# ---- sd_init_sequencer ----
**sd_init_sequencer: cell placement**

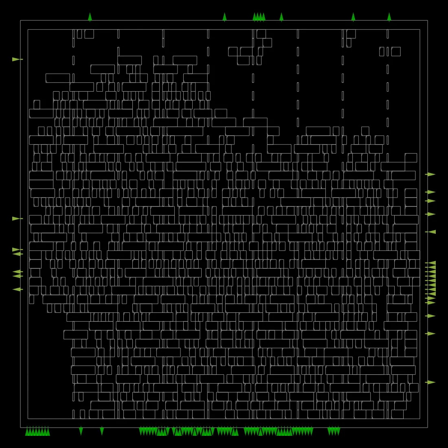

## src/rtl/sd_init_sequencer.sv

```systemverilog
// SD card identification and bring-up sequencer (CMD0..CMD7, ACMD41 polling).
// Define SD_WIDE_BUS_EN to append CMD55/ACMD6 and select the 4-bit data bus.
module sd_init_sequencer #(
    parameter int POWERUP_CYCLES = 74*480,
    parameter int MAX_POLLS      = 1000,
    parameter int POLL_GAP       = 48000
) (
    input  logic        wb_clk,
    input  logic        wb_rst,
    input  logic        init_start,
    output logic        busy,
    output logic        init_done,
    output logic        init_error,
    output logic [3:0]  error_code,
    output logic        card_hcs,
    output logic [15:0] card_rca,
    output logic        fast_clk_en,
    output logic        bus_4bit,
    output logic        cmd_req,
    output logic [5:0]  cmd_index,
    output logic [31:0] cmd_argument,
    input  logic        cmd_done,
    input  logic        cmd_timeout,
    input  logic [31:0] cmd_resp_arg
);

    localparam logic [3:0] S_IDLE   = 4'd0;
    localparam logic [3:0] S_PWRUP  = 4'd1;
    localparam logic [3:0] S_CMD0   = 4'd2;
    localparam logic [3:0] S_CMD8   = 4'd3;
    localparam logic [3:0] S_CMD55  = 4'd4;
    localparam logic [3:0] S_ACMD41 = 4'd5;
    localparam logic [3:0] S_GAP    = 4'd6;
    localparam logic [3:0] S_CMD2   = 4'd7;
    localparam logic [3:0] S_CMD3   = 4'd8;
    localparam logic [3:0] S_CMD7   = 4'd9;
    localparam logic [3:0] S_CMD55W = 4'd10;
    localparam logic [3:0] S_ACMD6  = 4'd11;
    localparam logic [3:0] S_DONE   = 4'd12;
    localparam logic [3:0] S_ERROR  = 4'd13;

    logic [3:0]  state;
    logic [31:0] tmr;
    logic [15:0] polls;
    logic        hcs_req;
    logic        is_cmd;
    logic [5:0]  nxt_idx;
    logic [31:0] nxt_arg;
    logic [3:0]  ev_next;
    logic [3:0]  ev_code;
    logic [15:0] polls_inc;

    assign polls_inc = polls + 16'd1;

    always_comb begin
        is_cmd  = 1'b1;
        nxt_idx = 6'd0;
        nxt_arg = 32'd0;
        case (state)
            S_CMD0:   nxt_idx = 6'd0;
            S_CMD8:   begin nxt_idx = 6'd8; nxt_arg = 32'h0000_01AA; end
            S_CMD55:  nxt_idx = 6'd55;
            S_ACMD41: begin
                nxt_idx = 6'd41;
                nxt_arg = {1'b0, hcs_req, 6'b0, 24'hFF8000};
            end
            S_CMD2:   nxt_idx = 6'd2;
            S_CMD3:   nxt_idx = 6'd3;
            S_CMD7:   begin nxt_idx = 6'd7; nxt_arg = {card_rca, 16'h0}; end
            S_CMD55W: begin nxt_idx = 6'd55; nxt_arg = {card_rca, 16'h0}; end
            S_ACMD6:  begin nxt_idx = 6'd6; nxt_arg = 32'd2; end
            default:  is_cmd = 1'b0;
        endcase
    end

    // Outcome of the command currently being waited on.
    always_comb begin
        ev_next = state;
        ev_code = 4'd0;
        case (state)
            S_CMD0: ev_next = S_CMD8;
            S_CMD8:
                if (!cmd_timeout && cmd_resp_arg[7:0] != 8'hAA) begin
                    ev_next = S_ERROR; ev_code = 4'd2;
                end else ev_next = S_CMD55;
            S_CMD55:
                if (cmd_timeout) begin ev_next = S_ERROR; ev_code = 4'd3; end
                else ev_next = S_ACMD41;
            S_ACMD41:
                if (cmd_timeout) begin ev_next = S_ERROR; ev_code = 4'd4; end
                else if (cmd_resp_arg[31]) ev_next = S_CMD2;
                else if (polls_inc == 16'(MAX_POLLS)) begin
                    ev_next = S_ERROR; ev_code = 4'd5;
                end else ev_next = S_GAP;
            S_CMD2:
                if (cmd_timeout) begin ev_next = S_ERROR; ev_code = 4'd6; end
                else ev_next = S_CMD3;
            S_CMD3:
                if (cmd_timeout) begin ev_next = S_ERROR; ev_code = 4'd7; end
                else ev_next = S_CMD7;
            S_CMD7:
                if (cmd_timeout) begin ev_next = S_ERROR; ev_code = 4'd8; end
`ifdef SD_WIDE_BUS_EN
                else ev_next = S_CMD55W;
`else
                else ev_next = S_DONE;
`endif
            S_CMD55W:
                if (cmd_timeout) begin ev_next = S_ERROR; ev_code = 4'd9; end
                else ev_next = S_ACMD6;
            S_ACMD6:
                if (cmd_timeout) begin ev_next = S_ERROR; ev_code = 4'd10; end
                else ev_next = S_DONE;
            default: ;
        endcase
    end

`ifndef SD_WIDE_BUS_EN
    assign bus_4bit = 1'b0;
`endif

    always_ff @(posedge wb_clk) begin
        if (wb_rst) begin
            state        <= S_IDLE;
            tmr          <= 32'd0;
            polls        <= 16'd0;
            hcs_req      <= 1'b0;
            busy         <= 1'b0;
            init_done    <= 1'b0;
            init_error   <= 1'b0;
            error_code   <= 4'd0;
            card_hcs     <= 1'b0;
            card_rca     <= 16'd0;
            fast_clk_en  <= 1'b0;
            cmd_req      <= 1'b0;
            cmd_index    <= 6'd0;
            cmd_argument <= 32'd0;
`ifdef SD_WIDE_BUS_EN
            bus_4bit     <= 1'b0;
`endif
        end else if (is_cmd && cmd_req && cmd_done) begin
            cmd_req <= 1'b0;
            state   <= ev_next;
            tmr     <= 32'd0;
            if (ev_next == S_ERROR) begin
                init_error <= 1'b1;
                error_code <= ev_code;
                busy       <= 1'b0;
            end
            if (ev_next == S_DONE) begin
                init_done   <= 1'b1;
                fast_clk_en <= 1'b1;
                busy        <= 1'b0;
`ifdef SD_WIDE_BUS_EN
                bus_4bit    <= 1'b1;
`endif
            end
            if (state == S_CMD8) hcs_req <= !cmd_timeout;
            if (state == S_ACMD41 && !cmd_timeout) begin
                polls <= polls_inc;
                if (cmd_resp_arg[31]) card_hcs <= cmd_resp_arg[30];
            end
            if (state == S_CMD3 && !cmd_timeout)
                card_rca <= cmd_resp_arg[31:16];
        end else if (is_cmd && !cmd_req) begin
            cmd_req      <= 1'b1;
            cmd_index    <= nxt_idx;
            cmd_argument <= nxt_arg;
        end else begin
            case (state)
                S_IDLE, S_DONE, S_ERROR:
                    if (init_start) begin
                        state       <= S_PWRUP;
                        tmr         <= 32'd0;
                        polls       <= 16'd0;
                        busy        <= 1'b1;
                        init_done   <= 1'b0;
                        init_error  <= 1'b0;
                        error_code  <= 4'd0;
                        fast_clk_en <= 1'b0;
`ifdef SD_WIDE_BUS_EN
                        bus_4bit    <= 1'b0;
`endif
                    end
                S_PWRUP:
                    if (tmr == 32'(POWERUP_CYCLES - 1)) begin
                        state <= S_CMD0;
                        tmr   <= 32'd0;
                    end else tmr <= tmr + 32'd1;
                S_GAP:
                    if (tmr == 32'(POLL_GAP - 1)) begin
                        state <= S_CMD55;
                        tmr   <= 32'd0;
                    end else tmr <= tmr + 32'd1;
                default: ;
            endcase
        end
    end

endmodule

```

## config.mk

```make
export PLATFORM = sky130hd
export DESIGN_NAME = sd_init_sequencer
export DESIGN_NICKNAME = d
export VERILOG_FILES = /design/src/rtl/sd_init_sequencer.sv
export SDC_FILE = /design/constraint.sdc
export NUM_CORES = 1
export LEC_CHECK = 0
export ABC_AREA = 1
export CELL_PAD_IN_SITES_DETAIL_PLACEMENT = 1
export CELL_PAD_IN_SITES_GLOBAL_PLACEMENT = 1
export CORE_MARGIN = 2
export CORE_UTILIZATION = 37
export CTS_CLUSTER_DIAMETER = 30
export DETAILED_ROUTE_END_ITERATION = 16
export GPL_TIMING_DRIVEN = 0
export PLACE_DENSITY = 0.92
export SLEW_MARGIN = 20
export SYNTH_ARGS = -nofsm -noshare
export SYNTH_HDL_FRONTEND = slang
export SYNTH_SLANG_ARGS = --single-unit
```

## constraint.sdc

```tcl
create_clock -name wb_clk -period 2.8 [get_ports wb_clk]
set_input_delay 0.42 -clock wb_clk [delete_from_list [all_inputs] [get_ports wb_clk]]
set_output_delay 0.42 -clock wb_clk [all_outputs]
set_load 0.005 [all_outputs]
```

# ---- regfile_wb_queue ----
**src/rtl/regfile_wb_queue.sv**
```systemverilog
// regfile_wb_queue: write-side sequencer for the 32x32 integer register file.
// Accepts ALU and load results over valid/ready, queues them in a circular
// FIFO and drains one register-file write per cycle. Reports pending writes
// to the operand-read stage as busy flags.
// Optional forwarding of queued data: define REGFILE_WB_FWD_EN.
module regfile_wb_queue #(
    parameter int DEPTH = 4,
    parameter int XLEN  = 32
) (
    input  logic            clk,
    input  logic            resetn,
    input  logic            alu_valid,
    input  logic [4:0]      alu_rd,
    input  logic [XLEN-1:0] alu_data,
    output logic            alu_ready,
    input  logic            ld_valid,
    input  logic [4:0]      ld_rd,
    input  logic [XLEN-1:0] ld_data,
    output logic            ld_ready,
    input  logic            wb_hold,
    output logic            wb_we,
    output logic [4:0]      wb_rd,
    output logic [XLEN-1:0] wb_data,
    input  logic [4:0]      rs1,
    input  logic [4:0]      rs2,
    output logic            rs1_busy,
    output logic            rs2_busy,
    output logic            fwd1_valid,
    output logic [XLEN-1:0] fwd1_data,
    output logic            fwd2_valid,
    output logic [XLEN-1:0] fwd2_data,
    output logic            wb_idle
);

    localparam int AW = $clog2(DEPTH);
    localparam int CW = AW + 1;

    logic [4:0]      mem_rd_r   [DEPTH];
    logic [XLEN-1:0] mem_data_r [DEPTH];
    logic [AW-1:0]   rd_ptr_r;
    logic [AW-1:0]   wr_ptr_r;
    logic [CW-1:0]   count_r;

    logic            deq_s;
    logic            space_s;
    logic            ld_x0_s;
    logic            alu_x0_s;
    logic            ld_take_s;
    logic            alu_take_s;
    logic            enq_s;
    logic [4:0]      enq_rd_s;
    logic [XLEN-1:0] enq_data_s;
    logic            rs1_busy_s;
    logic            rs2_busy_s;

    // The head leaves whenever something is queued and the write port is free.
    assign deq_s   = (count_r != {CW{1'b0}}) && !wb_hold;
    // A full queue that drains this cycle frees exactly one slot.
    assign space_s = (count_r < CW'(DEPTH)) || deq_s;

    // x0 results are accepted unconditionally and dropped.
    assign ld_x0_s  = ld_valid && (ld_rd == 5'd0);
    assign alu_x0_s = alu_valid && (alu_rd == 5'd0);

    // Load port has fixed priority; the ALU only gets a cycle with no load offer.
    assign ld_ready   = space_s || ld_x0_s;
    assign alu_ready  = !ld_valid && (space_s || alu_x0_s);
    assign ld_take_s  = ld_valid && (ld_rd != 5'd0) && space_s;
    assign alu_take_s = alu_valid && !ld_valid && (alu_rd != 5'd0) && space_s;
    assign enq_s      = ld_take_s || alu_take_s;
    assign enq_rd_s   = ld_take_s ? ld_rd : alu_rd;
    assign enq_data_s = ld_take_s ? ld_data : alu_data;

    // Write port shows the head entry; zeros when nothing is queued.
    assign wb_we   = deq_s;
    assign wb_rd   = (count_r != {CW{1'b0}}) ? mem_rd_r[rd_ptr_r]   : 5'd0;
    assign wb_data = (count_r != {CW{1'b0}}) ? mem_data_r[rd_ptr_r] : {XLEN{1'b0}};
    assign wb_idle = (count_r == {CW{1'b0}});

    // FIFO storage, pointers and occupancy; reset discards every queued entry.
    always_ff @(posedge clk or negedge resetn) begin
        if (!resetn) begin
            for (int i = 0; i < DEPTH; i++) begin
                mem_rd_r[i]   <= 5'd0;
                mem_data_r[i] <= {XLEN{1'b0}};
            end
            rd_ptr_r <= {AW{1'b0}};
            wr_ptr_r <= {AW{1'b0}};
            count_r  <= {CW{1'b0}};
        end else begin
            if (enq_s) begin
                mem_rd_r[wr_ptr_r]   <= enq_rd_s;
                mem_data_r[wr_ptr_r] <= enq_data_s;
                wr_ptr_r             <= wr_ptr_r + AW'(1);
            end
            if (deq_s) begin
                rd_ptr_r <= rd_ptr_r + AW'(1);
            end
            count_r <= count_r + CW'(enq_s) - CW'(deq_s);
        end
    end

    // Busy: any occupied entry (head included) targets the non-zero source.
    always_comb begin
        rs1_busy_s = 1'b0;
        rs2_busy_s = 1'b0;
        for (int k = 0; k < DEPTH; k++) begin
            rs1_busy_s = rs1_busy_s | ((CW'(k) < count_r) && (rs1 != 5'd0) &&
                                       (mem_rd_r[rd_ptr_r + AW'(k)] == rs1));
            rs2_busy_s = rs2_busy_s | ((CW'(k) < count_r) && (rs2 != 5'd0) &&
                                       (mem_rd_r[rd_ptr_r + AW'(k)] == rs2));
        end
    end

    assign rs1_busy = rs1_busy_s;
    assign rs2_busy = rs2_busy_s;

`ifdef REGFILE_WB_FWD_EN
    logic [XLEN-1:0] fwd1_data_s;
    logic [XLEN-1:0] fwd2_data_s;

    // Forward data: scan oldest to youngest so the youngest match overwrites.
    always_comb begin
        fwd1_data_s = {XLEN{1'b0}};
        fwd2_data_s = {XLEN{1'b0}};
        for (int k = 0; k < DEPTH; k++) begin
            fwd1_data_s = ((CW'(k) < count_r) && (rs1 != 5'd0) &&
                           (mem_rd_r[rd_ptr_r + AW'(k)] == rs1)) ?
                          mem_data_r[rd_ptr_r + AW'(k)] : fwd1_data_s;
            fwd2_data_s = ((CW'(k) < count_r) && (rs2 != 5'd0) &&
                           (mem_rd_r[rd_ptr_r + AW'(k)] == rs2)) ?
                          mem_data_r[rd_ptr_r + AW'(k)] : fwd2_data_s;
        end
    end

    assign fwd1_valid = rs1_busy_s;
    assign fwd1_data  = fwd1_data_s;
    assign fwd2_valid = rs2_busy_s;
    assign fwd2_data  = fwd2_data_s;
`else
    assign fwd1_valid = 1'b0;
    assign fwd1_data  = {XLEN{1'b0}};
    assign fwd2_valid = 1'b0;
    assign fwd2_data  = {XLEN{1'b0}};
`endif

endmodule

```
**config.mk**
```make
export PLATFORM = sky130hd
export DESIGN_NAME = regfile_wb_queue
export DESIGN_NICKNAME = d
export VERILOG_FILES = /design/src/rtl/regfile_wb_queue.sv
export SDC_FILE = /design/constraint.sdc
export NUM_CORES = 1
export LEC_CHECK = 0
export CORE_UTILIZATION = 46
export DETAILED_ROUTE_END_ITERATION = 10
export PLACE_DENSITY = 0.73
export SLEW_MARGIN = 20
export SYNTH_ARGS = -nofsm -noshare
export SYNTH_HDL_FRONTEND = slang
export SYNTH_SLANG_ARGS = --single-unit
```
**constraint.sdc**
```tcl
create_clock -name clk -period 2.2 [get_ports clk]
set_input_delay 0.22 -clock clk [delete_from_list [all_inputs] [get_ports clk]]
set_output_delay 0.22 -clock clk [all_outputs]
set_load 0.005 [all_outputs]
```
**sd_init_sequencer: pin placement**

Pins as bars across the die edge, other pins in gray.
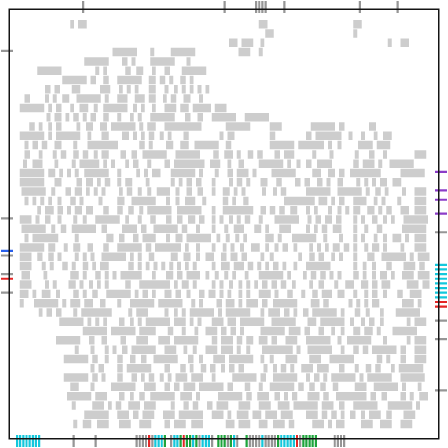
[purple] error_code | pins: 4 | direction: output | edge: east
[blue] cmd_done | pins: 1 | direction: input | edge: west
[cyan] cmd_resp_arg | pins: 32 | direction: input | edge: 24 south, 8 east
[red] cmd_index | pins: 6 | direction: output | edge: 3 south, 2 east, 1 west
[green] card_rca | pins: 16 | direction: output | edge: south
all pins by edge: 68 south, 18 east, 9 north, 7 west

Notes on 'cell placement' of sd_init_sequencer above:
share of the core filled with cells in the final layout: 0.475
number of sequential cells in the layout: 103
Core Box Area: 14,400 µm²
tally of non-filler cells in the final layout: 1,090

==> results.toml, sd_init_sequencer <==
# synthesis and place-and-route metrics
[final_timing]
timing.final.crit_period_ns = 2.54
tightestPinTransition_ns = 0.674

[worst_setup_path]
worst_ep_arrival_time_ns = 2.76

[logic_synthesis]
synth_warnings = 0
yosys_cells = 798
syn_area_um2 = 5440
synth_cell_types = 45

[pwr]
power_report.internal_total_uw = 2890
clock_power_share = 0.281

[detailed_routing]
drt_pre_antenna_iters = 5
detailroute.wirelength.met2_um = 9180

[cells_and_area]
layout_top_cells = "152 x sky130_fd_sc_hd__nand2_1, 112 x sky130_fd_sc_hd__inv_1, 101 x sky130_fd_sc_hd__dfxtp_1"

[cts]
clk_transition_reported_paths_ns = 0.07

[placement]
placedInstanceArea_um2 = 6520
placement.io_buffers = 82

[die]
die_width_um = 125
fp.dieArea_um2 = 15700

[outcome]
status = "finished, final reports clean"
[sd_init_sequencer: cells by family (layout without fill, tap and decap cells)]
logic type / Yosys count / count (layout) / share of synthesized area
AOI/OAI and AO/OA: 176 / 176 / 0.182
muxes: 1 / 1 / 0.00184
other: 1 / 11 / 0.000690
DFF: 103 / 103 / 0.379
adders and majority gates: 3 / 3 / 0.00691
xor gates and xnor gates: 3 / 3 / 0.00484
buffers and inverters: 154 / 252 / 0.119
and+or+nand+nor: 357 / 357 / 0.305
[sd_init_sequencer: layout make-up]
cell class                 count  area, µm²  area share
multi-input combinational    551       2780       0.405
tap                          184        230      0.0336
inverter                     116        438      0.0640
timing repair buffer          82        821       0.120
clock inverter                 5       65.1     0.00950
sequential                   103       2060       0.301
clock buffer                  11        243      0.0354
buffer                        38        211      0.0309
[sd_init_sequencer: per-layer routing]
| metal | track usage | vias to the layer above |
|---|---|---|
| met3 | 0.0484 | 23 |
| met1 | 0.274 | 2818 |
| met2 | 0.418 | 89 |
| met5 | 0 | - |
| met4 | 0.0614 | 0 |
| li1 | - | 2815 |
**regfile_wb_queue: wires at chosen ports, followed through buffers**

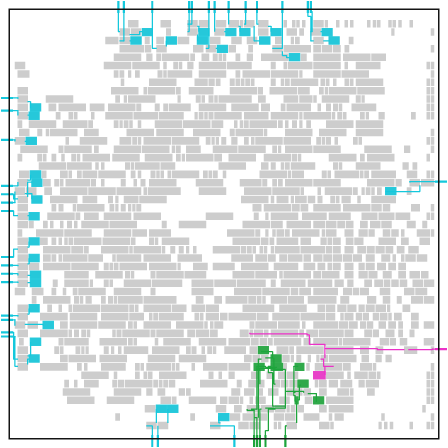
[cyan] ld_data | bits: 32 | direction: input | edge: 15 west, 13 north, 3 south, 1 east | end cells: 32 | buffers: 32 | wire: 299 µm
[green] alu_rd | bits: 5 | direction: input | edge: south | end cells: 8 | buffers: 10 | wire: 196 µm
[magenta] wb_we | bits: 1 | direction: output | edge: east | end cells: 1 | buffers: 2 | wire: 77.0 µm

==> results.toml, regfile_wb_queue <==
# synthesis and place-and-route metrics
[die]
tapCellCount = 229
design.core.area_um2 = 18200
die_height_um = 139

[detailed_routing]
post_route_drc = 19
via_count = 6735

[cts]
cts-root-to-sink-buffers = 2
hold_buffers = 1
cts_repair_resize_count = 102

[cells_and_area]
area_used_by_multi_input_combinational_logic_um2 = 4440
largest_register_ff_count = 128
nNonClkInverters = 9
signal_buffers = 253
layout_top_cells = "157 x sky130_fd_sc_hd__nor2_1, 153 x sky130_fd_sc_hd__dfrtp_1, 150 x sky130_fd_sc_hd__a21oi_1"
cell_type_taking_the_most_area = "multi-input combinational cells"

[logic_synthesis]
ys_chip_area_um2 = 8650
synth.cells.most_frequent = "158 x sky130_fd_sc_hd__nor2_1, 155 x sky130_fd_sc_hd__dfrtp_1, 150 x sky130_fd_sc_hd__a21oi_1"
synth_flops = 155
syn-instance-count = 837
syn_area_um2 = 8650

[final_timing]
hold-worst-slack_ns = 0.312
finalSetupViolCount = 34
finalWorstSetupSlack_ns = -0.671

[placement]
dpl_worst_slack_ns = -0.521
routabilityCongestion = 0.900

[global_routing]
number_of_antenna_violations_at_the_first_check_in_global_routing = 0
overflow = 0
gr-usage-all-layers = 0.226
first_global_vias = 6676

[outcome]
status = "finished, violations left"
failed_checks = "DRC, setup timing"

[worst_setup_path]
largest_stage_delay_on_the_critical_path_ns = 0.51
critPathKind = "flip-flop to primary output"
worst_ep_arrival_time_ns = 2.65
ff2ff_path_depth = 11

[pwr]
fin_total_pwr_uw = 18700
-- regfile_wb_queue: power by group through the flow --
stage | combinational, µW | clock (µW) | sequential (µW)
2_1_floorplan | 5940 | 0 | 4870
3_5_place_dp | 9280 | 0 | 5220
3_3_place_gp | 9140 | 0 | 5140
4_1_cts | 10300 | 3040 | 5170
5_1_grt | 11400 | 3140 | 5390
6_report | 10500 | 3000 | 5210
-- regfile_wb_queue: kinds of logic (layout without fill, tap and decap cells) --
kind of cell / Yosys count / count (layout) / share of synthesized area
and+or+nand+nor: 231 / 231 / 0.121
AOI/OAI and AO/OA: 159 / 159 / 0.0941
DFF: 155 / 155 / 0.449
buffers and inverters: 137 / 294 / 0.0999
muxes: 102 / 102 / 0.178
xor gates and xnor gates: 43 / 43 / 0.0436
adders and majority gates: 9 / 9 / 0.0139
other: 1 / 66 / 0.000434
-- regfile_wb_queue: worst max-delay path by stage --
stage | from | to | depth (start not counted)
detailed placement | rs1[1] | rs1_busy | 8
CTS | rd_ptr_r[0] | rs2_busy | 9
floorplan | alu_rd[1] | count_r[2] | 10
global placement | rs2[1] | rs2_busy | 6
finish | rd_ptr_r[0] | rs2_busy | 9
global route | rd_ptr_r[0] | rs2_busy | 9

# ---- seg_scan_mux ----
==> src/rtl/seg_pkg.sv <==
// Shared constants and helpers for the segment scan path and its 3-bit decoder.
package seg_pkg;

  localparam int unsigned DIGIT_W        = 3;
  localparam int unsigned MAX_DIGITS     = 32;
  localparam int unsigned DEF_NUM_DIGITS = 8;
  localparam int unsigned DEF_DIV_CNT    = 50000;
  localparam int unsigned DEF_BLANK_CYC  = 4;

  // Low n bits set; callers cast the result down to their own digit count.
  function automatic logic [MAX_DIGITS-1:0] an_off(input int unsigned n);
    logic [MAX_DIGITS-1:0] v;
    v = '0;
    for (int unsigned i = 0; i < MAX_DIGITS; i++) v[i] = (i < n);
    return v;
  endfunction

  function automatic int unsigned cnt_w(input int unsigned n);
    return (n > 1) ? $clog2(n) : 1;
  endfunction

endpackage

==> src/rtl/seg_scan_mux_prescaler.sv <==
// Slot prescaler: counts 0..DIV_CNT-1 and flags the last cycle of every slot.
module scan_prescaler
  import seg_pkg::*;
#(
  parameter int unsigned DIV_CNT = DEF_DIV_CNT
) (
  input  logic                        clk,
  input  logic                        rst,
  output logic                        tick_o,
  output logic [cnt_w(DIV_CNT)-1:0]   cnt_o
);

  localparam int unsigned CW = cnt_w(DIV_CNT);

  assign tick_o = (cnt_o == CW'(DIV_CNT - 1));

  always_ff @(posedge clk) begin
    if (rst) begin
      cnt_o <= '0;
    end else if (tick_o) begin
      cnt_o <= '0;
    end else begin
      cnt_o <= cnt_o + CW'(1);
    end
  end

endmodule

==> src/rtl/seg_scan_mux.sv <==
// Time-multiplexed digit scan driver feeding the 3-bit segment decoder.
// Optional ghost gap at the start of each slot: define SEG_SCAN_GHOST_GAP_EN.
module seg_scan_mux
  import seg_pkg::*;
#(
  parameter int unsigned NUM_DIGITS = DEF_NUM_DIGITS,
  parameter int unsigned DIV_CNT    = DEF_DIV_CNT,
  parameter int unsigned BLANK_CYC  = DEF_BLANK_CYC
) (
  input  logic                          clk,
  input  logic                          rst,
  input  logic [NUM_DIGITS*DIGIT_W-1:0] digits_i,
  input  logic [NUM_DIGITS-1:0]         digit_en_i,
  output logic [DIGIT_W-1:0]            x_o,
  output logic                          blank_o,
  output logic [NUM_DIGITS-1:0]         an_o,
  output logic                          frame_done_o
);

  localparam int unsigned IDX_W = $clog2(NUM_DIGITS);
  localparam int unsigned CW    = cnt_w(DIV_CNT);
  localparam logic [NUM_DIGITS-1:0] AN_OFF = NUM_DIGITS'(an_off(NUM_DIGITS));

  logic                          tick;
  logic [CW-1:0]                 cnt;
  logic [IDX_W-1:0]              idx_q;
  logic                          last_slot;
  logic                          wrap;
  logic                          first_q;
  logic                          gap;
  logic [NUM_DIGITS*DIGIT_W-1:0] shadow_dig;
  logic [NUM_DIGITS-1:0]         shadow_en;

  scan_prescaler #(.DIV_CNT(DIV_CNT)) u_prescaler (
    .clk    (clk),
    .rst    (rst),
    .tick_o (tick),
    .cnt_o  (cnt)
  );

  assign last_slot = (idx_q == IDX_W'(NUM_DIGITS - 1));
  assign wrap      = tick && last_slot;

`ifdef SEG_SCAN_GHOST_GAP_EN
  // Signed compare keeps BLANK_CYC=0 legal without a constant-result compare.
  assign gap = (int'(cnt) < int'(BLANK_CYC));
`else
  assign gap = 1'b0;
  logic unused_gap;
  assign unused_gap = (^cnt) ^ (BLANK_CYC != 0);
`endif

  always_ff @(posedge clk) begin
    if (rst) begin
      idx_q <= '0;
    end else if (tick) begin
      idx_q <= last_slot ? '0 : idx_q + IDX_W'(1);
    end
  end

  // Shadow loads once right out of reset, then only at the frame boundary.
  always_ff @(posedge clk) begin
    if (rst) begin
      first_q    <= 1'b1;
      shadow_dig <= '0;
      shadow_en  <= '0;
    end else begin
      first_q <= 1'b0;
      if (first_q || wrap) begin
        shadow_dig <= digits_i;
        shadow_en  <= digit_en_i;
      end
    end
  end

  always_ff @(posedge clk) begin
    if (rst) begin
      x_o          <= '0;
      blank_o      <= 1'b1;
      an_o         <= AN_OFF;
      frame_done_o <= 1'b0;
    end else begin
      frame_done_o <= wrap;
      if (shadow_en[idx_q] && !gap) begin
        x_o     <= shadow_dig[idx_q*DIGIT_W +: DIGIT_W];
        blank_o <= 1'b0;
        an_o    <= ~(NUM_DIGITS'(1) << idx_q);
      end else begin
        x_o     <= '0;
        blank_o <= 1'b1;
        an_o    <= AN_OFF;
      end
    end
  end

endmodule

==> config.mk <==
export PLATFORM = sky130hd
export DESIGN_NAME = seg_scan_mux
export DESIGN_NICKNAME = d
export VERILOG_FILES = /design/src/rtl/seg_pkg.sv /design/src/rtl/seg_scan_mux_prescaler.sv /design/src/rtl/seg_scan_mux.sv
export SDC_FILE = /design/constraint.sdc
export NUM_CORES = 1
export LEC_CHECK = 0
export ABC_AREA = 1
export CAP_MARGIN = 15
export CORE_UTILIZATION = 48
export CTS_CLUSTER_DIAMETER = 40
export CTS_CLUSTER_SIZE = 24
export DETAILED_ROUTE_END_ITERATION = 6
export PLACE_DENSITY_LB_ADDON = 0.08
export SLEW_MARGIN = 10
export SYNTH_ARGS = -nofsm -noshare
export SYNTH_HDL_FRONTEND = slang
export SYNTH_SLANG_ARGS = --single-unit
==> constraint.sdc <==
create_clock -name clk -period 1.4 [get_ports clk]
set_input_delay 0.14 -clock clk [delete_from_list [all_inputs] [get_ports clk]]
set_output_delay 0.14 -clock clk [all_outputs]
set_load 0.005 [all_outputs]
# ---- sc_grid_classifier_flat ----
`src/rtl/sc_grid_classifier_pkg.sv`:
```
// Shared types for the grid classifier: grid_state_t, default widths and the
// helper that merges two per-quantity classes into one.
package sc_grid_classifier_pkg;

  typedef enum logic [1:0] {
    GRID_NORMAL   = 2'd0,
    GRID_UNSTABLE = 2'd1,
    GRID_CRITICAL = 2'd2
  } grid_state_t;

  localparam int unsigned VW_DEF = 10;
  localparam int unsigned FW_DEF = 13;

  // Encoding 3 is illegal and is treated as CRITICAL, the safe side.
  function automatic grid_state_t grid_worse(input grid_state_t a, input grid_state_t b);
    if ((a != GRID_NORMAL && a != GRID_UNSTABLE) || (b != GRID_NORMAL && b != GRID_UNSTABLE))
      return GRID_CRITICAL;
    if (a == GRID_UNSTABLE || b == GRID_UNSTABLE)
      return GRID_UNSTABLE;
    return GRID_NORMAL;
  endfunction

endpackage

```
`src/rtl/sc_grid_classifier_if.sv`:
```
// Metering-sample input and grid-state output bundle of the grid classifier.
interface sc_grid_classifier_if
  import sc_grid_classifier_pkg::*;
#(
  parameter int unsigned VW = VW_DEF,
  parameter int unsigned FW = FW_DEF
);
  logic          sample_valid;
  logic [VW-1:0] v_rms;
  logic [FW-1:0] freq;
  grid_state_t   grid_state;
  logic          state_changed;
  logic          sensor_lost;

  modport master (
    output sample_valid, v_rms, freq,
    input  grid_state, state_changed, sensor_lost
  );

  modport slave (
    input  sample_valid, v_rms, freq,
    output grid_state, state_changed, sensor_lost
  );
endinterface

```
`src/rtl/sc_grid_classifier_band_check.sv`:
```
// Combinational window compare of one measured quantity against critical and
// unstable limits (inclusive), with an optional hysteresis-narrowed normal band.
module sc_band_check
  import sc_grid_classifier_pkg::*;
#(
  parameter int unsigned W       = 10,
  parameter int unsigned CRIT_LO = 176,
  parameter int unsigned UNST_LO = 198,
  parameter int unsigned UNST_HI = 242,
  parameter int unsigned CRIT_HI = 264,
  parameter int unsigned HYST    = 4
) (
  input  logic [W-1:0] i_x,
  input  logic         i_hyst_en,
  output grid_state_t  o_class
);

  localparam logic [W-1:0] C_CRIT_LO = W'(CRIT_LO);
  localparam logic [W-1:0] C_UNST_LO = W'(UNST_LO);
  localparam logic [W-1:0] C_UNST_HI = W'(UNST_HI);
  localparam logic [W-1:0] C_CRIT_HI = W'(CRIT_HI);
  localparam logic [W-1:0] C_HYST_LO = W'(UNST_LO + HYST);
  localparam logic [W-1:0] C_HYST_HI = W'(UNST_HI - HYST);

  always_comb begin
    o_class = GRID_NORMAL;
    if (i_x < C_CRIT_LO || i_x > C_CRIT_HI)
      o_class = GRID_CRITICAL;
    else if (i_x < C_UNST_LO || i_x > C_UNST_HI)
      o_class = GRID_UNSTABLE;
    else if (i_hyst_en && (i_x < C_HYST_LO || i_x > C_HYST_HI))
      o_class = GRID_UNSTABLE;
  end

endmodule

```
`src/rtl/sc_grid_classifier.sv`:
```
// Grid-quality classifier: fast escalation, debounced stepwise recovery with
// hysteresis, and a watchdog that forces CRITICAL when samples stop arriving.
module sc_grid_classifier
  import sc_grid_classifier_pkg::*;
#(
  parameter int unsigned VW          = VW_DEF,
  parameter int unsigned FW          = FW_DEF,
  parameter int unsigned V_CRIT_LO   = 176,
  parameter int unsigned V_UNST_LO   = 198,
  parameter int unsigned V_UNST_HI   = 242,
  parameter int unsigned V_CRIT_HI   = 264,
  parameter int unsigned F_CRIT_LO   = 5850,
  parameter int unsigned F_UNST_LO   = 5950,
  parameter int unsigned F_UNST_HI   = 6050,
  parameter int unsigned F_CRIT_HI   = 6150,
  parameter int unsigned V_HYST      = 4,
  parameter int unsigned F_HYST      = 10,
  parameter int unsigned UP_CNT      = 4,
  parameter int unsigned RECOVER_CNT = 64,
  parameter int unsigned TIMEOUT_CYC = 1000
) (
  input logic                 clk,
  input logic                 reset,
  sc_grid_classifier_if.slave bus
);

  localparam int unsigned ESC_W = $clog2(UP_CNT + 1);
  localparam int unsigned REC_W = $clog2(RECOVER_CNT + 1);
  localparam int unsigned WD_W  = $clog2(TIMEOUT_CYC + 1);

  localparam logic [ESC_W-1:0] ESC_MAX = ESC_W'(UP_CNT);
  localparam logic [REC_W-1:0] REC_MAX = REC_W'(RECOVER_CNT);
  localparam logic [WD_W-1:0]  WD_MAX  = WD_W'(TIMEOUT_CYC);
  localparam logic [WD_W-1:0]  WD_TRIP = WD_W'(TIMEOUT_CYC - 1);

  grid_state_t      r_state, w_state_nxt;
  logic [ESC_W-1:0] r_esc, w_esc_nxt, w_esc_inc;
  logic [REC_W-1:0] r_rec, w_rec_nxt, w_rec_inc;
  logic [WD_W-1:0]  r_wd, w_wd_nxt;
  logic             r_lost, w_lost_nxt;
  logic             r_changed;

  grid_state_t w_v_class, w_f_class, w_raw;
  logic        w_hyst_en;

  assign w_hyst_en = (r_state != GRID_NORMAL);

  sc_band_check #(
    .W(VW), .CRIT_LO(V_CRIT_LO), .UNST_LO(V_UNST_LO),
    .UNST_HI(V_UNST_HI), .CRIT_HI(V_CRIT_HI), .HYST(V_HYST)
  ) u_v_check (
    .i_x(bus.v_rms), .i_hyst_en(w_hyst_en), .o_class(w_v_class)
  );

  sc_band_check #(
    .W(FW), .CRIT_LO(F_CRIT_LO), .UNST_LO(F_UNST_LO),
    .UNST_HI(F_UNST_HI), .CRIT_HI(F_CRIT_HI), .HYST(F_HYST)
  ) u_f_check (
    .i_x(bus.freq), .i_hyst_en(w_hyst_en), .o_class(w_f_class)
  );

  assign w_raw     = grid_worse(w_v_class, w_f_class);
  assign w_esc_inc = (r_esc == ESC_MAX) ? r_esc : r_esc + 1'b1;
  assign w_rec_inc = (r_rec == REC_MAX) ? r_rec : r_rec + 1'b1;

  always_comb begin
    w_state_nxt = r_state;
    w_esc_nxt   = r_esc;
    w_rec_nxt   = r_rec;
    w_wd_nxt    = r_wd;
    w_lost_nxt  = r_lost;

    if (bus.sample_valid) begin
      w_wd_nxt   = '0;
      w_lost_nxt = 1'b0;
      if (w_raw == GRID_CRITICAL) begin
        w_state_nxt = GRID_CRITICAL;
        w_esc_nxt   = '0;
        w_rec_nxt   = '0;
      end else begin
        case (r_state)
          GRID_NORMAL: begin
            if (w_raw == GRID_UNSTABLE) begin
              w_esc_nxt = w_esc_inc;
              if (w_esc_inc == ESC_MAX) w_state_nxt = GRID_UNSTABLE;
            end else begin
              w_esc_nxt = '0;
            end
          end
          GRID_UNSTABLE: begin
            if (w_raw == GRID_NORMAL) begin
              w_rec_nxt = w_rec_inc;
              if (w_rec_inc == REC_MAX) w_state_nxt = GRID_NORMAL;
            end else begin
              w_rec_nxt = '0;
            end
          end
          default: begin
            // CRITICAL (and the illegal encoding) always step down to UNSTABLE first.
            w_rec_nxt = w_rec_inc;
            if (w_rec_inc == REC_MAX) w_state_nxt = GRID_UNSTABLE;
          end
        endcase
      end
    end else if (r_wd == WD_TRIP) begin
      w_wd_nxt    = WD_MAX;
      w_state_nxt = GRID_CRITICAL;
      w_lost_nxt  = 1'b1;
      w_rec_nxt   = '0;
    end else if (r_wd != WD_MAX) begin
      w_wd_nxt = r_wd + 1'b1;
    end

    if (w_state_nxt != r_state) begin
      w_esc_nxt = '0;
      w_rec_nxt = '0;
    end
  end

  always_ff @(posedge clk) begin
    if (reset) begin
      r_state   <= GRID_UNSTABLE;
      r_esc     <= '0;
      r_rec     <= '0;
      r_wd      <= '0;
      r_lost    <= 1'b0;
      r_changed <= 1'b0;
    end else begin
      r_state   <= w_state_nxt;
      r_esc     <= w_esc_nxt;
      r_rec     <= w_rec_nxt;
      r_wd      <= w_wd_nxt;
      r_lost    <= w_lost_nxt;
      r_changed <= (w_state_nxt != r_state);
    end
  end

  assign bus.grid_state    = r_state;
  assign bus.state_changed = r_changed;
  assign bus.sensor_lost   = r_lost;

endmodule
```
`src/flat_wrapper.sv`:
```
// flat-port wrapper written by rule: the top's interface ports become plain ports
module sc_grid_classifier_flat import sc_grid_classifier_pkg::*;
#(
  parameter int unsigned VW          = VW_DEF,
  parameter int unsigned FW          = FW_DEF,
  parameter int unsigned V_CRIT_LO   = 176,
  parameter int unsigned V_UNST_LO   = 198,
  parameter int unsigned V_UNST_HI   = 242,
  parameter int unsigned V_CRIT_HI   = 264,
  parameter int unsigned F_CRIT_LO   = 5850,
  parameter int unsigned F_UNST_LO   = 5950,
  parameter int unsigned F_UNST_HI   = 6050,
  parameter int unsigned F_CRIT_HI   = 6150,
  parameter int unsigned V_HYST      = 4,
  parameter int unsigned F_HYST      = 10,
  parameter int unsigned UP_CNT      = 4,
  parameter int unsigned RECOVER_CNT = 64,
  parameter int unsigned TIMEOUT_CYC = 1000
)
  (clk, reset, bus_sample_valid, bus_v_rms, bus_freq, bus_grid_state, bus_state_changed, bus_sensor_lost);
  sc_grid_classifier_if #(.VW(VW), .FW(FW)) bus_i ();
  input logic clk;
  input logic reset;
  input wire logic [$bits(bus_i.sample_valid)-1:0] bus_sample_valid;
  input wire logic [$bits(bus_i.v_rms)-1:0] bus_v_rms;
  input wire logic [$bits(bus_i.freq)-1:0] bus_freq;
  output wire logic [$bits(bus_i.grid_state)-1:0] bus_grid_state;
  output wire logic [$bits(bus_i.state_changed)-1:0] bus_state_changed;
  output wire logic [$bits(bus_i.sensor_lost)-1:0] bus_sensor_lost;
  assign bus_i.sample_valid = bus_sample_valid;
  assign bus_i.v_rms = bus_v_rms;
  assign bus_i.freq = bus_freq;
  assign bus_grid_state = bus_i.grid_state;
  assign bus_state_changed = bus_i.state_changed;
  assign bus_sensor_lost = bus_i.sensor_lost;
  sc_grid_classifier #(.VW(VW), .FW(FW), .V_CRIT_LO(V_CRIT_LO), .V_UNST_LO(V_UNST_LO), .V_UNST_HI(V_UNST_HI), .V_CRIT_HI(V_CRIT_HI), .F_CRIT_LO(F_CRIT_LO), .F_UNST_LO(F_UNST_LO), .F_UNST_HI(F_UNST_HI), .F_CRIT_HI(F_CRIT_HI), .V_HYST(V_HYST), .F_HYST(F_HYST), .UP_CNT(UP_CNT), .RECOVER_CNT(RECOVER_CNT), .TIMEOUT_CYC(TIMEOUT_CYC)) u_core (.clk(clk), .reset(reset), .bus(bus_i));
endmodule
```
`config.mk`:
```
export PLATFORM = sky130hd
export DESIGN_NAME = sc_grid_classifier_flat
export DESIGN_NICKNAME = d
export VERILOG_FILES = /design/src/rtl/sc_grid_classifier_pkg.sv /design/src/rtl/sc_grid_classifier_if.sv /design/src/rtl/sc_grid_classifier_band_check.sv /design/src/rtl/sc_grid_classifier.sv /design/src/flat_wrapper.sv
export SDC_FILE = /design/constraint.sdc
export NUM_CORES = 1
export LEC_CHECK = 0
export CAP_MARGIN = 40
export CORE_ASPECT_RATIO = 0.5
export CORE_MARGIN = 2
export CORE_UTILIZATION = 53
export CTS_BUF_LIST = sky130_fd_sc_hd__clkbuf_16
export CTS_CLUSTER_DIAMETER = 80
export DETAILED_ROUTE_END_ITERATION = 8
export GPL_ROUTABILITY_DRIVEN = 0
export PLACE_DENSITY = 0.84
export SLEW_MARGIN = 30
export SYNTH_ARGS = -nofsm -noshare
export SYNTH_HDL_FRONTEND = slang
export SYNTH_HIERARCHICAL = 1
export SYNTH_SLANG_ARGS = --single-unit
```
`constraint.sdc`:
```
create_clock -name clk -period 3.6 [get_ports clk]
set_input_delay 0.9 -clock clk [delete_from_list [all_inputs] [get_ports clk]]
set_output_delay 0.9 -clock clk [all_outputs]
set_load 0.02 [all_outputs]
```
**seg_scan_mux: cell placement**

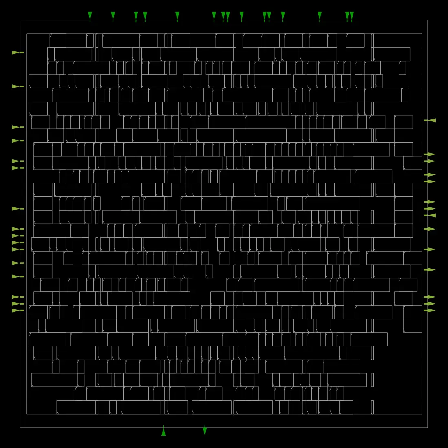
FILL cells: 504
number of sequential cells in the layout: 65

==> results.toml, seg_scan_mux <==
# synthesis and place-and-route metrics
[final_timing]
finalWorstSetupSlack_ns = -0.0333
timing.final.crit_period_ns = 1.43
finalSetupViolCount = 28

[cells_and_area]
reg_top3 = "shadow_dig x24, u_prescaler.cnt_o x16"

[die]
top_level_ports = 47
floorplan.core_util = 0.505

[pwr]
power_report.internal_total_uw = 3140

[cts]
post_cts.repair.setup_buffers = 4
cts_tree = "done"
hold_buffers = 0

[worst_setup_path]
worst_setup_path_startpoint = "u_prescaler.cnt_o[0]"
worst_ep_arrival_time_ns = 1.67

[detailed_routing]
detail_route.wirelength.met1_um = 3510
wirelength_um = 7330

[outcome]
failed_checks = "setup timing"
status = "finished, violations left"

[job]
drv_cap = 0
==> seg_scan_mux: final cells by class <==
| cell class | count | area [µm²] | share of cell area |
|---|---|---|---|
| Inverter | 57 | 214 | 0.0505 |
| Tap cell | 75 | 93.8 | 0.0221 |
| Sequential cell | 65 | 1310 | 0.309 |
| Clock inverter | 5 | 80.1 | 0.0189 |
| Timing Repair Buffer | 82 | 863 | 0.204 |
| Clock buffer | 11 | 131 | 0.0310 |
| Multi-Input combinational cell | 290 | 1550 | 0.365 |
==> seg_scan_mux: routing by layer <==
| layer | up-vias | GRT usage |
|---|---|---|
| met1 | 1323 | 0.325 |
| li1 | 1530 | - |
| met2 | 67 | 0.403 |
| met4 | 0 | 0.0842 |
| met5 | - | 0 |
| met3 | 12 | 0.0578 |
==> seg_scan_mux: stage by stage <==
| stage | worst slack, ns | setup TNS, ns |
|---|---|---|
| 3_5_place_dp | -0.0699 | -1.18 |
| 6_report | -0.0333 | -0.461 |
| 4_1_cts | -0.0198 | -0.220 |
| 2_1_floorplan | 0.00462 | 0 |
| 3_3_place_gp | -0.0244 | -0.0843 |
| 5_1_grt | -0.112 | -3.01 |
**sc_grid_classifier_flat: clock network drawn from the DEF**

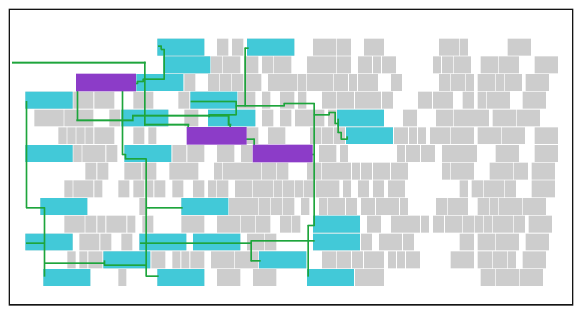
[cyan] flip-flops | count: 24
[purple] clock drivers | count: 3
[green] clock wires | length: 279 µm
routed clock nets: 4

==> results.toml, sc_grid_classifier_flat <==
# synthesis and place-and-route metrics
[logic_synthesis]
netlist_logic_family_top = "simple AND/OR/NAND/NOR gates"
simple_gate_area_frac = 0.338
synth_flops = 24
syn-mean-instance-area_um2 = 7.67
synth_top_flop_cell = "sky130_fd_sc_hd__dfxtp_1"
yosys_cells = 234

[outcome]
status = "finished, final reports clean"

[cells_and_area]
drive_gt1_frac = 0.0644
final_common_cell = "sky130_fd_sc_hd__clkdlybuf4s50_1"
fillCellCount = 243
layout_top_cells = "29 x sky130_fd_sc_hd__clkdlybuf4s50_1, 26 x sky130_fd_sc_hd__nor2_1, 24 x sky130_fd_sc_hd__dfxtp_1"

[die]
die_width_um = 86.3
die_height_um = 45.1

[worst_setup_path]
critPathCaptureType = "flip-flop"
ff2ff_path_depth = 10

[min_path]
min-delay-path-class = "flip-flop to flip-flop"

[final_timing]
timing.final.max_slew_violations = 0
finalSetupViolCount = 0

[detailed_routing]
wirelength_um = 4530
drt_pre_antenna_iters = 5

[global_routing]
grt_start_max_net_pins = 17

[cts]
clock_insertion_delay_worst_skew_ns = 0.25
sc_grid_classifier_flat: layout make-up:
class | count | share of cell area
Sequential cell | 24 | 0.218
Clock inverter | 1 | 0.00170
Multi-Input combinational cell | 188 | 0.554
Tap cell | 40 | 0.0227
Clock buffer | 3 | 0.0341
Timing Repair Buffer | 32 | 0.142
Inverter | 16 | 0.0273
sc_grid_classifier_flat: per-layer routing:
| metal | GRT usage | wire length, µm | vias up |
|---|---|---|---|
| met2 | 0.416 | 2040 | 104 |
| met1 | 0.287 | 2060 | 885 |
| met3 | 0.0567 | 375 | 9 |
| met5 | 0 | 0 | - |
| met4 | 0.0500 | 51 | 0 |
| li1 | - | - | 941 |
sc_grid_classifier_flat: registers in the layout, summed over array words and instances (netlist names):
| register | count |
|---|---|
| u_core/bus.state_changed | 1 |
| u_core/r_wd | 10 |
| u_core/bus.grid_state | 2 |
| u_core/r_rec | 7 |
| u_core/bus.sensor_lost | 1 |
| u_core/r_esc | 3 |
sc_grid_classifier_flat: power breakdown:
group	switching (µW)	total (µW)	internal, µW
logic	49.8	98.3	48.6
clock network	90.1	238	148
registers	4.93	274	269
total	145	611	466

# ---- rx_sync_controller ----
**rx_sync_controller: wiring by layer**

Scale bar: 20 µm.
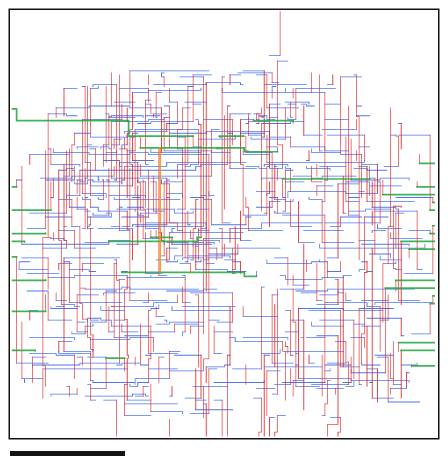

**src/rtl/rx_ctrl_pkg.sv**
```systemverilog
// Shared types and default constants for the Simple Encoding receive controller.
// Contents: receiver state encoding and default symbol, data, sync and policy constants.
package rx_ctrl_pkg;

    localparam int unsigned DEF_SYM_W     = 10;
    localparam int unsigned DEF_DATA_W    = 8;
    localparam logic [9:0]  DEF_SYNC_WORD = 10'b0011111011;
    localparam int unsigned DEF_LOCK_CNT  = 3;
    localparam int unsigned DEF_ERR_LIMIT = 4;

    typedef enum logic [1:0] {
        ST_HUNT    = 2'd0,
        ST_CONFIRM = 2'd1,
        ST_LOCKED  = 2'd2
    } state_t;

endpackage

```
**src/rtl/rx_sym_fifo.sv**
```systemverilog
// Two-entry byte FIFO between the symbol decoder and the byte consumer.
// Ports:
//   clk, rst_n        clock and asynchronous active-low reset
//   push, push_data   write request and data; accepted when not full or when popping
//   pop               read request; ignored when empty
//   head              oldest entry (valid when !empty)
//   full, empty       occupancy flags
module rx_sym_fifo
    import rx_ctrl_pkg::*;
#(
    parameter int unsigned DATA_W = DEF_DATA_W
) (
    input  logic              clk,
    input  logic              rst_n,
    input  logic              push,
    input  logic [DATA_W-1:0] push_data,
    input  logic              pop,
    output logic [DATA_W-1:0] head,
    output logic              full,
    output logic              empty
);

    logic [DATA_W-1:0] mem [2];
    logic              wr_ptr;
    logic              rd_ptr;
    logic [1:0]        count;
    logic              wr_en_c;
    logic              rd_en_c;

    // A full FIFO still takes a write when the head leaves in the same cycle.
    assign wr_en_c = push && (!full || pop);
    assign rd_en_c = pop && !empty;

    assign head  = mem[rd_ptr];
    assign full  = (count == 2'd2);
    assign empty = (count == 2'd0);

    // Storage, pointers and occupancy.
    always_ff @(posedge clk or negedge rst_n) begin
        if (!rst_n) begin
            mem[0] <= '0;
            mem[1] <= '0;
            wr_ptr <= 1'b0;
            rd_ptr <= 1'b0;
            count  <= 2'd0;
        end else begin
            if (wr_en_c) begin
                mem[wr_ptr] <= push_data;
                wr_ptr      <= ~wr_ptr;
            end
            if (rd_en_c) begin
                rd_ptr <= ~rd_ptr;
            end
            case ({wr_en_c, rd_en_c})
                2'b10:   count <= count + 2'd1;
                2'b01:   count <= count - 2'd1;
                default: count <= count;
            endcase
        end
    end

endmodule

```
**src/rtl/rx_sync_controller.sv**
```systemverilog
// Receive-side sequencer: deserialises the line into symbols, hunts for and
// confirms alignment on SYNC_WORD, feeds aligned symbols to an external
// combinational decoder and forwards good bytes through a 2-entry buffer.
// Ports:
//   clk, rst_n            clock and asynchronous active-low reset
//   rx_bit, rx_bit_vld    serial line bit (symbol MSB first) and its valid
//   dec_sym               held symbol presented to the decoder
//   dec_data, dec_err     decoder result for dec_sym
//   out_data, out_valid   decoded byte stream to the consumer
//   out_ready             consumer accept
//   locked                receiver is locked
//   err_pulse             one-cycle pulse per decode error while locked
//   overflow              sticky byte-dropped flag
//   clr_stat              synchronous clear of overflow
module rx_sync_controller
    import rx_ctrl_pkg::*;
#(
    parameter int unsigned       SYM_W     = DEF_SYM_W,
    parameter int unsigned       DATA_W    = DEF_DATA_W,
    parameter logic [SYM_W-1:0]  SYNC_WORD = SYM_W'(DEF_SYNC_WORD),
    parameter int unsigned       LOCK_CNT  = DEF_LOCK_CNT,
    parameter int unsigned       ERR_LIMIT = DEF_ERR_LIMIT
) (
    input  logic              clk,
    input  logic              rst_n,
    input  logic              rx_bit,
    input  logic              rx_bit_vld,
    output logic [SYM_W-1:0]  dec_sym,
    input  logic [DATA_W-1:0] dec_data,
    input  logic              dec_err,
    output logic [DATA_W-1:0] out_data,
    output logic              out_valid,
    input  logic              out_ready,
    output logic              locked,
    output logic              err_pulse,
    output logic              overflow,
    input  logic              clr_stat
);

    localparam int unsigned BC_W = $clog2(SYM_W);
    localparam int unsigned SC_W = $clog2(LOCK_CNT + 1);
    localparam int unsigned EC_W = $clog2(ERR_LIMIT + 1);

    state_t            state;
    logic [SYM_W-1:0]  win;
    logic [BC_W-1:0]   bit_cnt;
    logic [SC_W-1:0]   sync_cnt;
    logic [EC_W-1:0]   err_cnt;
    logic              eval;

    logic [SYM_W-1:0]  win_c;
    logic              is_sync_c;
    logic              boundary_c;
    logic              push_c;
    logic              pop_c;
    logic              drop_c;
    logic              fifo_full;
    logic              fifo_empty;

    // Window as it will look after this cycle's bit is shifted in.
    assign win_c      = {win[SYM_W-2:0], rx_bit};
    assign is_sync_c  = (win_c == SYNC_WORD);
    // Boundary only has meaning once an alignment has been chosen.
    assign boundary_c = rx_bit_vld && (state != ST_HUNT) && (bit_cnt == BC_W'(SYM_W - 1));

    // The decoder answer is sampled one cycle after the hold register loads.
    assign push_c = eval && !dec_err;
    assign pop_c  = out_valid && out_ready;
    assign drop_c = push_c && fifo_full && !pop_c;

    assign out_valid = !fifo_empty;

    // Shifter, counters, state machine, decoder hold register and statistics.
    always_ff @(posedge clk or negedge rst_n) begin
        if (!rst_n) begin
            state     <= ST_HUNT;
            win       <= '0;
            bit_cnt   <= '0;
            sync_cnt  <= '0;
            err_cnt   <= '0;
            eval      <= 1'b0;
            dec_sym   <= '0;
            locked    <= 1'b0;
            err_pulse <= 1'b0;
            overflow  <= 1'b0;
        end else begin
            err_pulse <= 1'b0;
            eval      <= 1'b0;

            if (rx_bit_vld) begin
                win     <= win_c;
                bit_cnt <= (bit_cnt == BC_W'(SYM_W - 1)) ? '0 : bit_cnt + BC_W'(1);
            end

            case (state)
                ST_HUNT: begin
                    if (rx_bit_vld && is_sync_c) begin
                        bit_cnt  <= '0;
                        sync_cnt <= SC_W'(1);
                        err_cnt  <= '0;
                        if (LOCK_CNT == 1) begin
                            state  <= ST_LOCKED;
                            locked <= 1'b1;
                        end else begin
                            state <= ST_CONFIRM;
                        end
                    end
                end

                ST_CONFIRM: begin
                    if (boundary_c) begin
                        if (is_sync_c) begin
                            sync_cnt <= sync_cnt + SC_W'(1);
                            if (sync_cnt == SC_W'(LOCK_CNT - 1)) begin
                                state  <= ST_LOCKED;
                                locked <= 1'b1;
                            end
                        end else begin
                            state    <= ST_HUNT;
                            sync_cnt <= '0;
                        end
                    end
                end

                ST_LOCKED: begin
                    // Idle sync symbols are dropped without touching err_cnt.
                    if (boundary_c && !is_sync_c) begin
                        dec_sym <= win_c;
                        eval    <= 1'b1;
                    end
                    if (eval) begin
                        if (dec_err) begin
                            err_pulse <= 1'b1;
                            if (err_cnt == EC_W'(ERR_LIMIT - 1)) begin
                                state    <= ST_HUNT;
                                locked   <= 1'b0;
                                err_cnt  <= '0;
                                sync_cnt <= '0;
                            end else begin
                                err_cnt <= err_cnt + EC_W'(1);
                            end
                        end else begin
                            err_cnt <= '0;
                        end
                    end
                end

                default: begin
                    state  <= ST_HUNT;
                    locked <= 1'b0;
                end
            endcase

            // A drop in the same cycle as a clear keeps the flag set.
            if (drop_c) begin
                overflow <= 1'b1;
            end else if (clr_stat) begin
                overflow <= 1'b0;
            end
        end
    end

    rx_sym_fifo #(
        .DATA_W (DATA_W)
    ) u_fifo (
        .clk       (clk),
        .rst_n     (rst_n),
        .push      (push_c),
        .push_data (dec_data),
        .pop       (pop_c),
        .head      (out_data),
        .full      (fifo_full),
        .empty     (fifo_empty)
    );

endmodule

```
**config.mk**
```make
export PLATFORM = sky130hd
export DESIGN_NAME = rx_sync_controller
export DESIGN_NICKNAME = d
export VERILOG_FILES = /design/src/rtl/rx_ctrl_pkg.sv /design/src/rtl/rx_sym_fifo.sv /design/src/rtl/rx_sync_controller.sv
export SDC_FILE = /design/constraint.sdc
export NUM_CORES = 1
export LEC_CHECK = 0
export CAP_MARGIN = 5
export CORE_MARGIN = 1.5
export CORE_UTILIZATION = 48
export DETAILED_ROUTE_END_ITERATION = 12
export PLACE_DENSITY = 0.85
export SYNTH_ARGS = -nofsm -noshare
export SYNTH_HDL_FRONTEND = slang
export SYNTH_SLANG_ARGS = --single-unit
```
**constraint.sdc**
```tcl
create_clock -name clk -period 1.9 [get_ports clk]
set_input_delay 0.38 -clock clk [delete_from_list [all_inputs] [get_ports clk]]
set_output_delay 0.38 -clock clk [all_outputs]
set_load 0.05 [all_outputs]
```
# ---- uart_dma_loader ----
===== src/rtl/dma_pkg.sv =====
// Shared types and constants for the UART DMA loader.
// Phase state encoding, default ack byte, word geometry and count clamp.
package dma_pkg;

    typedef enum logic [1:0] {
        S_HDR,
        S_CODE,
        S_ACK,
        S_DATA
    } state_t;

    localparam logic [7:0] ACK_BYTE_DEF = 8'hAA;
    localparam int         WORD_BYTES   = 4;

    // Limit a header count to the code segment capacity.
    function automatic logic [31:0] clamp_count(
        input logic [31:0] n,
        input logic [31:0] cap
    );
        return (n > cap) ? cap : n;
    endfunction

endpackage


===== src/rtl/uart_word_assembler.sv =====
// Packs received UART bytes into little-endian 32-bit words.
// Ports: clock, reset, rx_ready/rdata (byte in), word_valid/word (combinational,
// valid in the cycle of the 4th byte). Optional macro UART_DMA_BYTE_TIMEOUT_EN
// adds an inter-byte gap counter that discards a stalled partial word.
module uart_word_assembler
    import dma_pkg::*;
#(
    parameter int unsigned TIMEOUT_CYCLES = 1_000_000
) (
    input  logic        clock,
    input  logic        reset,
    input  logic        rx_ready,
    input  logic [7:0]  rdata,
    output logic        word_valid,
    output logic [31:0] word
);

    localparam logic [1:0] LAST_BYTE = 2'(WORD_BYTES - 1);

    logic [1:0]  byte_cnt;
    logic [23:0] shift_reg;
    logic        last;
    logic        timeout;

    assign last       = rx_ready && (byte_cnt == LAST_BYTE);
    // The top byte comes straight from rdata so the word is usable in the
    // same cycle as the final byte, giving one cycle of output latency.
    assign word_valid = last;
    assign word       = {rdata, shift_reg};

`ifdef UART_DMA_BYTE_TIMEOUT_EN
    localparam logic [31:0] GAP_LIMIT = 32'(TIMEOUT_CYCLES - 1);

    logic [31:0] gap;

    assign timeout = (byte_cnt != 2'd0) && !rx_ready && (gap == GAP_LIMIT);

    always_ff @(posedge clock) begin
        if (reset || rx_ready || byte_cnt == 2'd0 || timeout) begin
            gap <= 32'd0;
        end else begin
            gap <= gap + 32'd1;
        end
    end
`else
    wire unused_timeout_cfg = ^TIMEOUT_CYCLES;

    assign timeout = 1'b0;
`endif

    always_ff @(posedge clock) begin
        if (reset) begin
            byte_cnt  <= 2'd0;
            shift_reg <= 24'd0;
        end else if (rx_ready) begin
            if (!last) begin
                shift_reg[{byte_cnt, 3'b000} +: 8] <= rdata;
            end
            // Two-bit counter wraps to 0 after the 4th byte.
            byte_cnt <= byte_cnt + 2'd1;
        end else if (timeout) begin
            byte_cnt <= 2'd0;
        end
    end

endmodule


===== src/rtl/uart_dma_loader.sv =====
// DMA producer: boot header + code words as instr_ready, then one ack byte
// over UART, then all further words as mem_ready until reset.
// Ports: clock, reset, rx_ready/rdata (UART rx), instr_ready/mem_ready/data
// (word pulses), program_loaded, tx_start/sdata/tx_busy (UART tx handshake).
// Optional macro UART_DMA_BYTE_TIMEOUT_EN enables the partial-word timeout.
module uart_dma_loader
    import dma_pkg::*;
#(
    parameter int unsigned MAX_INSTR_WORDS = 256,
    parameter logic [7:0]  ACK_BYTE        = ACK_BYTE_DEF,
    parameter int unsigned TIMEOUT_CYCLES  = 1_000_000
) (
    input  logic        clock,
    input  logic        reset,
    input  logic        rx_ready,
    input  logic [7:0]  rdata,
    output logic        instr_ready,
    output logic        mem_ready,
    output logic [31:0] data,
    output logic        program_loaded,
    output logic        tx_start,
    output logic [7:0]  sdata,
    input  logic        tx_busy
);

    localparam logic [31:0] MAX_WORDS = 32'(MAX_INSTR_WORDS);

    state_t      state;
    logic [31:0] remaining;
    logic [31:0] drop;
    logic        word_valid;
    logic [31:0] word;
    logic [31:0] hdr_keep;

    uart_word_assembler #(
        .TIMEOUT_CYCLES (TIMEOUT_CYCLES)
    ) u_asm (
        .clock      (clock),
        .reset      (reset),
        .rx_ready   (rx_ready),
        .rdata      (rdata),
        .word_valid (word_valid),
        .word       (word)
    );

    assign hdr_keep = clamp_count(word, MAX_WORDS);

    always_ff @(posedge clock) begin
        if (reset) begin
            state          <= S_HDR;
            remaining      <= 32'd0;
            drop           <= 32'd0;
            instr_ready    <= 1'b0;
            mem_ready      <= 1'b0;
            data           <= 32'd0;
            program_loaded <= 1'b0;
            tx_start       <= 1'b0;
            sdata          <= 8'd0;
        end else begin
            instr_ready <= 1'b0;
            mem_ready   <= 1'b0;
            tx_start    <= 1'b0;

            unique case (state)
                S_HDR: begin
                    if (word_valid) begin
                        remaining <= hdr_keep;
                        drop      <= word - hdr_keep;
                        state     <= (word == 32'd0) ? S_ACK : S_CODE;
                    end
                end
                S_CODE: begin
                    if (word_valid) begin
                        if (remaining != 32'd0) begin
                            instr_ready <= 1'b1;
                            data        <= word;
                            remaining   <= remaining - 32'd1;
                            if (remaining == 32'd1 && drop == 32'd0) begin
                                state <= S_ACK;
                            end
                        end else if (drop != 32'd0) begin
                            drop <= drop - 32'd1;
                            if (drop == 32'd1) begin
                                state <= S_ACK;
                            end
                        end
                    end
                end
                S_ACK: begin
                    // Early data words are not lost while waiting on the tx.
                    if (word_valid) begin
                        mem_ready <= 1'b1;
                        data      <= word;
                    end
                    if (!tx_busy) begin
                        tx_start       <= 1'b1;
                        sdata          <= ACK_BYTE;
                        program_loaded <= 1'b1;
                        state          <= S_DATA;
                    end
                end
                S_DATA: begin
                    if (word_valid) begin
                        mem_ready <= 1'b1;
                        data      <= word;
                    end
                end
                default: state <= S_HDR;
            endcase
        end
    end

endmodule


===== config.mk =====
export PLATFORM = sky130hd
export DESIGN_NAME = uart_dma_loader
export DESIGN_NICKNAME = d
export VERILOG_FILES = /design/src/rtl/dma_pkg.sv /design/src/rtl/uart_word_assembler.sv /design/src/rtl/uart_dma_loader.sv
export SDC_FILE = /design/constraint.sdc
export NUM_CORES = 1
export LEC_CHECK = 0
export CELL_PAD_IN_SITES_DETAIL_PLACEMENT = 1
export CELL_PAD_IN_SITES_GLOBAL_PLACEMENT = 1
export CORE_UTILIZATION = 47
export DETAILED_ROUTE_END_ITERATION = 7
export GPL_ROUTABILITY_DRIVEN = 0
export MAX_ROUTING_LAYER = met4
export PLACE_DENSITY_LB_ADDON = 0.1
export RECOVER_POWER = 25
export SLEW_MARGIN = 10
export SYNTH_ARGS = -nofsm -noshare
export SYNTH_HDL_FRONTEND = slang
export SYNTH_HIERARCHICAL = 1
export SYNTH_SLANG_ARGS = --single-unit

===== constraint.sdc =====
create_clock -name clock -period 8.5 [get_ports clock]
set_clock_uncertainty 0.1 [all_clocks]
set_input_delay 1.7 -clock clock [delete_from_list [all_inputs] [get_ports clock]]
set_output_delay 1.7 -clock clock [all_outputs]
set_load 0.03 [all_outputs]

# ---- fetch_unit ----
<file path="config.mk">
export PLATFORM = sky130hd
export DESIGN_NAME = fetch_unit
export DESIGN_NICKNAME = d
export VERILOG_FILES = /design/src/rtl/fetch_unit.sv
export SDC_FILE = /design/constraint.sdc
export NUM_CORES = 1
export LEC_CHECK = 0
export ABC_AREA = 1
export CORE_AREA = 2 2 119 121
export CTS_BUF_LIST = sky130_fd_sc_hd__clkbuf_4
export CTS_CLUSTER_DIAMETER = 50
export DETAILED_ROUTE_END_ITERATION = 8
export DIE_AREA = 0 0 121 123
export PLACE_DENSITY_LB_ADDON = 0.15
export SLEW_MARGIN = 20
export SYNTH_ARGS = -nofsm -noshare
export SYNTH_HDL_FRONTEND = slang
export SYNTH_SLANG_ARGS = --single-unit
</file>
<file path="constraint.sdc">
create_clock -name clk -period 5.6 [get_ports clk]
set_clock_uncertainty 0.2 [all_clocks]
set_input_delay 0.84 -clock clk [delete_from_list [all_inputs] [get_ports clk]]
set_output_delay 0.84 -clock clk [all_outputs]
set_load 0.01 [all_outputs]
</file>
<file path="src/rtl/fetch_unit.sv">
// Instruction-fetch stage: owns the PC, addresses instruction memory combinationally
// and captures the returned word into the IF/ID pipeline register.
module fetch_unit #(
  parameter logic [31:0] RESET_PC  = 32'd0,
  parameter int unsigned MEM_DEPTH = 32
) (
  input  logic        clk,
  input  logic        rst,
  input  logic        stall,
  input  logic        flush,
  input  logic        redirect,
  input  logic [31:0] redirect_pc,
  output logic [31:0] imem_addr,
  input  logic [31:0] imem_data,
  output logic [31:0] if_id_instr,
  output logic [31:0] if_id_pc,
  output logic [31:0] if_id_pc_next,
  output logic        if_id_valid,
  output logic        fetch_fault
);

  localparam logic [31:0] LP_DEPTH = 32'(MEM_DEPTH);

  typedef enum logic {
    ST_RUN   = 1'b0,
    ST_FAULT = 1'b1
  } fault_state_t;

  fault_state_t r_state;
  logic [31:0]  r_pc;
  logic [31:0]  r_instr;
  logic [31:0]  r_id_pc;
  logic [31:0]  r_id_pc_next;
  logic         r_valid;

  logic         w_inrange;
  logic [31:0]  w_pc_inc;

  assign w_inrange = (r_pc < LP_DEPTH);
  assign w_pc_inc  = r_pc + 32'd1;

  // Priority: redirect > flush > stall > normal fetch; FAULT state only affects the flag.
  always_ff @(posedge clk or posedge rst) begin
    if (rst) begin
      r_state      <= ST_RUN;
      r_pc         <= RESET_PC;
      r_instr      <= 32'd0;
      r_id_pc      <= 32'd0;
      r_id_pc_next <= 32'd0;
      r_valid      <= 1'b0;
    end else if (redirect) begin
      r_pc         <= redirect_pc;
      r_instr      <= 32'd0;
      r_id_pc      <= r_pc;
      r_id_pc_next <= w_pc_inc;
      r_valid      <= 1'b0;
    end else if (flush) begin
      r_instr <= 32'd0;
      r_valid <= 1'b0;
      if (!stall && w_inrange) begin
        r_pc <= w_pc_inc;
      end
    end else if (stall) begin
      r_pc <= r_pc;
    end else if (w_inrange) begin
      r_instr      <= imem_data;
      r_id_pc      <= r_pc;
      r_id_pc_next <= w_pc_inc;
      r_valid      <= 1'b1;
      r_pc         <= w_pc_inc;
    end else begin
      // Out-of-range fetch: hold the PC until a redirect brings it back.
      r_instr <= 32'd0;
      r_valid <= 1'b0;
      r_state <= ST_FAULT;
    end
  end

  assign imem_addr     = r_pc;
  assign if_id_instr   = r_instr;
  assign if_id_pc      = r_id_pc;
  assign if_id_pc_next = r_id_pc_next;
  assign if_id_valid   = r_valid;
  assign fetch_fault   = (r_state == ST_FAULT);

endmodule

</file>
# ---- io_read_hub ----
$ cat src/rtl/io_read_hub.sv
// Multi-channel debounced input hub answering memorio reads; optional press latching under IOREAD_STICKY_EN.
// Latency: 2 sync + DB_CYCLES debounce before a pin change is readable; a read returns data one cycle after ior.
// Backpressure: none; every ior with a non-empty select completes with a one-cycle valid pulse.
module io_read_hub #(
    parameter int                CH_NUM      = 2,
    parameter int                DATA_W      = 16,
    parameter int                DB_CYCLES   = 20000,
    parameter int                DB_W        = 16,
    parameter logic [CH_NUM-1:0] STICKY_MASK = '0
) (
    input  logic                     clock,
    input  logic                     reset,
    input  logic                     ior,
    input  logic [CH_NUM-1:0]        io_sel,
    input  logic [CH_NUM*DATA_W-1:0] io_raw,
    output logic [DATA_W-1:0]        ioread_data,
    output logic                     ioread_valid,
    output logic                     sel_err
);

`ifdef IOREAD_STICKY_EN
    localparam logic STICKY_ON = 1'b1;
`else
    localparam logic STICKY_ON = 1'b0;
`endif
    localparam logic [CH_NUM-1:0] STICKY_CH = STICKY_MASK & {CH_NUM{STICKY_ON}};
    localparam logic [DB_W-1:0]   CNT_LAST  = DB_W'(DB_CYCLES - 1);

    logic [CH_NUM-1:0][DATA_W-1:0] view;
    logic [CH_NUM-1:0]             rd_hit;
    logic                          multi_sel;
    logic [DATA_W-1:0]             rd_word;

    // rd_hit isolates the lowest set select bit, so overlapping selects still pick one channel.
    always_comb begin
        rd_hit    = io_sel & (~io_sel + CH_NUM'(1));
        multi_sel = |(io_sel & (io_sel - CH_NUM'(1)));
        rd_word   = '0;
        for (int i = 0; i < CH_NUM; i++) begin
            if (rd_hit[i]) rd_word = rd_word | view[i];
        end
    end

    for (genvar i = 0; i < CH_NUM; i++) begin : g_ch
        logic [DATA_W-1:0] sync1;
        logic [DATA_W-1:0] sync2;
        logic [DATA_W-1:0] stable;
        logic [DB_W-1:0]   cnt;
        logic              accept;

        assign accept = (sync2 != stable) && (cnt == CNT_LAST);

        always_ff @(posedge clock) begin
            if (reset) begin
                sync1  <= '0;
                sync2  <= '0;
                stable <= '0;
                cnt    <= '0;
            end else begin
                sync1 <= io_raw[i*DATA_W +: DATA_W];
                sync2 <= sync1;
                if (sync2 == stable) begin
                    cnt <= '0;
                end else if (accept) begin
                    stable <= sync2;
                    cnt    <= '0;
                end else begin
                    cnt <= cnt + DB_W'(1);
                end
            end
        end

        if (STICKY_CH[i]) begin : g_sticky
            logic [DATA_W-1:0] sticky;
            logic [DATA_W-1:0] rise;

            assign rise = accept ? (sync2 & ~stable) : '0;

            // A rise landing on the clearing read survives into the next read.
            always_ff @(posedge clock) begin
                if (reset) begin
                    sticky <= '0;
                end else if (ior && rd_hit[i]) begin
                    sticky <= rise;
                end else begin
                    sticky <= sticky | rise;
                end
            end

            assign view[i] = stable | sticky;
        end else begin : g_plain
            assign view[i] = stable;
        end
    end

    always_ff @(posedge clock) begin
        if (reset) begin
            ioread_data  <= '0;
            ioread_valid <= 1'b0;
            sel_err      <= 1'b0;
        end else begin
            ioread_valid <= 1'b0;
            sel_err      <= 1'b0;
            if (ior && (|io_sel)) begin
                ioread_data  <= rd_word;
                ioread_valid <= 1'b1;
                sel_err      <= multi_sel;
            end
        end
    end

endmodule

$ cat config.mk
export PLATFORM = sky130hd
export DESIGN_NAME = io_read_hub
export DESIGN_NICKNAME = d
export VERILOG_FILES = /design/src/rtl/io_read_hub.sv
export SDC_FILE = /design/constraint.sdc
export NUM_CORES = 1
export LEC_CHECK = 0
export ABC_AREA = 1
export CAP_MARGIN = 10
export CORE_ASPECT_RATIO = 0.8
export CORE_UTILIZATION = 27
export CTS_CLUSTER_SIZE = 10
export DETAILED_ROUTE_END_ITERATION = 7
export PLACE_DENSITY = 0.57
export SYNTH_ARGS = -nofsm -noshare
export SYNTH_HDL_FRONTEND = slang
export SYNTH_SLANG_ARGS = --single-unit
$ cat constraint.sdc
create_clock -name clock -period 1.4 [get_ports clock]
set_input_delay 0.28 -clock clock [delete_from_list [all_inputs] [get_ports clock]]
set_output_delay 0.28 -clock clock [all_outputs]
set_load 0.005 [all_outputs]

==> screenshots <==
Clock network drawn from the DEF.
picture 1
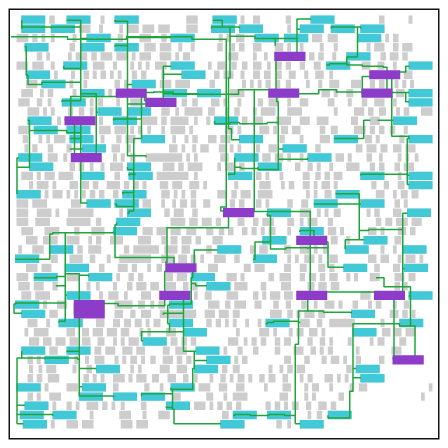
picture 2
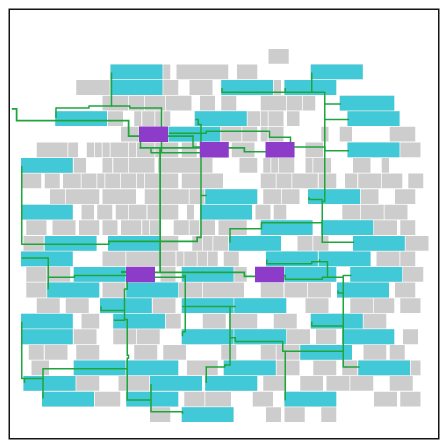
picture 3
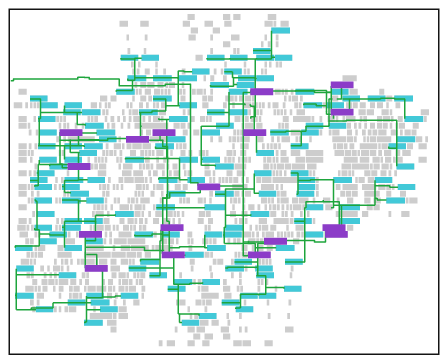
picture 4
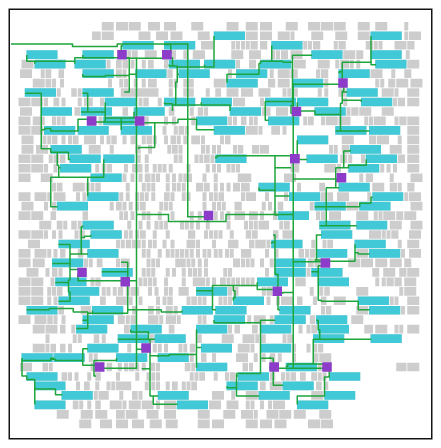
The one with the fewest sequential cells is picture 2.
picture 4 -> fetch_unit
picture 1 -> uart_dma_loader
picture 2 -> rx_sync_controller
picture 3 -> io_read_hub

Key to picture 2:
[purple] clock drivers | count: 5
[green] clock wires | length: 586 µm
[cyan] flip-flops | count: 54
routed clock nets: 6
flops lie: spread over the die

**uart_dma_loader: pin placement**

Pins as bars across the die edge, other pins in gray.
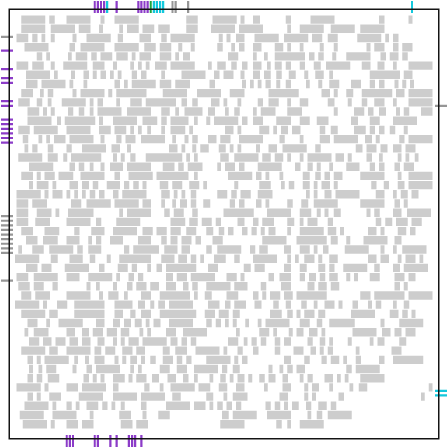
[green] program_loaded | pins: 1 | direction: output | edge: north
[cyan] sdata | pins: 8 | direction: output | edge: 6 north, 2 east
[purple] data | pins: 32 | direction: output | edge: 12 west, 11 south, 9 north

**uart_dma_loader: wires at chosen ports, followed through buffers**

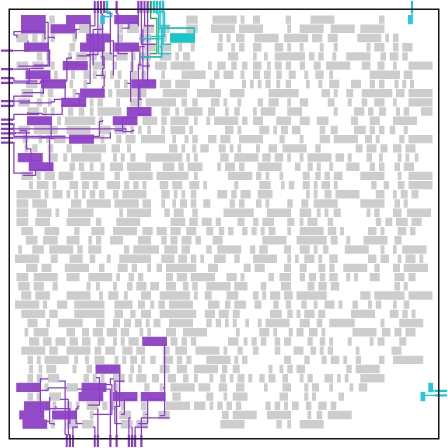
[green] program_loaded | bits: 1 | direction: output | edge: north | end cells: 1 | buffers: 1 | wire: 50.5 µm
[purple] data | bits: 32 | direction: output | edge: 12 west, 11 south, 9 north | end cells: 32 | buffers: 32 | wire: 898 µm
[cyan] sdata | bits: 8 | direction: output | edge: 6 north, 2 east | end cells: 5 | buffers: 4 | wire: 97.4 µm

==> results.toml, uart_dma_loader <==
# synthesis and place-and-route metrics
[pwr]
power_leader = "the clock network"
power.sequential.fraction = 0.406

[job]
drv_cap = 1

[worst_setup_path]
critical-path-top-delay-family = "simple AND/OR/NAND/NOR gates"

[placement]
dpl_worst_slack_ns = 3.02
placement.io_buffers = 51

[logic_synthesis]
synth_warnings = 6
yosys_cells = 937
top_cell = "sky130_fd_sc_hd__nand2_1"
synth_flops = 128

[final_timing]
timing.final.max_slew_violations = 57

[outcome]
status = "finished, violations left"
failed_checks = "capacitance limit, slew limit"

[cells_and_area]
post-route-cell-area_um2 = 8290
area_used_by_multi_input_combinational_logic_um2 = 4280

[global_routing]
gr-usage-all-layers = 0.327
grt.busiest_layer = "met2"
## uart_dma_loader: kinds of logic (layout without fill, tap and decap cells)
family                   count (synthesis)  after routing  share of synthesized area
flip-flops                             128            128                      0.351
other                                    2              5                    0.00103
multiplexers                             5              5                    0.00703
AND-OR/OR-AND                          267            267                      0.246
buffers and inverters                   99            110                     0.0682
XOR/XNOR                                19             19                     0.0228
adder cells (fa/ha/maj)                 14             14                     0.0240
AND/OR/NAND/NOR                        403            403                      0.280
## uart_dma_loader: worst paths after layout
| check | from | end | slack, ns | depth (start not counted) |
|---|---|---|---|---|
| worst max-delay path | rdata[0] | drop[10] | 3.42 | 12 |
| worst min-delay path | data[31] | data[31] | 0.36 | 2 |
| worst max register to register | u_asm/shift_reg[9] | drop[10] | 4.73 | 11 |
| worst min register to register | data[31] | data[31] | 0.36 | 2 |
## uart_dma_loader: per-stage QoR
stage,utilization,hold WS [ns],std cells
finish,0.545,0.356,1139
floorplan,-,0.348,940
detailed placement,0.507,0.353,1107
CTS,0.545,0.362,1139
global placement,0.507,0.344,1107
global route,0.545,0.378,1139
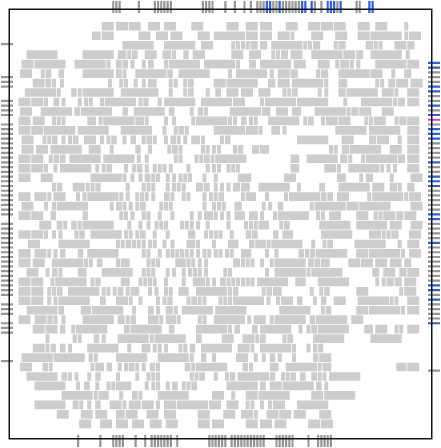
**Above:** fetch_unit (pin placement).
Pins as bars across the die edge, other pins in gray.
[magenta] if_id_valid | pins: 1 | direction: output | edge: east
[blue] if_id_instr | pins: 32 | direction: output | edge: 20 east, 12 north
all pins by edge: 57 east, 51 west, 46 north, 45 south

==> results.toml, fetch_unit <==
# synthesis and place-and-route metrics
[outcome]
status = "finished, final reports clean"

[placement]
dpl_worst_slack_ns = 1.90

[logic_synthesis]
post_synth_fa_ha_maj_area_fraction = 0.00196
syn-mean-instance-area_um2 = 7.57
netlist_logic_family_top = "simple AND/OR/NAND/NOR gates"
syn-num-nets = 912
simple_gate_area_frac = 0.402

[worst_setup_path]
worst_ep_arrival_time_ns = 3.35
cp_max_fo = 48
critical-path-top-delay-family = "buffers and inverters"
largest_stage_delay_on_the_critical_path_ns = 0.64

[detailed_routing]
via_count = 6201
wl_per_cell_um = 15.1
via_per_instance_ratio = 5.13
ant_nets = 0
post_route_drc = 0

[cts]
cts.sink_count = 130
cts_repair_resize_count = 0
htree_levels = 4

[global_routing]
grt_start_max_net_pins = 81
first_global_vias = 5775
gr-usage-all-layers = 0.254

[cells_and_area]
final_common_cell = "sky130_fd_sc_hd__nand2_1"
post-route-cell-area_um2 = 8590
antenna_cells_inserted = 0

[final_timing]
maxSlewHeadroom = 0.321
hold_viol_final = 0
achievable-frequency_ghz = 0.322

[pwr]
power_leakage_uw = 0.00420

[die]
rows = 43
## fetch_unit: area by class of cell
class,count,area [µm²]
Multi-Input combinational cell,630,2710
Tap cell,180,225
Inverter,29,114
Timing Repair Buffer,207,2050
Clock inverter,14,97.6
Fill cell,1240,5020
Sequential cell,130,3250
Clock buffer,18,135
## fetch_unit: worst reg2reg max path, delay by kind of cell, from the launching register on
kind / cells / cell delay, ns
and+or+nand+nor: 7 / 1.29
buffers and inverters: 1 / 0.44
DFF: 1 / 0.50
## fetch_unit: report_power, final
| group | internal, µW | switching, µW | total (µW) |
|---|---|---|---|
| clock | 213 | 342 | 556 |
| sequential | 1020 | 95.5 | 1110 |
| combinational | 237 | 212 | 449 |
| total | 1470 | 649 | 2120 |
## fetch_unit: registers in the layout (all words and copies together), names as in the netlist
register,count
if_id_pc,32
fetch_fault,1
if_id_instr,32
imem_addr,32
if_id_valid,1
if_id_pc_next,32
## fetch_unit: per-layer routing
layer  part of all wire  vias up  global-route usage  wire, µm
met2               0.46      223               0.388      8340
met3              0.067       35              0.0600      1220
met4              0.024        0              0.0981       440
li1                   -     3034                   -         -
met5                  0        -                   0         0
met1               0.45     2909               0.352      8250
**rx_sync_controller: cell placement**

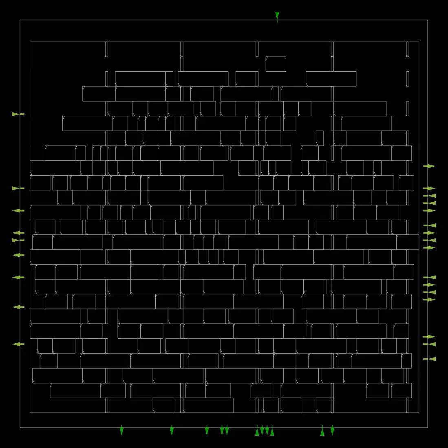
FILL cells: 335
tap cell count: 67

## Picture notes: 'wiring by layer' of rx_sync_controller
[orange] metal 4 | wire length: 21.8 µm
[red] metal 2 | wire length: 2,420 µm
[green] metal 3 | wire length: 225 µm
[blue] metal 1 | wire length: 2,140 µm

==> results.toml, rx_sync_controller <==
# synthesis and place-and-route metrics
[logic_synthesis]
syn_area_um2 = 2470
synth_cell_types = 45
ys_chip_area_um2 = 2470
synth.cells.most_frequent = "54 x sky130_fd_sc_hd__dfrtp_1, 28 x sky130_fd_sc_hd__mux2_1, 17 x sky130_fd_sc_hd__mux2_2"
synth_flops = 54

[pwr]
combPwrFrac = 0.183
clock_power_share = 0.276
power_report.internal_total_uw = 1810

[final_timing]
timing.final.crit_period_ns = 2.02
tightestPinTransition_ns = 0.539
finalSetupViolCount = 13
finalWorstSetupSlack_ns = -0.121

[detailed_routing]
drt_pre_antenna_iters = 4
highest-signal-layer = "met4"
via_count = 1648
drtIter0Drc = 82
via_per_instance_ratio = 5.17
detailroute.wirelength.met3_um = 224

[global_routing]
gr-usage-all-layers = 0.189
gr-usage-met1 = 0.251

[worst_setup_path]
timing.critical_path.from_type = "flip-flop"
reg2reg_setup_slack_ns = -0.12
critical_path.reg2reg.startpoint = "state[0]"
worst_ep_arrival_time_ns = 2.22
cp_max_fo = 2
critical_path.cell_chain = "inv_2, ha_4, or4b_4, buf_4, o21ai_4, o2111ai_4, mux2_4"

[cells_and_area]
cell_type_taking_the_most_area = "sequential cells"
area_share_nonclk_buffers = 0.177

[placement]
dpl.hpwl_um = 3370
placement.io_buffers = 36

[outcome]
status = "finished, violations left"
failed_checks = "setup timing"

[job]
drv_cap = 0
log.warning_count = 31

[die]
die_width_um = 74.7
fp.dieArea_um2 = 5580
[rx_sync_controller: per-stage QoR]
step | instance area (µm²) | std cells | total power, µW | hold slack (ns)
after floorplan | 2480 | 182 | 1570 | 0.0844
after global placement | 3110 | 310 | 1770 | 0.393
after detailed placement | 3110 | 310 | 1790 | 0.395
after CTS | 3230 | 318 | 2480 | 0.0585
after global routing | 3290 | 319 | 2620 | 0.0705
final | 3290 | 319 | 2480 | 0.0414
[rx_sync_controller: cell families after synthesis]
family	after synthesis	share of synthesized area
muxes	47	0.213
AOI/OAI and AO/OA	19	0.0643
xor gates and xnor gates	7	0.0248
buffers and inverters	12	0.0213
adders and majority gates	6	0.0304
DFF	54	0.547
and+or+nand+nor	37	0.0988
[rx_sync_controller: timing repair]
action	CTS	global route
pin swaps	1	1
setup buffers	0	1
endpoints found under the setup margin	15	24
gates resized	7	11
[rx_sync_controller: flip-flops by register name, summed over array words and instances (netlist names), 2 cells and up]
name and flops:
sync_cnt 2, dec_sym 10, state 2, u_fifo.mem 16, u_fifo.count 2, bit_cnt 4
err_cnt 3, win 9
**io_read_hub: cell placement**

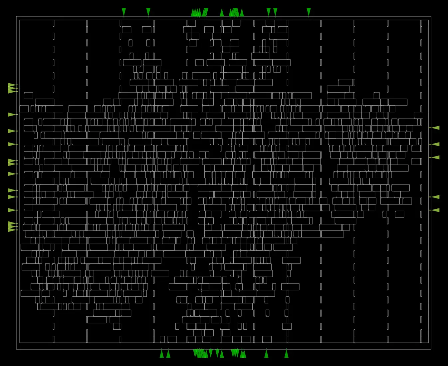
FILL cells: 2,321
share of the core filled with cells in the final layout: 0.411
std cell rows: 49

==> results.toml, io_read_hub <==
# synthesis and place-and-route metrics
[job]
log.warning_count = 29

[logic_synthesis]
syn-num-nets = 911
synth-compound-area-share = 0.0667
synth_top_flop_cell = "sky130_fd_sc_hd__dfxtp_1"
synth_warnings = 0
mux_share = 0

[final_timing]
timing.final.crit_period_ns = 1.52
finalSetupViolCount = 64
finalWorstSetupSlack_ns = -0.119
tightestPinTransition_ns = 0.457

[worst_setup_path]
reg2reg_setup_slack_ns = -0.12
worst_ep_arrival_time_ns = 1.83
crit_buf_inv = 3
cpMaxStageDelayCell = "sky130_fd_sc_hd__dfxtp_4"
largest_stage_delay_on_the_critical_path_ns = 0.36
rr_endpoint = "g_ch[0].stable[1]"
critPathMostFrequentCell = "sky130_fd_sc_hd__buf_6"

[cells_and_area]
ff_latch_area_um2 = 3000
final_common_cell = "sky130_fd_sc_hd__nor2_1"
post-route-cell-area_um2 = 9240
syn2layout_area_growth_pct = 49.3

[global_routing]
gr-usage-all-layers = 0.136
grt_pass1_wl_um = 25100

[die]
fp.dieArea_um2 = 23500

[cts]
post_cts.repair.setup_buffers = 14
cts-root-to-sink-buffers = 2
cts_repair_resize_count = 112

[pwr]
power_report.internal_total_uw = 7540
switching_share = 0.239
combPwrFrac = 0.088
power.sequential.fraction = 0.441

[placement]
placement.io_buffers = 54
placedInstanceArea_um2 = 7960
routabilityCongestion = 0.827

[min_path]
min_delay_path_depth = 2

[detailed_routing]
via_count = 5619
wl_per_cell_um = 11.0
ant_nets = 0
wirelength_um = 15100

[outcome]
status = "finished, violations left"
failed_checks = "setup timing"
[io_read_hub: per-layer routing]
metal  vias to the layer above  share of wire  GRT usage
li1                       2999              -          -
met5                         -              0          0
met4                         0          0.018     0.0556
met3                        21          0.032     0.0305
met1                      2515           0.47      0.167
met2                        84           0.48      0.232
[io_read_hub: stage by stage]
stage	total power, µW	util	hold WS, ns	std cells	TNS [ns]
final	9920	0.411	0.148	1374	-4.20
after CTS	10000	0.400	0.141	1369	-3.71
after global routing	10400	0.411	0.139	1374	-10.69
after global placement	5190	0.354	0.393	1319	-5.42
after detailed placement	5200	0.354	0.393	1319	-6.73
after floorplan	4840	-	0.387	872	-3.12
[io_read_hub: power by group through the flow]
stage	sequential (µW)	clock [µW]	combinational, µW
after detailed placement	4460	0	736
after CTS	4380	4800	826
after global placement	4460	0	728
final	4370	4670	871
after global routing	4380	5000	972
after floorplan	4440	0	402
[io_read_hub: area by class of cell]
cell class	count	share of cell area
Clock inverter	14	0.0195
Timing Repair Buffer	193	0.190
Tap cell	306	0.0414
Inverter	163	0.0662
Multi-Input combinational cell	535	0.312
Sequential cell	146	0.324
Clock buffer	17	0.0460

# ---- mem_port_arbiter ----
**mem_port_arbiter: cell placement**

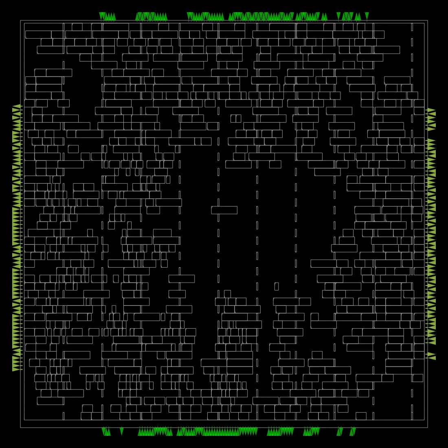

<file path="src/rtl/mem_port_arbiter.sv">
`default_nettype none
// ============================================================================
//  Module      : mem_port_arbiter
//  Description : Shares one single-ported unified memory between the fetch
//                (IF) and data (MEM) stages. Each access runs through grant,
//                issue, fixed-latency wait and response. Per-stage stall
//                signals are provided. Data wins arbitration unless fetch has
//                waited through MAX_DSTREAK consecutive data grants.
//  Revision    : 1.0 - initial release
// ============================================================================
module mem_port_arbiter #(
  parameter int ADDR_W      = 32,
  parameter int DATA_W      = 32,
  parameter int MEM_LAT     = 2,
  parameter int MAX_DSTREAK = 4
) (
  input  logic                clk,
  input  logic                reset,

  input  logic                if_req,
  input  logic [ADDR_W-1:0]   if_addr,
  output logic [DATA_W-1:0]   if_rdata,
  output logic                if_valid,
  output logic                if_stall,

  input  logic                dm_req,
  input  logic                dm_we,
  input  logic [DATA_W/8-1:0] dm_be,
  input  logic [ADDR_W-1:0]   dm_addr,
  input  logic [DATA_W-1:0]   dm_wdata,
  output logic [DATA_W-1:0]   dm_rdata,
  output logic                dm_valid,
  output logic                dm_stall,

  output logic                mem_en,
  output logic                mem_we,
  output logic [DATA_W/8-1:0] mem_be,
  output logic [ADDR_W-1:0]   mem_addr,
  output logic [DATA_W-1:0]   mem_wdata,
  input  logic [DATA_W-1:0]   mem_rdata,

  output logic                busy
);

  localparam int c_be_w  = DATA_W / 8;
  localparam int c_lat_w = $clog2(MEM_LAT + 1);
  localparam int c_stk_w = $clog2(MAX_DSTREAK + 1);

  typedef enum logic [1:0] {
    S_IDLE  = 2'd0,
    S_ISSUE = 2'd1,
    S_WAIT  = 2'd2,
    S_RESP  = 2'd3
  } state_t;

  state_t                r_state;
  logic                  r_owner_dm;
  logic [c_lat_w-1:0]    r_lat_cnt;
  logic [c_stk_w-1:0]    r_streak;
  logic                  r_mem_en;
  logic                  r_mem_we;
  logic [c_be_w-1:0]     r_mem_be;
  logic [ADDR_W-1:0]     r_mem_addr;
  logic [DATA_W-1:0]     r_mem_wdata;
  logic [DATA_W-1:0]     r_if_rdata;
  logic [DATA_W-1:0]     r_dm_rdata;
  logic                  r_if_valid;
  logic                  r_dm_valid;

  logic                  w_fetch_due;
  logic                  w_grant_dm;
  logic                  w_grant_if;

  // Fetch overrides data priority once the data streak has hit its limit
  assign w_fetch_due = if_req && (r_streak == c_stk_w'(MAX_DSTREAK));
  assign w_grant_dm  = dm_req && !w_fetch_due;
  assign w_grant_if  = if_req && !w_grant_dm;

  // Access sequencer: arbitration in IDLE, one issue cycle, latency count,
  // one-cycle completion pulse to the owning stage
  always_ff @(posedge clk or negedge reset) begin
    if (!reset) begin
      r_state     <= S_IDLE;
      r_owner_dm  <= 1'b0;
      r_lat_cnt   <= '0;
      r_streak    <= '0;
      r_mem_en    <= 1'b0;
      r_mem_we    <= 1'b0;
      r_mem_be    <= '0;
      r_mem_addr  <= '0;
      r_mem_wdata <= '0;
      r_if_rdata  <= '0;
      r_dm_rdata  <= '0;
      r_if_valid  <= 1'b0;
      r_dm_valid  <= 1'b0;
    end else begin
      case (r_state)
        S_IDLE: begin
          if (w_grant_dm) begin
            r_owner_dm  <= 1'b1;
            r_mem_en    <= 1'b1;
            r_mem_we    <= dm_we;
            r_mem_be    <= dm_be;
            r_mem_addr  <= dm_addr;
            r_mem_wdata <= dm_wdata;
            if (r_streak != c_stk_w'(MAX_DSTREAK)) begin
              r_streak <= r_streak + c_stk_w'(1);
            end
            r_state     <= S_ISSUE;
          end else if (w_grant_if) begin
            r_owner_dm  <= 1'b0;
            r_mem_en    <= 1'b1;
            r_mem_we    <= 1'b0;
            r_mem_be    <= '1;
            r_mem_addr  <= if_addr;
            r_streak    <= '0;
            r_state     <= S_ISSUE;
          end
        end
        S_ISSUE: begin
          r_mem_en <= 1'b0;
          r_mem_we <= 1'b0;
          if (r_mem_we) begin
            // Stores complete without waiting for memory latency
            r_dm_valid <= 1'b1;
            r_state    <= S_RESP;
          end else begin
            r_lat_cnt <= c_lat_w'(MEM_LAT);
            r_state   <= S_WAIT;
          end
        end
        S_WAIT: begin
          if (r_lat_cnt == c_lat_w'(1)) begin
            if (r_owner_dm) begin
              r_dm_rdata <= mem_rdata;
              r_dm_valid <= 1'b1;
            end else begin
              r_if_rdata <= mem_rdata;
              r_if_valid <= 1'b1;
            end
            r_state <= S_RESP;
          end else begin
            r_lat_cnt <= r_lat_cnt - c_lat_w'(1);
          end
        end
        S_RESP: begin
          r_if_valid <= 1'b0;
          r_dm_valid <= 1'b0;
          r_state    <= S_IDLE;
        end
        default: begin
          r_state <= S_IDLE;
        end
      endcase
    end
  end

  assign mem_en    = r_mem_en;
  assign mem_we    = r_mem_we;
  assign mem_be    = r_mem_be;
  assign mem_addr  = r_mem_addr;
  assign mem_wdata = r_mem_wdata;
  assign if_rdata  = r_if_rdata;
  assign dm_rdata  = r_dm_rdata;
  assign if_valid  = r_if_valid;
  assign dm_valid  = r_dm_valid;
  assign if_stall  = if_req && !r_if_valid;
  assign dm_stall  = dm_req && !r_dm_valid;
  assign busy      = (r_state != S_IDLE);

endmodule
`default_nettype wire

</file>
<file path="config.mk">
export PLATFORM = sky130hd
export DESIGN_NAME = mem_port_arbiter
export DESIGN_NICKNAME = d
export VERILOG_FILES = /design/src/rtl/mem_port_arbiter.sv
export SDC_FILE = /design/constraint.sdc
export NUM_CORES = 1
export LEC_CHECK = 0
export ABC_CLOCK_PERIOD_IN_PS = 2200
export CAP_MARGIN = 20
export CORE_UTILIZATION = 30
export CTS_CLUSTER_DIAMETER = 80
export DETAILED_ROUTE_END_ITERATION = 8
export GPL_TIMING_DRIVEN = 0
export PLACE_DENSITY_LB_ADDON = 0.2
export RECOVER_POWER = 100
export SKIP_LAST_GASP = 1
export SLEW_MARGIN = 20
export SYNTH_ARGS = -nofsm -noshare
export SYNTH_HDL_FRONTEND = slang
export SYNTH_SLANG_ARGS = --single-unit
</file>
<file path="constraint.sdc">
create_clock -name clk -period 2.2 [get_ports clk]
set_clock_uncertainty 0.05 [all_clocks]
set_input_delay 0.44 -clock clk [delete_from_list [all_inputs] [get_ports clk]]
set_output_delay 0.44 -clock clk [all_outputs]
set_load 0.005 [all_outputs]
</file>
# ---- calc_op_sequencer ----
<file path="src/rtl/calc_op_sequencer.sv">
// Calculator operation sequencer: starts one arithmetic unit on the latched
// operands, waits for its done pulse, and range-checks the result for display.
module calc_op_sequencer #(
  parameter int DATA_W         = 16,
  parameter int RES_W          = 32,
  parameter int RES_MAX        = 9999,
  parameter int TIMEOUT_CYCLES = 1024
) (
  input  logic              clk,
  input  logic              reset,
  input  logic              op_valid,
  input  logic [2:0]        op_code,
  input  logic [DATA_W-1:0] operand_a,
  input  logic [DATA_W-1:0] operand_b,
  input  logic              clear,
  output logic [3:0]        unit_start,
  output logic [DATA_W-1:0] unit_a,
  output logic [DATA_W-1:0] unit_b,
  input  logic [3:0]        unit_done,
  input  logic [RES_W-1:0]  unit_result,
  output logic              busy,
  output logic [DATA_W-1:0] result_out,
  output logic              result_valid,
  output logic [1:0]        err_code,
  output logic [2:0]        dbg_state
);

  // Request handshake: op_valid and clear are one-cycle pulses, sampled only in
  // IDLE or HOLD (i.e. while busy is low); anything presented while busy is
  // dropped. Each unit gets a one-cycle unit_start and answers with a one-cycle
  // unit_done, whose cycle also carries the valid unit_result.

  typedef enum logic [2:0] {
    S_IDLE  = 3'd0,
    S_ISSUE = 3'd1,
    S_WAIT  = 3'd2,
    S_CHECK = 3'd3,
    S_HOLD  = 3'd4
  } state_t;

  localparam int CNT_W = (TIMEOUT_CYCLES > 2) ? $clog2(TIMEOUT_CYCLES) : 1;
  localparam logic [CNT_W-1:0] CNT_LAST = CNT_W'(TIMEOUT_CYCLES - 1);
  localparam logic signed [RES_W-1:0] RES_HI = RES_W'(RES_MAX);
  localparam logic signed [RES_W-1:0] RES_LO = -RES_HI;

  state_t             r_state;
  logic [1:0]         r_op;
  logic [CNT_W-1:0]   r_cnt;
  logic [RES_W-1:0]   r_res;

  logic w_bad_op;
  logic w_div0;
  logic w_out_of_range;

  assign w_bad_op       = op_code[2];
  assign w_div0         = (op_code == 3'd3) && (operand_b == '0);
  assign w_out_of_range = ($signed(r_res) > RES_HI) || ($signed(r_res) < RES_LO);
  assign dbg_state      = r_state;

  always_ff @(posedge clk or posedge reset) begin
    if (reset) begin
      r_state      <= S_IDLE;
      r_op         <= '0;
      r_cnt        <= '0;
      r_res        <= '0;
      unit_start   <= '0;
      unit_a       <= '0;
      unit_b       <= '0;
      busy         <= 1'b0;
      result_out   <= '0;
      result_valid <= 1'b0;
      err_code     <= 2'd0;
    end else begin
      unit_start <= '0;
      case (r_state)
        S_IDLE, S_HOLD: begin
          if ((r_state == S_HOLD) && clear) begin
            r_state      <= S_IDLE;
            result_valid <= 1'b0;
            result_out   <= '0;
            err_code     <= 2'd0;
          end else if (op_valid) begin
            r_op   <= op_code[1:0];
            unit_a <= operand_a;
            unit_b <= operand_b;
            result_out <= '0;
            // Bad codes and divide-by-zero are resolved here without touching a unit.
            if (w_bad_op || w_div0) begin
              r_state      <= S_HOLD;
              result_valid <= 1'b1;
              err_code     <= w_bad_op ? 2'd3 : 2'd1;
              busy         <= 1'b0;
            end else begin
              r_state      <= S_ISSUE;
              unit_start   <= 4'b0001 << op_code[1:0];
              result_valid <= 1'b0;
              err_code     <= 2'd0;
              busy         <= 1'b1;
            end
          end
        end

        S_ISSUE: begin
          r_cnt   <= '0;
          r_state <= S_WAIT;
        end

        S_WAIT: begin
          if (unit_done[r_op]) begin
            r_res   <= unit_result;
            r_state <= S_CHECK;
          end else if (r_cnt == CNT_LAST) begin
            r_state      <= S_HOLD;
            busy         <= 1'b0;
            result_valid <= 1'b1;
            result_out   <= '0;
            err_code     <= 2'd3;
          end else begin
            r_cnt <= r_cnt + 1'b1;
          end
        end

        S_CHECK: begin
          r_state      <= S_HOLD;
          busy         <= 1'b0;
          result_valid <= 1'b1;
          if (w_out_of_range) begin
            result_out <= '0;
            err_code   <= 2'd2;
          end else begin
            result_out <= r_res[DATA_W-1:0];
            err_code   <= 2'd0;
          end
        end

        default: begin
          r_state      <= S_IDLE;
          busy         <= 1'b0;
          result_valid <= 1'b0;
          result_out   <= '0;
          err_code     <= 2'd0;
        end
      endcase
    end
  end

endmodule

</file>
<file path="config.mk">
export PLATFORM = sky130hd
export DESIGN_NAME = calc_op_sequencer
export DESIGN_NICKNAME = d
export VERILOG_FILES = /design/src/rtl/calc_op_sequencer.sv
export SDC_FILE = /design/constraint.sdc
export NUM_CORES = 1
export LEC_CHECK = 0
export CAP_MARGIN = 20
export CORE_UTILIZATION = 50
export DETAILED_ROUTE_END_ITERATION = 6
export GPL_ROUTABILITY_DRIVEN = 0
export PLACE_DENSITY = 0.85
export REMOVE_ABC_BUFFERS = 1
export SYNTH_ARGS = -nofsm -noshare
export SYNTH_HDL_FRONTEND = slang
export SYNTH_SLANG_ARGS = --single-unit
</file>
<file path="constraint.sdc">
create_clock -name clk -period 5.9 [get_ports clk]
set_clock_uncertainty 0.1 [all_clocks]
set_input_delay 1.18 -clock clk [delete_from_list [all_inputs] [get_ports clk]]
set_output_delay 1.18 -clock clk [all_outputs]
set_load 0.02 [all_outputs]
</file>
# ---- hub75_capture ----
### src/rtl/hub75_pkg.sv
// hub75_pkg: shared state encoding, RGB bit positions and chain sizing helpers for the HUB75 blocks
package hub75_pkg;
    typedef enum logic [1:0] {ST_SYNC, ST_IDLE, ST_SHIFT} state_t;
    localparam int RGB_R0 = 5;
    localparam int RGB_G0 = 4;
    localparam int RGB_B0 = 3;
    localparam int RGB_R1 = 2;
    localparam int RGB_G1 = 1;
    localparam int RGB_B1 = 0;
    function automatic int led_n(input int width, input int chain);
        return width * chain;
    endfunction
    function automatic int led_w(input int n);
        return (n > 1) ? $clog2(n) : 1;
    endfunction
endpackage

### src/rtl/hub75_sync_edge.sv
// hub75_sync_edge: 2-flop synchronizer plus previous-value register with rise/fall detect
module hub75_sync_edge #(
    parameter int W = 1,
    parameter logic [W-1:0] RST = '0
) (
    input  logic         clk,
    input  logic         rst,
    input  logic [W-1:0] d_i,
    output logic [W-1:0] s_o,
    output logic [W-1:0] p_o,
    output logic [W-1:0] rise_o,
    output logic [W-1:0] fall_o
);
    logic [W-1:0] m_q, s_q, p_q;
    always_ff @(posedge clk) begin
        if (rst) begin
            m_q <= RST;
            s_q <= RST;
            p_q <= RST;
        end else begin
            m_q <= d_i;
            s_q <= m_q;
            p_q <= s_q;
        end
    end
    assign s_o    = s_q;
    assign p_o    = p_q;
    assign rise_o = s_q & ~p_q;
    assign fall_o = ~s_q & p_q;
endmodule

### src/rtl/hub75_capture.sv
// hub75_capture: oversampling HUB75 chain receiver; pixels, latches, on-times, frame marks.
// Define HUB75_CAP_CHECK_EN to build in the sticky protocol checker driving proto_err.
module hub75_capture
    import hub75_pkg::*;
#(
    parameter int C_LED_CHAIN_LENGTH = 4,
    parameter int C_LED_NBANKS       = 16,
    parameter int C_LED_WIDTH        = 32,
    parameter int C_OE_CNT_W         = 24,
    localparam int N  = led_n(C_LED_WIDTH, C_LED_CHAIN_LENGTH),
    localparam int XW = led_w(N),
    localparam int BW = led_w(C_LED_NBANKS)
) (
    input  logic                  sys_clk,
    input  logic                  sys_rst,
    input  logic                  led_clk,
    input  logic                  led_stb,
    input  logic                  led_oe,
    input  logic [BW-1:0]         led_bank,
    input  logic [5:0]            led_rgb,
    output logic                  pix_valid,
    output logic [XW-1:0]         pix_x,
    output logic [5:0]            pix_rgb,
    output logic                  row_valid,
    output logic [BW-1:0]         row_bank,
    output logic [XW:0]           row_len,
    output logic                  oe_valid,
    output logic [C_OE_CNT_W-1:0] oe_cycles,
    output logic [BW-1:0]         oe_bank,
    output logic                  frame_start,
    output logic                  proto_err
);
    localparam logic [XW:0]   NV   = (XW+1)'(N);
    localparam logic [BW-1:0] LAST = BW'(C_LED_NBANKS - 1);
    logic [2:0] ctl_s, ctl_p_unused, ctl_rise, ctl_fall;
    logic [BW+5:0] dat_s, dat_p_unused, dat_rise_unused, dat_fall_unused;
    logic unused_clk_fall;
    state_t state_q, state_d;
    logic [XW:0] cnt_q, cnt_d, cnt_inc;
    logic [C_OE_CNT_W-1:0] oe_cnt_q, oe_cnt_d;
    logic [1:0] live_q;
    logic arm_q, active, clk_rise, stb_rise, oe_rise, pix_emit, latch, frame, oe_emit;
    logic [BW-1:0] s_bank;
    logic [5:0] s_rgb;
    hub75_sync_edge #(.W(3), .RST(3'b001)) u_ctl (
        .clk(sys_clk), .rst(sys_rst), .d_i({led_clk, led_stb, led_oe}),
        .s_o(ctl_s), .p_o(ctl_p_unused), .rise_o(ctl_rise), .fall_o(ctl_fall)
    );
    hub75_sync_edge #(.W(BW+6)) u_dat (
        .clk(sys_clk), .rst(sys_rst), .d_i({led_bank, led_rgb}),
        .s_o(dat_s), .p_o(dat_p_unused), .rise_o(dat_rise_unused), .fall_o(dat_fall_unused)
    );
    assign unused_clk_fall = ctl_fall[2];
    assign {s_bank, s_rgb} = dat_s;
    assign {clk_rise, stb_rise, oe_rise} = ctl_rise;
    always_comb begin
        active   = state_q != ST_SYNC;
        cnt_inc  = (active && clk_rise && !(&cnt_q)) ? cnt_q + 1'b1 : cnt_q;
        pix_emit = active && clk_rise && cnt_q < NV;
        latch    = active && stb_rise;
        frame    = latch && row_bank == LAST && s_bank == '0;
        cnt_d    = latch ? '0 : cnt_inc;
        state_d  = latch ? ST_IDLE :
                   (active && clk_rise) ? ST_SHIFT :
                   (!active && ctl_fall[1]) ? ST_IDLE : state_q;
        oe_cnt_d = ctl_fall[0] ? C_OE_CNT_W'(1) :
                   (!ctl_s[0] && !(&oe_cnt_q)) ? oe_cnt_q + 1'b1 : oe_cnt_q;
        oe_emit  = oe_rise && arm_q;
    end
    // a window already open when reset releases is dropped: arm only once OE is seen high post-reset
    always_ff @(posedge sys_clk) begin
        if (sys_rst) begin
            state_q     <= ST_SYNC;
            cnt_q       <= '0;
            oe_cnt_q    <= '0;
            live_q      <= '0;
            arm_q       <= 1'b0;
            pix_valid   <= 1'b0;
            pix_x       <= '0;
            pix_rgb     <= '0;
            row_valid   <= 1'b0;
            row_bank    <= '0;
            row_len     <= '0;
            oe_valid    <= 1'b0;
            oe_cycles   <= '0;
            oe_bank     <= '0;
            frame_start <= 1'b0;
        end else begin
            state_q     <= state_d;
            cnt_q       <= cnt_d;
            oe_cnt_q    <= oe_cnt_d;
            live_q      <= {live_q[0], 1'b1};
            arm_q       <= arm_q | (live_q[1] & ctl_s[0]);
            pix_valid   <= pix_emit;
            row_valid   <= latch;
            oe_valid    <= oe_emit;
            frame_start <= frame;
            if (pix_emit) begin
                pix_x   <= cnt_q[XW-1:0];
                pix_rgb <= s_rgb;
            end
            if (latch) begin
                row_bank <= s_bank;
                row_len  <= cnt_inc;
            end
            if (oe_emit) begin
                oe_cycles <= oe_cnt_q;
                oe_bank   <= s_bank;
            end
        end
    end
`ifdef HUB75_CAP_CHECK_EN
    logic err_q;
    always_ff @(posedge sys_clk) begin
        err_q <= sys_rst ? 1'b0 : err_q | (clk_rise & ~ctl_s[0]) | (stb_rise & ctl_s[2])
                 | (clk_rise & ctl_s[1]) | (latch & cnt_inc != NV);
    end
    assign proto_err = err_q;
`else
    logic unused_lvl;
    assign unused_lvl = &{1'b0, ctl_s[2:1]};
    assign proto_err  = 1'b0;
`endif
endmodule

### config.mk
export PLATFORM = sky130hd
export DESIGN_NAME = hub75_capture
export DESIGN_NICKNAME = d
export VERILOG_FILES = /design/src/rtl/hub75_pkg.sv /design/src/rtl/hub75_sync_edge.sv /design/src/rtl/hub75_capture.sv
export SDC_FILE = /design/constraint.sdc
export NUM_CORES = 1
export LEC_CHECK = 0
export CAP_MARGIN = 5
export CORE_MARGIN = 3
export CORE_UTILIZATION = 53
export CTS_CLUSTER_DIAMETER = 50
export DETAILED_ROUTE_END_ITERATION = 6
export PLACE_DENSITY_LB_ADDON = 0.08
export SYNTH_ARGS = -nofsm -noshare
export SYNTH_HDL_FRONTEND = slang
export SYNTH_SLANG_ARGS = --single-unit
### constraint.sdc
create_clock -name sys_clk -period 2 [get_ports sys_clk]
set_input_delay 0.4 -clock sys_clk [delete_from_list [all_inputs] [get_ports sys_clk]]
set_output_delay 0.4 -clock sys_clk [all_outputs]
set_load 0.02 [all_outputs]
# ---- seg_scan ----
### src/rtl/seg_pkg.sv
// seg_pkg: shared constants and the display-set payload for the seven-segment scanner.
// Optional feature macro: SEG_SCAN_LZB_EN (adds the leading-zero mask helper).
package seg_pkg;

  localparam int unsigned NUM_DIGITS = 8;
  localparam int unsigned DIGIT_W    = 4;
  localparam int unsigned VALUE_W    = NUM_DIGITS * DIGIT_W;
  localparam int unsigned IDX_W      = $clog2(NUM_DIGITS);

  localparam logic [NUM_DIGITS-1:0] AN_OFF = 8'hFF;

  // One complete display image: hex value plus per-digit enables.
  typedef struct packed {
    logic [VALUE_W-1:0]    value;
    logic [NUM_DIGITS-1:0] dig_en;
    logic [NUM_DIGITS-1:0] dp_en;
  } disp_set_t;

`ifdef SEG_SCAN_LZB_EN
  // Bit i set when nibble i and every nibble above it are zero; digit 0 always shows.
  function automatic logic [NUM_DIGITS-1:0] lz_mask(input logic [VALUE_W-1:0] v);
    logic [NUM_DIGITS-1:0] mask;
    mask = '0;
    for (int unsigned i = 1; i < NUM_DIGITS; i++) begin
      mask[IDX_W'(i)] = ((v >> (DIGIT_W * i)) == '0);
    end
    return mask;
  endfunction
`endif

endpackage

### src/rtl/scan_tick.sv
// scan_tick: slot counter and digit index for the display scan.
// Ports:
//   clk, rst    clock, asynchronous active-high reset
//   idx         current digit index (0..NUM_DIGITS-1)
//   in_blank    high during the first BLANK cycles of each slot
//   frame_wrap  high in the last cycle of the last digit slot (idx wraps next edge)
// Parameters: CLK_DIV (>= 2) cycles per slot, BLANK (< CLK_DIV) dark cycles per slot.
module scan_tick
  import seg_pkg::*;
#(
  parameter int unsigned CLK_DIV = 100000,
  parameter int unsigned BLANK   = 16
) (
  input  logic             clk,
  input  logic             rst,
  output logic [IDX_W-1:0] idx,
  output logic             in_blank,
  output logic             frame_wrap
);

  localparam int unsigned CNT_W = $clog2(CLK_DIV);

  logic [CNT_W-1:0] cnt;
  logic             slot_end;
  logic             last_digit;

  assign slot_end   = (cnt == CNT_W'(CLK_DIV - 1));
  assign last_digit = (idx == IDX_W'(NUM_DIGITS - 1));
  assign frame_wrap = slot_end && last_digit;

  // Slot counter and digit index.
  always_ff @(posedge clk or posedge rst) begin
    if (rst) begin
      cnt <= '0;
      idx <= '0;
    end else if (slot_end) begin
      cnt <= '0;
      idx <= last_digit ? '0 : idx + IDX_W'(1);
    end else begin
      cnt <= cnt + CNT_W'(1);
    end
  end

  // Anti-ghosting window; a zero-length window is simply never active.
  generate
    if (BLANK == 0) begin : g_no_blank
      assign in_blank = 1'b0;
    end else begin : g_blank
      assign in_blank = (cnt < CNT_W'(BLANK));
    end
  endgenerate

endmodule

### src/rtl/seg_scan.sv
// seg_scan: time-multiplexed scanner for an 8-digit common-anode display.
// Holds a pending and a shadow copy of the display image; the shadow only
// changes at frame boundaries so a frame never tears.
// Ports:
//   clk, rst     clock, asynchronous active-high reset
//   value        eight hex nibbles, nibble i shows on digit i (digit 0 rightmost)
//   dig_en       per-digit enable (0 = dark)
//   dp_en        per-digit decimal point enable
//   load         one-cycle strobe capturing value/dig_en/dp_en
//   code         nibble for the current digit, to the segment decoder
//   an           active-low anode enables, at most one bit low
//   dp_n         active-low decimal point
//   frame_done   one-cycle pulse aligned with the first output cycle of digit 0
// Parameters: CLK_DIV (>= 2) cycles per slot, BLANK (< CLK_DIV) dark cycles per slot.
// Optional feature macro: SEG_SCAN_LZB_EN enables leading-zero blanking.
module seg_scan
  import seg_pkg::*;
#(
  parameter int unsigned CLK_DIV = 100000,
  parameter int unsigned BLANK   = 16
) (
  input  logic                  clk,
  input  logic                  rst,
  input  logic [VALUE_W-1:0]    value,
  input  logic [NUM_DIGITS-1:0] dig_en,
  input  logic [NUM_DIGITS-1:0] dp_en,
  input  logic                  load,
  output logic [DIGIT_W-1:0]    code,
  output logic [NUM_DIGITS-1:0] an,
  output logic                  dp_n,
  output logic                  frame_done
);

  logic [IDX_W-1:0] idx;
  logic             in_blank;
  logic             frame_wrap;

  disp_set_t in_set;
  disp_set_t pending;
  disp_set_t shadow;
  disp_set_t shadow_src;
  logic      pend;
  logic      shadow_upd;
  logic      wrap_q;

  logic                  lit_c;
  logic                  lz_dark_c;
  logic [NUM_DIGITS-1:0] an_nx;
  logic [DIGIT_W-1:0]    code_nx;
  logic                  dp_n_nx;

  scan_tick #(
    .CLK_DIV (CLK_DIV),
    .BLANK   (BLANK)
  ) u_tick (
    .clk        (clk),
    .rst        (rst),
    .idx        (idx),
    .in_blank   (in_blank),
    .frame_wrap (frame_wrap)
  );

  assign in_set = {value, dig_en, dp_en};

  // A load in the boundary cycle bypasses the pending copy.
  assign shadow_src = load ? in_set : pending;
  assign shadow_upd = frame_wrap && (load || pend);

  // Pending and shadow image.
  always_ff @(posedge clk or posedge rst) begin
    if (rst) begin
      pending <= '0;
      pend    <= 1'b0;
      shadow  <= '0;
    end else begin
      if (shadow_upd) begin
        shadow <= shadow_src;
      end
      if (frame_wrap) begin
        pend <= 1'b0;
      end else if (load) begin
        pending <= in_set;
        pend    <= 1'b1;
      end
    end
  end

`ifdef SEG_SCAN_LZB_EN
  logic [NUM_DIGITS-1:0] lz_blank;

  // Mask computed once per shadow update, alongside the new image.
  always_ff @(posedge clk or posedge rst) begin
    if (rst) begin
      lz_blank <= '0;
    end else if (shadow_upd) begin
      lz_blank <= lz_mask(shadow_src.value);
    end
  end

  assign lz_dark_c = lz_blank[idx];
`else
  assign lz_dark_c = 1'b0;
`endif

  assign lit_c = shadow.dig_en[idx] && !in_blank && !lz_dark_c;

  // Next output values; the nibble is presented even while the digit is dark.
  always_comb begin
    an_nx   = AN_OFF;
    dp_n_nx = 1'b1;
    code_nx = DIGIT_W'(shadow.value >> (DIGIT_W * idx));
    if (lit_c) begin
      an_nx   = AN_OFF ^ (NUM_DIGITS'(1) << idx);
      dp_n_nx = ~shadow.dp_en[idx];
    end
  end

  // Registered outputs; frame_done is delayed twice to line up with digit 0's first output cycle.
  always_ff @(posedge clk or posedge rst) begin
    if (rst) begin
      an         <= AN_OFF;
      code       <= '0;
      dp_n       <= 1'b1;
      wrap_q     <= 1'b0;
      frame_done <= 1'b0;
    end else begin
      an         <= an_nx;
      code       <= code_nx;
      dp_n       <= dp_n_nx;
      wrap_q     <= frame_wrap;
      frame_done <= wrap_q;
    end
  end

endmodule

### config.mk
export PLATFORM = sky130hd
export DESIGN_NAME = seg_scan
export DESIGN_NICKNAME = d
export VERILOG_FILES = /design/src/rtl/seg_pkg.sv /design/src/rtl/scan_tick.sv /design/src/rtl/seg_scan.sv
export SDC_FILE = /design/constraint.sdc
export NUM_CORES = 1
export LEC_CHECK = 0
export CAP_MARGIN = 20
export CORE_MARGIN = 2
export CORE_UTILIZATION = 57
export DETAILED_ROUTE_END_ITERATION = 10
export PLACE_DENSITY_LB_ADDON = 0.3
export RECOVER_POWER = 25
export SLEW_MARGIN = 30
export SYNTH_ARGS = -nofsm -noshare
export SYNTH_HDL_FRONTEND = slang
export SYNTH_SLANG_ARGS = --single-unit
### constraint.sdc
create_clock -name clk -period 5.7 [get_ports clk]
set_input_delay 1.425 -clock clk [delete_from_list [all_inputs] [get_ports clk]]
set_output_delay 1.425 -clock clk [all_outputs]
set_load 0.05 [all_outputs]
**calc_op_sequencer: wires at chosen ports, followed through buffers**

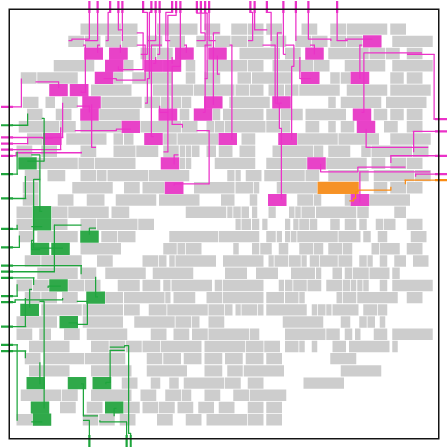
[orange] result_valid | bits: 1 | direction: output | edge: east | end cells: 1 | buffers: 1 | wire: 20.2 µm
[green] operand_a | bits: 16 | direction: input | edge: 13 west, 3 south | end cells: 16 | buffers: 16 | wire: 305 µm
[magenta] unit_result | bits: 32 | direction: input | edge: 23 north, 5 west, 4 east | end cells: 32 | buffers: 32 | wire: 773 µm

**calc_op_sequencer: cell placement**

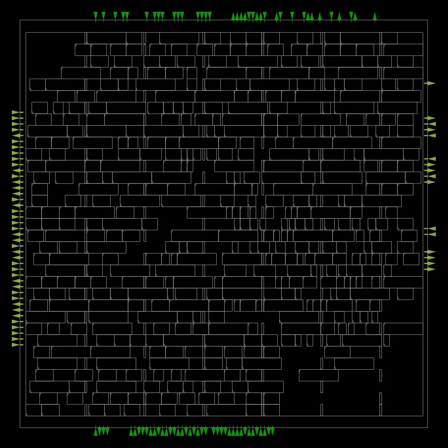
register share of the cell area: 0.430
number of sequential cells in the layout: 103
tap cell count: 105

==> results.toml, calc_op_sequencer <==
# synthesis and place-and-route metrics
[cells_and_area]
area_used_by_multi_input_combinational_logic_um2 = 1660
nNetsFinal = 546

[cts]
cts-root-to-sink-buffers = 2
htree_levels = 3
cts_tree = "done"
clock_insertion_delay_worst_skew_ns = 0.36

[logic_synthesis]
synth_flops = 103
syn_area_um2 = 4360

[worst_setup_path]
cp_data_required_time_ns = 6.05
timing.critical_path.from_type = "input pin"
critPathMostFrequentCell = "sky130_fd_sc_hd__nand2_1"
critical_path.cell_chain = "clkdlybuf4s50_1, nand2_1, and2_1, nand2_1, buf_4, mux2_2"

[placement]
placement.io_buffers = 133

[detailed_routing]
wl_per_cell_um = 17.1

[die]
top_level_ports = 134
die_width_um = 95.4

[pwr]
cellPowerDensity_nw_per_um2 = 451
ir_drop_v = 0.000289

[final_timing]
timing.final.crit_period_ns = 3.27
grt_setup_unrepaired = "no"

[min_path]
min-delay-path-class = "flip-flop to flip-flop"
timing.hold.worst_endpoint = "err_code[1]"

[outcome]
status = "finished, final reports clean"

[job]
log.warning_count = 25

[global_routing]
overflow = 0
calc_op_sequencer: flip-flops by register name, summed over array words and instances (netlist names):
register,flops
busy,1
dbg_state,3
err_code,2
r_cnt,10
r_op,2
r_res,32
result_out,16
result_valid,1
unit_a,16
unit_b,16
unit_start,4
calc_op_sequencer: stage by stage:
stage	util	setup WS [ns]
after floorplan	-	1.92
after global placement	0.693	2.32
after detailed placement	0.693	2.22
after CTS	0.718	2.61
after global routing	0.718	2.52
final	0.718	2.63
calc_op_sequencer: layout make-up:
type	count	share of cell area
inverters	11	0.00731
clock buffers	10	0.0230
flip-flops and latches	103	0.430
well taps	105	0.0219
clock inverters	6	0.0121
repair buffers	137	0.227
multi-input cells	208	0.278
calc_op_sequencer: where the power goes:
| group | switching (µW) | internal (µW) |
|---|---|---|
| combinational | 492 | 569 |
| sequential | 212 | 969 |
| clock | 247 | 215 |
calc_op_sequencer: routing by layer:
layer / up-vias / global-route usage / wire length [µm]
met3: 16 / 0.0726 / 613
met5: - / 0 / 0
li1: 1498 / - / -
met1: 1624 / 0.288 / 4000
met4: 0 / 0.0697 / 185
met2: 95 / 0.386 / 5140
**seg_scan: wiring by layer**

Scale bar: 20 µm.
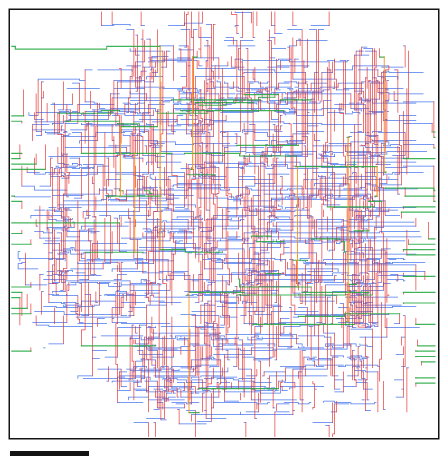
[orange] metal 4 | wire length: 267 µm
[green] metal 3 | wire length: 778 µm
[red] metal 2 | wire length: 6,570 µm
[blue] metal 1 | wire length: 6,040 µm

==> results.toml, seg_scan <==
# synthesis and place-and-route metrics
[final_timing]
timing.final.max_slew_violations = 79
timing.final.crit_period_ns = 3.88

[logic_synthesis]
syn-mean-instance-area_um2 = 11.9
synth_cell_types = 49
synth_top_flop_cell = "sky130_fd_sc_hd__dfrtp_1"
syn-num-nets = 587
top_cell = "sky130_fd_sc_hd__dfrtp_1"
syn_area_um2 = 6270

[pwr]
power_leakage_uw = 0.00326
cellPowerDensity_nw_per_um2 = 305

[placement]
routabilityCongestion = 0.806

[worst_setup_path]
rr_endpoint = "shadow[7]"
cp_max_fo = 78
worst_setup_path_startpoint = "rst"
crit_buf_inv = 3
critical_path.cell_chain = "dlygate4sd3_1, clkinvlp_2, buf_4"

[detailed_routing]
ant_nets = 0
via_count = 4389
detail_route.wirelength.met1_um = 6040

[die]
floorplan.core_util = 0.581
design.core.area_um2 = 10800

[outcome]
failed_checks = "capacitance limit, slew limit"
status = "finished, violations left"

[global_routing]
grt.busiest_layer = "met2"
grt_pass1_wl_um = 23100

[cts]
cts_tree = "done"
htree_levels = 4
cts.sink_count = 132

[cells_and_area]
drive_gt1_frac = 0.207
layout_top_cells = "123 x sky130_fd_sc_hd__dfrtp_1, 63 x sky130_fd_sc_hd__clkdlybuf4s50_1, 47 x sky130_fd_sc_hd__nor2_1"

[job]
drv_cap = 1
[seg_scan: cell families after synthesis]
family | share of synthesized area
AND-OR/OR-AND | 0.118
XOR/XNOR | 0.0210
adder cells (fa/ha/maj) | 0.0140
buffers and inverters | 0.0511
flip-flops | 0.529
multiplexers | 0.141
AND/OR/NAND/NOR | 0.126
[seg_scan: power by group]
part	total, µW	switching, µW	leakage [µW]	internal [µW]
sequential	1000	24.3	0.00164	980
clock	1140	386	0.000311	753
combinational	156	68.3	0.00131	87.7
[seg_scan: area by class of cell]
cell class                 instances  area (µm²)
clock buffer                      22         473
clock inverter                    10         153
fill                             783        3260
inverter                          23        87.6
multi-input combinational        338        2620
sequential                       132        3310
tap                              140         175
timing repair buffer              73         708
[seg_scan: through the flow]
step | total power, µW | instance area, µm² | instances | hold WS (ns)
after global routing | 2380 | 7530 | 738 | 0.369
after global placement | 1170 | 6920 | 706 | 0.356
after floorplan | 1110 | 6270 | 529 | 0.331
after detailed placement | 1170 | 6920 | 706 | 0.349
final | 2300 | 7530 | 738 | 0.359
after CTS | 2310 | 7550 | 738 | 0.363
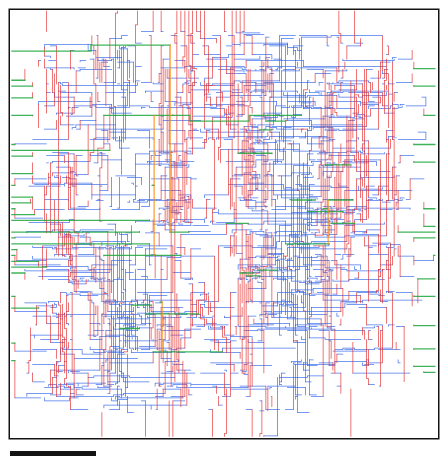
**Above:** hub75_capture (wiring by layer).
Scale bar: 20 µm.
[red] metal 2 | wire length: 5,030 µm
[blue] metal 1 | wire length: 4,300 µm
[green] metal 3 | wire length: 475 µm
[orange] metal 4 | wire length: 97.9 µm

==> results.toml, hub75_capture <==
# synthesis and place-and-route metrics
[cells_and_area]
antenna_cells_inserted = 0
comb_share = 0.335

[final_timing]
grt_setup_unrepaired = "yes"
clk_skew_ns = 0.0116
finalSetupViolCount = 0

[logic_synthesis]
synth_top_flop_cell = "sky130_fd_sc_hd__dfxtp_1"
syn-instance-count = 519
synth_warnings = 0
synth_cell_types = 49
syn-num-nets = 536

[die]
design.core.area_um2 = 8380
rows = 33
die_width_um = 99.7

[pwr]
power_leader = "the clock network"

[placement]
routabilityCongestion = 0.878
placement.io_buffers = 71

[min_path]
min_delay_path_depth = 3

[worst_setup_path]
worst_setup_path_startpoint = "row_bank[1]"
critPathCaptureType = "primary output"

[outcome]
status = "finished, final reports clean"
-- hub75_capture: state kept, by name, indices dropped and copies added (netlist names) --
name and cells:
u_ctl.s_o 3, frame_start 1, arm_q 1, live_q 2, pix_rgb 6, oe_valid 1, u_dat.s_o 10, pix_x 7
row_valid 1, oe_bank 4, row_bank 4, row_len 8, u_dat.m_q 10, cnt_q 8, state_q 2, u_ctl.m_q 3
u_ctl.p_o 3, pix_valid 1, oe_cnt_q 24, oe_cycles 24
-- hub75_capture: metrics by stage --
stage | cells | worst slack (ns) | power [µW] | TNS, ns
3_3_place_gp | 675 | 0.229 | 2680 | 0
6_report | 707 | 0.101 | 5440 | 0
4_1_cts | 707 | 0.0592 | 5480 | 0
2_1_floorplan | 519 | 0.316 | 2630 | 0
3_5_place_dp | 675 | 0.173 | 2690 | 0
5_1_grt | 707 | -0.0167 | 5620 | -0.0302
-- hub75_capture: cell families (layout without fill, tap and decap cells) --
logic type	Yosys count	in the layout	synth area share
muxes	2	2	0.00431
DFF	123	123	0.530
and+or+nand+nor	234	234	0.246
other	1	1	0.000807
adders and majority gates	2	2	0.00538
AOI/OAI and AO/OA	96	96	0.134
buffers and inverters	40	123	0.0401
xor gates and xnor gates	21	21	0.0396
**mem_port_arbiter: wires at chosen ports, followed through buffers**

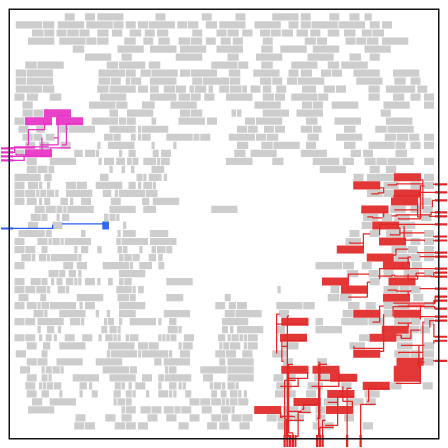
[blue] dm_we | bits: 1 | direction: input | edge: west | end cells: 1 | buffers: 1 | wire: 29.5 µm
[red] mem_wdata | bits: 32 | direction: output | edge: 22 east, 10 south | end cells: 32 | buffers: 32 | wire: 841 µm
[magenta] mem_be | bits: 4 | direction: output | edge: west | end cells: 4 | buffers: 4 | wire: 122 µm

**mem_port_arbiter: pin placement**

Pins as bars across the die edge, other pins in gray.
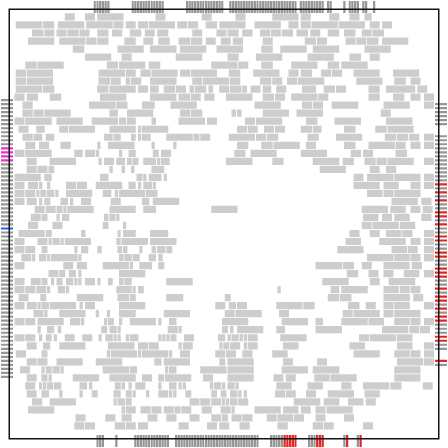
[blue] dm_we | pins: 1 | direction: input | edge: west
[red] mem_wdata | pins: 32 | direction: output | edge: 22 east, 10 south
[magenta] mem_be | pins: 4 | direction: output | edge: west
all pins by edge: 76 north, 70 west, 68 south, 62 east

## Picture notes: 'cell placement' of mem_port_arbiter
number of sequential cells in the layout: 144
share of the core filled with cells in the final layout: 0.489
tap cell count: 270
std cell rows: 52
Core Box Area: 20,200 µm²

==> results.toml, mem_port_arbiter <==
# synthesis and place-and-route metrics
[logic_synthesis]
yosys_cells = 475
synth-edff-count = 0
synthXorXnorAreaFrac = 0
syn-instance-count = 475

[final_timing]
finalSetupViolCount = 0
grt_setup_unrepaired = "yes"

[cells_and_area]
antenna_cells_inserted = 1
drive_gt1_frac = 0.189
final_common_cell = "sky130_fd_sc_hd__dfrtp_1"
nNonClkInverters = 10

[cts]
ctsRootBufferMaster = "sky130_fd_sc_hd__clkbuf_16"
cts-root-to-sink-buffers = 2
number_of_buffers_created_by_cts = 17

[die]
top_level_ports = 276

[global_routing]
grt.busiest_layer = "met2"

[pwr]
fin_total_pwr_uw = 13100

[outcome]
status = "finished, final reports clean"

[placement]
dpl.hpwl_um = 12300
[mem_port_arbiter: flip-flops by register name, summed over array words and instances, names as in the netlist, 2 cells and up]
register	flops
dm_rdata	32
if_rdata	32
mem_addr	32
mem_be	4
mem_wdata	32
r_lat_cnt	2
r_state	2
r_streak	3
[mem_port_arbiter: layer usage]
layer / vias up / part of all wire
li1: 2288 / -
met1: 2420 / 0.42
met2: 197 / 0.49
met3: 29 / 0.069
met4: 0 / 0.021
met5: - / 0
[mem_port_arbiter: critical path: stages (launching register included)]
cell	delay [ns]
sky130_fd_sc_hd__dfrtp_1	0.39
sky130_fd_sc_hd__inv_2	0.07
sky130_fd_sc_hd__ha_1	0.20
sky130_fd_sc_hd__buf_4	0.17
sky130_fd_sc_hd__inv_2	0.09
sky130_fd_sc_hd__dlygate4sd2_1	0.26
[mem_port_arbiter: power breakdown]
group,internal (µW),leakage (µW),switching (µW)
sequential,3990,0.00170,674
clock,1540,0.000283,1290
combinational,3420,0.00214,2190
total,8940,0.00412,4150

==> gallery <==
Clock network drawn from the DEF.
image #1
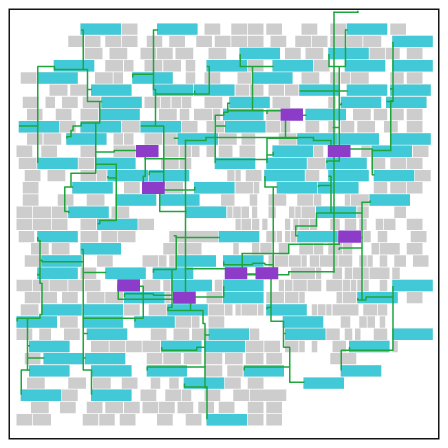
image #2
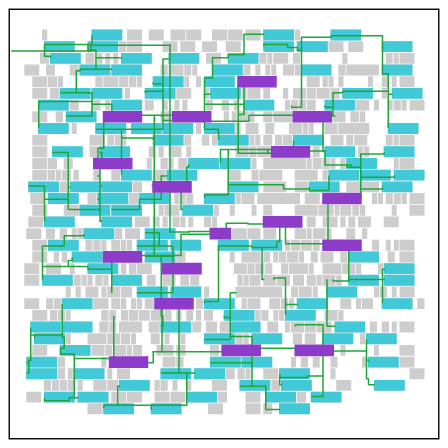
image #3
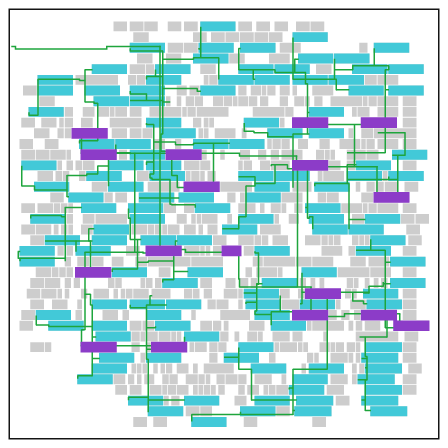
image #4
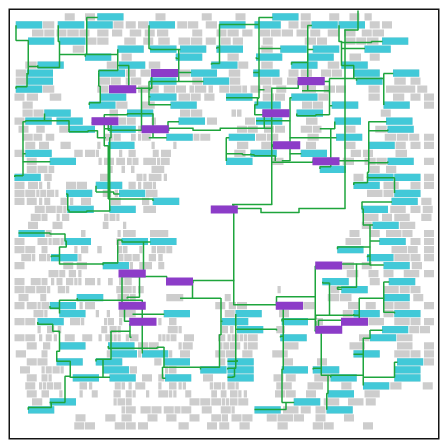
- seg_scan = image #3
- hub75_capture = image #2
- calc_op_sequencer = image #1
- mem_port_arbiter = image #4

Key to image #2:
[purple] clock drivers | count: 17
[cyan] flip-flops | count: 123
[green] clock wires | length: 1,400 µm
routed clock nets: 18
flops lie: spread over the die


# ---- vga_timing_xga ----
**vga_timing_xga: pin placement**

Pins as bars across the die edge, other pins in gray.
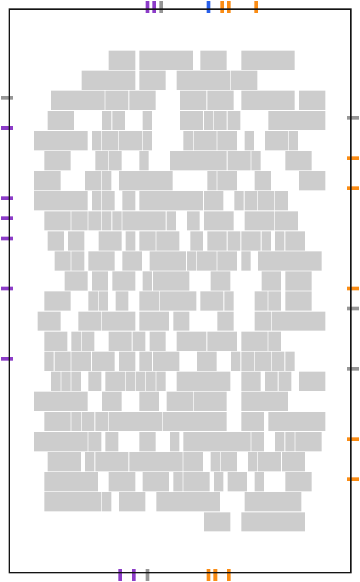

`src/rtl/vga_timing_xga.sv`:
```
// XGA (1024x768 @ 60 Hz) raster timing generator: registered pixel/line counters with zero-latency blank/sync flags.
// Optional macro VGA_TIMING_FRAME_CNT_EN adds a 16-bit wrapping frame counter output frame_cnt_out.
module vga_timing_xga #(
  parameter int H_ACTIVE = 1024,
  parameter int H_FP     = 24,
  parameter int H_SYNC   = 136,
  parameter int H_BP     = 160,
  parameter int V_ACTIVE = 768,
  parameter int V_FP     = 3,
  parameter int V_SYNC   = 6,
  parameter int V_BP     = 29
) (
  input  logic        clk,
  input  logic        rst,
  output logic [10:0] hcount_out,
  output logic [9:0]  vcount_out,
  output logic        hblnk_out,
  output logic        vblnk_out,
  output logic        hsync_out,
  output logic        vsync_out,
  output logic        frame_start_out
`ifdef VGA_TIMING_FRAME_CNT_EN
  ,
  output logic [15:0] frame_cnt_out
`endif
);

  localparam int H_TOTAL = H_ACTIVE + H_FP + H_SYNC + H_BP;
  localparam int V_TOTAL = V_ACTIVE + V_FP + V_SYNC + V_BP;

  localparam logic [10:0] H_LAST     = 11'(H_TOTAL - 1);
  localparam logic [10:0] H_BLANK    = 11'(H_ACTIVE);
  localparam logic [10:0] HS_FIRST   = 11'(H_ACTIVE + H_FP);
  localparam logic [10:0] HS_LAST    = 11'(H_ACTIVE + H_FP + H_SYNC - 1);
  localparam logic [9:0]  V_LAST     = 10'(V_TOTAL - 1);
  localparam logic [9:0]  V_BLANK    = 10'(V_ACTIVE);
  localparam logic [9:0]  VS_FIRST   = 10'(V_ACTIVE + V_FP);
  localparam logic [9:0]  VS_LAST    = 10'(V_ACTIVE + V_FP + V_SYNC - 1);

  // Counters are 11/10 bits wide, so larger rasters cannot be represented.
  generate
    if (H_TOTAL > 2048 || V_TOTAL > 1024 || H_ACTIVE < 1 || V_ACTIVE < 1 ||
        H_SYNC < 1 || V_SYNC < 1) begin : g_bad_params
      $error("vga_timing_xga: illegal timing parameter set");
    end
  endgenerate

  logic [10:0] h_next;
  logic [9:0]  v_next;
  logic        h_wrap;
  logic        frame_wrap;

  always_comb begin
    h_wrap     = (hcount_out == H_LAST);
    h_next     = h_wrap ? 11'd0 : hcount_out + 11'd1;
    v_next     = vcount_out;
    frame_wrap = 1'b0;
    if (h_wrap) begin
      if (vcount_out == V_LAST) begin
        v_next     = 10'd0;
        frame_wrap = 1'b1;
      end else begin
        v_next = vcount_out + 10'd1;
      end
    end
  end

  // Flags are decoded from the next counts so they line up with the counts registered alongside them.
  always_ff @(posedge clk) begin
    if (rst) begin
      hcount_out      <= '0;
      vcount_out      <= '0;
      hblnk_out       <= 1'b0;
      vblnk_out       <= 1'b0;
      hsync_out       <= 1'b0;
      vsync_out       <= 1'b0;
      frame_start_out <= 1'b0;
    end else begin
      hcount_out      <= h_next;
      vcount_out      <= v_next;
      hblnk_out       <= (h_next >= H_BLANK);
      vblnk_out       <= (v_next >= V_BLANK);
      hsync_out       <= (h_next >= HS_FIRST) && (h_next <= HS_LAST);
      vsync_out       <= (v_next >= VS_FIRST) && (v_next <= VS_LAST);
      frame_start_out <= frame_wrap;
    end
  end

`ifdef VGA_TIMING_FRAME_CNT_EN
  always_ff @(posedge clk) begin
    if (rst) begin
      frame_cnt_out <= '0;
    end else if (frame_wrap) begin
      frame_cnt_out <= frame_cnt_out + 16'd1;
    end
  end
`endif

endmodule
```
`config.mk`:
```
export PLATFORM = sky130hd
export DESIGN_NAME = vga_timing_xga
export DESIGN_NICKNAME = d
export VERILOG_FILES = /design/src/rtl/vga_timing_xga.sv
export SDC_FILE = /design/constraint.sdc
export NUM_CORES = 1
export LEC_CHECK = 0
export ABC_AREA = 0
export ABC_CLOCK_PERIOD_IN_PS = 2530
export CAP_MARGIN = 20
export CORE_ASPECT_RATIO = 1.75
export CORE_MARGIN = 3
export CORE_UTILIZATION = 51
export DETAILED_ROUTE_END_ITERATION = 7
export PLACE_DENSITY = 0.77
export SETUP_SLACK_MARGIN = 0.5
export SYNTH_ARGS = -nofsm -noshare
export SYNTH_HDL_FRONTEND = slang
export SYNTH_SLANG_ARGS = --single-unit
```
`constraint.sdc`:
```
create_clock -name clk -period 2.53 [get_ports clk]
set_input_delay 0.506 -clock clk [delete_from_list [all_inputs] [get_ports clk]]
set_output_delay 0.506 -clock clk [all_outputs]
set_load 0.02 [all_outputs]
```
# ---- fetch_unit_flat ----
[src/rtl/fetch_unit_if.sv]
// Fetch-unit bus bundle: redirect input, instruction-memory request/response port
// and the decode-side instruction handshake.
interface fetch_unit_if #(
    parameter int unsigned XLEN = 32,
    parameter int unsigned ILEN = 32
);
    logic            redirect_valid;
    logic [XLEN-1:0] redirect_pc;
    logic            imem_req_valid;
    logic            imem_req_ready;
    logic [XLEN-1:0] imem_req_addr;
    logic            imem_rsp_valid;
    logic [ILEN-1:0] imem_rsp_data;
    logic            inst_valid;
    logic            inst_ready;
    logic [ILEN-1:0] inst_data;
    logic [XLEN-1:0] inst_pc;

    modport master (
        input  redirect_valid, redirect_pc, imem_req_ready, imem_rsp_valid,
               imem_rsp_data, inst_ready,
        output imem_req_valid, imem_req_addr, inst_valid, inst_data, inst_pc
    );

    modport slave (
        output redirect_valid, redirect_pc, imem_req_ready, imem_rsp_valid,
               imem_rsp_data, inst_ready,
        input  imem_req_valid, imem_req_addr, inst_valid, inst_data, inst_pc
    );
endinterface

[src/rtl/fetch_unit.sv]
// Instruction fetch stage: credit-limited in-order fetch into an instruction queue,
// redirect with stale-response discard. Optional FETCH_PERF_EN adds perf counters.
module fetch_unit #(
    parameter int unsigned     XLEN            = 32,
    parameter int unsigned     ILEN            = 32,
    parameter logic [XLEN-1:0] RESET_PC        = '0,
    parameter int unsigned     IBUF_DEPTH      = 4,
    parameter int unsigned     MAX_OUTSTANDING = 2
) (
    input  logic        clk,
    input  logic        rst_n,
    fetch_unit_if.master bus
`ifdef FETCH_PERF_EN
    ,
    output logic [31:0] perf_fetched,
    output logic [31:0] perf_dropped
`endif
);
    localparam int unsigned PTR_W = $clog2(IBUF_DEPTH);
    localparam int unsigned OST_W = $clog2(MAX_OUTSTANDING + 1);
    localparam int unsigned SUM_W = $clog2(IBUF_DEPTH + MAX_OUTSTANDING + 1);

    logic [XLEN-1:0]  fetch_pc_q, fetch_pc_d;
    logic [XLEN-1:0]  rsp_pc_q, rsp_pc_d;
    logic [OST_W-1:0] outst_q, outst_d;
    logic [OST_W-1:0] drop_q, drop_d;
    logic [PTR_W:0]   wr_q, wr_d, rd_q, rd_d;
    logic [ILEN-1:0]  data_q [IBUF_DEPTH];
    logic [XLEN-1:0]  pcs_q  [IBUF_DEPTH];

    logic [PTR_W:0]   occ_c;
    logic [SUM_W-1:0] credit_c;
    logic             req_valid_c, req_fire_c, rsp_fire_c, push_c, pop_c, discard_c;
    logic             inst_valid_c;

    // Credit: every request in flight already owns a queue slot.
    assign occ_c        = wr_q - rd_q;
    assign credit_c     = SUM_W'(occ_c) + SUM_W'(outst_q);
    assign req_valid_c  = (outst_q < OST_W'(MAX_OUTSTANDING)) &&
                          (credit_c < SUM_W'(IBUF_DEPTH));
    assign req_fire_c   = req_valid_c && bus.imem_req_ready;
    assign rsp_fire_c   = bus.imem_rsp_valid && (outst_q != '0);
    assign inst_valid_c = (occ_c != '0) && !bus.redirect_valid;

    assign bus.imem_req_valid = req_valid_c;
    assign bus.imem_req_addr  = fetch_pc_q;
    assign bus.inst_valid     = inst_valid_c;
    assign bus.inst_data      = data_q[rd_q[PTR_W-1:0]];
    assign bus.inst_pc        = pcs_q[rd_q[PTR_W-1:0]];

    always_comb begin
        fetch_pc_d = fetch_pc_q;
        rsp_pc_d   = rsp_pc_q;
        drop_d     = drop_q;
        wr_d       = wr_q;
        rd_d       = rd_q;
        push_c     = 1'b0;
        pop_c      = 1'b0;
        discard_c  = 1'b0;
        outst_d    = outst_q + OST_W'(req_fire_c) - OST_W'(rsp_fire_c);

        if (bus.redirect_valid) begin
            // In-flight requests, including one issued now, come back stale.
            fetch_pc_d = bus.redirect_pc;
            rsp_pc_d   = bus.redirect_pc;
            drop_d     = outst_d;
            wr_d       = '0;
            rd_d       = '0;
            discard_c  = rsp_fire_c;
        end else begin
            if (req_fire_c) begin
                fetch_pc_d = fetch_pc_q + XLEN'(4);
            end
            if (rsp_fire_c) begin
                if (drop_q != '0) begin
                    drop_d    = drop_q - OST_W'(1);
                    discard_c = 1'b1;
                end else begin
                    push_c   = 1'b1;
                    rsp_pc_d = rsp_pc_q + XLEN'(4);
                end
            end
            pop_c = inst_valid_c && bus.inst_ready;
            wr_d  = wr_q + (PTR_W+1)'(push_c);
            rd_d  = rd_q + (PTR_W+1)'(pop_c);
        end
    end

    always_ff @(posedge clk or negedge rst_n) begin
        if (!rst_n) begin
            fetch_pc_q <= RESET_PC;
            rsp_pc_q   <= RESET_PC;
            outst_q    <= '0;
            drop_q     <= '0;
            wr_q       <= '0;
            rd_q       <= '0;
        end else begin
            fetch_pc_q <= fetch_pc_d;
            rsp_pc_q   <= rsp_pc_d;
            outst_q    <= outst_d;
            drop_q     <= drop_d;
            wr_q       <= wr_d;
            rd_q       <= rd_d;
        end
    end

    // Queue storage needs no reset; validity is carried by the pointers.
    always_ff @(posedge clk) begin
        if (push_c) begin
            data_q[wr_q[PTR_W-1:0]] <= bus.imem_rsp_data;
            pcs_q[wr_q[PTR_W-1:0]]  <= rsp_pc_q;
        end
    end

`ifdef FETCH_PERF_EN
    logic [31:0] perf_fetched_q, perf_dropped_q;

    always_ff @(posedge clk or negedge rst_n) begin
        if (!rst_n) begin
            perf_fetched_q <= '0;
            perf_dropped_q <= '0;
        end else begin
            if (pop_c && (perf_fetched_q != '1)) begin
                perf_fetched_q <= perf_fetched_q + 32'd1;
            end
            if (discard_c && (perf_dropped_q != '1)) begin
                perf_dropped_q <= perf_dropped_q + 32'd1;
            end
        end
    end

    assign perf_fetched = perf_fetched_q;
    assign perf_dropped = perf_dropped_q;
`endif
endmodule

[src/flat_wrapper.sv]
// flat-port wrapper written by rule: the top's interface ports become plain ports
module fetch_unit_flat 
#(
    parameter int unsigned     XLEN            = 32,
    parameter int unsigned     ILEN            = 32,
    parameter logic [XLEN-1:0] RESET_PC        = '0,
    parameter int unsigned     IBUF_DEPTH      = 4,
    parameter int unsigned     MAX_OUTSTANDING = 2
)
  (clk, rst_n, bus_redirect_valid, bus_redirect_pc, bus_imem_req_ready, bus_imem_rsp_valid, bus_imem_rsp_data, bus_inst_ready, bus_imem_req_valid, bus_imem_req_addr, bus_inst_valid, bus_inst_data, bus_inst_pc);
  fetch_unit_if #(.XLEN(XLEN), .ILEN(ILEN)) bus_i ();
  input  logic clk;
  input  logic rst_n;
  input wire logic [$bits(bus_i.redirect_valid)-1:0] bus_redirect_valid;
  input wire logic [$bits(bus_i.redirect_pc)-1:0] bus_redirect_pc;
  input wire logic [$bits(bus_i.imem_req_ready)-1:0] bus_imem_req_ready;
  input wire logic [$bits(bus_i.imem_rsp_valid)-1:0] bus_imem_rsp_valid;
  input wire logic [$bits(bus_i.imem_rsp_data)-1:0] bus_imem_rsp_data;
  input wire logic [$bits(bus_i.inst_ready)-1:0] bus_inst_ready;
  output wire logic [$bits(bus_i.imem_req_valid)-1:0] bus_imem_req_valid;
  output wire logic [$bits(bus_i.imem_req_addr)-1:0] bus_imem_req_addr;
  output wire logic [$bits(bus_i.inst_valid)-1:0] bus_inst_valid;
  output wire logic [$bits(bus_i.inst_data)-1:0] bus_inst_data;
  output wire logic [$bits(bus_i.inst_pc)-1:0] bus_inst_pc;
  assign bus_i.redirect_valid = bus_redirect_valid;
  assign bus_i.redirect_pc = bus_redirect_pc;
  assign bus_i.imem_req_ready = bus_imem_req_ready;
  assign bus_i.imem_rsp_valid = bus_imem_rsp_valid;
  assign bus_i.imem_rsp_data = bus_imem_rsp_data;
  assign bus_i.inst_ready = bus_inst_ready;
  assign bus_imem_req_valid = bus_i.imem_req_valid;
  assign bus_imem_req_addr = bus_i.imem_req_addr;
  assign bus_inst_valid = bus_i.inst_valid;
  assign bus_inst_data = bus_i.inst_data;
  assign bus_inst_pc = bus_i.inst_pc;
  fetch_unit #(.XLEN(XLEN), .ILEN(ILEN), .RESET_PC(RESET_PC), .IBUF_DEPTH(IBUF_DEPTH), .MAX_OUTSTANDING(MAX_OUTSTANDING)) u_core (.clk(clk), .rst_n(rst_n), .bus(bus_i));
endmodule
[config.mk]
export PLATFORM = sky130hd
export DESIGN_NAME = fetch_unit_flat
export DESIGN_NICKNAME = d
export VERILOG_FILES = /design/src/rtl/fetch_unit_if.sv /design/src/rtl/fetch_unit.sv /design/src/flat_wrapper.sv
export SDC_FILE = /design/constraint.sdc
export NUM_CORES = 1
export LEC_CHECK = 0
export CELL_PAD_IN_SITES_DETAIL_PLACEMENT = 1
export CELL_PAD_IN_SITES_GLOBAL_PLACEMENT = 1
export CORE_ASPECT_RATIO = 0.6
export CORE_MARGIN = 2
export CORE_UTILIZATION = 43
export DETAILED_ROUTE_END_ITERATION = 16
export MAX_ROUTING_LAYER = met4
export PLACE_DENSITY = 0.86
export SLEW_MARGIN = 30
export SYNTH_ARGS = -nofsm -noshare
export SYNTH_HDL_FRONTEND = slang
export SYNTH_SLANG_ARGS = --single-unit
[constraint.sdc]
create_clock -name clk -period 7.55 [get_ports clk]
set_clock_uncertainty 0.2 [all_clocks]
set_input_delay 1.51 -clock clk [delete_from_list [all_inputs] [get_ports clk]]
set_output_delay 1.51 -clock clk [all_outputs]
set_load 0.01 [all_outputs]
# ---- stack_ctrl ----
--- config.mk ---
export PLATFORM = sky130hd
export DESIGN_NAME = stack_ctrl
export DESIGN_NICKNAME = d
export VERILOG_FILES = /design/src/rtl/stack_pkg.sv /design/src/rtl/stack_ctrl.sv
export SDC_FILE = /design/constraint.sdc
export NUM_CORES = 1
export LEC_CHECK = 0
export CAP_MARGIN = 40
export CORE_ASPECT_RATIO = 1.2
export CORE_MARGIN = 3
export CORE_UTILIZATION = 45
export DETAILED_ROUTE_END_ITERATION = 10
export GPL_TIMING_DRIVEN = 0
export PLACE_DENSITY = 0.87
export SKIP_LAST_GASP = 1
export SLEW_MARGIN = 20
export SYNTH_ARGS = -nofsm -noshare
export SYNTH_HDL_FRONTEND = slang
export SYNTH_SLANG_ARGS = --single-unit
export TNS_END_PERCENT = 100
--- constraint.sdc ---
create_clock -name clk -period 5.05 [get_ports clk]
set_input_delay 1.01 -clock clk [delete_from_list [all_inputs] [get_ports clk]]
set_output_delay 1.01 -clock clk [all_outputs]
set_load 0.01 [all_outputs]
--- src/rtl/stack_pkg.sv ---
// Shared encodings for the hardware stack: operation codes, stack-memory write
// source select and the controller state encoding. The stack memory imports
// the same package so both sides agree on what a write strobe means.
package stack_pkg;

    // Operation requested on the op channel
    typedef enum logic [1:0] {
        OP_NOP  = 2'b00,
        OP_PUSH = 2'b01,
        OP_POP  = 2'b10,
        OP_POP2 = 2'b11
    } op_code_e;

    // Stack memory write source; NONE means the memory must not write
    typedef enum logic [1:0] {
        WSRC_NONE = 2'b00,
        WSRC_ALU  = 2'b01,
        WSRC_DMEM = 2'b10,
        WSRC_PC   = 2'b11
    } write_src_e;

    // Controller states
    typedef enum logic [1:0] {
        ST_IDLE  = 2'b00,
        ST_WRITE = 2'b01,
        ST_READ  = 2'b10,
        ST_RESP  = 2'b11
    } state_e;

    // Width of the address/stack-pointer buses seen outside the controller
    localparam int ADDR_W = 32;

    // Number of entries removed by a pop-type operation
    function automatic logic [1:0] pop_words(input op_code_e op);
        logic [1:0] n;
        case (op)
            OP_POP2: n = 2'd2;
            default: n = 2'd1;
        endcase
        return n;
    endfunction

endpackage

--- src/rtl/stack_ctrl.sv ---
// Hardware stack controller. Sequences PUSH / POP / POP2 against an external
// stack memory with a combinational two-word read port (mem_sp, mem_sp+1) and
// a one-cycle write strobe. sp counts occupied entries and always names the
// next free slot; the memory address is sp in idle/response, sp for a write
// and sp-1 / sp-2 for a read. Error flags are sticky until reset.
module stack_ctrl
    import stack_pkg::*;
#(
    parameter int DEPTH  = 16,
    parameter int DATA_W = 32
) (
    input  logic              clk,
    input  logic              rst_n,
    input  logic              op_valid,
    output logic              op_ready,
    input  logic [1:0]        op_code,
    input  logic [1:0]        push_src,
    output logic [1:0]        mem_write_src,
    output logic [ADDR_W-1:0] mem_sp,
    input  logic [DATA_W-1:0] mem_read1,
    input  logic [DATA_W-1:0] mem_read2,
    output logic              rsp_valid,
    input  logic              rsp_ready,
    output logic [DATA_W-1:0] rsp_data1,
    output logic [DATA_W-1:0] rsp_data2,
    output logic [ADDR_W-1:0] sp,
    output logic              full,
    output logic              empty,
    output logic              err_overflow,
    output logic              err_underflow
);

    // One extra bit so the counter can hold DEPTH itself (the full state)
    localparam int               CNT_W    = $clog2(DEPTH) + 1;
    localparam logic [CNT_W-1:0] DEPTH_C  = CNT_W'(DEPTH);
    localparam logic [CNT_W-1:0] ZERO_C   = {CNT_W{1'b0}};
    localparam logic [CNT_W-1:0] ONE_C    = {{(CNT_W-1){1'b0}}, 1'b1};
    localparam logic [CNT_W-1:0] TWO_C    = CNT_W'(2'd2);

    // FSM and registered outputs
    state_e              state_q;
    write_src_e          wsrc_q;
    logic                pop2_q;
    logic                op_ready_q;
    logic                rsp_valid_q;
    logic [DATA_W-1:0]   rsp_data1_q;
    logic [DATA_W-1:0]   rsp_data2_q;
    logic                err_ovf_q;
    logic                err_unf_q;

    // Stack pointer, memory address and occupancy flags
    logic [CNT_W-1:0]    sp_q;
    logic [CNT_W-1:0]    sp_d;
    logic [CNT_W-1:0]    mem_sp_q;
    logic [CNT_W-1:0]    mem_sp_d;
    logic                full_q;
    logic                empty_q;

    // Request decode
    op_code_e            op_s;
    write_src_e          src_s;
    logic                take_s;
    logic                is_pop_s;
    logic [CNT_W-1:0]    words_s;
    logic                push_ok_s;
    logic                push_ovf_s;
    logic                pop_ok_s;
    logic                pop_unf_s;

    // Decode the offered operation against the current occupancy (IDLE only)
    always_comb begin
        op_s       = op_code_e'(op_code);
        src_s      = write_src_e'(push_src);
        take_s     = op_valid && (state_q == ST_IDLE);
        is_pop_s   = (op_s == OP_POP) || (op_s == OP_POP2);
        words_s    = CNT_W'(pop_words(op_s));
        push_ok_s  = take_s && (op_s == OP_PUSH) && (sp_q != DEPTH_C) && (src_s != WSRC_NONE);
        push_ovf_s = take_s && (op_s == OP_PUSH) && (sp_q == DEPTH_C);
        pop_ok_s   = take_s && is_pop_s && (sp_q >= words_s);
        pop_unf_s  = take_s && is_pop_s && (sp_q < words_s);
    end

    // Next stack pointer: grows on leaving WRITE, shrinks on leaving READ
    always_comb begin
        sp_d = sp_q;
        case (state_q)
            ST_WRITE: sp_d = sp_q + ONE_C;
            ST_READ:  sp_d = sp_q - (pop2_q ? TWO_C : ONE_C);
            default:  sp_d = sp_q;
        endcase
    end

    // Next memory address: the lower of the popped words while reading, else sp
    always_comb begin
        if (pop_ok_s) begin
            mem_sp_d = sp_q - words_s;
        end else begin
            mem_sp_d = sp_d;
        end
    end

    // Stack pointer, memory address and full/empty flags
    always_ff @(posedge clk or negedge rst_n) begin
        if (!rst_n) begin
            sp_q     <= ZERO_C;
            mem_sp_q <= ZERO_C;
            full_q   <= 1'b0;
            empty_q  <= 1'b1;
        end else begin
            sp_q     <= sp_d;
            mem_sp_q <= mem_sp_d;
            full_q   <= (sp_d == DEPTH_C);
            empty_q  <= (sp_d == ZERO_C);
        end
    end

    // Controller FSM with registered handshake, strobe, response and error outputs
    always_ff @(posedge clk or negedge rst_n) begin
        if (!rst_n) begin
            state_q     <= ST_IDLE;
            wsrc_q      <= WSRC_NONE;
            pop2_q      <= 1'b0;
            op_ready_q  <= 1'b1;
            rsp_valid_q <= 1'b0;
            rsp_data1_q <= {DATA_W{1'b0}};
            rsp_data2_q <= {DATA_W{1'b0}};
            err_ovf_q   <= 1'b0;
            err_unf_q   <= 1'b0;
        end else begin
            case (state_q)
                ST_IDLE: begin
                    if (push_ok_s) begin
                        state_q    <= ST_WRITE;
                        wsrc_q     <= src_s;
                        op_ready_q <= 1'b0;
                    end else if (pop_ok_s) begin
                        state_q    <= ST_READ;
                        pop2_q     <= (op_s == OP_POP2);
                        op_ready_q <= 1'b0;
                    end else if (push_ovf_s) begin
                        // Rejected push is consumed; only the sticky flag records it
                        err_ovf_q  <= 1'b1;
                    end else if (pop_unf_s) begin
                        err_unf_q  <= 1'b1;
                    end else begin
                        state_q    <= ST_IDLE;
                    end
                end
                ST_WRITE: begin
                    // Strobe lasts exactly this one cycle
                    wsrc_q     <= WSRC_NONE;
                    state_q    <= ST_IDLE;
                    op_ready_q <= 1'b1;
                end
                ST_READ: begin
                    // mem_read2 is the top entry when two words are popped
                    if (pop2_q) begin
                        rsp_data1_q <= mem_read2;
                        rsp_data2_q <= mem_read1;
                    end else begin
                        rsp_data1_q <= mem_read1;
                        rsp_data2_q <= {DATA_W{1'b0}};
                    end
                    rsp_valid_q <= 1'b1;
                    state_q     <= ST_RESP;
                end
                ST_RESP: begin
                    if (rsp_ready) begin
                        rsp_valid_q <= 1'b0;
                        state_q     <= ST_IDLE;
                        op_ready_q  <= 1'b1;
                    end else begin
                        state_q     <= ST_RESP;
                    end
                end
                default: begin
                    state_q     <= ST_IDLE;
                    wsrc_q      <= WSRC_NONE;
                    op_ready_q  <= 1'b1;
                    rsp_valid_q <= 1'b0;
                end
            endcase
        end
    end

    assign op_ready      = op_ready_q;
    assign mem_write_src = wsrc_q;
    assign mem_sp        = {{(ADDR_W-CNT_W){1'b0}}, mem_sp_q};
    assign rsp_valid     = rsp_valid_q;
    assign rsp_data1     = rsp_data1_q;
    assign rsp_data2     = rsp_data2_q;
    assign sp            = {{(ADDR_W-CNT_W){1'b0}}, sp_q};
    assign full          = full_q;
    assign empty         = empty_q;
    assign err_overflow  = err_ovf_q;
    assign err_underflow = err_unf_q;

endmodule
# ---- random_delay_timer_flat ----
[src/rtl/random_delay_timer_if.sv]
// Handshake bundle between the random delay timer and its controller.
// The controller drives start/cancel/randomNumber and observes busy/timeout/delayValue.
interface random_delay_timer_if;
   logic       start;
   logic       cancel;
   logic [3:0] randomNumber;
   logic       busy;
   logic       timeout;
   logic [3:0] delayValue;

   modport master (
      output start,
      output cancel,
      output randomNumber,
      input  busy,
      input  timeout,
      input  delayValue
   );

   modport slave (
      input  start,
      input  cancel,
      input  randomNumber,
      output busy,
      output timeout,
      output delayValue
   );
endinterface

[src/rtl/random_delay_timer.sv]
// Captures an LFSR value on start, counts (value + UNIT_OFFSET) units, then pulses timeout.
// Optional RANDOM_DELAY_PRESCALE_EN stretches each unit to TICK_DIV clocks.
module random_delay_timer #(
   parameter int TICK_DIV    = 1000,
   parameter int UNIT_OFFSET = 1
) (
   input  logic               clock,
   input  logic               reset,
   random_delay_timer_if.slave bus
);

   typedef enum logic [1:0] {
      IDLE_S  = 2'b00,
      COUNT_S = 2'b01,
      FIRE_S  = 2'b10
   } state_t;

   localparam logic [4:0] OFFSET_C = 5'(UNIT_OFFSET);

   state_t     state_r;
   state_t     state_nx_s;
   logic [4:0] count_r;
   logic [4:0] count_nx_s;
   logic [3:0] delay_r;
   logic [3:0] delay_nx_s;
   logic [4:0] load_s;
   logic       start_ok_s;
   logic       tick_s;
   logic       busy_r;
   logic       timeout_r;

   assign load_s     = {1'b0, bus.randomNumber} + OFFSET_C;
   assign start_ok_s = (state_r == IDLE_S) && bus.start && !bus.cancel;

`ifdef RANDOM_DELAY_PRESCALE_EN
   localparam logic [15:0] TICK_LAST_C = 16'(TICK_DIV - 1);

   logic [15:0] prescale_r;
   logic [15:0] prescale_nx_s;

   assign tick_s = (prescale_r == TICK_LAST_C);

   // Prescaler: cleared on accepted start, free-runs and wraps while counting.
   always_comb begin
      prescale_nx_s = prescale_r;
      if (start_ok_s) begin
         prescale_nx_s = 16'd0;
      end else if ((state_r == COUNT_S) && !bus.cancel) begin
         if (tick_s) begin
            prescale_nx_s = 16'd0;
         end else begin
            prescale_nx_s = prescale_r + 16'd1;
         end
      end else begin
         prescale_nx_s = prescale_r;
      end
   end

   // Prescaler register.
   always_ff @(posedge clock) begin
      if (reset) begin
         prescale_r <= 16'd0;
      end else begin
         prescale_r <= prescale_nx_s;
      end
   end
`else
   assign tick_s = 1'b1;
`endif

   // Next-state, unit counter and captured value; cancel outranks the final tick.
   always_comb begin
      state_nx_s = state_r;
      count_nx_s = count_r;
      delay_nx_s = delay_r;
      case (state_r)
         IDLE_S: begin
            if (start_ok_s) begin
               delay_nx_s = bus.randomNumber;
               count_nx_s = load_s;
               if (load_s == 5'd0) begin
                  state_nx_s = FIRE_S;
               end else begin
                  state_nx_s = COUNT_S;
               end
            end else begin
               state_nx_s = IDLE_S;
            end
         end
         COUNT_S: begin
            if (bus.cancel) begin
               state_nx_s = IDLE_S;
            end else if (tick_s) begin
               count_nx_s = count_r - 5'd1;
               if (count_r == 5'd1) begin
                  state_nx_s = FIRE_S;
               end else begin
                  state_nx_s = COUNT_S;
               end
            end else begin
               state_nx_s = COUNT_S;
            end
         end
         FIRE_S: begin
            state_nx_s = IDLE_S;
         end
         default: begin
            state_nx_s = IDLE_S;
         end
      endcase
   end

   // State, datapath and registered output decodes.
   always_ff @(posedge clock) begin
      if (reset) begin
         state_r   <= IDLE_S;
         count_r   <= 5'd0;
         delay_r   <= 4'd0;
         busy_r    <= 1'b0;
         timeout_r <= 1'b0;
      end else begin
         state_r   <= state_nx_s;
         count_r   <= count_nx_s;
         delay_r   <= delay_nx_s;
         busy_r    <= (state_nx_s != IDLE_S);
         timeout_r <= (state_nx_s == FIRE_S);
      end
   end

   assign bus.busy       = busy_r;
   assign bus.timeout    = timeout_r;
   assign bus.delayValue = delay_r;

endmodule

[src/flat_wrapper.sv]
// flat-port wrapper written by rule: the top's interface ports become plain ports
module random_delay_timer_flat 
#(
   parameter int TICK_DIV    = 1000,
   parameter int UNIT_OFFSET = 1
)
  (clock, reset, bus_start, bus_cancel, bus_randomNumber, bus_busy, bus_timeout, bus_delayValue);
  random_delay_timer_if bus_i ();
  input  logic clock;
  input  logic reset;
  input wire logic [$bits(bus_i.start)-1:0] bus_start;
  input wire logic [$bits(bus_i.cancel)-1:0] bus_cancel;
  input wire logic [$bits(bus_i.randomNumber)-1:0] bus_randomNumber;
  output wire logic [$bits(bus_i.busy)-1:0] bus_busy;
  output wire logic [$bits(bus_i.timeout)-1:0] bus_timeout;
  output wire logic [$bits(bus_i.delayValue)-1:0] bus_delayValue;
  assign bus_i.start = bus_start;
  assign bus_i.cancel = bus_cancel;
  assign bus_i.randomNumber = bus_randomNumber;
  assign bus_busy = bus_i.busy;
  assign bus_timeout = bus_i.timeout;
  assign bus_delayValue = bus_i.delayValue;
  random_delay_timer #(.TICK_DIV(TICK_DIV), .UNIT_OFFSET(UNIT_OFFSET)) u_core (.clock(clock), .reset(reset), .bus(bus_i));
endmodule
[config.mk]
export PLATFORM = sky130hd
export DESIGN_NAME = random_delay_timer_flat
export DESIGN_NICKNAME = d
export VERILOG_FILES = /design/src/rtl/random_delay_timer_if.sv /design/src/rtl/random_delay_timer.sv /design/src/flat_wrapper.sv
export SDC_FILE = /design/constraint.sdc
export NUM_CORES = 1
export LEC_CHECK = 0
export CAP_MARGIN = 20
export CORE_MARGIN = 2
export CORE_UTILIZATION = 48
export CTS_CLUSTER_SIZE = 16
export DETAILED_ROUTE_END_ITERATION = 12
export GPL_TIMING_DRIVEN = 0
export PLACE_DENSITY_LB_ADDON = 0.1
export SLEW_MARGIN = 20
export SYNTH_ARGS = -nofsm -noshare
export SYNTH_HDL_FRONTEND = slang
export SYNTH_SLANG_ARGS = --single-unit
[constraint.sdc]
create_clock -name clock -period 1.6 [get_ports clock]
set_clock_uncertainty 0.05 [all_clocks]
set_input_delay 0.4 -clock clock [delete_from_list [all_inputs] [get_ports clock]]
set_output_delay 0.4 -clock clock [all_outputs]
set_load 0.005 [all_outputs]
**fetch_unit_flat: wires at chosen ports, followed through buffers**

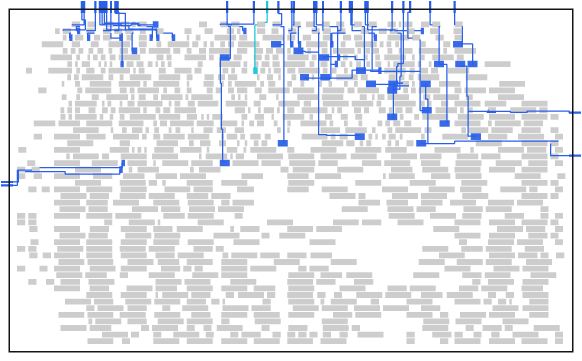
[blue] bus_redirect_pc | bits: 32 | direction: input | edge: 28 north, 2 west, 2 east | end cells: 44 | buffers: 32 | wire: 1,260 µm
[cyan] bus_imem_req_valid | bits: 1 | direction: output | edge: north | end cells: 1 | buffers: 1 | wire: 25.2 µm

==> results.toml, fetch_unit_flat <==
# synthesis and place-and-route metrics
[cts]
cts-root-to-sink-buffers = 3
clock_insertion_delay_worst_skew_ns = 0.56
post_cts.repair.setup_buffers = 0
cts_tree = "done"
clk_transition_reported_paths_ns = 0.07
htree_levels = 1

[logic_synthesis]
synthTopCellsByArea = "sky130_fd_sc_hd__edfxtp_1 57%, sky130_fd_sc_hd__dfrtp_1 14%, sky130_fd_sc_hd__mux4_2 11%, sky130_fd_sc_hd__xnor2_1 2.0%, sky130_fd_sc_hd__mux2_2 1.9%"
syn_area_um2 = 13400
synth_top_flop_cell = "sky130_fd_sc_hd__edfxtp_1"

[cells_and_area]
final_common_cell = "sky130_fd_sc_hd__edfxtp_1"
clock_cell_area_share = 0.0627
logic_gates = 381

[worst_setup_path]
cp_max_fo = 40
setup.worst_path.end = "bus_imem_req_valid"
critPathMostFrequentCell = "sky130_fd_sc_hd__ha_1"
timing.critical_path.from_type = "flip-flop"
critical_path.cell_chain = "ha_1, inv_1, fa_1, ha_1, nand3b_1, a21oi_1, nor3_1, clkdlybuf4s50_1"
critical_path.reg2reg.startpoint = "u_core.rd_q[0]"

[die]
fp.dieArea_um2 = 32600
top_level_ports = 168
design.core.area_um2 = 30300
floorplan.core_util = 0.442

[global_routing]
gr-usage-met1 = 0.291
grt_pass1_wl_um = 49700
globalRouteMet3Util = 0.0368

[detailed_routing]
drtIter0Drc = 510
detail_route.wirelength.met1_um = 14500
detailroute.wirelength.met3_um = 1660

[pwr]
cellPowerDensity_nw_per_um2 = 283
power.net_switching_uw = 1200
power_report.internal_total_uw = 3530
power_leakage_uw = 0.00551

[outcome]
status = "finished, final reports clean"
[fetch_unit_flat: state kept, by name (all words and copies together) (netlist names)]
signal                    cells
u_core.bus.imem_req_addr     32
u_core.wr_q                   3
u_core.pcs_q                128
u_core.drop_q                 2
u_core.outst_q                2
u_core.data_q               128
u_core.rsp_pc_q              32
u_core.rd_q                   3
[fetch_unit_flat: cells by family after synthesis]
group	Yosys count	synth area share
AND/OR/NAND/NOR	169	0.0704
adder cells (fa/ha/maj)	12	0.0118
XOR/XNOR	40	0.0273
multiplexers	88	0.128
flip-flops	330	0.713
buffers and inverters	51	0.0156
AND-OR/OR-AND	72	0.0338
[fetch_unit_flat: stage by stage]
step	total power [µW]	setup TNS (ns)	instance area (µm²)	std cells
finish	4720	0	16700	1375
global route	4900	0	16700	1375
CTS	4770	0	16600	1372
detailed placement	3150	0	15600	1317
global placement	3120	0	15500	1315
floorplan	2710	-149.78	13400	762
**vga_timing_xga: clock network drawn from the DEF**

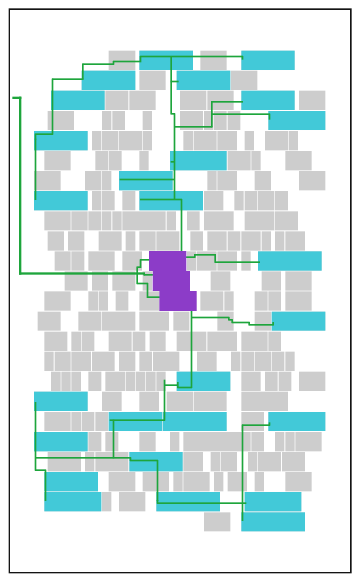
[cyan] flip-flops | count: 26
[green] clock wires | length: 294 µm
[purple] clock drivers | count: 3
routed clock nets: 4
flops lie: spread over the die

Notes on 'pin placement' of vga_timing_xga above:
[purple] vcount_out | pins: 10 | direction: output | edge: 6 west, 2 south, 2 north
[orange] hcount_out | pins: 11 | direction: output | edge: 5 east, 3 south, 3 north
[blue] frame_start_out | pins: 1 | direction: output | edge: north
all pins by edge: 8 east, 7 west, 7 north, 6 south

==> results.toml, vga_timing_xga <==
# synthesis and place-and-route metrics
[final_timing]
finalCritPeriodShare = 0.895
timing.final.crit_period_ns = 2.26
achievable-frequency_ghz = 0.442
hold_viol_final = 0

[logic_synthesis]
synth_top_flop_cell = "sky130_fd_sc_hd__dfxtp_1"
syn-instance-count = 179
syn-num-nets = 185
syn-mean-instance-area_um2 = 8.02
async_flop_share = 0
synth_cell_types = 46

[min_path]
min-delay-path-class = "flip-flop to flip-flop"

[die]
die_height_um = 76.2
design.core.area_um2 = 2580
floorplan.core_util = 0.556

[cells_and_area]
finish.utilization = 0.722
cell_type_taking_the_most_area = "multi-input combinational cells"
final_common_cell = "sky130_fd_sc_hd__nor2_1"
fillCellCount = 208
signal_buffers = 36
antenna_cells_inserted = 0

[detailed_routing]
ant_nets = 0
wl_per_cell_um = 15.7
post_route_drc = 0

[worst_setup_path]
critical-path-top-delay-family = "simple AND/OR/NAND/NOR gates"
critPathKind = "flip-flop to flip-flop"
largest_stage_delay_on_the_critical_path_ns = 0.54
worst_ep_arrival_time_ns = 2.45
critPathCaptureType = "flip-flop"
timing.critical_path.from_type = "flip-flop"

[global_routing]
grt_start_max_net_pins = 15
grt_pass1_wl_um = 6160
number_of_antenna_violations_at_the_first_check_in_global_routing = 0

[cts]
ctsRootBufferMaster = "sky130_fd_sc_hd__clkbuf_8"
htree_levels = 1
cts_tree = "done"

[placement]
dpl.hpwl_um = 2660
routabilityCongestion = 0.950
placement.io_buffers = 27

[outcome]
status = "finished, final reports clean"

[pwr]
comb_cell_power_uw = 54.5
ir_drop_v = 0.000372
[vga_timing_xga: metrics by stage]
stage               std cells  hold WS [ns]
floorplan                 179         0.490
global placement          225         0.448
detailed placement        225         0.454
CTS                       234         0.469
global route              235         0.484
finish                    235         0.467
[vga_timing_xga: routing by layer]
layer / wire (µm) / global-route usage / vias up
li1: - / - / 697
met1: 1360 / 0.264 / 690
met2: 2040 / 0.391 / 52
met3: 162 / 0.0260 / 12
met4: 123 / 0.0883 / 0
met5: 0 / 0 / -
[vga_timing_xga: flip-flops by register name, indices dropped and copies added, names as in the netlist]
| name | cells |
|---|---|
| hcount_out | 11 |
| vblnk_out | 1 |
| vsync_out | 1 |
| frame_start_out | 1 |
| hsync_out | 1 |
| vcount_out | 10 |
| hblnk_out | 1 |
[vga_timing_xga: cells by family (layout without fill, tap and decap cells)]
family | Yosys count | in the layout | synth area share
XOR/XNOR | 13 | 13 | 0.0793
flip-flops | 26 | 26 | 0.363
AND/OR/NAND/NOR | 93 | 93 | 0.337
adder cells (fa/ha/maj) | 4 | 4 | 0.0349
AND-OR/OR-AND | 28 | 28 | 0.125
multiplexers | 2 | 2 | 0.0148
buffers and inverters | 13 | 43 | 0.0462
**random_delay_timer_flat: wiring by layer**

Scale bar: 10 µm.
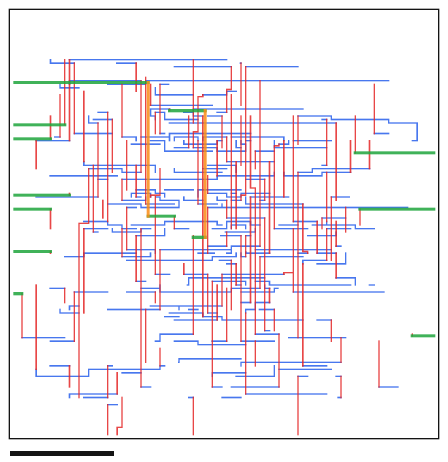
[green] metal 3 | wire length: 58.0 µm
[red] metal 2 | wire length: 625 µm
[orange] metal 4 | wire length: 25.2 µm
[blue] metal 1 | wire length: 713 µm

==> results.toml, random_delay_timer_flat <==
# synthesis and place-and-route metrics
[outcome]
status = "finished, final reports clean"

[logic_synthesis]
post_synth_fa_ha_maj_area_fraction = 0.0561
ys_chip_area_um2 = 669
async_flop_share = 0
ys_seq_share = 0.389
syn-mean-instance-area_um2 = 9.05
synth-edff-count = 0

[detailed_routing]
wl_per_cell_um = 13.3
wirelength_um = 1420
detailroute.wirelength.met3_um = 57
detail_route.wirelength.met1_um = 713

[cells_and_area]
final.clkbuf_count = 4
finish.utilization = 0.670
signal_buffers = 17
comb_share = 0.449
max_flop_register = "u_core.count_r"

[job]
drv_cap = 0

[pwr]
power_report.internal_total_uw = 506

[global_routing]
overflow = 0
grt_pass1_wl_um = 2220

[worst_setup_path]
critical_path.cell_chain = "clkdlybuf4s50_1"
crit_buf_inv = 1
reg2reg_setup_slack_ns = 0.13
rr_endpoint = "u_core.count_r[2]"

[final_timing]
timing.final.max_slew_violations = 0
timing.final.crit_period_ns = 1.57

[cts]
cts.sink_count = 13
cts-root-to-sink-buffers = 2

[min_path]
worstHoldStart = "u_core.bus.delayValue[1]"
-- random_delay_timer_flat: synthesized netlist by cell type (all sizes together), types with 2 or more instances --
master / count
dfxtp: 13
nor2: 10
nor3: 7
a21oi: 5
mux2i: 4
a211oi: 3
ha: 3
nand2: 3
o21ai: 3
buf: 2
inv: 2
nand3: 2
-- random_delay_timer_flat: placed cells by master (no fill, tap or decap), types with 2 or more instances in the layout --
cell type                         instances
sky130_fd_sc_hd__clkbuf_1                 2
sky130_fd_sc_hd__nand3_1                  2
sky130_fd_sc_hd__o21ai_0                  2
sky130_fd_sc_hd__clkbuf_4                 3
sky130_fd_sc_hd__a21oi_1                  5
sky130_fd_sc_hd__dfxtp_1                 12
sky130_fd_sc_hd__inv_1                    2
sky130_fd_sc_hd__clkdlybuf4s50_1          8
sky130_fd_sc_hd__nor3_1                   7
sky130_fd_sc_hd__nor2_1                   9
sky130_fd_sc_hd__dlymetal6s2s_1           4
sky130_fd_sc_hd__nand2_1                  3
sky130_fd_sc_hd__mux2i_1                  4
sky130_fd_sc_hd__ha_1                     2
sky130_fd_sc_hd__a211oi_1                 2
**stack_ctrl: pin placement**

Pins as bars across the die edge, other pins in gray.
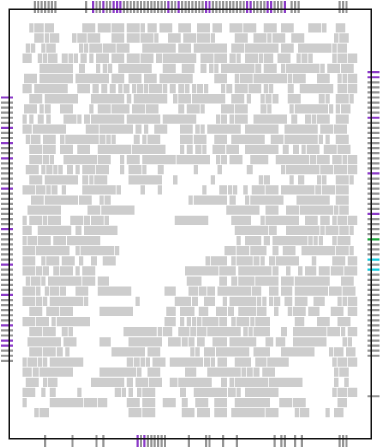
[green] rsp_ready | pins: 1 | direction: input | edge: east
[purple] mem_read1 | pins: 32 | direction: input | edge: 14 north, 11 west, 5 east, 2 south
[cyan] mem_write_src | pins: 2 | direction: output | edge: east

==> results.toml, stack_ctrl <==
# synthesis and place-and-route metrics
[outcome]
status = "finished, final reports clean"

[pwr]
comb_cell_power_uw = 1920
powerClk_uw = 627
power_leakage_uw = 0.00301
power.net_switching_uw = 1420

[global_routing]
first_global_vias = 3989
number_of_antenna_violations_at_the_first_check_in_global_routing = 0
overflow = 0

[cells_and_area]
logic_gates = 309
signal_buffers = 229
nNonClkInverters = 44
ff_latch_area_um2 = 2130
layout.sequential_cells = 85
area_share_nonclk_buffers = 0.307
nNetsFinal = 763

[worst_setup_path]
largest_stage_delay_on_the_critical_path_ns = 0.47
worst_ep_arrival_time_ns = 4.33

[placement]
dpl.hpwl_um = 9320
placement.io_buffers = 153

[logic_synthesis]
async_flop_share = 1.00
synth_warnings = 0

[final_timing]
hold-worst-slack_ns = 0.469
timing.final.crit_period_ns = 4.07
finalCritPeriodShare = 0.806

[cts]
htree_levels = 3
ctsRootBufferMaster = "sky130_fd_sc_hd__clkbuf_16"
clk_transition_reported_paths_ns = 0.06

[die]
design.core.area_um2 = 9560

[min_path]
min-delay-path-class = "flip-flop to flip-flop"

[detailed_routing]
detailroute.wirelength.met3_um = 939
## stack_ctrl: registers in the layout, indices dropped and copies added, names as in the netlist
| signal | count |
|---|---|
| rsp_valid | 1 |
| pop2_q | 1 |
| state_q | 2 |
| rsp_data2 | 32 |
| op_ready | 1 |
| full | 1 |
| sp_q | 5 |
| err_underflow | 1 |
| rsp_data1 | 32 |
| err_overflow | 1 |
| mem_sp_q | 5 |
| empty | 1 |
| mem_write_src | 2 |
## stack_ctrl: path summary, 6_finish.rpt
kind | slack (ns) | end | startpoint
min in group asynchronous | 0.65 | rsp_data2[30] | rst_n
max in group asynchronous | 3.80 | rsp_data2[14] | rst_n
min | 0.47 | err_overflow | err_overflow
max | 0.98 | full | state_q[0]
max reg2reg | 0.98 | full | state_q[0]
min reg2reg | 0.47 | err_overflow | err_overflow
## stack_ctrl: through the flow
step            util  instances  setup WS [ns]
2_1_floorplan      -        513           1.77
3_3_place_gp   0.663        789        0.00820
3_5_place_dp   0.665        790          0.932
4_1_cts        0.695        806          0.916
5_1_grt        0.695        806          0.637
6_report       0.695        806          0.982

==> screenshots <==
Cell placement.
(a)
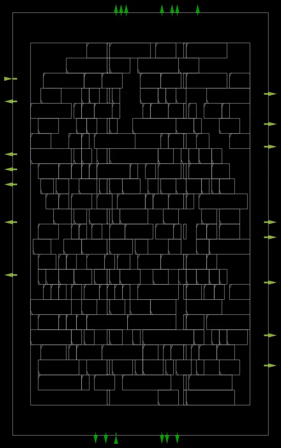
(b)
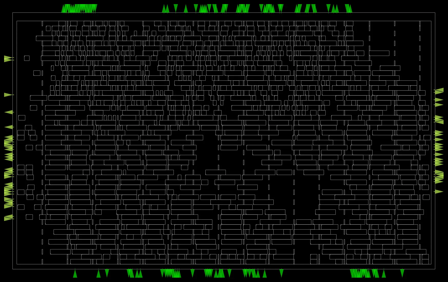
(c)
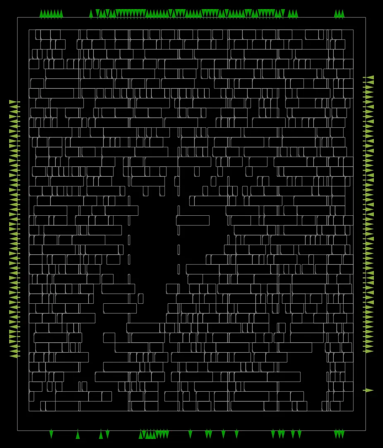
For vga_timing_xga, see (a).
For stack_ctrl, see (c).
For fetch_unit_flat, see (b).


# ---- crc_word_feeder_flat ----
**crc_word_feeder_flat: wires at chosen ports, followed through buffers**

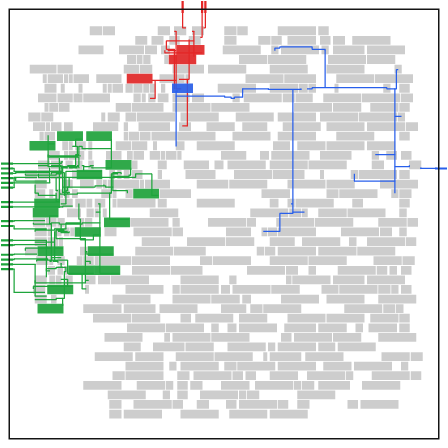

$ cat src/rtl/crc_word_feeder_if.sv
// Control/CRC-side bundle for crc_word_feeder.
// master drives pushes and the generator handshake, slave is the feeder.
interface crc_word_feeder_if #(
  parameter int WORD_SIZE = 32,
  parameter int DEPTH     = 4
);
  localparam int CW = $clog2(DEPTH) + 1;

  logic                 push;
  logic [WORD_SIZE-1:0] push_data;
  logic                 flush;
  logic                 clr_overflow;
  logic                 crc_ready;
  logic [WORD_SIZE-1:0] crc_data_in;
  logic                 crc_start;
  logic                 crc_reset;
  logic [CW-1:0]        fifo_count;
  logic                 full;
  logic                 empty;
  logic                 busy;
  logic                 overflow;
  logic [15:0]          words_done;

  modport master (
    output push, push_data, flush,
    output clr_overflow, crc_ready,
    input  crc_data_in, crc_start, crc_reset,
    input  fifo_count, full, empty, busy,
    input  overflow, words_done
  );

  modport slave (
    input  push, push_data, flush,
    input  clr_overflow, crc_ready,
    output crc_data_in, crc_start, crc_reset,
    output fifo_count, full, empty, busy,
    output overflow, words_done
  );
endinterface

$ cat src/rtl/crc_word_feeder.sv
// Word FIFO feeding a CRC generator one word per start/ready handshake.
// Head word stays in place from START until the generator completes it.
module crc_word_feeder #(
  parameter int WORD_SIZE = 32,
  parameter int DEPTH     = 4
) (
  input logic              CLK,
  input logic              RST,
  crc_word_feeder_if.slave bus
);
  localparam int AW = $clog2(DEPTH);

  localparam logic [1:0] IDLE  = 2'd0;
  localparam logic [1:0] START = 2'd1;
  localparam logic [1:0] ACK   = 2'd2;
  localparam logic [1:0] DONE  = 2'd3;

  localparam logic [AW-1:0] PTR_ONE  = 1;
  localparam logic [AW:0]   CNT_ONE  = 1;
  localparam logic [AW:0]   CNT_FULL = DEPTH[AW:0];

  logic [1:0]           state_q, state_d;
  logic [AW-1:0]        rd_ptr_q, rd_ptr_d;
  logic [AW-1:0]        wr_ptr_q, wr_ptr_d;
  logic [AW:0]          count_q, count_d;
  logic [WORD_SIZE-1:0] mem_q [DEPTH];
  logic                 ovf_q, ovf_d;
  logic                 crst_q;
  logic [15:0]          done_q, done_d;

  logic full, empty;
  logic do_push, drop, do_pop;

  assign full  = (count_q == CNT_FULL);
  assign empty = (count_q == '0);

  assign do_push = bus.push && !full && !bus.flush;
  assign drop    = bus.push && full && !bus.flush;
  assign do_pop  = (state_q == DONE) && bus.crc_ready
                   && !bus.flush;

  always_comb begin
    state_d  = state_q;
    rd_ptr_d = rd_ptr_q;
    wr_ptr_d = wr_ptr_q;
    count_d  = count_q;
    done_d   = done_q;
    ovf_d    = ovf_q;

    unique case (state_q)
      IDLE:    if (!empty) state_d = START;
      START:   state_d = ACK;
      ACK:     if (!bus.crc_ready) state_d = DONE;
      DONE:    if (bus.crc_ready) state_d = IDLE;
      default: state_d = IDLE;
    endcase

    if (do_push) wr_ptr_d = wr_ptr_q + PTR_ONE;
    if (do_pop) begin
      rd_ptr_d = rd_ptr_q + PTR_ONE;
      done_d   = done_q + 16'd1;
    end

    if (do_push && !do_pop)
      count_d = count_q + CNT_ONE;
    else if (!do_push && do_pop)
      count_d = count_q - CNT_ONE;

    // a dropped push wins over a same-cycle clear
    if (drop)
      ovf_d = 1'b1;
    else if (bus.clr_overflow)
      ovf_d = 1'b0;

    if (bus.flush) begin
      state_d  = IDLE;
      rd_ptr_d = '0;
      wr_ptr_d = '0;
      count_d  = '0;
      done_d   = '0;
    end
  end

  always_ff @(posedge CLK) begin
    if (RST) begin
      state_q  <= IDLE;
      rd_ptr_q <= '0;
      wr_ptr_q <= '0;
      count_q  <= '0;
      done_q   <= '0;
      ovf_q    <= 1'b0;
      crst_q   <= 1'b1;
    end else begin
      state_q  <= state_d;
      rd_ptr_q <= rd_ptr_d;
      wr_ptr_q <= wr_ptr_d;
      count_q  <= count_d;
      done_q   <= done_d;
      ovf_q    <= ovf_d;
      crst_q   <= bus.flush;
    end
  end

  always_ff @(posedge CLK) begin
    if (!RST && do_push)
      mem_q[wr_ptr_q] <= bus.push_data;
  end

  assign bus.crc_data_in = empty ? '0 : mem_q[rd_ptr_q];
  assign bus.crc_start   = (state_q == START);
  assign bus.crc_reset   = crst_q;
  assign bus.fifo_count  = count_q;
  assign bus.full        = full;
  assign bus.empty       = empty;
  assign bus.busy        = (state_q != IDLE);
  assign bus.overflow    = ovf_q;
  assign bus.words_done  = done_q;
endmodule

$ cat src/flat_wrapper.sv
// flat-port wrapper written by rule: the top's interface ports become plain ports
module crc_word_feeder_flat 
#(
  parameter int WORD_SIZE = 32,
  parameter int DEPTH     = 4
)
  (CLK, RST, bus_push, bus_push_data, bus_flush, bus_clr_overflow, bus_crc_ready, bus_crc_data_in, bus_crc_start, bus_crc_reset, bus_fifo_count, bus_full, bus_empty, bus_busy, bus_overflow, bus_words_done);
  crc_word_feeder_if #(.WORD_SIZE(WORD_SIZE), .DEPTH(DEPTH)) bus_i ();
  input logic CLK;
  input logic RST;
  input wire logic [$bits(bus_i.push)-1:0] bus_push;
  input wire logic [$bits(bus_i.push_data)-1:0] bus_push_data;
  input wire logic [$bits(bus_i.flush)-1:0] bus_flush;
  input wire logic [$bits(bus_i.clr_overflow)-1:0] bus_clr_overflow;
  input wire logic [$bits(bus_i.crc_ready)-1:0] bus_crc_ready;
  output wire logic [$bits(bus_i.crc_data_in)-1:0] bus_crc_data_in;
  output wire logic [$bits(bus_i.crc_start)-1:0] bus_crc_start;
  output wire logic [$bits(bus_i.crc_reset)-1:0] bus_crc_reset;
  output wire logic [$bits(bus_i.fifo_count)-1:0] bus_fifo_count;
  output wire logic [$bits(bus_i.full)-1:0] bus_full;
  output wire logic [$bits(bus_i.empty)-1:0] bus_empty;
  output wire logic [$bits(bus_i.busy)-1:0] bus_busy;
  output wire logic [$bits(bus_i.overflow)-1:0] bus_overflow;
  output wire logic [$bits(bus_i.words_done)-1:0] bus_words_done;
  assign bus_i.push = bus_push;
  assign bus_i.push_data = bus_push_data;
  assign bus_i.flush = bus_flush;
  assign bus_i.clr_overflow = bus_clr_overflow;
  assign bus_i.crc_ready = bus_crc_ready;
  assign bus_crc_data_in = bus_i.crc_data_in;
  assign bus_crc_start = bus_i.crc_start;
  assign bus_crc_reset = bus_i.crc_reset;
  assign bus_fifo_count = bus_i.fifo_count;
  assign bus_full = bus_i.full;
  assign bus_empty = bus_i.empty;
  assign bus_busy = bus_i.busy;
  assign bus_overflow = bus_i.overflow;
  assign bus_words_done = bus_i.words_done;
  crc_word_feeder #(.WORD_SIZE(WORD_SIZE), .DEPTH(DEPTH)) u_core (.CLK(CLK), .RST(RST), .bus(bus_i));
endmodule
$ cat config.mk
export PLATFORM = sky130hd
export DESIGN_NAME = crc_word_feeder_flat
export DESIGN_NICKNAME = d
export VERILOG_FILES = /design/src/rtl/crc_word_feeder_if.sv /design/src/rtl/crc_word_feeder.sv /design/src/flat_wrapper.sv
export SDC_FILE = /design/constraint.sdc
export NUM_CORES = 1
export LEC_CHECK = 0
export ABC_CLOCK_PERIOD_IN_PS = 2400
export CORE_MARGIN = 4
export CORE_UTILIZATION = 48
export CTS_CLUSTER_DIAMETER = 100
export DETAILED_ROUTE_END_ITERATION = 8
export GPL_TIMING_DRIVEN = 0
export PLACE_DENSITY = 0.71
export SYNTH_ARGS = -nofsm -noshare
export SYNTH_HDL_FRONTEND = slang
export SYNTH_SLANG_ARGS = --single-unit
$ cat constraint.sdc
create_clock -name CLK -period 2.4 [get_ports CLK]
set_clock_uncertainty 0.1 [all_clocks]
set_input_delay 0.24 -clock CLK [delete_from_list [all_inputs] [get_ports CLK]]
set_output_delay 0.24 -clock CLK [all_outputs]
set_load 0.005 [all_outputs]
# ---- program_loader ----
## src/rtl/k2_pkg.sv

```systemverilog
// rtl/k2_pkg.sv - shared K2 loader types and constants
package k2_pkg;

    typedef enum logic [2:0] {
        IDLE = 3'd0,
        LEN  = 3'd1,
        DATA = 3'd2,
        CHK  = 3'd3,
        DONE = 3'd4,
        ERR  = 3'd5
    } loader_state_t;

    localparam int K2_DATA_W = 8;

endpackage

```

## src/rtl/instr_ram.sv

```systemverilog
// rtl/instr_ram.sv - K2 instruction RAM, sync write port, async read port
module instr_ram
    import k2_pkg::*;
#(
    parameter int ADDR_W = 4
) (
    input  logic                 clk,
    input  logic                 wr_en,
    input  logic [ADDR_W-1:0]    wr_addr,
    input  logic [K2_DATA_W-1:0] wr_data,
    input  logic [ADDR_W-1:0]    rd_addr,
    output logic [K2_DATA_W-1:0] rd_data
);

    localparam int DEPTH = 2 ** ADDR_W;

    // No reset: a verified program survives a processor-side reset.
    logic [K2_DATA_W-1:0] mem_q [DEPTH];

    always_ff @(posedge clk) begin
        if (wr_en) begin
            mem_q[wr_addr] <= wr_data;
        end
    end

    assign rd_data = mem_q[rd_addr];

endmodule

```

## src/rtl/program_loader.sv

```systemverilog
// rtl/program_loader.sv - framed host loader for the K2 instruction RAM
module program_loader
    import k2_pkg::*;
#(
    parameter int ADDR_W = 4,
    parameter int DATA_W = K2_DATA_W
) (
    input  logic              clk,
    input  logic              reset,
    input  logic              start,
    input  logic [7:0]        in_data,
    input  logic              in_valid,
    output logic              in_ready,
    input  logic [ADDR_W-1:0] cpu_addr,
    output logic [7:0]        cpu_data,
    output logic              cpu_hold,
    output logic              busy,
    output logic              done,
    output logic              error,
    output logic [ADDR_W:0]   words_loaded
);

    localparam int         DEPTH   = 2 ** ADDR_W;
    localparam logic [8:0] DEPTH_9 = 9'(DEPTH);

    loader_state_t   state_q, state_d;
    logic [ADDR_W-1:0] addr_q, addr_d;
    logic [ADDR_W:0]   len_q, len_d;
    logic [7:0]        sum_q, sum_d;
    logic [ADDR_W:0]   words_q, words_d;
    logic              wr_en;
    logic              accept;
    logic [7:0]        sum_next;
    logic [ADDR_W:0]   words_next;

    assign busy     = (state_q == LEN) || (state_q == DATA) || (state_q == CHK);
    assign in_ready = busy;
    assign accept   = in_valid && in_ready;
    assign done     = (state_q == DONE);
    assign error    = (state_q == ERR);
    assign cpu_hold = (state_q != DONE);
    assign words_loaded = words_q;

    always_comb begin
        state_d    = state_q;
        addr_d     = addr_q;
        len_d      = len_q;
        sum_d      = sum_q;
        words_d    = words_q;
        wr_en      = 1'b0;
        sum_next   = sum_q + in_data;
        words_next = words_q + 1'b1;
        case (state_q)
            IDLE, DONE, ERR: begin
                if (start) begin
                    state_d = LEN;
                    words_d = '0;
                end
            end
            LEN: begin
                if (accept) begin
                    if ((in_data != 8'h00) && ({1'b0, in_data} <= DEPTH_9)) begin
                        len_d   = in_data[ADDR_W:0];
                        addr_d  = '0;
                        sum_d   = 8'h00;
                        state_d = DATA;
                    end else begin
                        state_d = ERR;
                    end
                end
            end
            DATA: begin
                if (accept) begin
                    wr_en   = 1'b1;
                    addr_d  = addr_q + 1'b1;
                    sum_d   = sum_next;
                    words_d = words_next;
                    if (words_next == len_q) begin
                        state_d = CHK;
                    end
                end
            end
            CHK: begin
                if (accept) begin
                    state_d = (sum_next == 8'h00) ? DONE : ERR;
                end
            end
            default: state_d = IDLE;
        endcase
    end

    always_ff @(posedge clk) begin
        if (reset) begin
            state_q <= IDLE;
            addr_q  <= '0;
            len_q   <= '0;
            sum_q   <= 8'h00;
            words_q <= '0;
        end else begin
            state_q <= state_d;
            addr_q  <= addr_d;
            len_q   <= len_d;
            sum_q   <= sum_d;
            words_q <= words_d;
        end
    end

    instr_ram #(
        .ADDR_W (ADDR_W)
    ) u_instr_ram (
        .clk     (clk),
        .wr_en   (wr_en),
        .wr_addr (addr_q),
        .wr_data (in_data),
        .rd_addr (cpu_addr),
        .rd_data (cpu_data)
    );

endmodule
```

## config.mk

```make
export PLATFORM = sky130hd
export DESIGN_NAME = program_loader
export DESIGN_NICKNAME = d
export VERILOG_FILES = /design/src/rtl/k2_pkg.sv /design/src/rtl/instr_ram.sv /design/src/rtl/program_loader.sv
export SDC_FILE = /design/constraint.sdc
export NUM_CORES = 1
export LEC_CHECK = 0
export ABC_AREA = 1
export CORE_MARGIN = 3
export CORE_UTILIZATION = 54
export CTS_CLUSTER_SIZE = 14
export DETAILED_ROUTE_END_ITERATION = 8
export PLACE_DENSITY = 0.84
export SYNTH_ARGS = -nofsm -noshare
export SYNTH_HDL_FRONTEND = slang
export SYNTH_SLANG_ARGS = --single-unit
```

## constraint.sdc

```tcl
create_clock -name clk -period 1.8 [get_ports clk]
set_input_delay 0.27 -clock clk [delete_from_list [all_inputs] [get_ports clk]]
set_output_delay 0.27 -clock clk [all_outputs]
set_load 0.005 [all_outputs]
```

**crc_word_feeder_flat: cell placement**

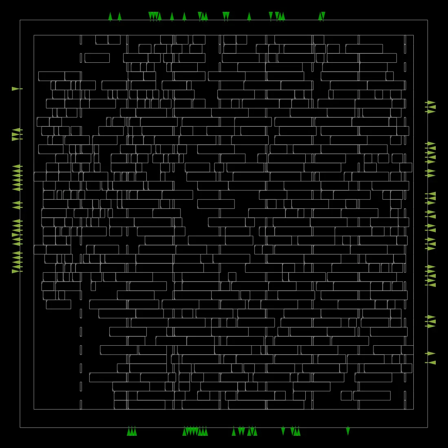
number of sequential cells in the layout: 157
register share of the cell area: 0.547
tap cell count: 172
std cell rows: 41
tally of non-filler cells in the final layout: 661

**crc_word_feeder_flat: wiring by layer**

Scale bar: 20 µm.
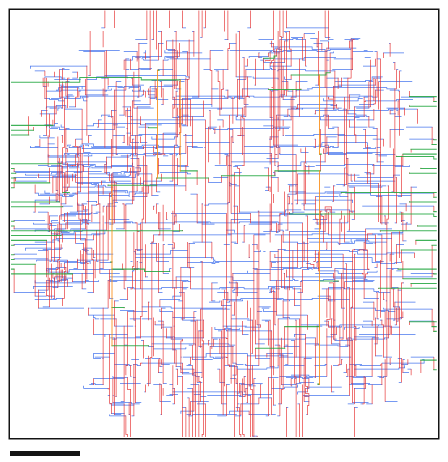
[blue] metal 1 | wire length: 4,940 µm
[red] metal 2 | wire length: 5,850 µm
[green] metal 3 | wire length: 609 µm
[orange] metal 4 | wire length: 185 µm

Notes on 'wires at chosen ports, followed through buffers' of crc_word_feeder_flat above:
[green] bus_words_done | bits: 16 | direction: output | edge: west | end cells: 16 | buffers: 16 | wire: 767 µm
[red] bus_fifo_count | bits: 3 | direction: output | edge: north | end cells: 3 | buffers: 3 | wire: 124 µm
[blue] bus_empty | bits: 1 | direction: output | edge: east | end cells: 1 | buffers: 2 | wire: 226 µm

==> results.toml, crc_word_feeder_flat <==
# synthesis and place-and-route metrics
[outcome]
status = "finished, final reports clean"

[pwr]
ir_drop_v = 0.000396

[final_timing]
grt_setup_unrepaired = "no"

[cells_and_area]
nNonClkInverters = 10
final.clkbuf_count = 27
clock_cell_area_share = 0.0736
nNetsFinal = 526
logic_gates = 173

[logic_synthesis]
yosys_cells = 355
synth_top_flop_cell = "sky130_fd_sc_hd__edfxtp_1"
syn-instance-count = 355
synth-edff-count = 128
netlist_logic_family_top = "multiplexers"
top_cell = "sky130_fd_sc_hd__edfxtp_1"
post-synth-top-area-cell = "sky130_fd_sc_hd__edfxtp_1"
ys_seq_share = 0.716
synthTopCellsByArea = "sky130_fd_sc_hd__edfxtp_1 62%, sky130_fd_sc_hd__mux4_2 12%, sky130_fd_sc_hd__dfxtp_1 9.4%, sky130_fd_sc_hd__nor2b_1 3.3%, sky130_fd_sc_hd__ha_1 2.2%"
syn-num-nets = 405

[worst_setup_path]
critPathKind = "flip-flop to primary output"
worst_ep_arrival_time_ns = 1.98
cpMaxStageDelayCell = "sky130_fd_sc_hd__mux4_2"

[global_routing]
gr-usage-all-layers = 0.168
global_routing_usage_on_met2 = 0.282
overflow = 0

[placement]
placement.io_buffers = 94
routabilityCongestion = 0.790
dpl.hpwl_um = 7260

[detailed_routing]
ant_nets = 0
detail_route.wirelength.met1_um = 4940

[cts]
hold_buffers = 0
cts_tree = "done"
ctsRootBufferMaster = "sky130_fd_sc_hd__clkbuf_16"

[job]
drv_cap = 0

[min_path]
min_delay_path_depth = 3

[die]
fp.dieArea_um2 = 14800
## crc_word_feeder_flat: power breakdown
part           internal (µW)  switching (µW)  leakage (µW)  total, µW
combinational            144             119       0.00108        263
sequential              2970            10.5       0.00139       2980
clock                   1650             980      0.000295       2630
## crc_word_feeder_flat: registers in the layout (all words and copies together), names as in the netlist, named ones only
| register | cells |
|---|---|
| u_core.bus.overflow | 1 |
| u_core.bus.words_done | 16 |
| u_core.rd_ptr_q | 2 |
| u_core.state_q | 2 |
| u_core.bus.fifo_count | 3 |
| u_core.mem_q | 128 |
| u_core.bus.crc_reset | 1 |
| u_core.wr_ptr_q | 2 |
## crc_word_feeder_flat: metrics by stage
| stage | total power [µW] | setup WS [ns] | TNS, ns | hold slack, ns | cell area, µm² |
|---|---|---|---|---|---|
| after global routing | 6080 | 0.00695 | 0 | 0.337 | 8110 |
| after detailed placement | 3310 | -0.482 | -70.74 | 0.362 | 7340 |
| final | 5870 | 0.0836 | 0 | 0.324 | 8110 |
| after global placement | 3310 | -0.480 | -72.37 | 0.359 | 7340 |
| after CTS | 5930 | 0.00357 | 0 | 0.307 | 8030 |
| after floorplan | 3130 | -0.00794 | -0.00794 | 0.209 | 6190 |
**program_loader: cell placement**

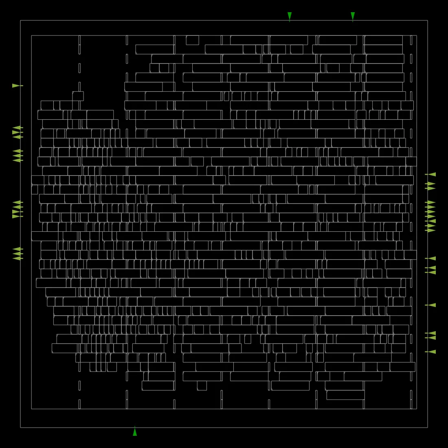
number of sequential cells in the layout: 153
Core Box Area: 12,200 µm²

==> results.toml, program_loader <==
# synthesis and place-and-route metrics
[cts]
ctsRootBufferMaster = "sky130_fd_sc_hd__clkbuf_16"
cts_tree = "done"
clk_transition_reported_paths_ns = 0.06
clock_insertion_delay_worst_skew_ns = 0.42
cts-root-to-sink-buffers = 2

[job]
log.warning_count = 32

[die]
top_level_ports = 34
fp.dieArea_um2 = 14100
die_height_um = 119

[cells_and_area]
reg_top3 = "u_instr_ram.mem_q x128, sum_q x8"
max_flop_register = "u_instr_ram.mem_q"
area.share.sequential = 0.493
fillCellCount = 816
antenna_cells_inserted = 0
ff_latch_area_um2 = 4350
final.clkbuf_count = 19
syn2layout_area_growth_pct = 28.9

[global_routing]
gr-usage-all-layers = 0.257
grt_pass1_wl_um = 27800
overflow = 0

[worst_setup_path]
cp_max_fo = 1

[final_timing]
achievable-frequency_ghz = 0.510
setup-tns-final_ns = -0.748
timing.final.max_slew_violations = 0
finalWorstSetupSlack_ns = -0.159
maxSlewHeadroom = 0.774
finalSetupViolCount = 30
finalCritPeriodShare = 1.09

[outcome]
failed_checks = "setup timing"
status = "finished, violations left"

[logic_synthesis]
synthXorXnorAreaFrac = 0.00511
synth_warnings = 0
ys_chip_area_um2 = 6850
synth_top_flop_cell = "sky130_fd_sc_hd__edfxtp_1"
mux_share = 0.0467
synthTopCellsByArea = "sky130_fd_sc_hd__edfxtp_1 56%, sky130_fd_sc_hd__dfxtp_1 7.3%, sky130_fd_sc_hd__nand2_1 5.1%, sky130_fd_sc_hd__mux2i_1 4.7%, sky130_fd_sc_hd__a21oi_1 4.0%"
netlist_logic_family_top = "AND-OR/OR-AND gates"

[pwr]
fin_total_pwr_uw = 9760
ir_drop_v = 0.000924

[detailed_routing]
post_route_drc = 0
drtIter0Drc = 549

[placement]
routabilityCongestion = 0.874
program_loader: critical path, cell delays in order, from the launching register on:
cell and delay [ns]:
sky130_fd_sc_hd__edfxtp_1 0.42, sky130_fd_sc_hd__inv_2 0.07, sky130_fd_sc_hd__a21oi_2 0.05, sky130_fd_sc_hd__o21ai_1 0.08, sky130_fd_sc_hd__o21ai_1 0.12, sky130_fd_sc_hd__o211ai_1 0.28
sky130_fd_sc_hd__nand2_1 0.10, sky130_fd_sc_hd__buf_2 0.14
program_loader: what timing repair did:
item / in CTS / in global routing
setup buffers: 2 / 9
gates cloned: 1 / 1
pin swaps: 26 / 40
setup endpoints to repair: 24 / 152
gates resized: 73 / 89
program_loader: layer usage:
layer | GRT usage | vias up | share of wire
met5 | 0 | - | 0
met4 | 0.0978 | 0 | 0.028
met3 | 0.0431 | 54 | 0.060
met2 | 0.461 | 266 | 0.54
met1 | 0.310 | 2609 | 0.38
li1 | - | 2397 | -
program_loader: power by group:
group          total, µW  switching [µW]  internal, µW
sequential          4070             115          3960
combinational       2120            1240           886
clock               3560            1390          2170
total               9760            2740          7010

==> layout pictures side by side <==
Pin placement.
Pins as bars across the die edge, other pins in gray.
panel A
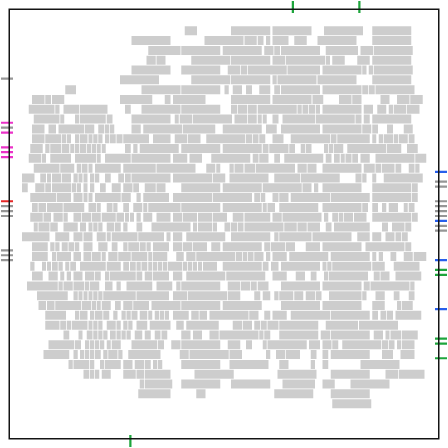
panel B
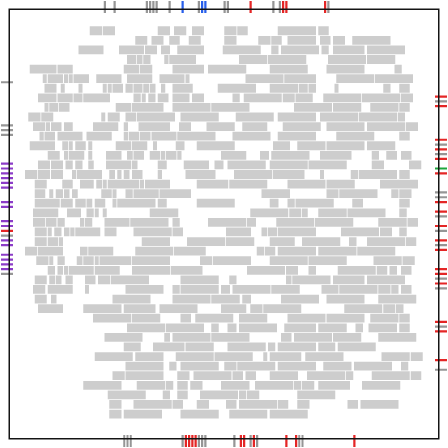
- panel A = program_loader
- panel B = crc_word_feeder_flat
- most pins: panel B


# ---- step_dir_decoder ----
**step_dir_decoder: cell placement**

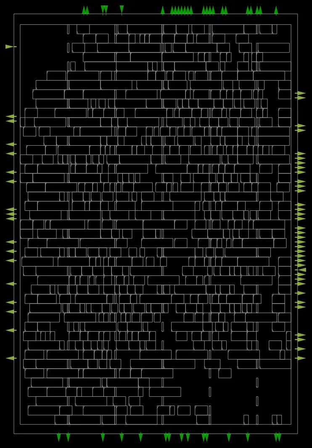

===== src/rtl/step_dir_decoder.sv =====
// Step/dir receiver: synchronizes step_in/dir_in, decodes accepted pulses into a
// wrapping 24-bit position and measures the step period. Macro STEP_DIR_DECODER_FILTER_EN enables the pulse-width filter.
module step_dir_decoder #(
  parameter int unsigned SYNC_STAGES = 2,
  parameter int unsigned MIN_PULSE   = 1,
  parameter int unsigned TIMEOUT     = 2_000_000
) (
  input  logic        clk,
  input  logic        reset,
  input  logic        step_in,
  input  logic        dir_in,
  input  logic        clear,
  output logic [23:0] position,
  output logic [31:0] feedback_position,
  output logic        dir_out,
  output logic        step_strobe,
  output logic [27:0] step_period,
  output logic        moving,
  output logic        pulse_error
);

  // Out-of-range parameters elaborate an empty marker scope named for the offence.
  if (SYNC_STAGES < 2 || SYNC_STAGES > 4) begin : g_bad_sync_stages
  end
  if (MIN_PULSE < 1 || MIN_PULSE > 255) begin : g_bad_min_pulse
  end
  if (TIMEOUT == 0 || TIMEOUT >= 32'd268435456) begin : g_bad_timeout
  end

  localparam logic [27:0] TIMEOUT_W = 28'(TIMEOUT);

  logic [SYNC_STAGES-1:0] step_sync;
  logic [SYNC_STAGES-1:0] dir_sync;
  logic                   s_step;
  logic                   s_dir;
  logic                   dir_hold;
  logic                   accept;

  always_ff @(posedge clk or posedge reset) begin
    if (reset) begin
      step_sync <= '0;
      dir_sync  <= '0;
    end else begin
      step_sync <= {step_sync[SYNC_STAGES-2:0], step_in};
      dir_sync  <= {dir_sync[SYNC_STAGES-2:0], dir_in};
    end
  end

  assign s_step = step_sync[SYNC_STAGES-1];
  assign s_dir  = dir_sync[SYNC_STAGES-1];

  // Direction is captured only while step is low, so a dir flip on the step edge is ignored.
  always_ff @(posedge clk or posedge reset) begin
    if (reset) begin
      dir_hold <= 1'b0;
    end else if (!s_step) begin
      dir_hold <= s_dir;
    end
  end

`ifdef STEP_DIR_DECODER_FILTER_EN
  localparam logic [7:0] MIN_PULSE_W = 8'(MIN_PULSE);

  typedef enum logic [1:0] {
    IDLE,
    HIGH,
    WAIT_LOW
  } state_t;

  state_t     state;
  state_t     state_next;
  logic [7:0] hcnt;
  logic [7:0] hcnt_next;
  logic       pulse_error_next;

  always_ff @(posedge clk or posedge reset) begin
    if (reset) begin
      state       <= IDLE;
      hcnt        <= '0;
      pulse_error <= 1'b0;
    end else begin
      state       <= state_next;
      hcnt        <= hcnt_next;
      pulse_error <= pulse_error_next;
    end
  end

  always_comb begin
    state_next       = state;
    hcnt_next        = hcnt;
    pulse_error_next = pulse_error;
    accept           = 1'b0;
    unique case (state)
      IDLE: begin
        if (s_step) begin
          hcnt_next = 8'd1;
          if (MIN_PULSE_W == 8'd1) begin
            accept     = 1'b1;
            state_next = WAIT_LOW;
          end else begin
            state_next = HIGH;
          end
        end
      end
      HIGH: begin
        if (s_step) begin
          hcnt_next = hcnt + 8'd1;
          if (hcnt + 8'd1 == MIN_PULSE_W) begin
            accept     = 1'b1;
            state_next = WAIT_LOW;
          end
        end else begin
          pulse_error_next = 1'b1;
          state_next       = IDLE;
        end
      end
      WAIT_LOW: begin
        if (!s_step) begin
          state_next = IDLE;
        end
      end
      default: state_next = IDLE;
    endcase
  end
`else
  typedef enum logic {
    IDLE,
    WAIT_LOW
  } state_t;

  state_t state;
  state_t state_next;

  always_ff @(posedge clk or posedge reset) begin
    if (reset) begin
      state <= IDLE;
    end else begin
      state <= state_next;
    end
  end

  always_comb begin
    state_next = state;
    accept     = 1'b0;
    case (state)
      IDLE: begin
        if (s_step) begin
          accept     = 1'b1;
          state_next = WAIT_LOW;
        end
      end
      WAIT_LOW: begin
        if (!s_step) begin
          state_next = IDLE;
        end
      end
      default: state_next = IDLE;
    endcase
  end

  assign pulse_error = 1'b0;
`endif

  // Clear outranks a same-cycle accept for position only.
  always_ff @(posedge clk or posedge reset) begin
    if (reset) begin
      position    <= '0;
      dir_out     <= 1'b0;
      step_strobe <= 1'b0;
    end else begin
      step_strobe <= accept;
      if (accept) begin
        dir_out <= dir_hold;
      end
      if (clear) begin
        position <= '0;
      end else if (accept) begin
        position <= dir_hold ? position - 24'd1 : position + 24'd1;
      end
    end
  end

  assign feedback_position = {8'b0, position};

  logic [27:0] pcnt;
  logic [27:0] pcnt_inc;

  assign pcnt_inc = (pcnt == TIMEOUT_W) ? pcnt : pcnt + 28'd1;

  // The period is pcnt+1 because pcnt restarts from 0 on the accept edge itself.
  always_ff @(posedge clk or posedge reset) begin
    if (reset) begin
      pcnt        <= '0;
      moving      <= 1'b0;
      step_period <= '0;
    end else if (accept) begin
      step_period <= moving ? pcnt + 28'd1 : '0;
      pcnt        <= '0;
      moving      <= 1'b1;
    end else begin
      pcnt <= pcnt_inc;
      if (pcnt_inc == TIMEOUT_W) begin
        moving      <= 1'b0;
        step_period <= '0;
      end
    end
  end

endmodule


===== config.mk =====
export PLATFORM = sky130hd
export DESIGN_NAME = step_dir_decoder
export DESIGN_NICKNAME = d
export VERILOG_FILES = /design/src/rtl/step_dir_decoder.sv
export SDC_FILE = /design/constraint.sdc
export NUM_CORES = 1
export LEC_CHECK = 0
export CAP_MARGIN = 30
export CORE_ASPECT_RATIO = 1.5
export CORE_MARGIN = 1.5
export CORE_UTILIZATION = 58
export CTS_CLUSTER_SIZE = 14
export DETAILED_ROUTE_END_ITERATION = 8
export GPL_ROUTABILITY_DRIVEN = 0
export PLACE_DENSITY = 0.86
export SLEW_MARGIN = 15
export SYNTH_ARGS = -nofsm -noshare
export SYNTH_HDL_FRONTEND = slang
export SYNTH_SLANG_ARGS = --single-unit

===== constraint.sdc =====
create_clock -name clk -period 6.59 [get_ports clk]
set_input_delay 0.659 -clock clk [delete_from_list [all_inputs] [get_ports clk]]
set_output_delay 0.659 -clock clk [all_outputs]
set_load 0.005 [all_outputs]

# ---- change_dispenser ----
==> config.mk <==
export PLATFORM = sky130hd
export DESIGN_NAME = change_dispenser
export DESIGN_NICKNAME = d
export VERILOG_FILES = /design/src/rtl/change_dispenser.sv
export SDC_FILE = /design/constraint.sdc
export NUM_CORES = 1
export LEC_CHECK = 0
export ABC_AREA = 1
export CORE_MARGIN = 1
export CORE_UTILIZATION = 56
export DETAILED_ROUTE_END_ITERATION = 10
export GPL_ROUTABILITY_DRIVEN = 0
export GPL_TIMING_DRIVEN = 0
export PLACE_DENSITY = 0.9
export SYNTH_ARGS = -nofsm -noshare
export SYNTH_HDL_FRONTEND = slang
export SYNTH_SLANG_ARGS = --single-unit
==> constraint.sdc <==
create_clock -name clock -period 9.95 [get_ports clock]
set_clock_uncertainty 0.15 [all_clocks]
set_input_delay 0.995 -clock clock [delete_from_list [all_inputs] [get_ports clock]]
set_output_delay 0.995 -clock clock [all_outputs]
set_load 0.005 [all_outputs]
==> src/rtl/change_dispenser.sv <==
// change_dispenser: greedy dime-then-nickel change splitter, one eject pulse per coin, then a one-cycle inventory subtract.
// Optional macro CHANGE_PARTIAL_EN: dispense what inventory allows and report the remainder as shortfall.
module change_dispenser #(
  parameter int AMT_W     = 6,
  parameter int CNT_W     = 8,
  parameter int PULSE_GAP = 2
) (
  input  logic             clock,
  input  logic             reset,
  input  logic             start,
  input  logic [AMT_W-1:0] amount,
  input  logic [CNT_W-1:0] nickel_avail,
  input  logic [CNT_W-1:0] dime_avail,
  output logic [CNT_W-1:0] sub_nickel,
  output logic [CNT_W-1:0] sub_dime,
  output logic             nickel_out,
  output logic             dime_out,
  output logic             busy,
  output logic             done,
  output logic             fail,
  output logic [AMT_W-1:0] shortfall
);

  localparam int MW    = ((AMT_W > CNT_W) ? AMT_W : CNT_W) + 1;
  localparam int GAP_W = $clog2(PULSE_GAP);

  typedef enum logic [2:0] {
    S_IDLE,
    S_CALC,
    S_DIME,
    S_NICKEL,
    S_COMMIT,
    S_DONE,
    S_FAIL
  } state_t;

  state_t             state_q, state_d;
  logic [AMT_W-1:0]   amount_q, amount_d;
  logic [AMT_W-1:0]   dimes_q, dimes_d;
  logic [AMT_W-1:0]   nick_q, nick_d;
  logic [AMT_W-1:0]   left_q, left_d;
  logic [GAP_W-1:0]   gap_q, gap_d;
`ifdef CHANGE_PARTIAL_EN
  logic [AMT_W-1:0]   short_q, short_d;
`endif

  logic [MW-1:0] amt_w, half_w, davail_w, navail_w;
  logic [MW-1:0] dimes_w, rem_w, nick_w;
  logic          fits_w;
  logic          last_gap_w;

  // Split arithmetic is done one bit wider than either operand so nothing truncates.
  assign amt_w    = MW'(amount_q);
  assign half_w   = MW'(amount_q >> 1);
  assign davail_w = MW'(dime_avail);
  assign navail_w = MW'(nickel_avail);
  assign dimes_w  = (half_w < davail_w) ? half_w : davail_w;
  assign rem_w    = amt_w - (dimes_w << 1);
  assign fits_w   = (rem_w <= navail_w);
`ifdef CHANGE_PARTIAL_EN
  assign nick_w   = fits_w ? rem_w : navail_w;
`else
  assign nick_w   = rem_w;
`endif

  assign last_gap_w = (gap_q == GAP_W'(PULSE_GAP - 1));

  always_ff @(posedge clock or negedge reset) begin
    if (!reset) begin
      state_q  <= S_IDLE;
      amount_q <= '0;
      dimes_q  <= '0;
      nick_q   <= '0;
      left_q   <= '0;
      gap_q    <= '0;
`ifdef CHANGE_PARTIAL_EN
      short_q  <= '0;
`endif
    end else begin
      state_q  <= state_d;
      amount_q <= amount_d;
      dimes_q  <= dimes_d;
      nick_q   <= nick_d;
      left_q   <= left_d;
      gap_q    <= gap_d;
`ifdef CHANGE_PARTIAL_EN
      short_q  <= short_d;
`endif
    end
  end

  always_comb begin
    state_d    = state_q;
    amount_d   = amount_q;
    dimes_d    = dimes_q;
    nick_d     = nick_q;
    left_d     = left_q;
    gap_d      = gap_q;
`ifdef CHANGE_PARTIAL_EN
    short_d    = short_q;
`endif
    sub_nickel = '0;
    sub_dime   = '0;
    nickel_out = 1'b0;
    dime_out   = 1'b0;
    busy       = (state_q != S_IDLE);
    done       = 1'b0;
    fail       = 1'b0;
    shortfall  = '0;

    case (state_q)
      S_IDLE: begin
        if (start) begin
          amount_d = amount;
          state_d  = S_CALC;
        end
      end

      S_CALC: begin
        dimes_d = AMT_W'(dimes_w);
        nick_d  = AMT_W'(nick_w);
        gap_d   = '0;
`ifdef CHANGE_PARTIAL_EN
        short_d = fits_w ? '0 : AMT_W'(rem_w - navail_w);
        if (dimes_w != '0) begin
`else
        if (!fits_w) begin
          state_d = S_FAIL;
        end else if (dimes_w != '0) begin
`endif
          state_d = S_DIME;
          left_d  = AMT_W'(dimes_w);
        end else if (nick_w != '0) begin
          state_d = S_NICKEL;
          left_d  = AMT_W'(nick_w);
        end else begin
          state_d = S_COMMIT;
        end
      end

      S_DIME: begin
        dime_out = (gap_q == '0);
        if (last_gap_w) begin
          gap_d  = '0;
          left_d = left_q - AMT_W'(1);
          if (left_q == AMT_W'(1)) begin
            if (nick_q != '0) begin
              state_d = S_NICKEL;
              left_d  = nick_q;
            end else begin
              state_d = S_COMMIT;
            end
          end
        end else begin
          gap_d = gap_q + GAP_W'(1);
        end
      end

      S_NICKEL: begin
        nickel_out = (gap_q == '0);
        if (last_gap_w) begin
          gap_d  = '0;
          left_d = left_q - AMT_W'(1);
          if (left_q == AMT_W'(1)) begin
            state_d = S_COMMIT;
          end
        end else begin
          gap_d = gap_q + GAP_W'(1);
        end
      end

      S_COMMIT: begin
        sub_dime   = CNT_W'(dimes_q);
        sub_nickel = CNT_W'(nick_q);
        state_d    = S_DONE;
      end

      S_DONE: begin
        done    = 1'b1;
`ifdef CHANGE_PARTIAL_EN
        // A nonzero remainder only arises from a partial dispense.
        fail      = (short_q != '0);
        shortfall = short_q;
`endif
        state_d = S_IDLE;
      end

      S_FAIL: begin
        done      = 1'b1;
        fail      = 1'b1;
        shortfall = amount_q;
        state_d   = S_IDLE;
      end

      default: begin
        state_d = S_IDLE;
      end
    endcase
  end

endmodule

# ---- ioctl_sdram_loader ----
## config.mk

```make
export PLATFORM = sky130hd
export DESIGN_NAME = ioctl_sdram_loader
export DESIGN_NICKNAME = d
export VERILOG_FILES = /design/src/rtl/ioctl_sdram_loader.sv
export SDC_FILE = /design/constraint.sdc
export NUM_CORES = 1
export LEC_CHECK = 0
export ABC_AREA = 1
export CAP_MARGIN = 15
export CORE_UTILIZATION = 60
export DETAILED_ROUTE_END_ITERATION = 12
export GPL_TIMING_DRIVEN = 0
export PLACE_DENSITY = 0.85
export SLEW_MARGIN = 40
export SYNTH_ARGS = -nofsm -noshare
export SYNTH_HDL_FRONTEND = slang
export SYNTH_SLANG_ARGS = --single-unit
```

## constraint.sdc

```tcl
create_clock -name clk_sys -period 4.3 [get_ports clk_sys]
set_input_delay 0.645 -clock clk_sys [delete_from_list [all_inputs] [get_ports clk_sys]]
set_output_delay 0.645 -clock clk_sys [all_outputs]
set_load 0.005 [all_outputs]
```

## src/rtl/ioctl_sdram_loader.sv

```systemverilog
// Buffers data_io download bytes in a small FIFO and issues them as SDRAM writes.
// Optional LOADER_CHECKSUM_EN adds a 16-bit running sum of committed bytes.
module ioctl_sdram_loader #(
    parameter int unsigned FIFO_DEPTH = 4,
    parameter logic [22:0] ROM_BASE   = 23'h000000,
    parameter logic [22:0] AUX_BASE   = 23'h400000
) (
    input  logic        clk_sys,
    input  logic        reset_n,
    input  logic        ioctl_download,
    input  logic        ioctl_wr,
    input  logic [22:0] ioctl_addr,
    input  logic [7:0]  ioctl_data,
    input  logic [7:0]  ioctl_index,
    input  logic        ram_ready,
    output logic [22:0] ram_addr,
    output logic [7:0]  ram_din,
    output logic        ram_we,
    output logic        load_active,
    output logic        load_done,
    output logic        overflow,
    output logic [23:0] bytes_written
`ifdef LOADER_CHECKSUM_EN
    ,
    output logic [15:0] checksum
`endif
);

    localparam int unsigned AW = (FIFO_DEPTH > 1) ? $clog2(FIFO_DEPTH) : 1;
    localparam int unsigned CW = AW + 1;
    localparam logic [CW-1:0] FullCnt = CW'(FIFO_DEPTH);

    typedef enum logic [1:0] {StIdle, StIssue, StGap} state_e;

    state_e        state_q, state_d;
    logic [30:0]   mem_q [FIFO_DEPTH];
    logic [AW-1:0] wr_ptr_q, rd_ptr_q;
    logic [CW-1:0] count_q, count_d;
    logic          ram_we_q, ram_we_d;
    logic [22:0]   ram_addr_q, ram_addr_d;
    logic [7:0]    ram_din_q, ram_din_d;
    logic          overflow_q, overflow_d;
    logic [23:0]   bw_q, bw_d;
    logic          dl_q, armed_q, armed_d;

    logic          fifo_empty, fifo_full;
    logic          push, push_ok, pop, drop, commit, dl_rise;
    logic [22:0]   push_addr;
    logic [30:0]   head;

    assign push_addr  = ioctl_addr + ((ioctl_index == 8'd0) ? ROM_BASE : AUX_BASE);
    assign fifo_empty = (count_q == '0);
    assign fifo_full  = (count_q == FullCnt);
    assign head       = mem_q[rd_ptr_q];

    assign push    = ioctl_wr & ioctl_download;
    // A full FIFO still accepts when the FSM pops the head in the same cycle.
    assign push_ok = push & (~fifo_full | pop);
    assign drop    = push & ~push_ok;
    assign dl_rise = ioctl_download & ~dl_q;

    always_comb begin
        state_d    = state_q;
        pop        = 1'b0;
        commit     = 1'b0;
        ram_we_d   = ram_we_q;
        ram_addr_d = ram_addr_q;
        ram_din_d  = ram_din_q;
        unique case (state_q)
            StIdle: begin
                if (!fifo_empty) begin
                    pop        = 1'b1;
                    ram_we_d   = 1'b1;
                    ram_addr_d = head[30:8];
                    ram_din_d  = head[7:0];
                    state_d    = StIssue;
                end
            end
            StIssue: begin
                if (ram_ready) begin
                    commit   = 1'b1;
                    ram_we_d = 1'b0;
                    state_d  = StGap;
                end
            end
            StGap:   state_d = StIdle;
            default: state_d = StIdle;
        endcase
    end

    always_comb begin
        unique case ({push_ok, pop})
            2'b10:   count_d = count_q + CW'(1);
            2'b01:   count_d = count_q - CW'(1);
            default: count_d = count_q;
        endcase
    end

    always_comb begin
        bw_d = dl_rise ? '0 : bw_q;
        if (commit && (bw_d != '1)) begin
            bw_d = bw_d + 24'd1;
        end
    end

    assign overflow_d = drop | (overflow_q & ~dl_rise);

    assign load_done = armed_q & ~ioctl_download & fifo_empty & (state_q == StIdle);

    always_comb begin
        armed_d = armed_q;
        if (load_done) begin
            armed_d = 1'b0;
        end
        if (dl_rise) begin
            armed_d = 1'b1;
        end
    end

    always_ff @(posedge clk_sys or negedge reset_n) begin
        if (!reset_n) begin
            state_q    <= StIdle;
            wr_ptr_q   <= '0;
            rd_ptr_q   <= '0;
            count_q    <= '0;
            ram_we_q   <= 1'b0;
            ram_addr_q <= '0;
            ram_din_q  <= '0;
            overflow_q <= 1'b0;
            bw_q       <= '0;
            dl_q       <= 1'b0;
            armed_q    <= 1'b0;
        end else begin
            state_q    <= state_d;
            count_q    <= count_d;
            ram_we_q   <= ram_we_d;
            ram_addr_q <= ram_addr_d;
            ram_din_q  <= ram_din_d;
            overflow_q <= overflow_d;
            bw_q       <= bw_d;
            dl_q       <= ioctl_download;
            armed_q    <= armed_d;
            if (push_ok) begin
                wr_ptr_q <= wr_ptr_q + AW'(1);
            end
            if (pop) begin
                rd_ptr_q <= rd_ptr_q + AW'(1);
            end
        end
    end

    // Storage needs no reset: count_q alone decides which entries are valid.
    always_ff @(posedge clk_sys) begin
        if (push_ok) begin
            mem_q[wr_ptr_q] <= {push_addr, ioctl_data};
        end
    end

`ifdef LOADER_CHECKSUM_EN
    logic [15:0] csum_q, csum_d;

    always_comb begin
        csum_d = dl_rise ? '0 : csum_q;
        if (commit) begin
            csum_d = csum_d + {8'h00, ram_din_q};
        end
    end

    always_ff @(posedge clk_sys or negedge reset_n) begin
        if (!reset_n) begin
            csum_q <= '0;
        end else begin
            csum_q <= csum_d;
        end
    end

    assign checksum = csum_q;
`endif

    assign ram_we        = ram_we_q;
    assign ram_addr      = ram_addr_q;
    assign ram_din       = ram_din_q;
    assign overflow      = overflow_q;
    assign bytes_written = bw_q;
    // Gated so the mux select drops the instant reset asserts, even mid-download.
    assign load_active   = reset_n & (ioctl_download | ~fifo_empty | (state_q != StIdle));

endmodule

```

**change_dispenser: pin placement**

Pins as bars across the die edge, other pins in gray.
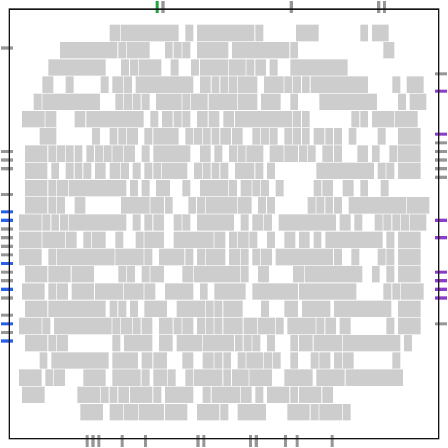
[blue] amount | pins: 6 | direction: input | edge: west
[green] dime_out | pins: 1 | direction: output | edge: north
[purple] sub_dime | pins: 8 | direction: output | edge: east
all pins by edge: 20 west, 15 east, 12 south, 5 north

==> results.toml, change_dispenser <==
# synthesis and place-and-route metrics
[final_timing]
tightestPinTransition_ns = 0.615
timing.final.crit_period_ns = 5.22
setup-tns-final_ns = 0
maxSlewHeadroom = 0.590
finalSetupViolCount = 0
timing.final.max_slew_violations = 0

[pwr]
ir_drop_v = 0.0000522
powerClk_uw = 73.4

[cells_and_area]
antenna_cells_inserted = 0
area_share_nonclk_buffers = 0.170
layout.sequential_cells = 28
syn2layout_area_growth_pct = 24.7

[worst_setup_path]
ff2ff_path_depth = 24
worst_ep_arrival_time_ns = 5.30
cp_max_fo = 7
timing.critical_path.from_type = "input pin"

[global_routing]
first_global_vias = 2209

[logic_synthesis]
yosys_cells = 351
synth_flops = 28

[min_path]
min_delay_path_depth = 2

[die]
die_width_um = 67.5

[detailed_routing]
drt_pre_antenna_iters = 5
post_route_drc = 0

[cts]
cts-root-to-sink-buffers = 2
cts_tree = "done"

[outcome]
status = "finished, final reports clean"
-- change_dispenser: metrics by stage --
| step | instance area (µm²) | hold slack, ns | instances | power [µW] |
|---|---|---|---|---|
| 3_3_place_gp | 2950 | 0.302 | 451 | 157 |
| 5_1_grt | 3000 | 0.368 | 455 | 240 |
| 2_1_floorplan | 2420 | 0.286 | 354 | 142 |
| 4_1_cts | 3010 | 0.336 | 455 | 230 |
| 6_report | 3000 | 0.333 | 455 | 230 |
| 3_5_place_dp | 2950 | 0.312 | 451 | 159 |
-- change_dispenser: synthesized netlist by cell type, drive strengths merged, types with 2 or more instances --
cell and n:
nand2 98, xor2 6, nor2 43, a22oi 2, nor3 5, ha 19, clkbuf 4, a21oi 21
o21ai 18, o22ai 2, nand3 18, nand4 5, inv 67, nand3b 3, buf 4, dfrtp 28
-- change_dispenser: worst max-delay path by stage --
stage / start / to / slack [ns] / cells after the start
finish: dime_avail[3] / left_q[5] / 4.73 / 26
global route: dime_avail[3] / left_q[2] / 4.45 / 27
CTS: dime_avail[3] / left_q[5] / 4.79 / 26
detailed placement: dime_avail[3] / left_q[3] / 4.53 / 26
global placement: dime_avail[3] / left_q[1] / 4.67 / 26
floorplan: dime_avail[3] / left_q[3] / 5.57 / 25
**ioctl_sdram_loader: pin placement**

Pins as bars across the die edge, other pins in gray.
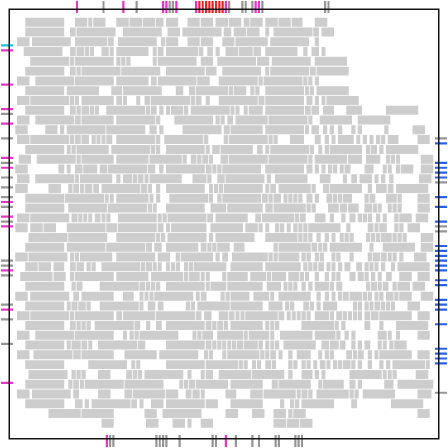
[blue] bytes_written | pins: 24 | direction: output | edge: east
[red] ioctl_index | pins: 8 | direction: input | edge: north
[magenta] ioctl_addr | pins: 23 | direction: input | edge: 12 west, 9 north, 2 south
[cyan] clk_sys | pins: 1 | direction: input | edge: west
all pins by edge: 29 east, 28 north, 27 west, 19 south

**ioctl_sdram_loader: cell placement**

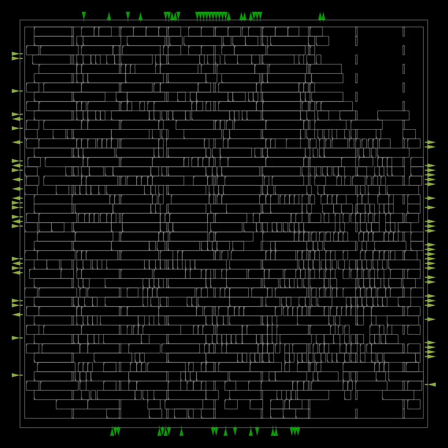
FILL cells: 824
tap cell count: 176
Core Box Area: 13,300 µm²

==> results.toml, ioctl_sdram_loader <==
# synthesis and place-and-route metrics
[outcome]
status = "finished, final reports clean"

[final_timing]
achievable-frequency_ghz = 0.318
timing.final.crit_period_ns = 3.14

[die]
die_height_um = 119
fp.dieArea_um2 = 14200
rows = 42

[cells_and_area]
drive_gt1_frac = 0.0760
area.share.sequential = 0.529
syn2layout_area_growth_pct = 25.0
antenna_cells_inserted = 0
final.clkbuf_count = 17
area_used_by_multi_input_combinational_logic_um2 = 2440
comb_share = 0.237
clock_cell_area_share = 0.0572
area_share_nonclk_buffers = 0.134
ff_latch_area_um2 = 5430

[cts]
post_cts.repair.setup_buffers = 0
clk_transition_reported_paths_ns = 0.08

[logic_synthesis]
synth_cell_types = 34
ys_seq_share = 0.661
synth_warnings = 0
synth_flops = 192
syn-num-nets = 855

[pwr]
cellPowerDensity_nw_per_um2 = 594
pg_seq_uw = 2500

[worst_setup_path]
ff2ff_path_depth = 12
critical-path-top-delay-family = "buffers and inverters"
critPathKind = "input pin to flip-flop"
cpMaxStageDelayCell = "sky130_fd_sc_hd__clkdlybuf4s50_1"

[placement]
routabilityCongestion = 0.929
dpl_worst_slack_ns = 0.759
placed_cells_incl_taps = 1091
placement.io_buffers = 102
-- ioctl_sdram_loader: how the worst max path moves through the flow --
stage / from / end / slack, ns
finish: ioctl_download / bytes_written[15] / 1.16
global route: ioctl_download / bytes_written[9] / 0.91
detailed placement: ioctl_download / bytes_written[15] / 0.76
global placement: reset_n / load_active / -0.72
CTS: ioctl_download / bytes_written[15] / 1.21
floorplan: ioctl_download / mem_q[0][0] / 1.65
-- ioctl_sdram_loader: per-layer routing --
| layer | part of all wire | vias up | GRT usage |
|---|---|---|---|
| li1 | - | 2930 | - |
| met1 | 0.39 | 3018 | 0.347 |
| met2 | 0.52 | 302 | 0.489 |
| met3 | 0.071 | 37 | 0.0575 |
| met4 | 0.023 | 0 | 0.133 |
| met5 | 0 | - | 0 |
-- ioctl_sdram_loader: flip-flops by register name (all words and copies together), names as in the netlist --
name / flops
armed_q: 1
bytes_written: 24
count_q: 3
dl_q: 1
mem_q: 124
overflow: 1
ram_addr: 23
ram_din: 8
ram_we: 1
rd_ptr_q: 2
state_q: 2
wr_ptr_q: 2
**step_dir_decoder: pin placement**

Pins as bars across the die edge, other pins in gray.
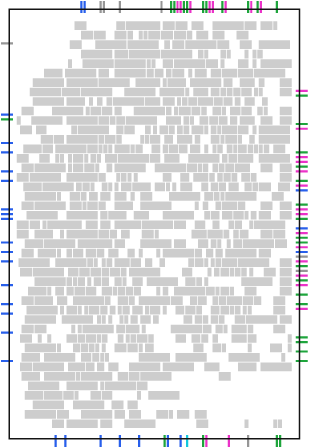
[green] feedback_position | pins: 32 | direction: output | edge: 17 east, 10 north, 4 south, 1 west
[magenta] position | pins: 24 | direction: output | edge: 14 east, 8 north, 2 south
[cyan] step_strobe | pins: 1 | direction: output | edge: south
[blue] step_period | pins: 28 | direction: output | edge: 16 west, 7 south, 3 east, 2 north

## Picture notes: 'cell placement' of step_dir_decoder
tally of non-filler cells in the final layout: 752
tap cell count: 112
Core Box Area: 9250 µm²
number of sequential cells in the layout: 89

==> results.toml, step_dir_decoder <==
# synthesis and place-and-route metrics
[cts]
number_of_buffers_created_by_cts = 9
cts_repair_resize_count = 0
hold_buffers = 0
post_cts.repair.setup_buffers = 0
htree_levels = 3

[cells_and_area]
post-route-cell-area_um2 = 6610
logic_gates = 434
syn2layout_area_growth_pct = 19.0
final_common_cell = "sky130_fd_sc_hd__dfrtp_1"
cell_type_taking_the_most_area = "multi-input combinational cells"
final.clkbuf_count = 10

[logic_synthesis]
simple_gate_area_frac = 0.200
ys_chip_area_um2 = 5550

[outcome]
status = "finished, final reports clean"

[global_routing]
global_routing_usage_on_met2 = 0.490

[job]
log.warning_count = 27

[final_timing]
clk_skew_ns = 0.0107
setup-tns-final_ns = 0

[detailed_routing]
post_route_drc = 0

[placement]
placedInstanceArea_um2 = 6240

[die]
die_height_um = 123
die_width_um = 82.9

[worst_setup_path]
path_depth = 11
==> step_dir_decoder: final timing paths <==
check	slack (ns)	to	from
max in group asynchronous	5.21	position[21]	reset
min in group asynchronous	0.77	dir_out	reset
min reg2reg	0.35	step_sync[1]	step_sync[0]
max reg2reg	3.36	step_period[6]	pcnt[0]
max	3.36	step_period[6]	pcnt[0]
min	0.35	step_sync[1]	step_sync[0]
==> step_dir_decoder: report_power, final <==
| part | internal [µW] | total (µW) | switching [µW] | leakage, µW |
|---|---|---|---|---|
| Clock | 271 | 498 | 226 | 0.000144 |
| Sequential | 581 | 625 | 43.8 | 0.00120 |
| Combinational | 178 | 368 | 190 | 0.00143 |
==> step_dir_decoder: registers in the layout, indices dropped and copies added (netlist names) <==
| signal | cells |
|---|---|
| dir_out | 1 |
| step_sync | 2 |
| position | 24 |
| dir_hold | 1 |
| moving | 1 |
| state | 1 |
| pcnt | 28 |
| dir_sync | 2 |
| step_period | 28 |
| step_strobe | 1 |

==> notes/layouts.md <==
Pictures saved along the way, in no particular order.

Clock network drawn from the DEF.
Plate I
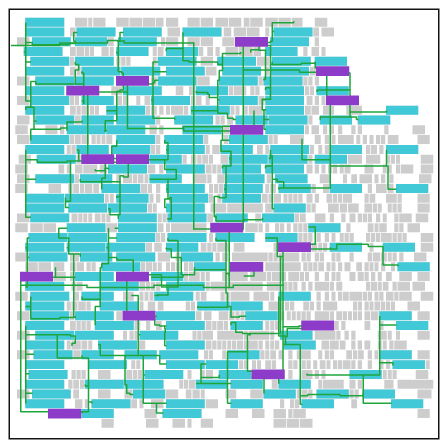
Plate II
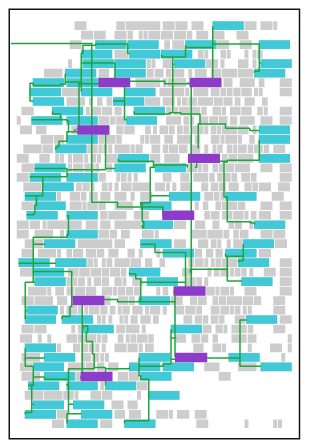
Plate III
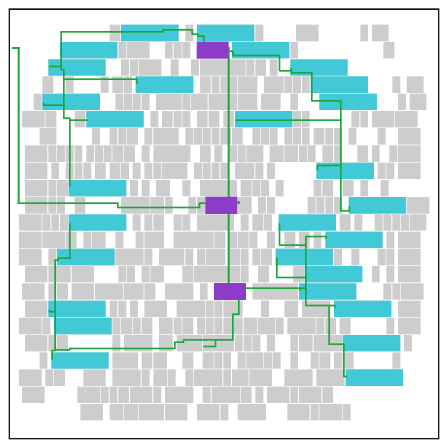
- ioctl_sdram_loader = Plate I
- change_dispenser = Plate III
- step_dir_decoder = Plate II
The one with the fewest sequential cells is Plate III.
The one with the most sequential cells is Plate I.


# ---- alu_cmd_unit ----
**alu_cmd_unit: clock network drawn from the DEF**

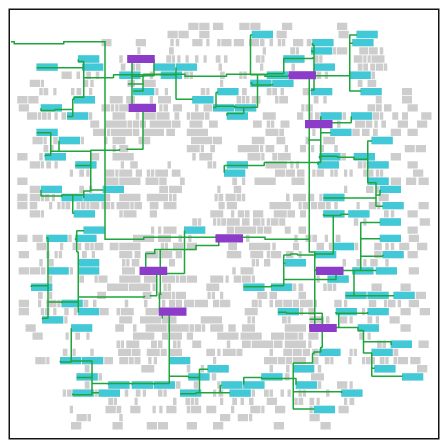
**alu_cmd_unit: cell placement**

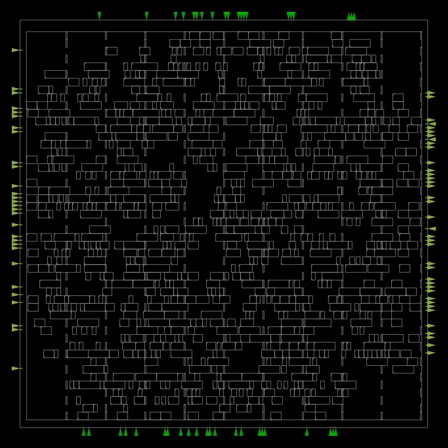
**config.mk**
```make
export PLATFORM = sky130hd
export DESIGN_NAME = alu_cmd_unit
export DESIGN_NICKNAME = d
export VERILOG_FILES = /design/src/rtl/alu_pkg.sv /design/src/rtl/ALU.sv /design/src/rtl/alu_cmd_unit.sv
export SDC_FILE = /design/constraint.sdc
export NUM_CORES = 1
export LEC_CHECK = 0
export CORE_MARGIN = 2
export CORE_UTILIZATION = 34
export CTS_CLUSTER_SIZE = 40
export DETAILED_ROUTE_END_ITERATION = 7
export GPL_TIMING_DRIVEN = 1
export PLACE_DENSITY_LB_ADDON = 0.05
export SLEW_MARGIN = 5
export SYNTH_ARGS = -nofsm -noshare
export SYNTH_HDL_FRONTEND = slang
export SYNTH_SLANG_ARGS = --single-unit
```
**constraint.sdc**
```tcl
create_clock -name clk -period 23.6 [get_ports clk]
set_input_delay 3.54 -clock clk [delete_from_list [all_inputs] [get_ports clk]]
set_output_delay 3.54 -clock clk [all_outputs]
set_load 0.03 [all_outputs]
```
**src/rtl/alu_pkg.sv**
```systemverilog
// Shared definitions for the ALU command front-end.
// Latency: n/a (constants and types only).
// Backpressure: n/a.
//
// Contents: command opcodes, ALU Operation encodings, command FSM state enum.
package alu_pkg;

  // Command opcodes seen on cmd_op
  localparam logic [2:0] OP_AND = 3'b000;
  localparam logic [2:0] OP_OR  = 3'b001;
  localparam logic [2:0] OP_ADD = 3'b010;
  localparam logic [2:0] OP_SUB = 3'b110;
  localparam logic [2:0] OP_SLT = 3'b111;

  // ALU Operation select encodings
  localparam logic [1:0] ALU_AND = 2'b00;
  localparam logic [1:0] ALU_OR  = 2'b01;
  localparam logic [1:0] ALU_ADD = 2'b10;

  typedef enum logic [1:0] {
    S_IDLE = 2'b00,
    S_EXEC = 2'b01,
    S_RESP = 2'b10
  } state_t;

endpackage

```
**src/rtl/ALU.sv**
```systemverilog
// Combinational ripple-carry ALU: AND / OR / ADD with optional B inversion.
// Latency: purely combinational, no registers.
// Backpressure: none; output follows inputs after ripple settle.
//
// Ports: a, b            operands
//        Binvert         invert b before the logic/adder stage
//        Carryin         carry into bit 0
//        Operation       00 AND, 01 OR, 10 ADD, 11 yields zero
//        Result          selected result
//        CarryOut        carry out of the MSB of the adder
module ALU #(
  parameter int WIDTH = 32
) (
  input  logic [WIDTH-1:0] a,
  input  logic [WIDTH-1:0] b,
  input  logic             Binvert,
  input  logic             Carryin,
  input  logic [1:0]       Operation,
  output logic [WIDTH-1:0] Result,
  output logic             CarryOut
);

  logic [WIDTH-1:0] b_eff;
  logic [WIDTH-1:0] sum;

  assign b_eff = b ^ {WIDTH{Binvert}};

  // Bit-serial ripple chain; c carries from one bit slice to the next.
  always_comb begin
    logic c;
    sum = '0;
    c   = Carryin;
    for (int i = 0; i < WIDTH; i++) begin
      sum[i] = a[i] ^ b_eff[i] ^ c;
      c      = (a[i] & b_eff[i]) | (c & (a[i] ^ b_eff[i]));
    end
    CarryOut = c;
  end

  always_comb begin
    case (Operation)
      2'b00:   Result = a & b_eff;
      2'b01:   Result = a | b_eff;
      2'b10:   Result = sum;
      default: Result = '0;
    endcase
  end

endmodule

```
**src/rtl/alu_cmd_unit.sv**
```systemverilog
// Command front-end for the ripple ALU: one command in, one registered result out.
// Latency: rsp_valid rises LAT edges after the accept edge; next command one cycle after rsp handshake.
// Backpressure: cmd_ready only in IDLE; response held stable in RESP until rsp_ready.
//
// Ports: clk, rst (sync, active high)
//        cmd_valid/cmd_ready, cmd_op[2:0], cmd_a, cmd_b   command channel
//        rsp_valid/rsp_ready, rsp_result, rsp_carry, rsp_zero, rsp_ovf, rsp_err   response channel
module alu_cmd_unit #(
  parameter int WIDTH = 32,
  parameter int LAT   = 1
) (
  input  logic             clk,
  input  logic             rst,
  input  logic             cmd_valid,
  output logic             cmd_ready,
  input  logic [2:0]       cmd_op,
  input  logic [WIDTH-1:0] cmd_a,
  input  logic [WIDTH-1:0] cmd_b,
  output logic             rsp_valid,
  input  logic             rsp_ready,
  output logic [WIDTH-1:0] rsp_result,
  output logic             rsp_carry,
  output logic             rsp_zero,
  output logic             rsp_ovf,
  output logic             rsp_err
);

  import alu_pkg::*;

  localparam logic [3:0] CNT_LOAD = 4'(LAT - 1);

  state_t           state, state_n;
  logic [3:0]       cnt;
  logic [2:0]       op_q;
  logic [WIDTH-1:0] a_q, b_q;

  logic [1:0]       alu_operation;
  logic             alu_binvert, alu_carryin;
  logic [WIDTH-1:0] alu_result;
  logic             alu_carry;

  logic             ovf_add, ovf_sub;
  logic [WIDTH-1:0] res_n;
  logic             carry_n, ovf_n, err_n;
  logic             capture;

  // ALU sees only the latched operands, never the live command bus.
  ALU #(.WIDTH(WIDTH)) u_alu (
    .a         (a_q),
    .b         (b_q),
    .Binvert   (alu_binvert),
    .Carryin   (alu_carryin),
    .Operation (alu_operation),
    .Result    (alu_result),
    .CarryOut  (alu_carry)
  );

  // Control decode; illegal opcodes fall back to harmless AND controls.
  always_comb begin
    alu_operation = ALU_AND;
    alu_binvert   = 1'b0;
    alu_carryin   = 1'b0;
    case (op_q)
      OP_OR:  alu_operation = ALU_OR;
      OP_ADD: alu_operation = ALU_ADD;
      OP_SUB, OP_SLT: begin
        alu_operation = ALU_ADD;
        alu_binvert   = 1'b1;
        alu_carryin   = 1'b1;
      end
      default: ;
    endcase
  end

  // Signed overflow from operand/sum sign bits; subtraction flips the b-sign test.
  assign ovf_add = (a_q[WIDTH-1] == b_q[WIDTH-1]) && (alu_result[WIDTH-1] != a_q[WIDTH-1]);
  assign ovf_sub = (a_q[WIDTH-1] != b_q[WIDTH-1]) && (alu_result[WIDTH-1] != a_q[WIDTH-1]);

  always_comb begin
    res_n   = alu_result;
    carry_n = 1'b0;
    ovf_n   = 1'b0;
    err_n   = 1'b0;
    case (op_q)
      OP_AND, OP_OR: ;
      OP_ADD: begin
        carry_n = alu_carry;
        ovf_n   = ovf_add;
      end
      OP_SUB: begin
        carry_n = alu_carry;
        ovf_n   = ovf_sub;
      end
      OP_SLT: begin
        // True signed less-than: sign of difference corrected by overflow.
        res_n    = '0;
        res_n[0] = alu_result[WIDTH-1] ^ ovf_sub;
        carry_n  = alu_carry;
        ovf_n    = ovf_sub;
      end
      default: begin
        res_n = '0;
        err_n = 1'b1;
      end
    endcase
  end

  // FSM next-state
  always_comb begin
    state_n = state;
    capture = 1'b0;
    case (state)
      S_IDLE: if (cmd_valid) state_n = S_EXEC;
      S_EXEC: if (cnt == 4'd0) begin
        capture = 1'b1;
        state_n = S_RESP;
      end
      S_RESP: if (rsp_ready) state_n = S_IDLE;
      default: state_n = S_IDLE;
    endcase
  end

  always_ff @(posedge clk) begin
    if (rst) state <= S_IDLE;
    else     state <= state_n;
  end

  always_ff @(posedge clk) begin
    if (rst) begin
      cnt        <= '0;
      op_q       <= '0;
      a_q        <= '0;
      b_q        <= '0;
      rsp_result <= '0;
      rsp_carry  <= 1'b0;
      rsp_zero   <= 1'b0;
      rsp_ovf    <= 1'b0;
      rsp_err    <= 1'b0;
    end else begin
      if (state == S_IDLE && cmd_valid) begin
        op_q <= cmd_op;
        a_q  <= cmd_a;
        b_q  <= cmd_b;
        cnt  <= CNT_LOAD;
      end else if (state == S_EXEC && cnt != 4'd0) begin
        cnt <= cnt - 4'd1;
      end
      if (capture) begin
        rsp_result <= res_n;
        rsp_carry  <= carry_n;
        rsp_zero   <= (res_n == '0);
        rsp_ovf    <= ovf_n;
        rsp_err    <= err_n;
      end
    end
  end

  // cmd_ready is gated by rst so it reads 0 through the reset cycle.
  assign cmd_ready = (state == S_IDLE) && !rst;
  assign rsp_valid = (state == S_RESP);

endmodule

```
==> results.toml <==
# synthesis and place-and-route metrics
[detailed_routing]
drtIter0Drc = 338
via_per_instance_ratio = 4.77
wl_per_cell_um = 14.8
ant_nets = 0

[cells_and_area]
nNonClkInverters = 82
cell_type_taking_the_most_area = "multi-input combinational cells"
area_used_by_multi_input_combinational_logic_um2 = 3840
area_share_nonclk_buffers = 0.141
comb_share = 0.475
area.share.sequential = 0.270
signal_buffers = 116

[logic_synthesis]
synthXorXnorAreaFrac = 0.0468
syn-mean-instance-area_um2 = 8.26
synth_cell_types = 42
synth_largest_type_area_fraction = 0.333
synth-edff-count = 0
post_synth_fa_ha_maj_area_fraction = 0.217
syn_area_um2 = 6550
yosys_cells = 793
syn-num-nets = 958
synth-compound-area-share = 0.151
top_cell = "sky130_fd_sc_hd__nand2_1"
ys_seq_share = 0.333

[placement]
placed_cells_incl_taps = 1118

[min_path]
timing.hold.worst_endpoint = "rsp_result[22]"
min_delay_path_depth = 2

[die]
floorplan.core_util = 0.348
die_height_um = 143

[cts]
number_of_buffers_created_by_cts = 9
hold_buffers = 0
post_cts.repair.setup_buffers = 0
cts.sink_count = 109
clk_transition_reported_paths_ns = 0.07
htree_levels = 3

[final_timing]
finalSetupViolCount = 0

[pwr]
ir_drop_v = 0.0000344
power_leakage_uw = 0.00317
cellPowerDensity_nw_per_um2 = 56.4

[global_routing]
overflow = 0
grt_start_max_net_pins = 77

[worst_setup_path]
critical-path-top-delay-family = "adder cells"
timing.critical_path.from_type = "flip-flop"

[outcome]
status = "finished, final reports clean"

[job]
log.warning_count = 88
drv_cap = 0
About 'clock network drawn from the DEF' of alu_cmd_unit:
[cyan] flip-flops | count: 109
[green] clock wires | length: 1,510 µm
[purple] clock drivers | count: 9
routed clock nets: 10

About 'cell placement' of alu_cmd_unit:
number of sequential cells in the layout: 109
std cell rows: 50

[registers in the layout (all words and copies together), names as in the netlist, 2 cells and up]
name,count
op_q,3
cnt,4
a_q,32
rsp_result,32
state,2
b_q,32
[worst max path at each step]
| stage | slack, ns | end | cells after the start | start |
|---|---|---|---|---|
| after floorplan | 10.41 | rsp_zero | 47 | op_q[1] |
| after global placement | 9.75 | rsp_zero | 45 | op_q[2] |
| after detailed placement | 9.64 | rsp_zero | 45 | op_q[2] |
| after CTS | 9.59 | rsp_zero | 45 | op_q[2] |
| after global routing | 8.79 | rsp_zero | 45 | op_q[2] |
| final | 9.58 | rsp_zero | 45 | op_q[2] |
[report_power, final]
group	leakage [µW]	internal [µW]	switching (µW)
clock network	0.000139	77.9	70.7
registers	0.000892	195	11.4
logic	0.00214	41.6	59.3
total	0.00317	315	141
[metal layers]
layer,track usage,wire length (µm),part of all wire,vias up
met5,0,0,0,-
met4,0.0469,198,0.012,0
met3,0.0282,839,0.050,11
met2,0.265,7330,0.44,134
met1,0.253,8470,0.50,2536
li1,-,-,-,2725


==> layout pictures side by side <==
Pin placement.
Pins as bars across the die edge, other pins in gray.
shot_01.png
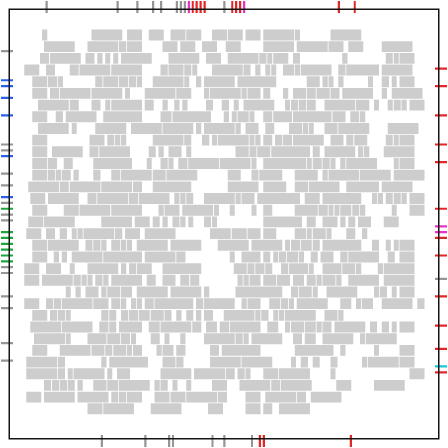
shot_02.png
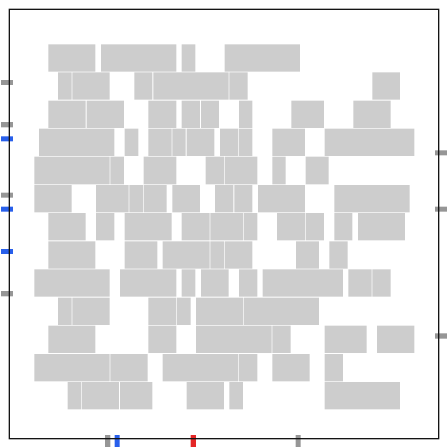
shot_03.png
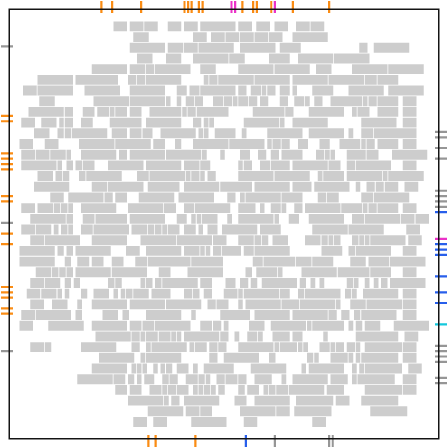
shot_04.png
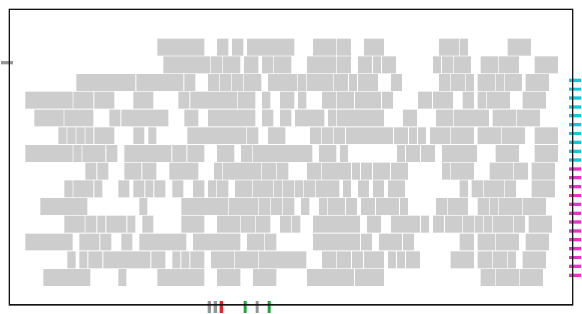
shot_05.png
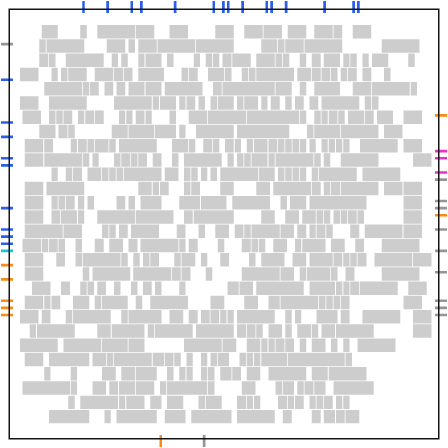
shot_06.png
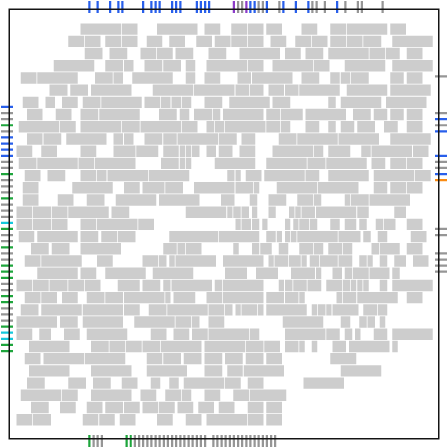
Of these, fewest pins: shot_02.png
shot_05.png is seg_scan_mux.
shot_04.png is sc_grid_classifier_flat.
shot_06.png is calc_op_sequencer.
shot_02.png is random_delay_timer_flat.
shot_03.png is seg_scan.
shot_01.png is hub75_capture.

Key to shot_04.png:
[red] bus_sample_valid | pins: 1 | direction: input | edge: south
[cyan] bus_v_rms | pins: 10 | direction: input | edge: east
[green] bus_grid_state | pins: 2 | direction: output | edge: south
[magenta] bus_freq | pins: 13 | direction: input | edge: east
all pins by edge: 23 east, 6 south, 1 west


==> layout pictures side by side <==
Clock network drawn from the DEF.
Plate I
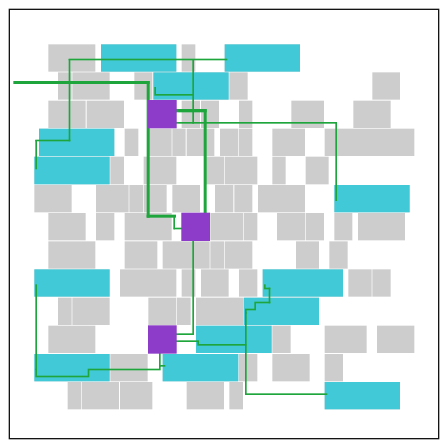
Plate II
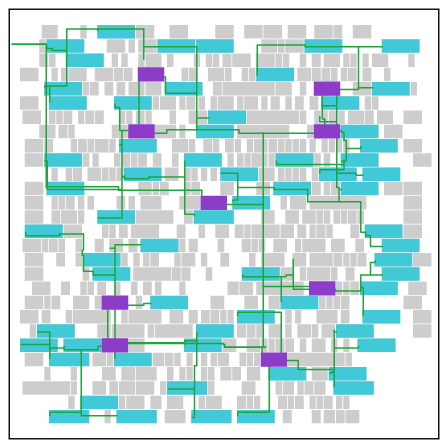
Plate III
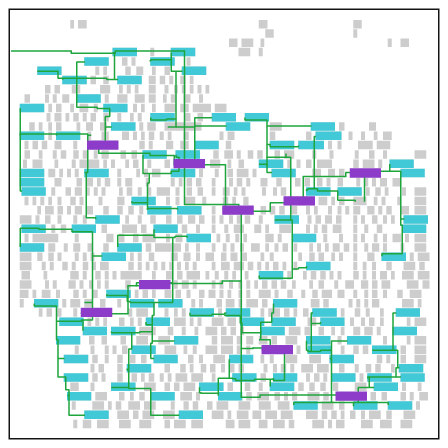
Plate IV
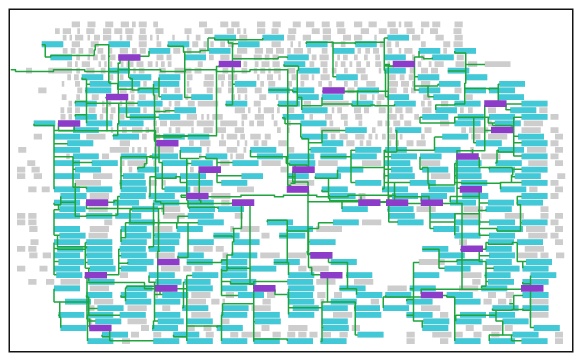
Plate V
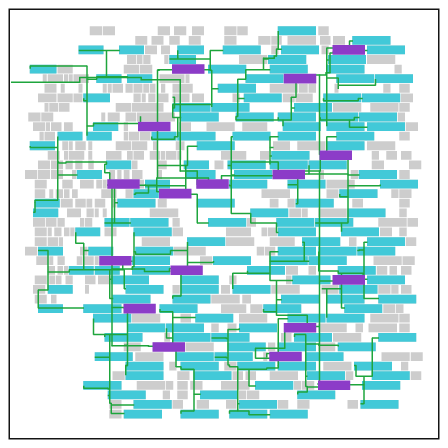
Plate VI
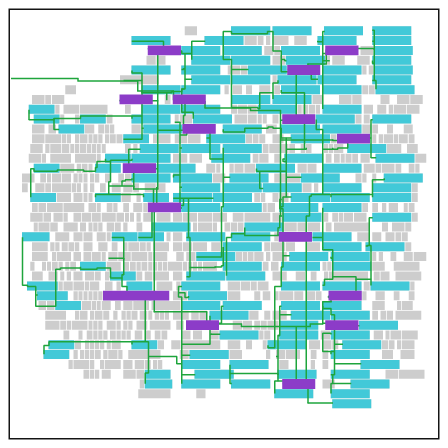
Of these, most sequential cells: Plate IV
| from | picture |
|---|---|
| program_loader | Plate VI |
| seg_scan_mux | Plate II |
| fetch_unit_flat | Plate IV |
| sd_init_sequencer | Plate III |
| crc_word_feeder_flat | Plate V |
| random_delay_timer_flat | Plate I |

Power figures rest on the tool's default switching activity, not on a simulated workload.
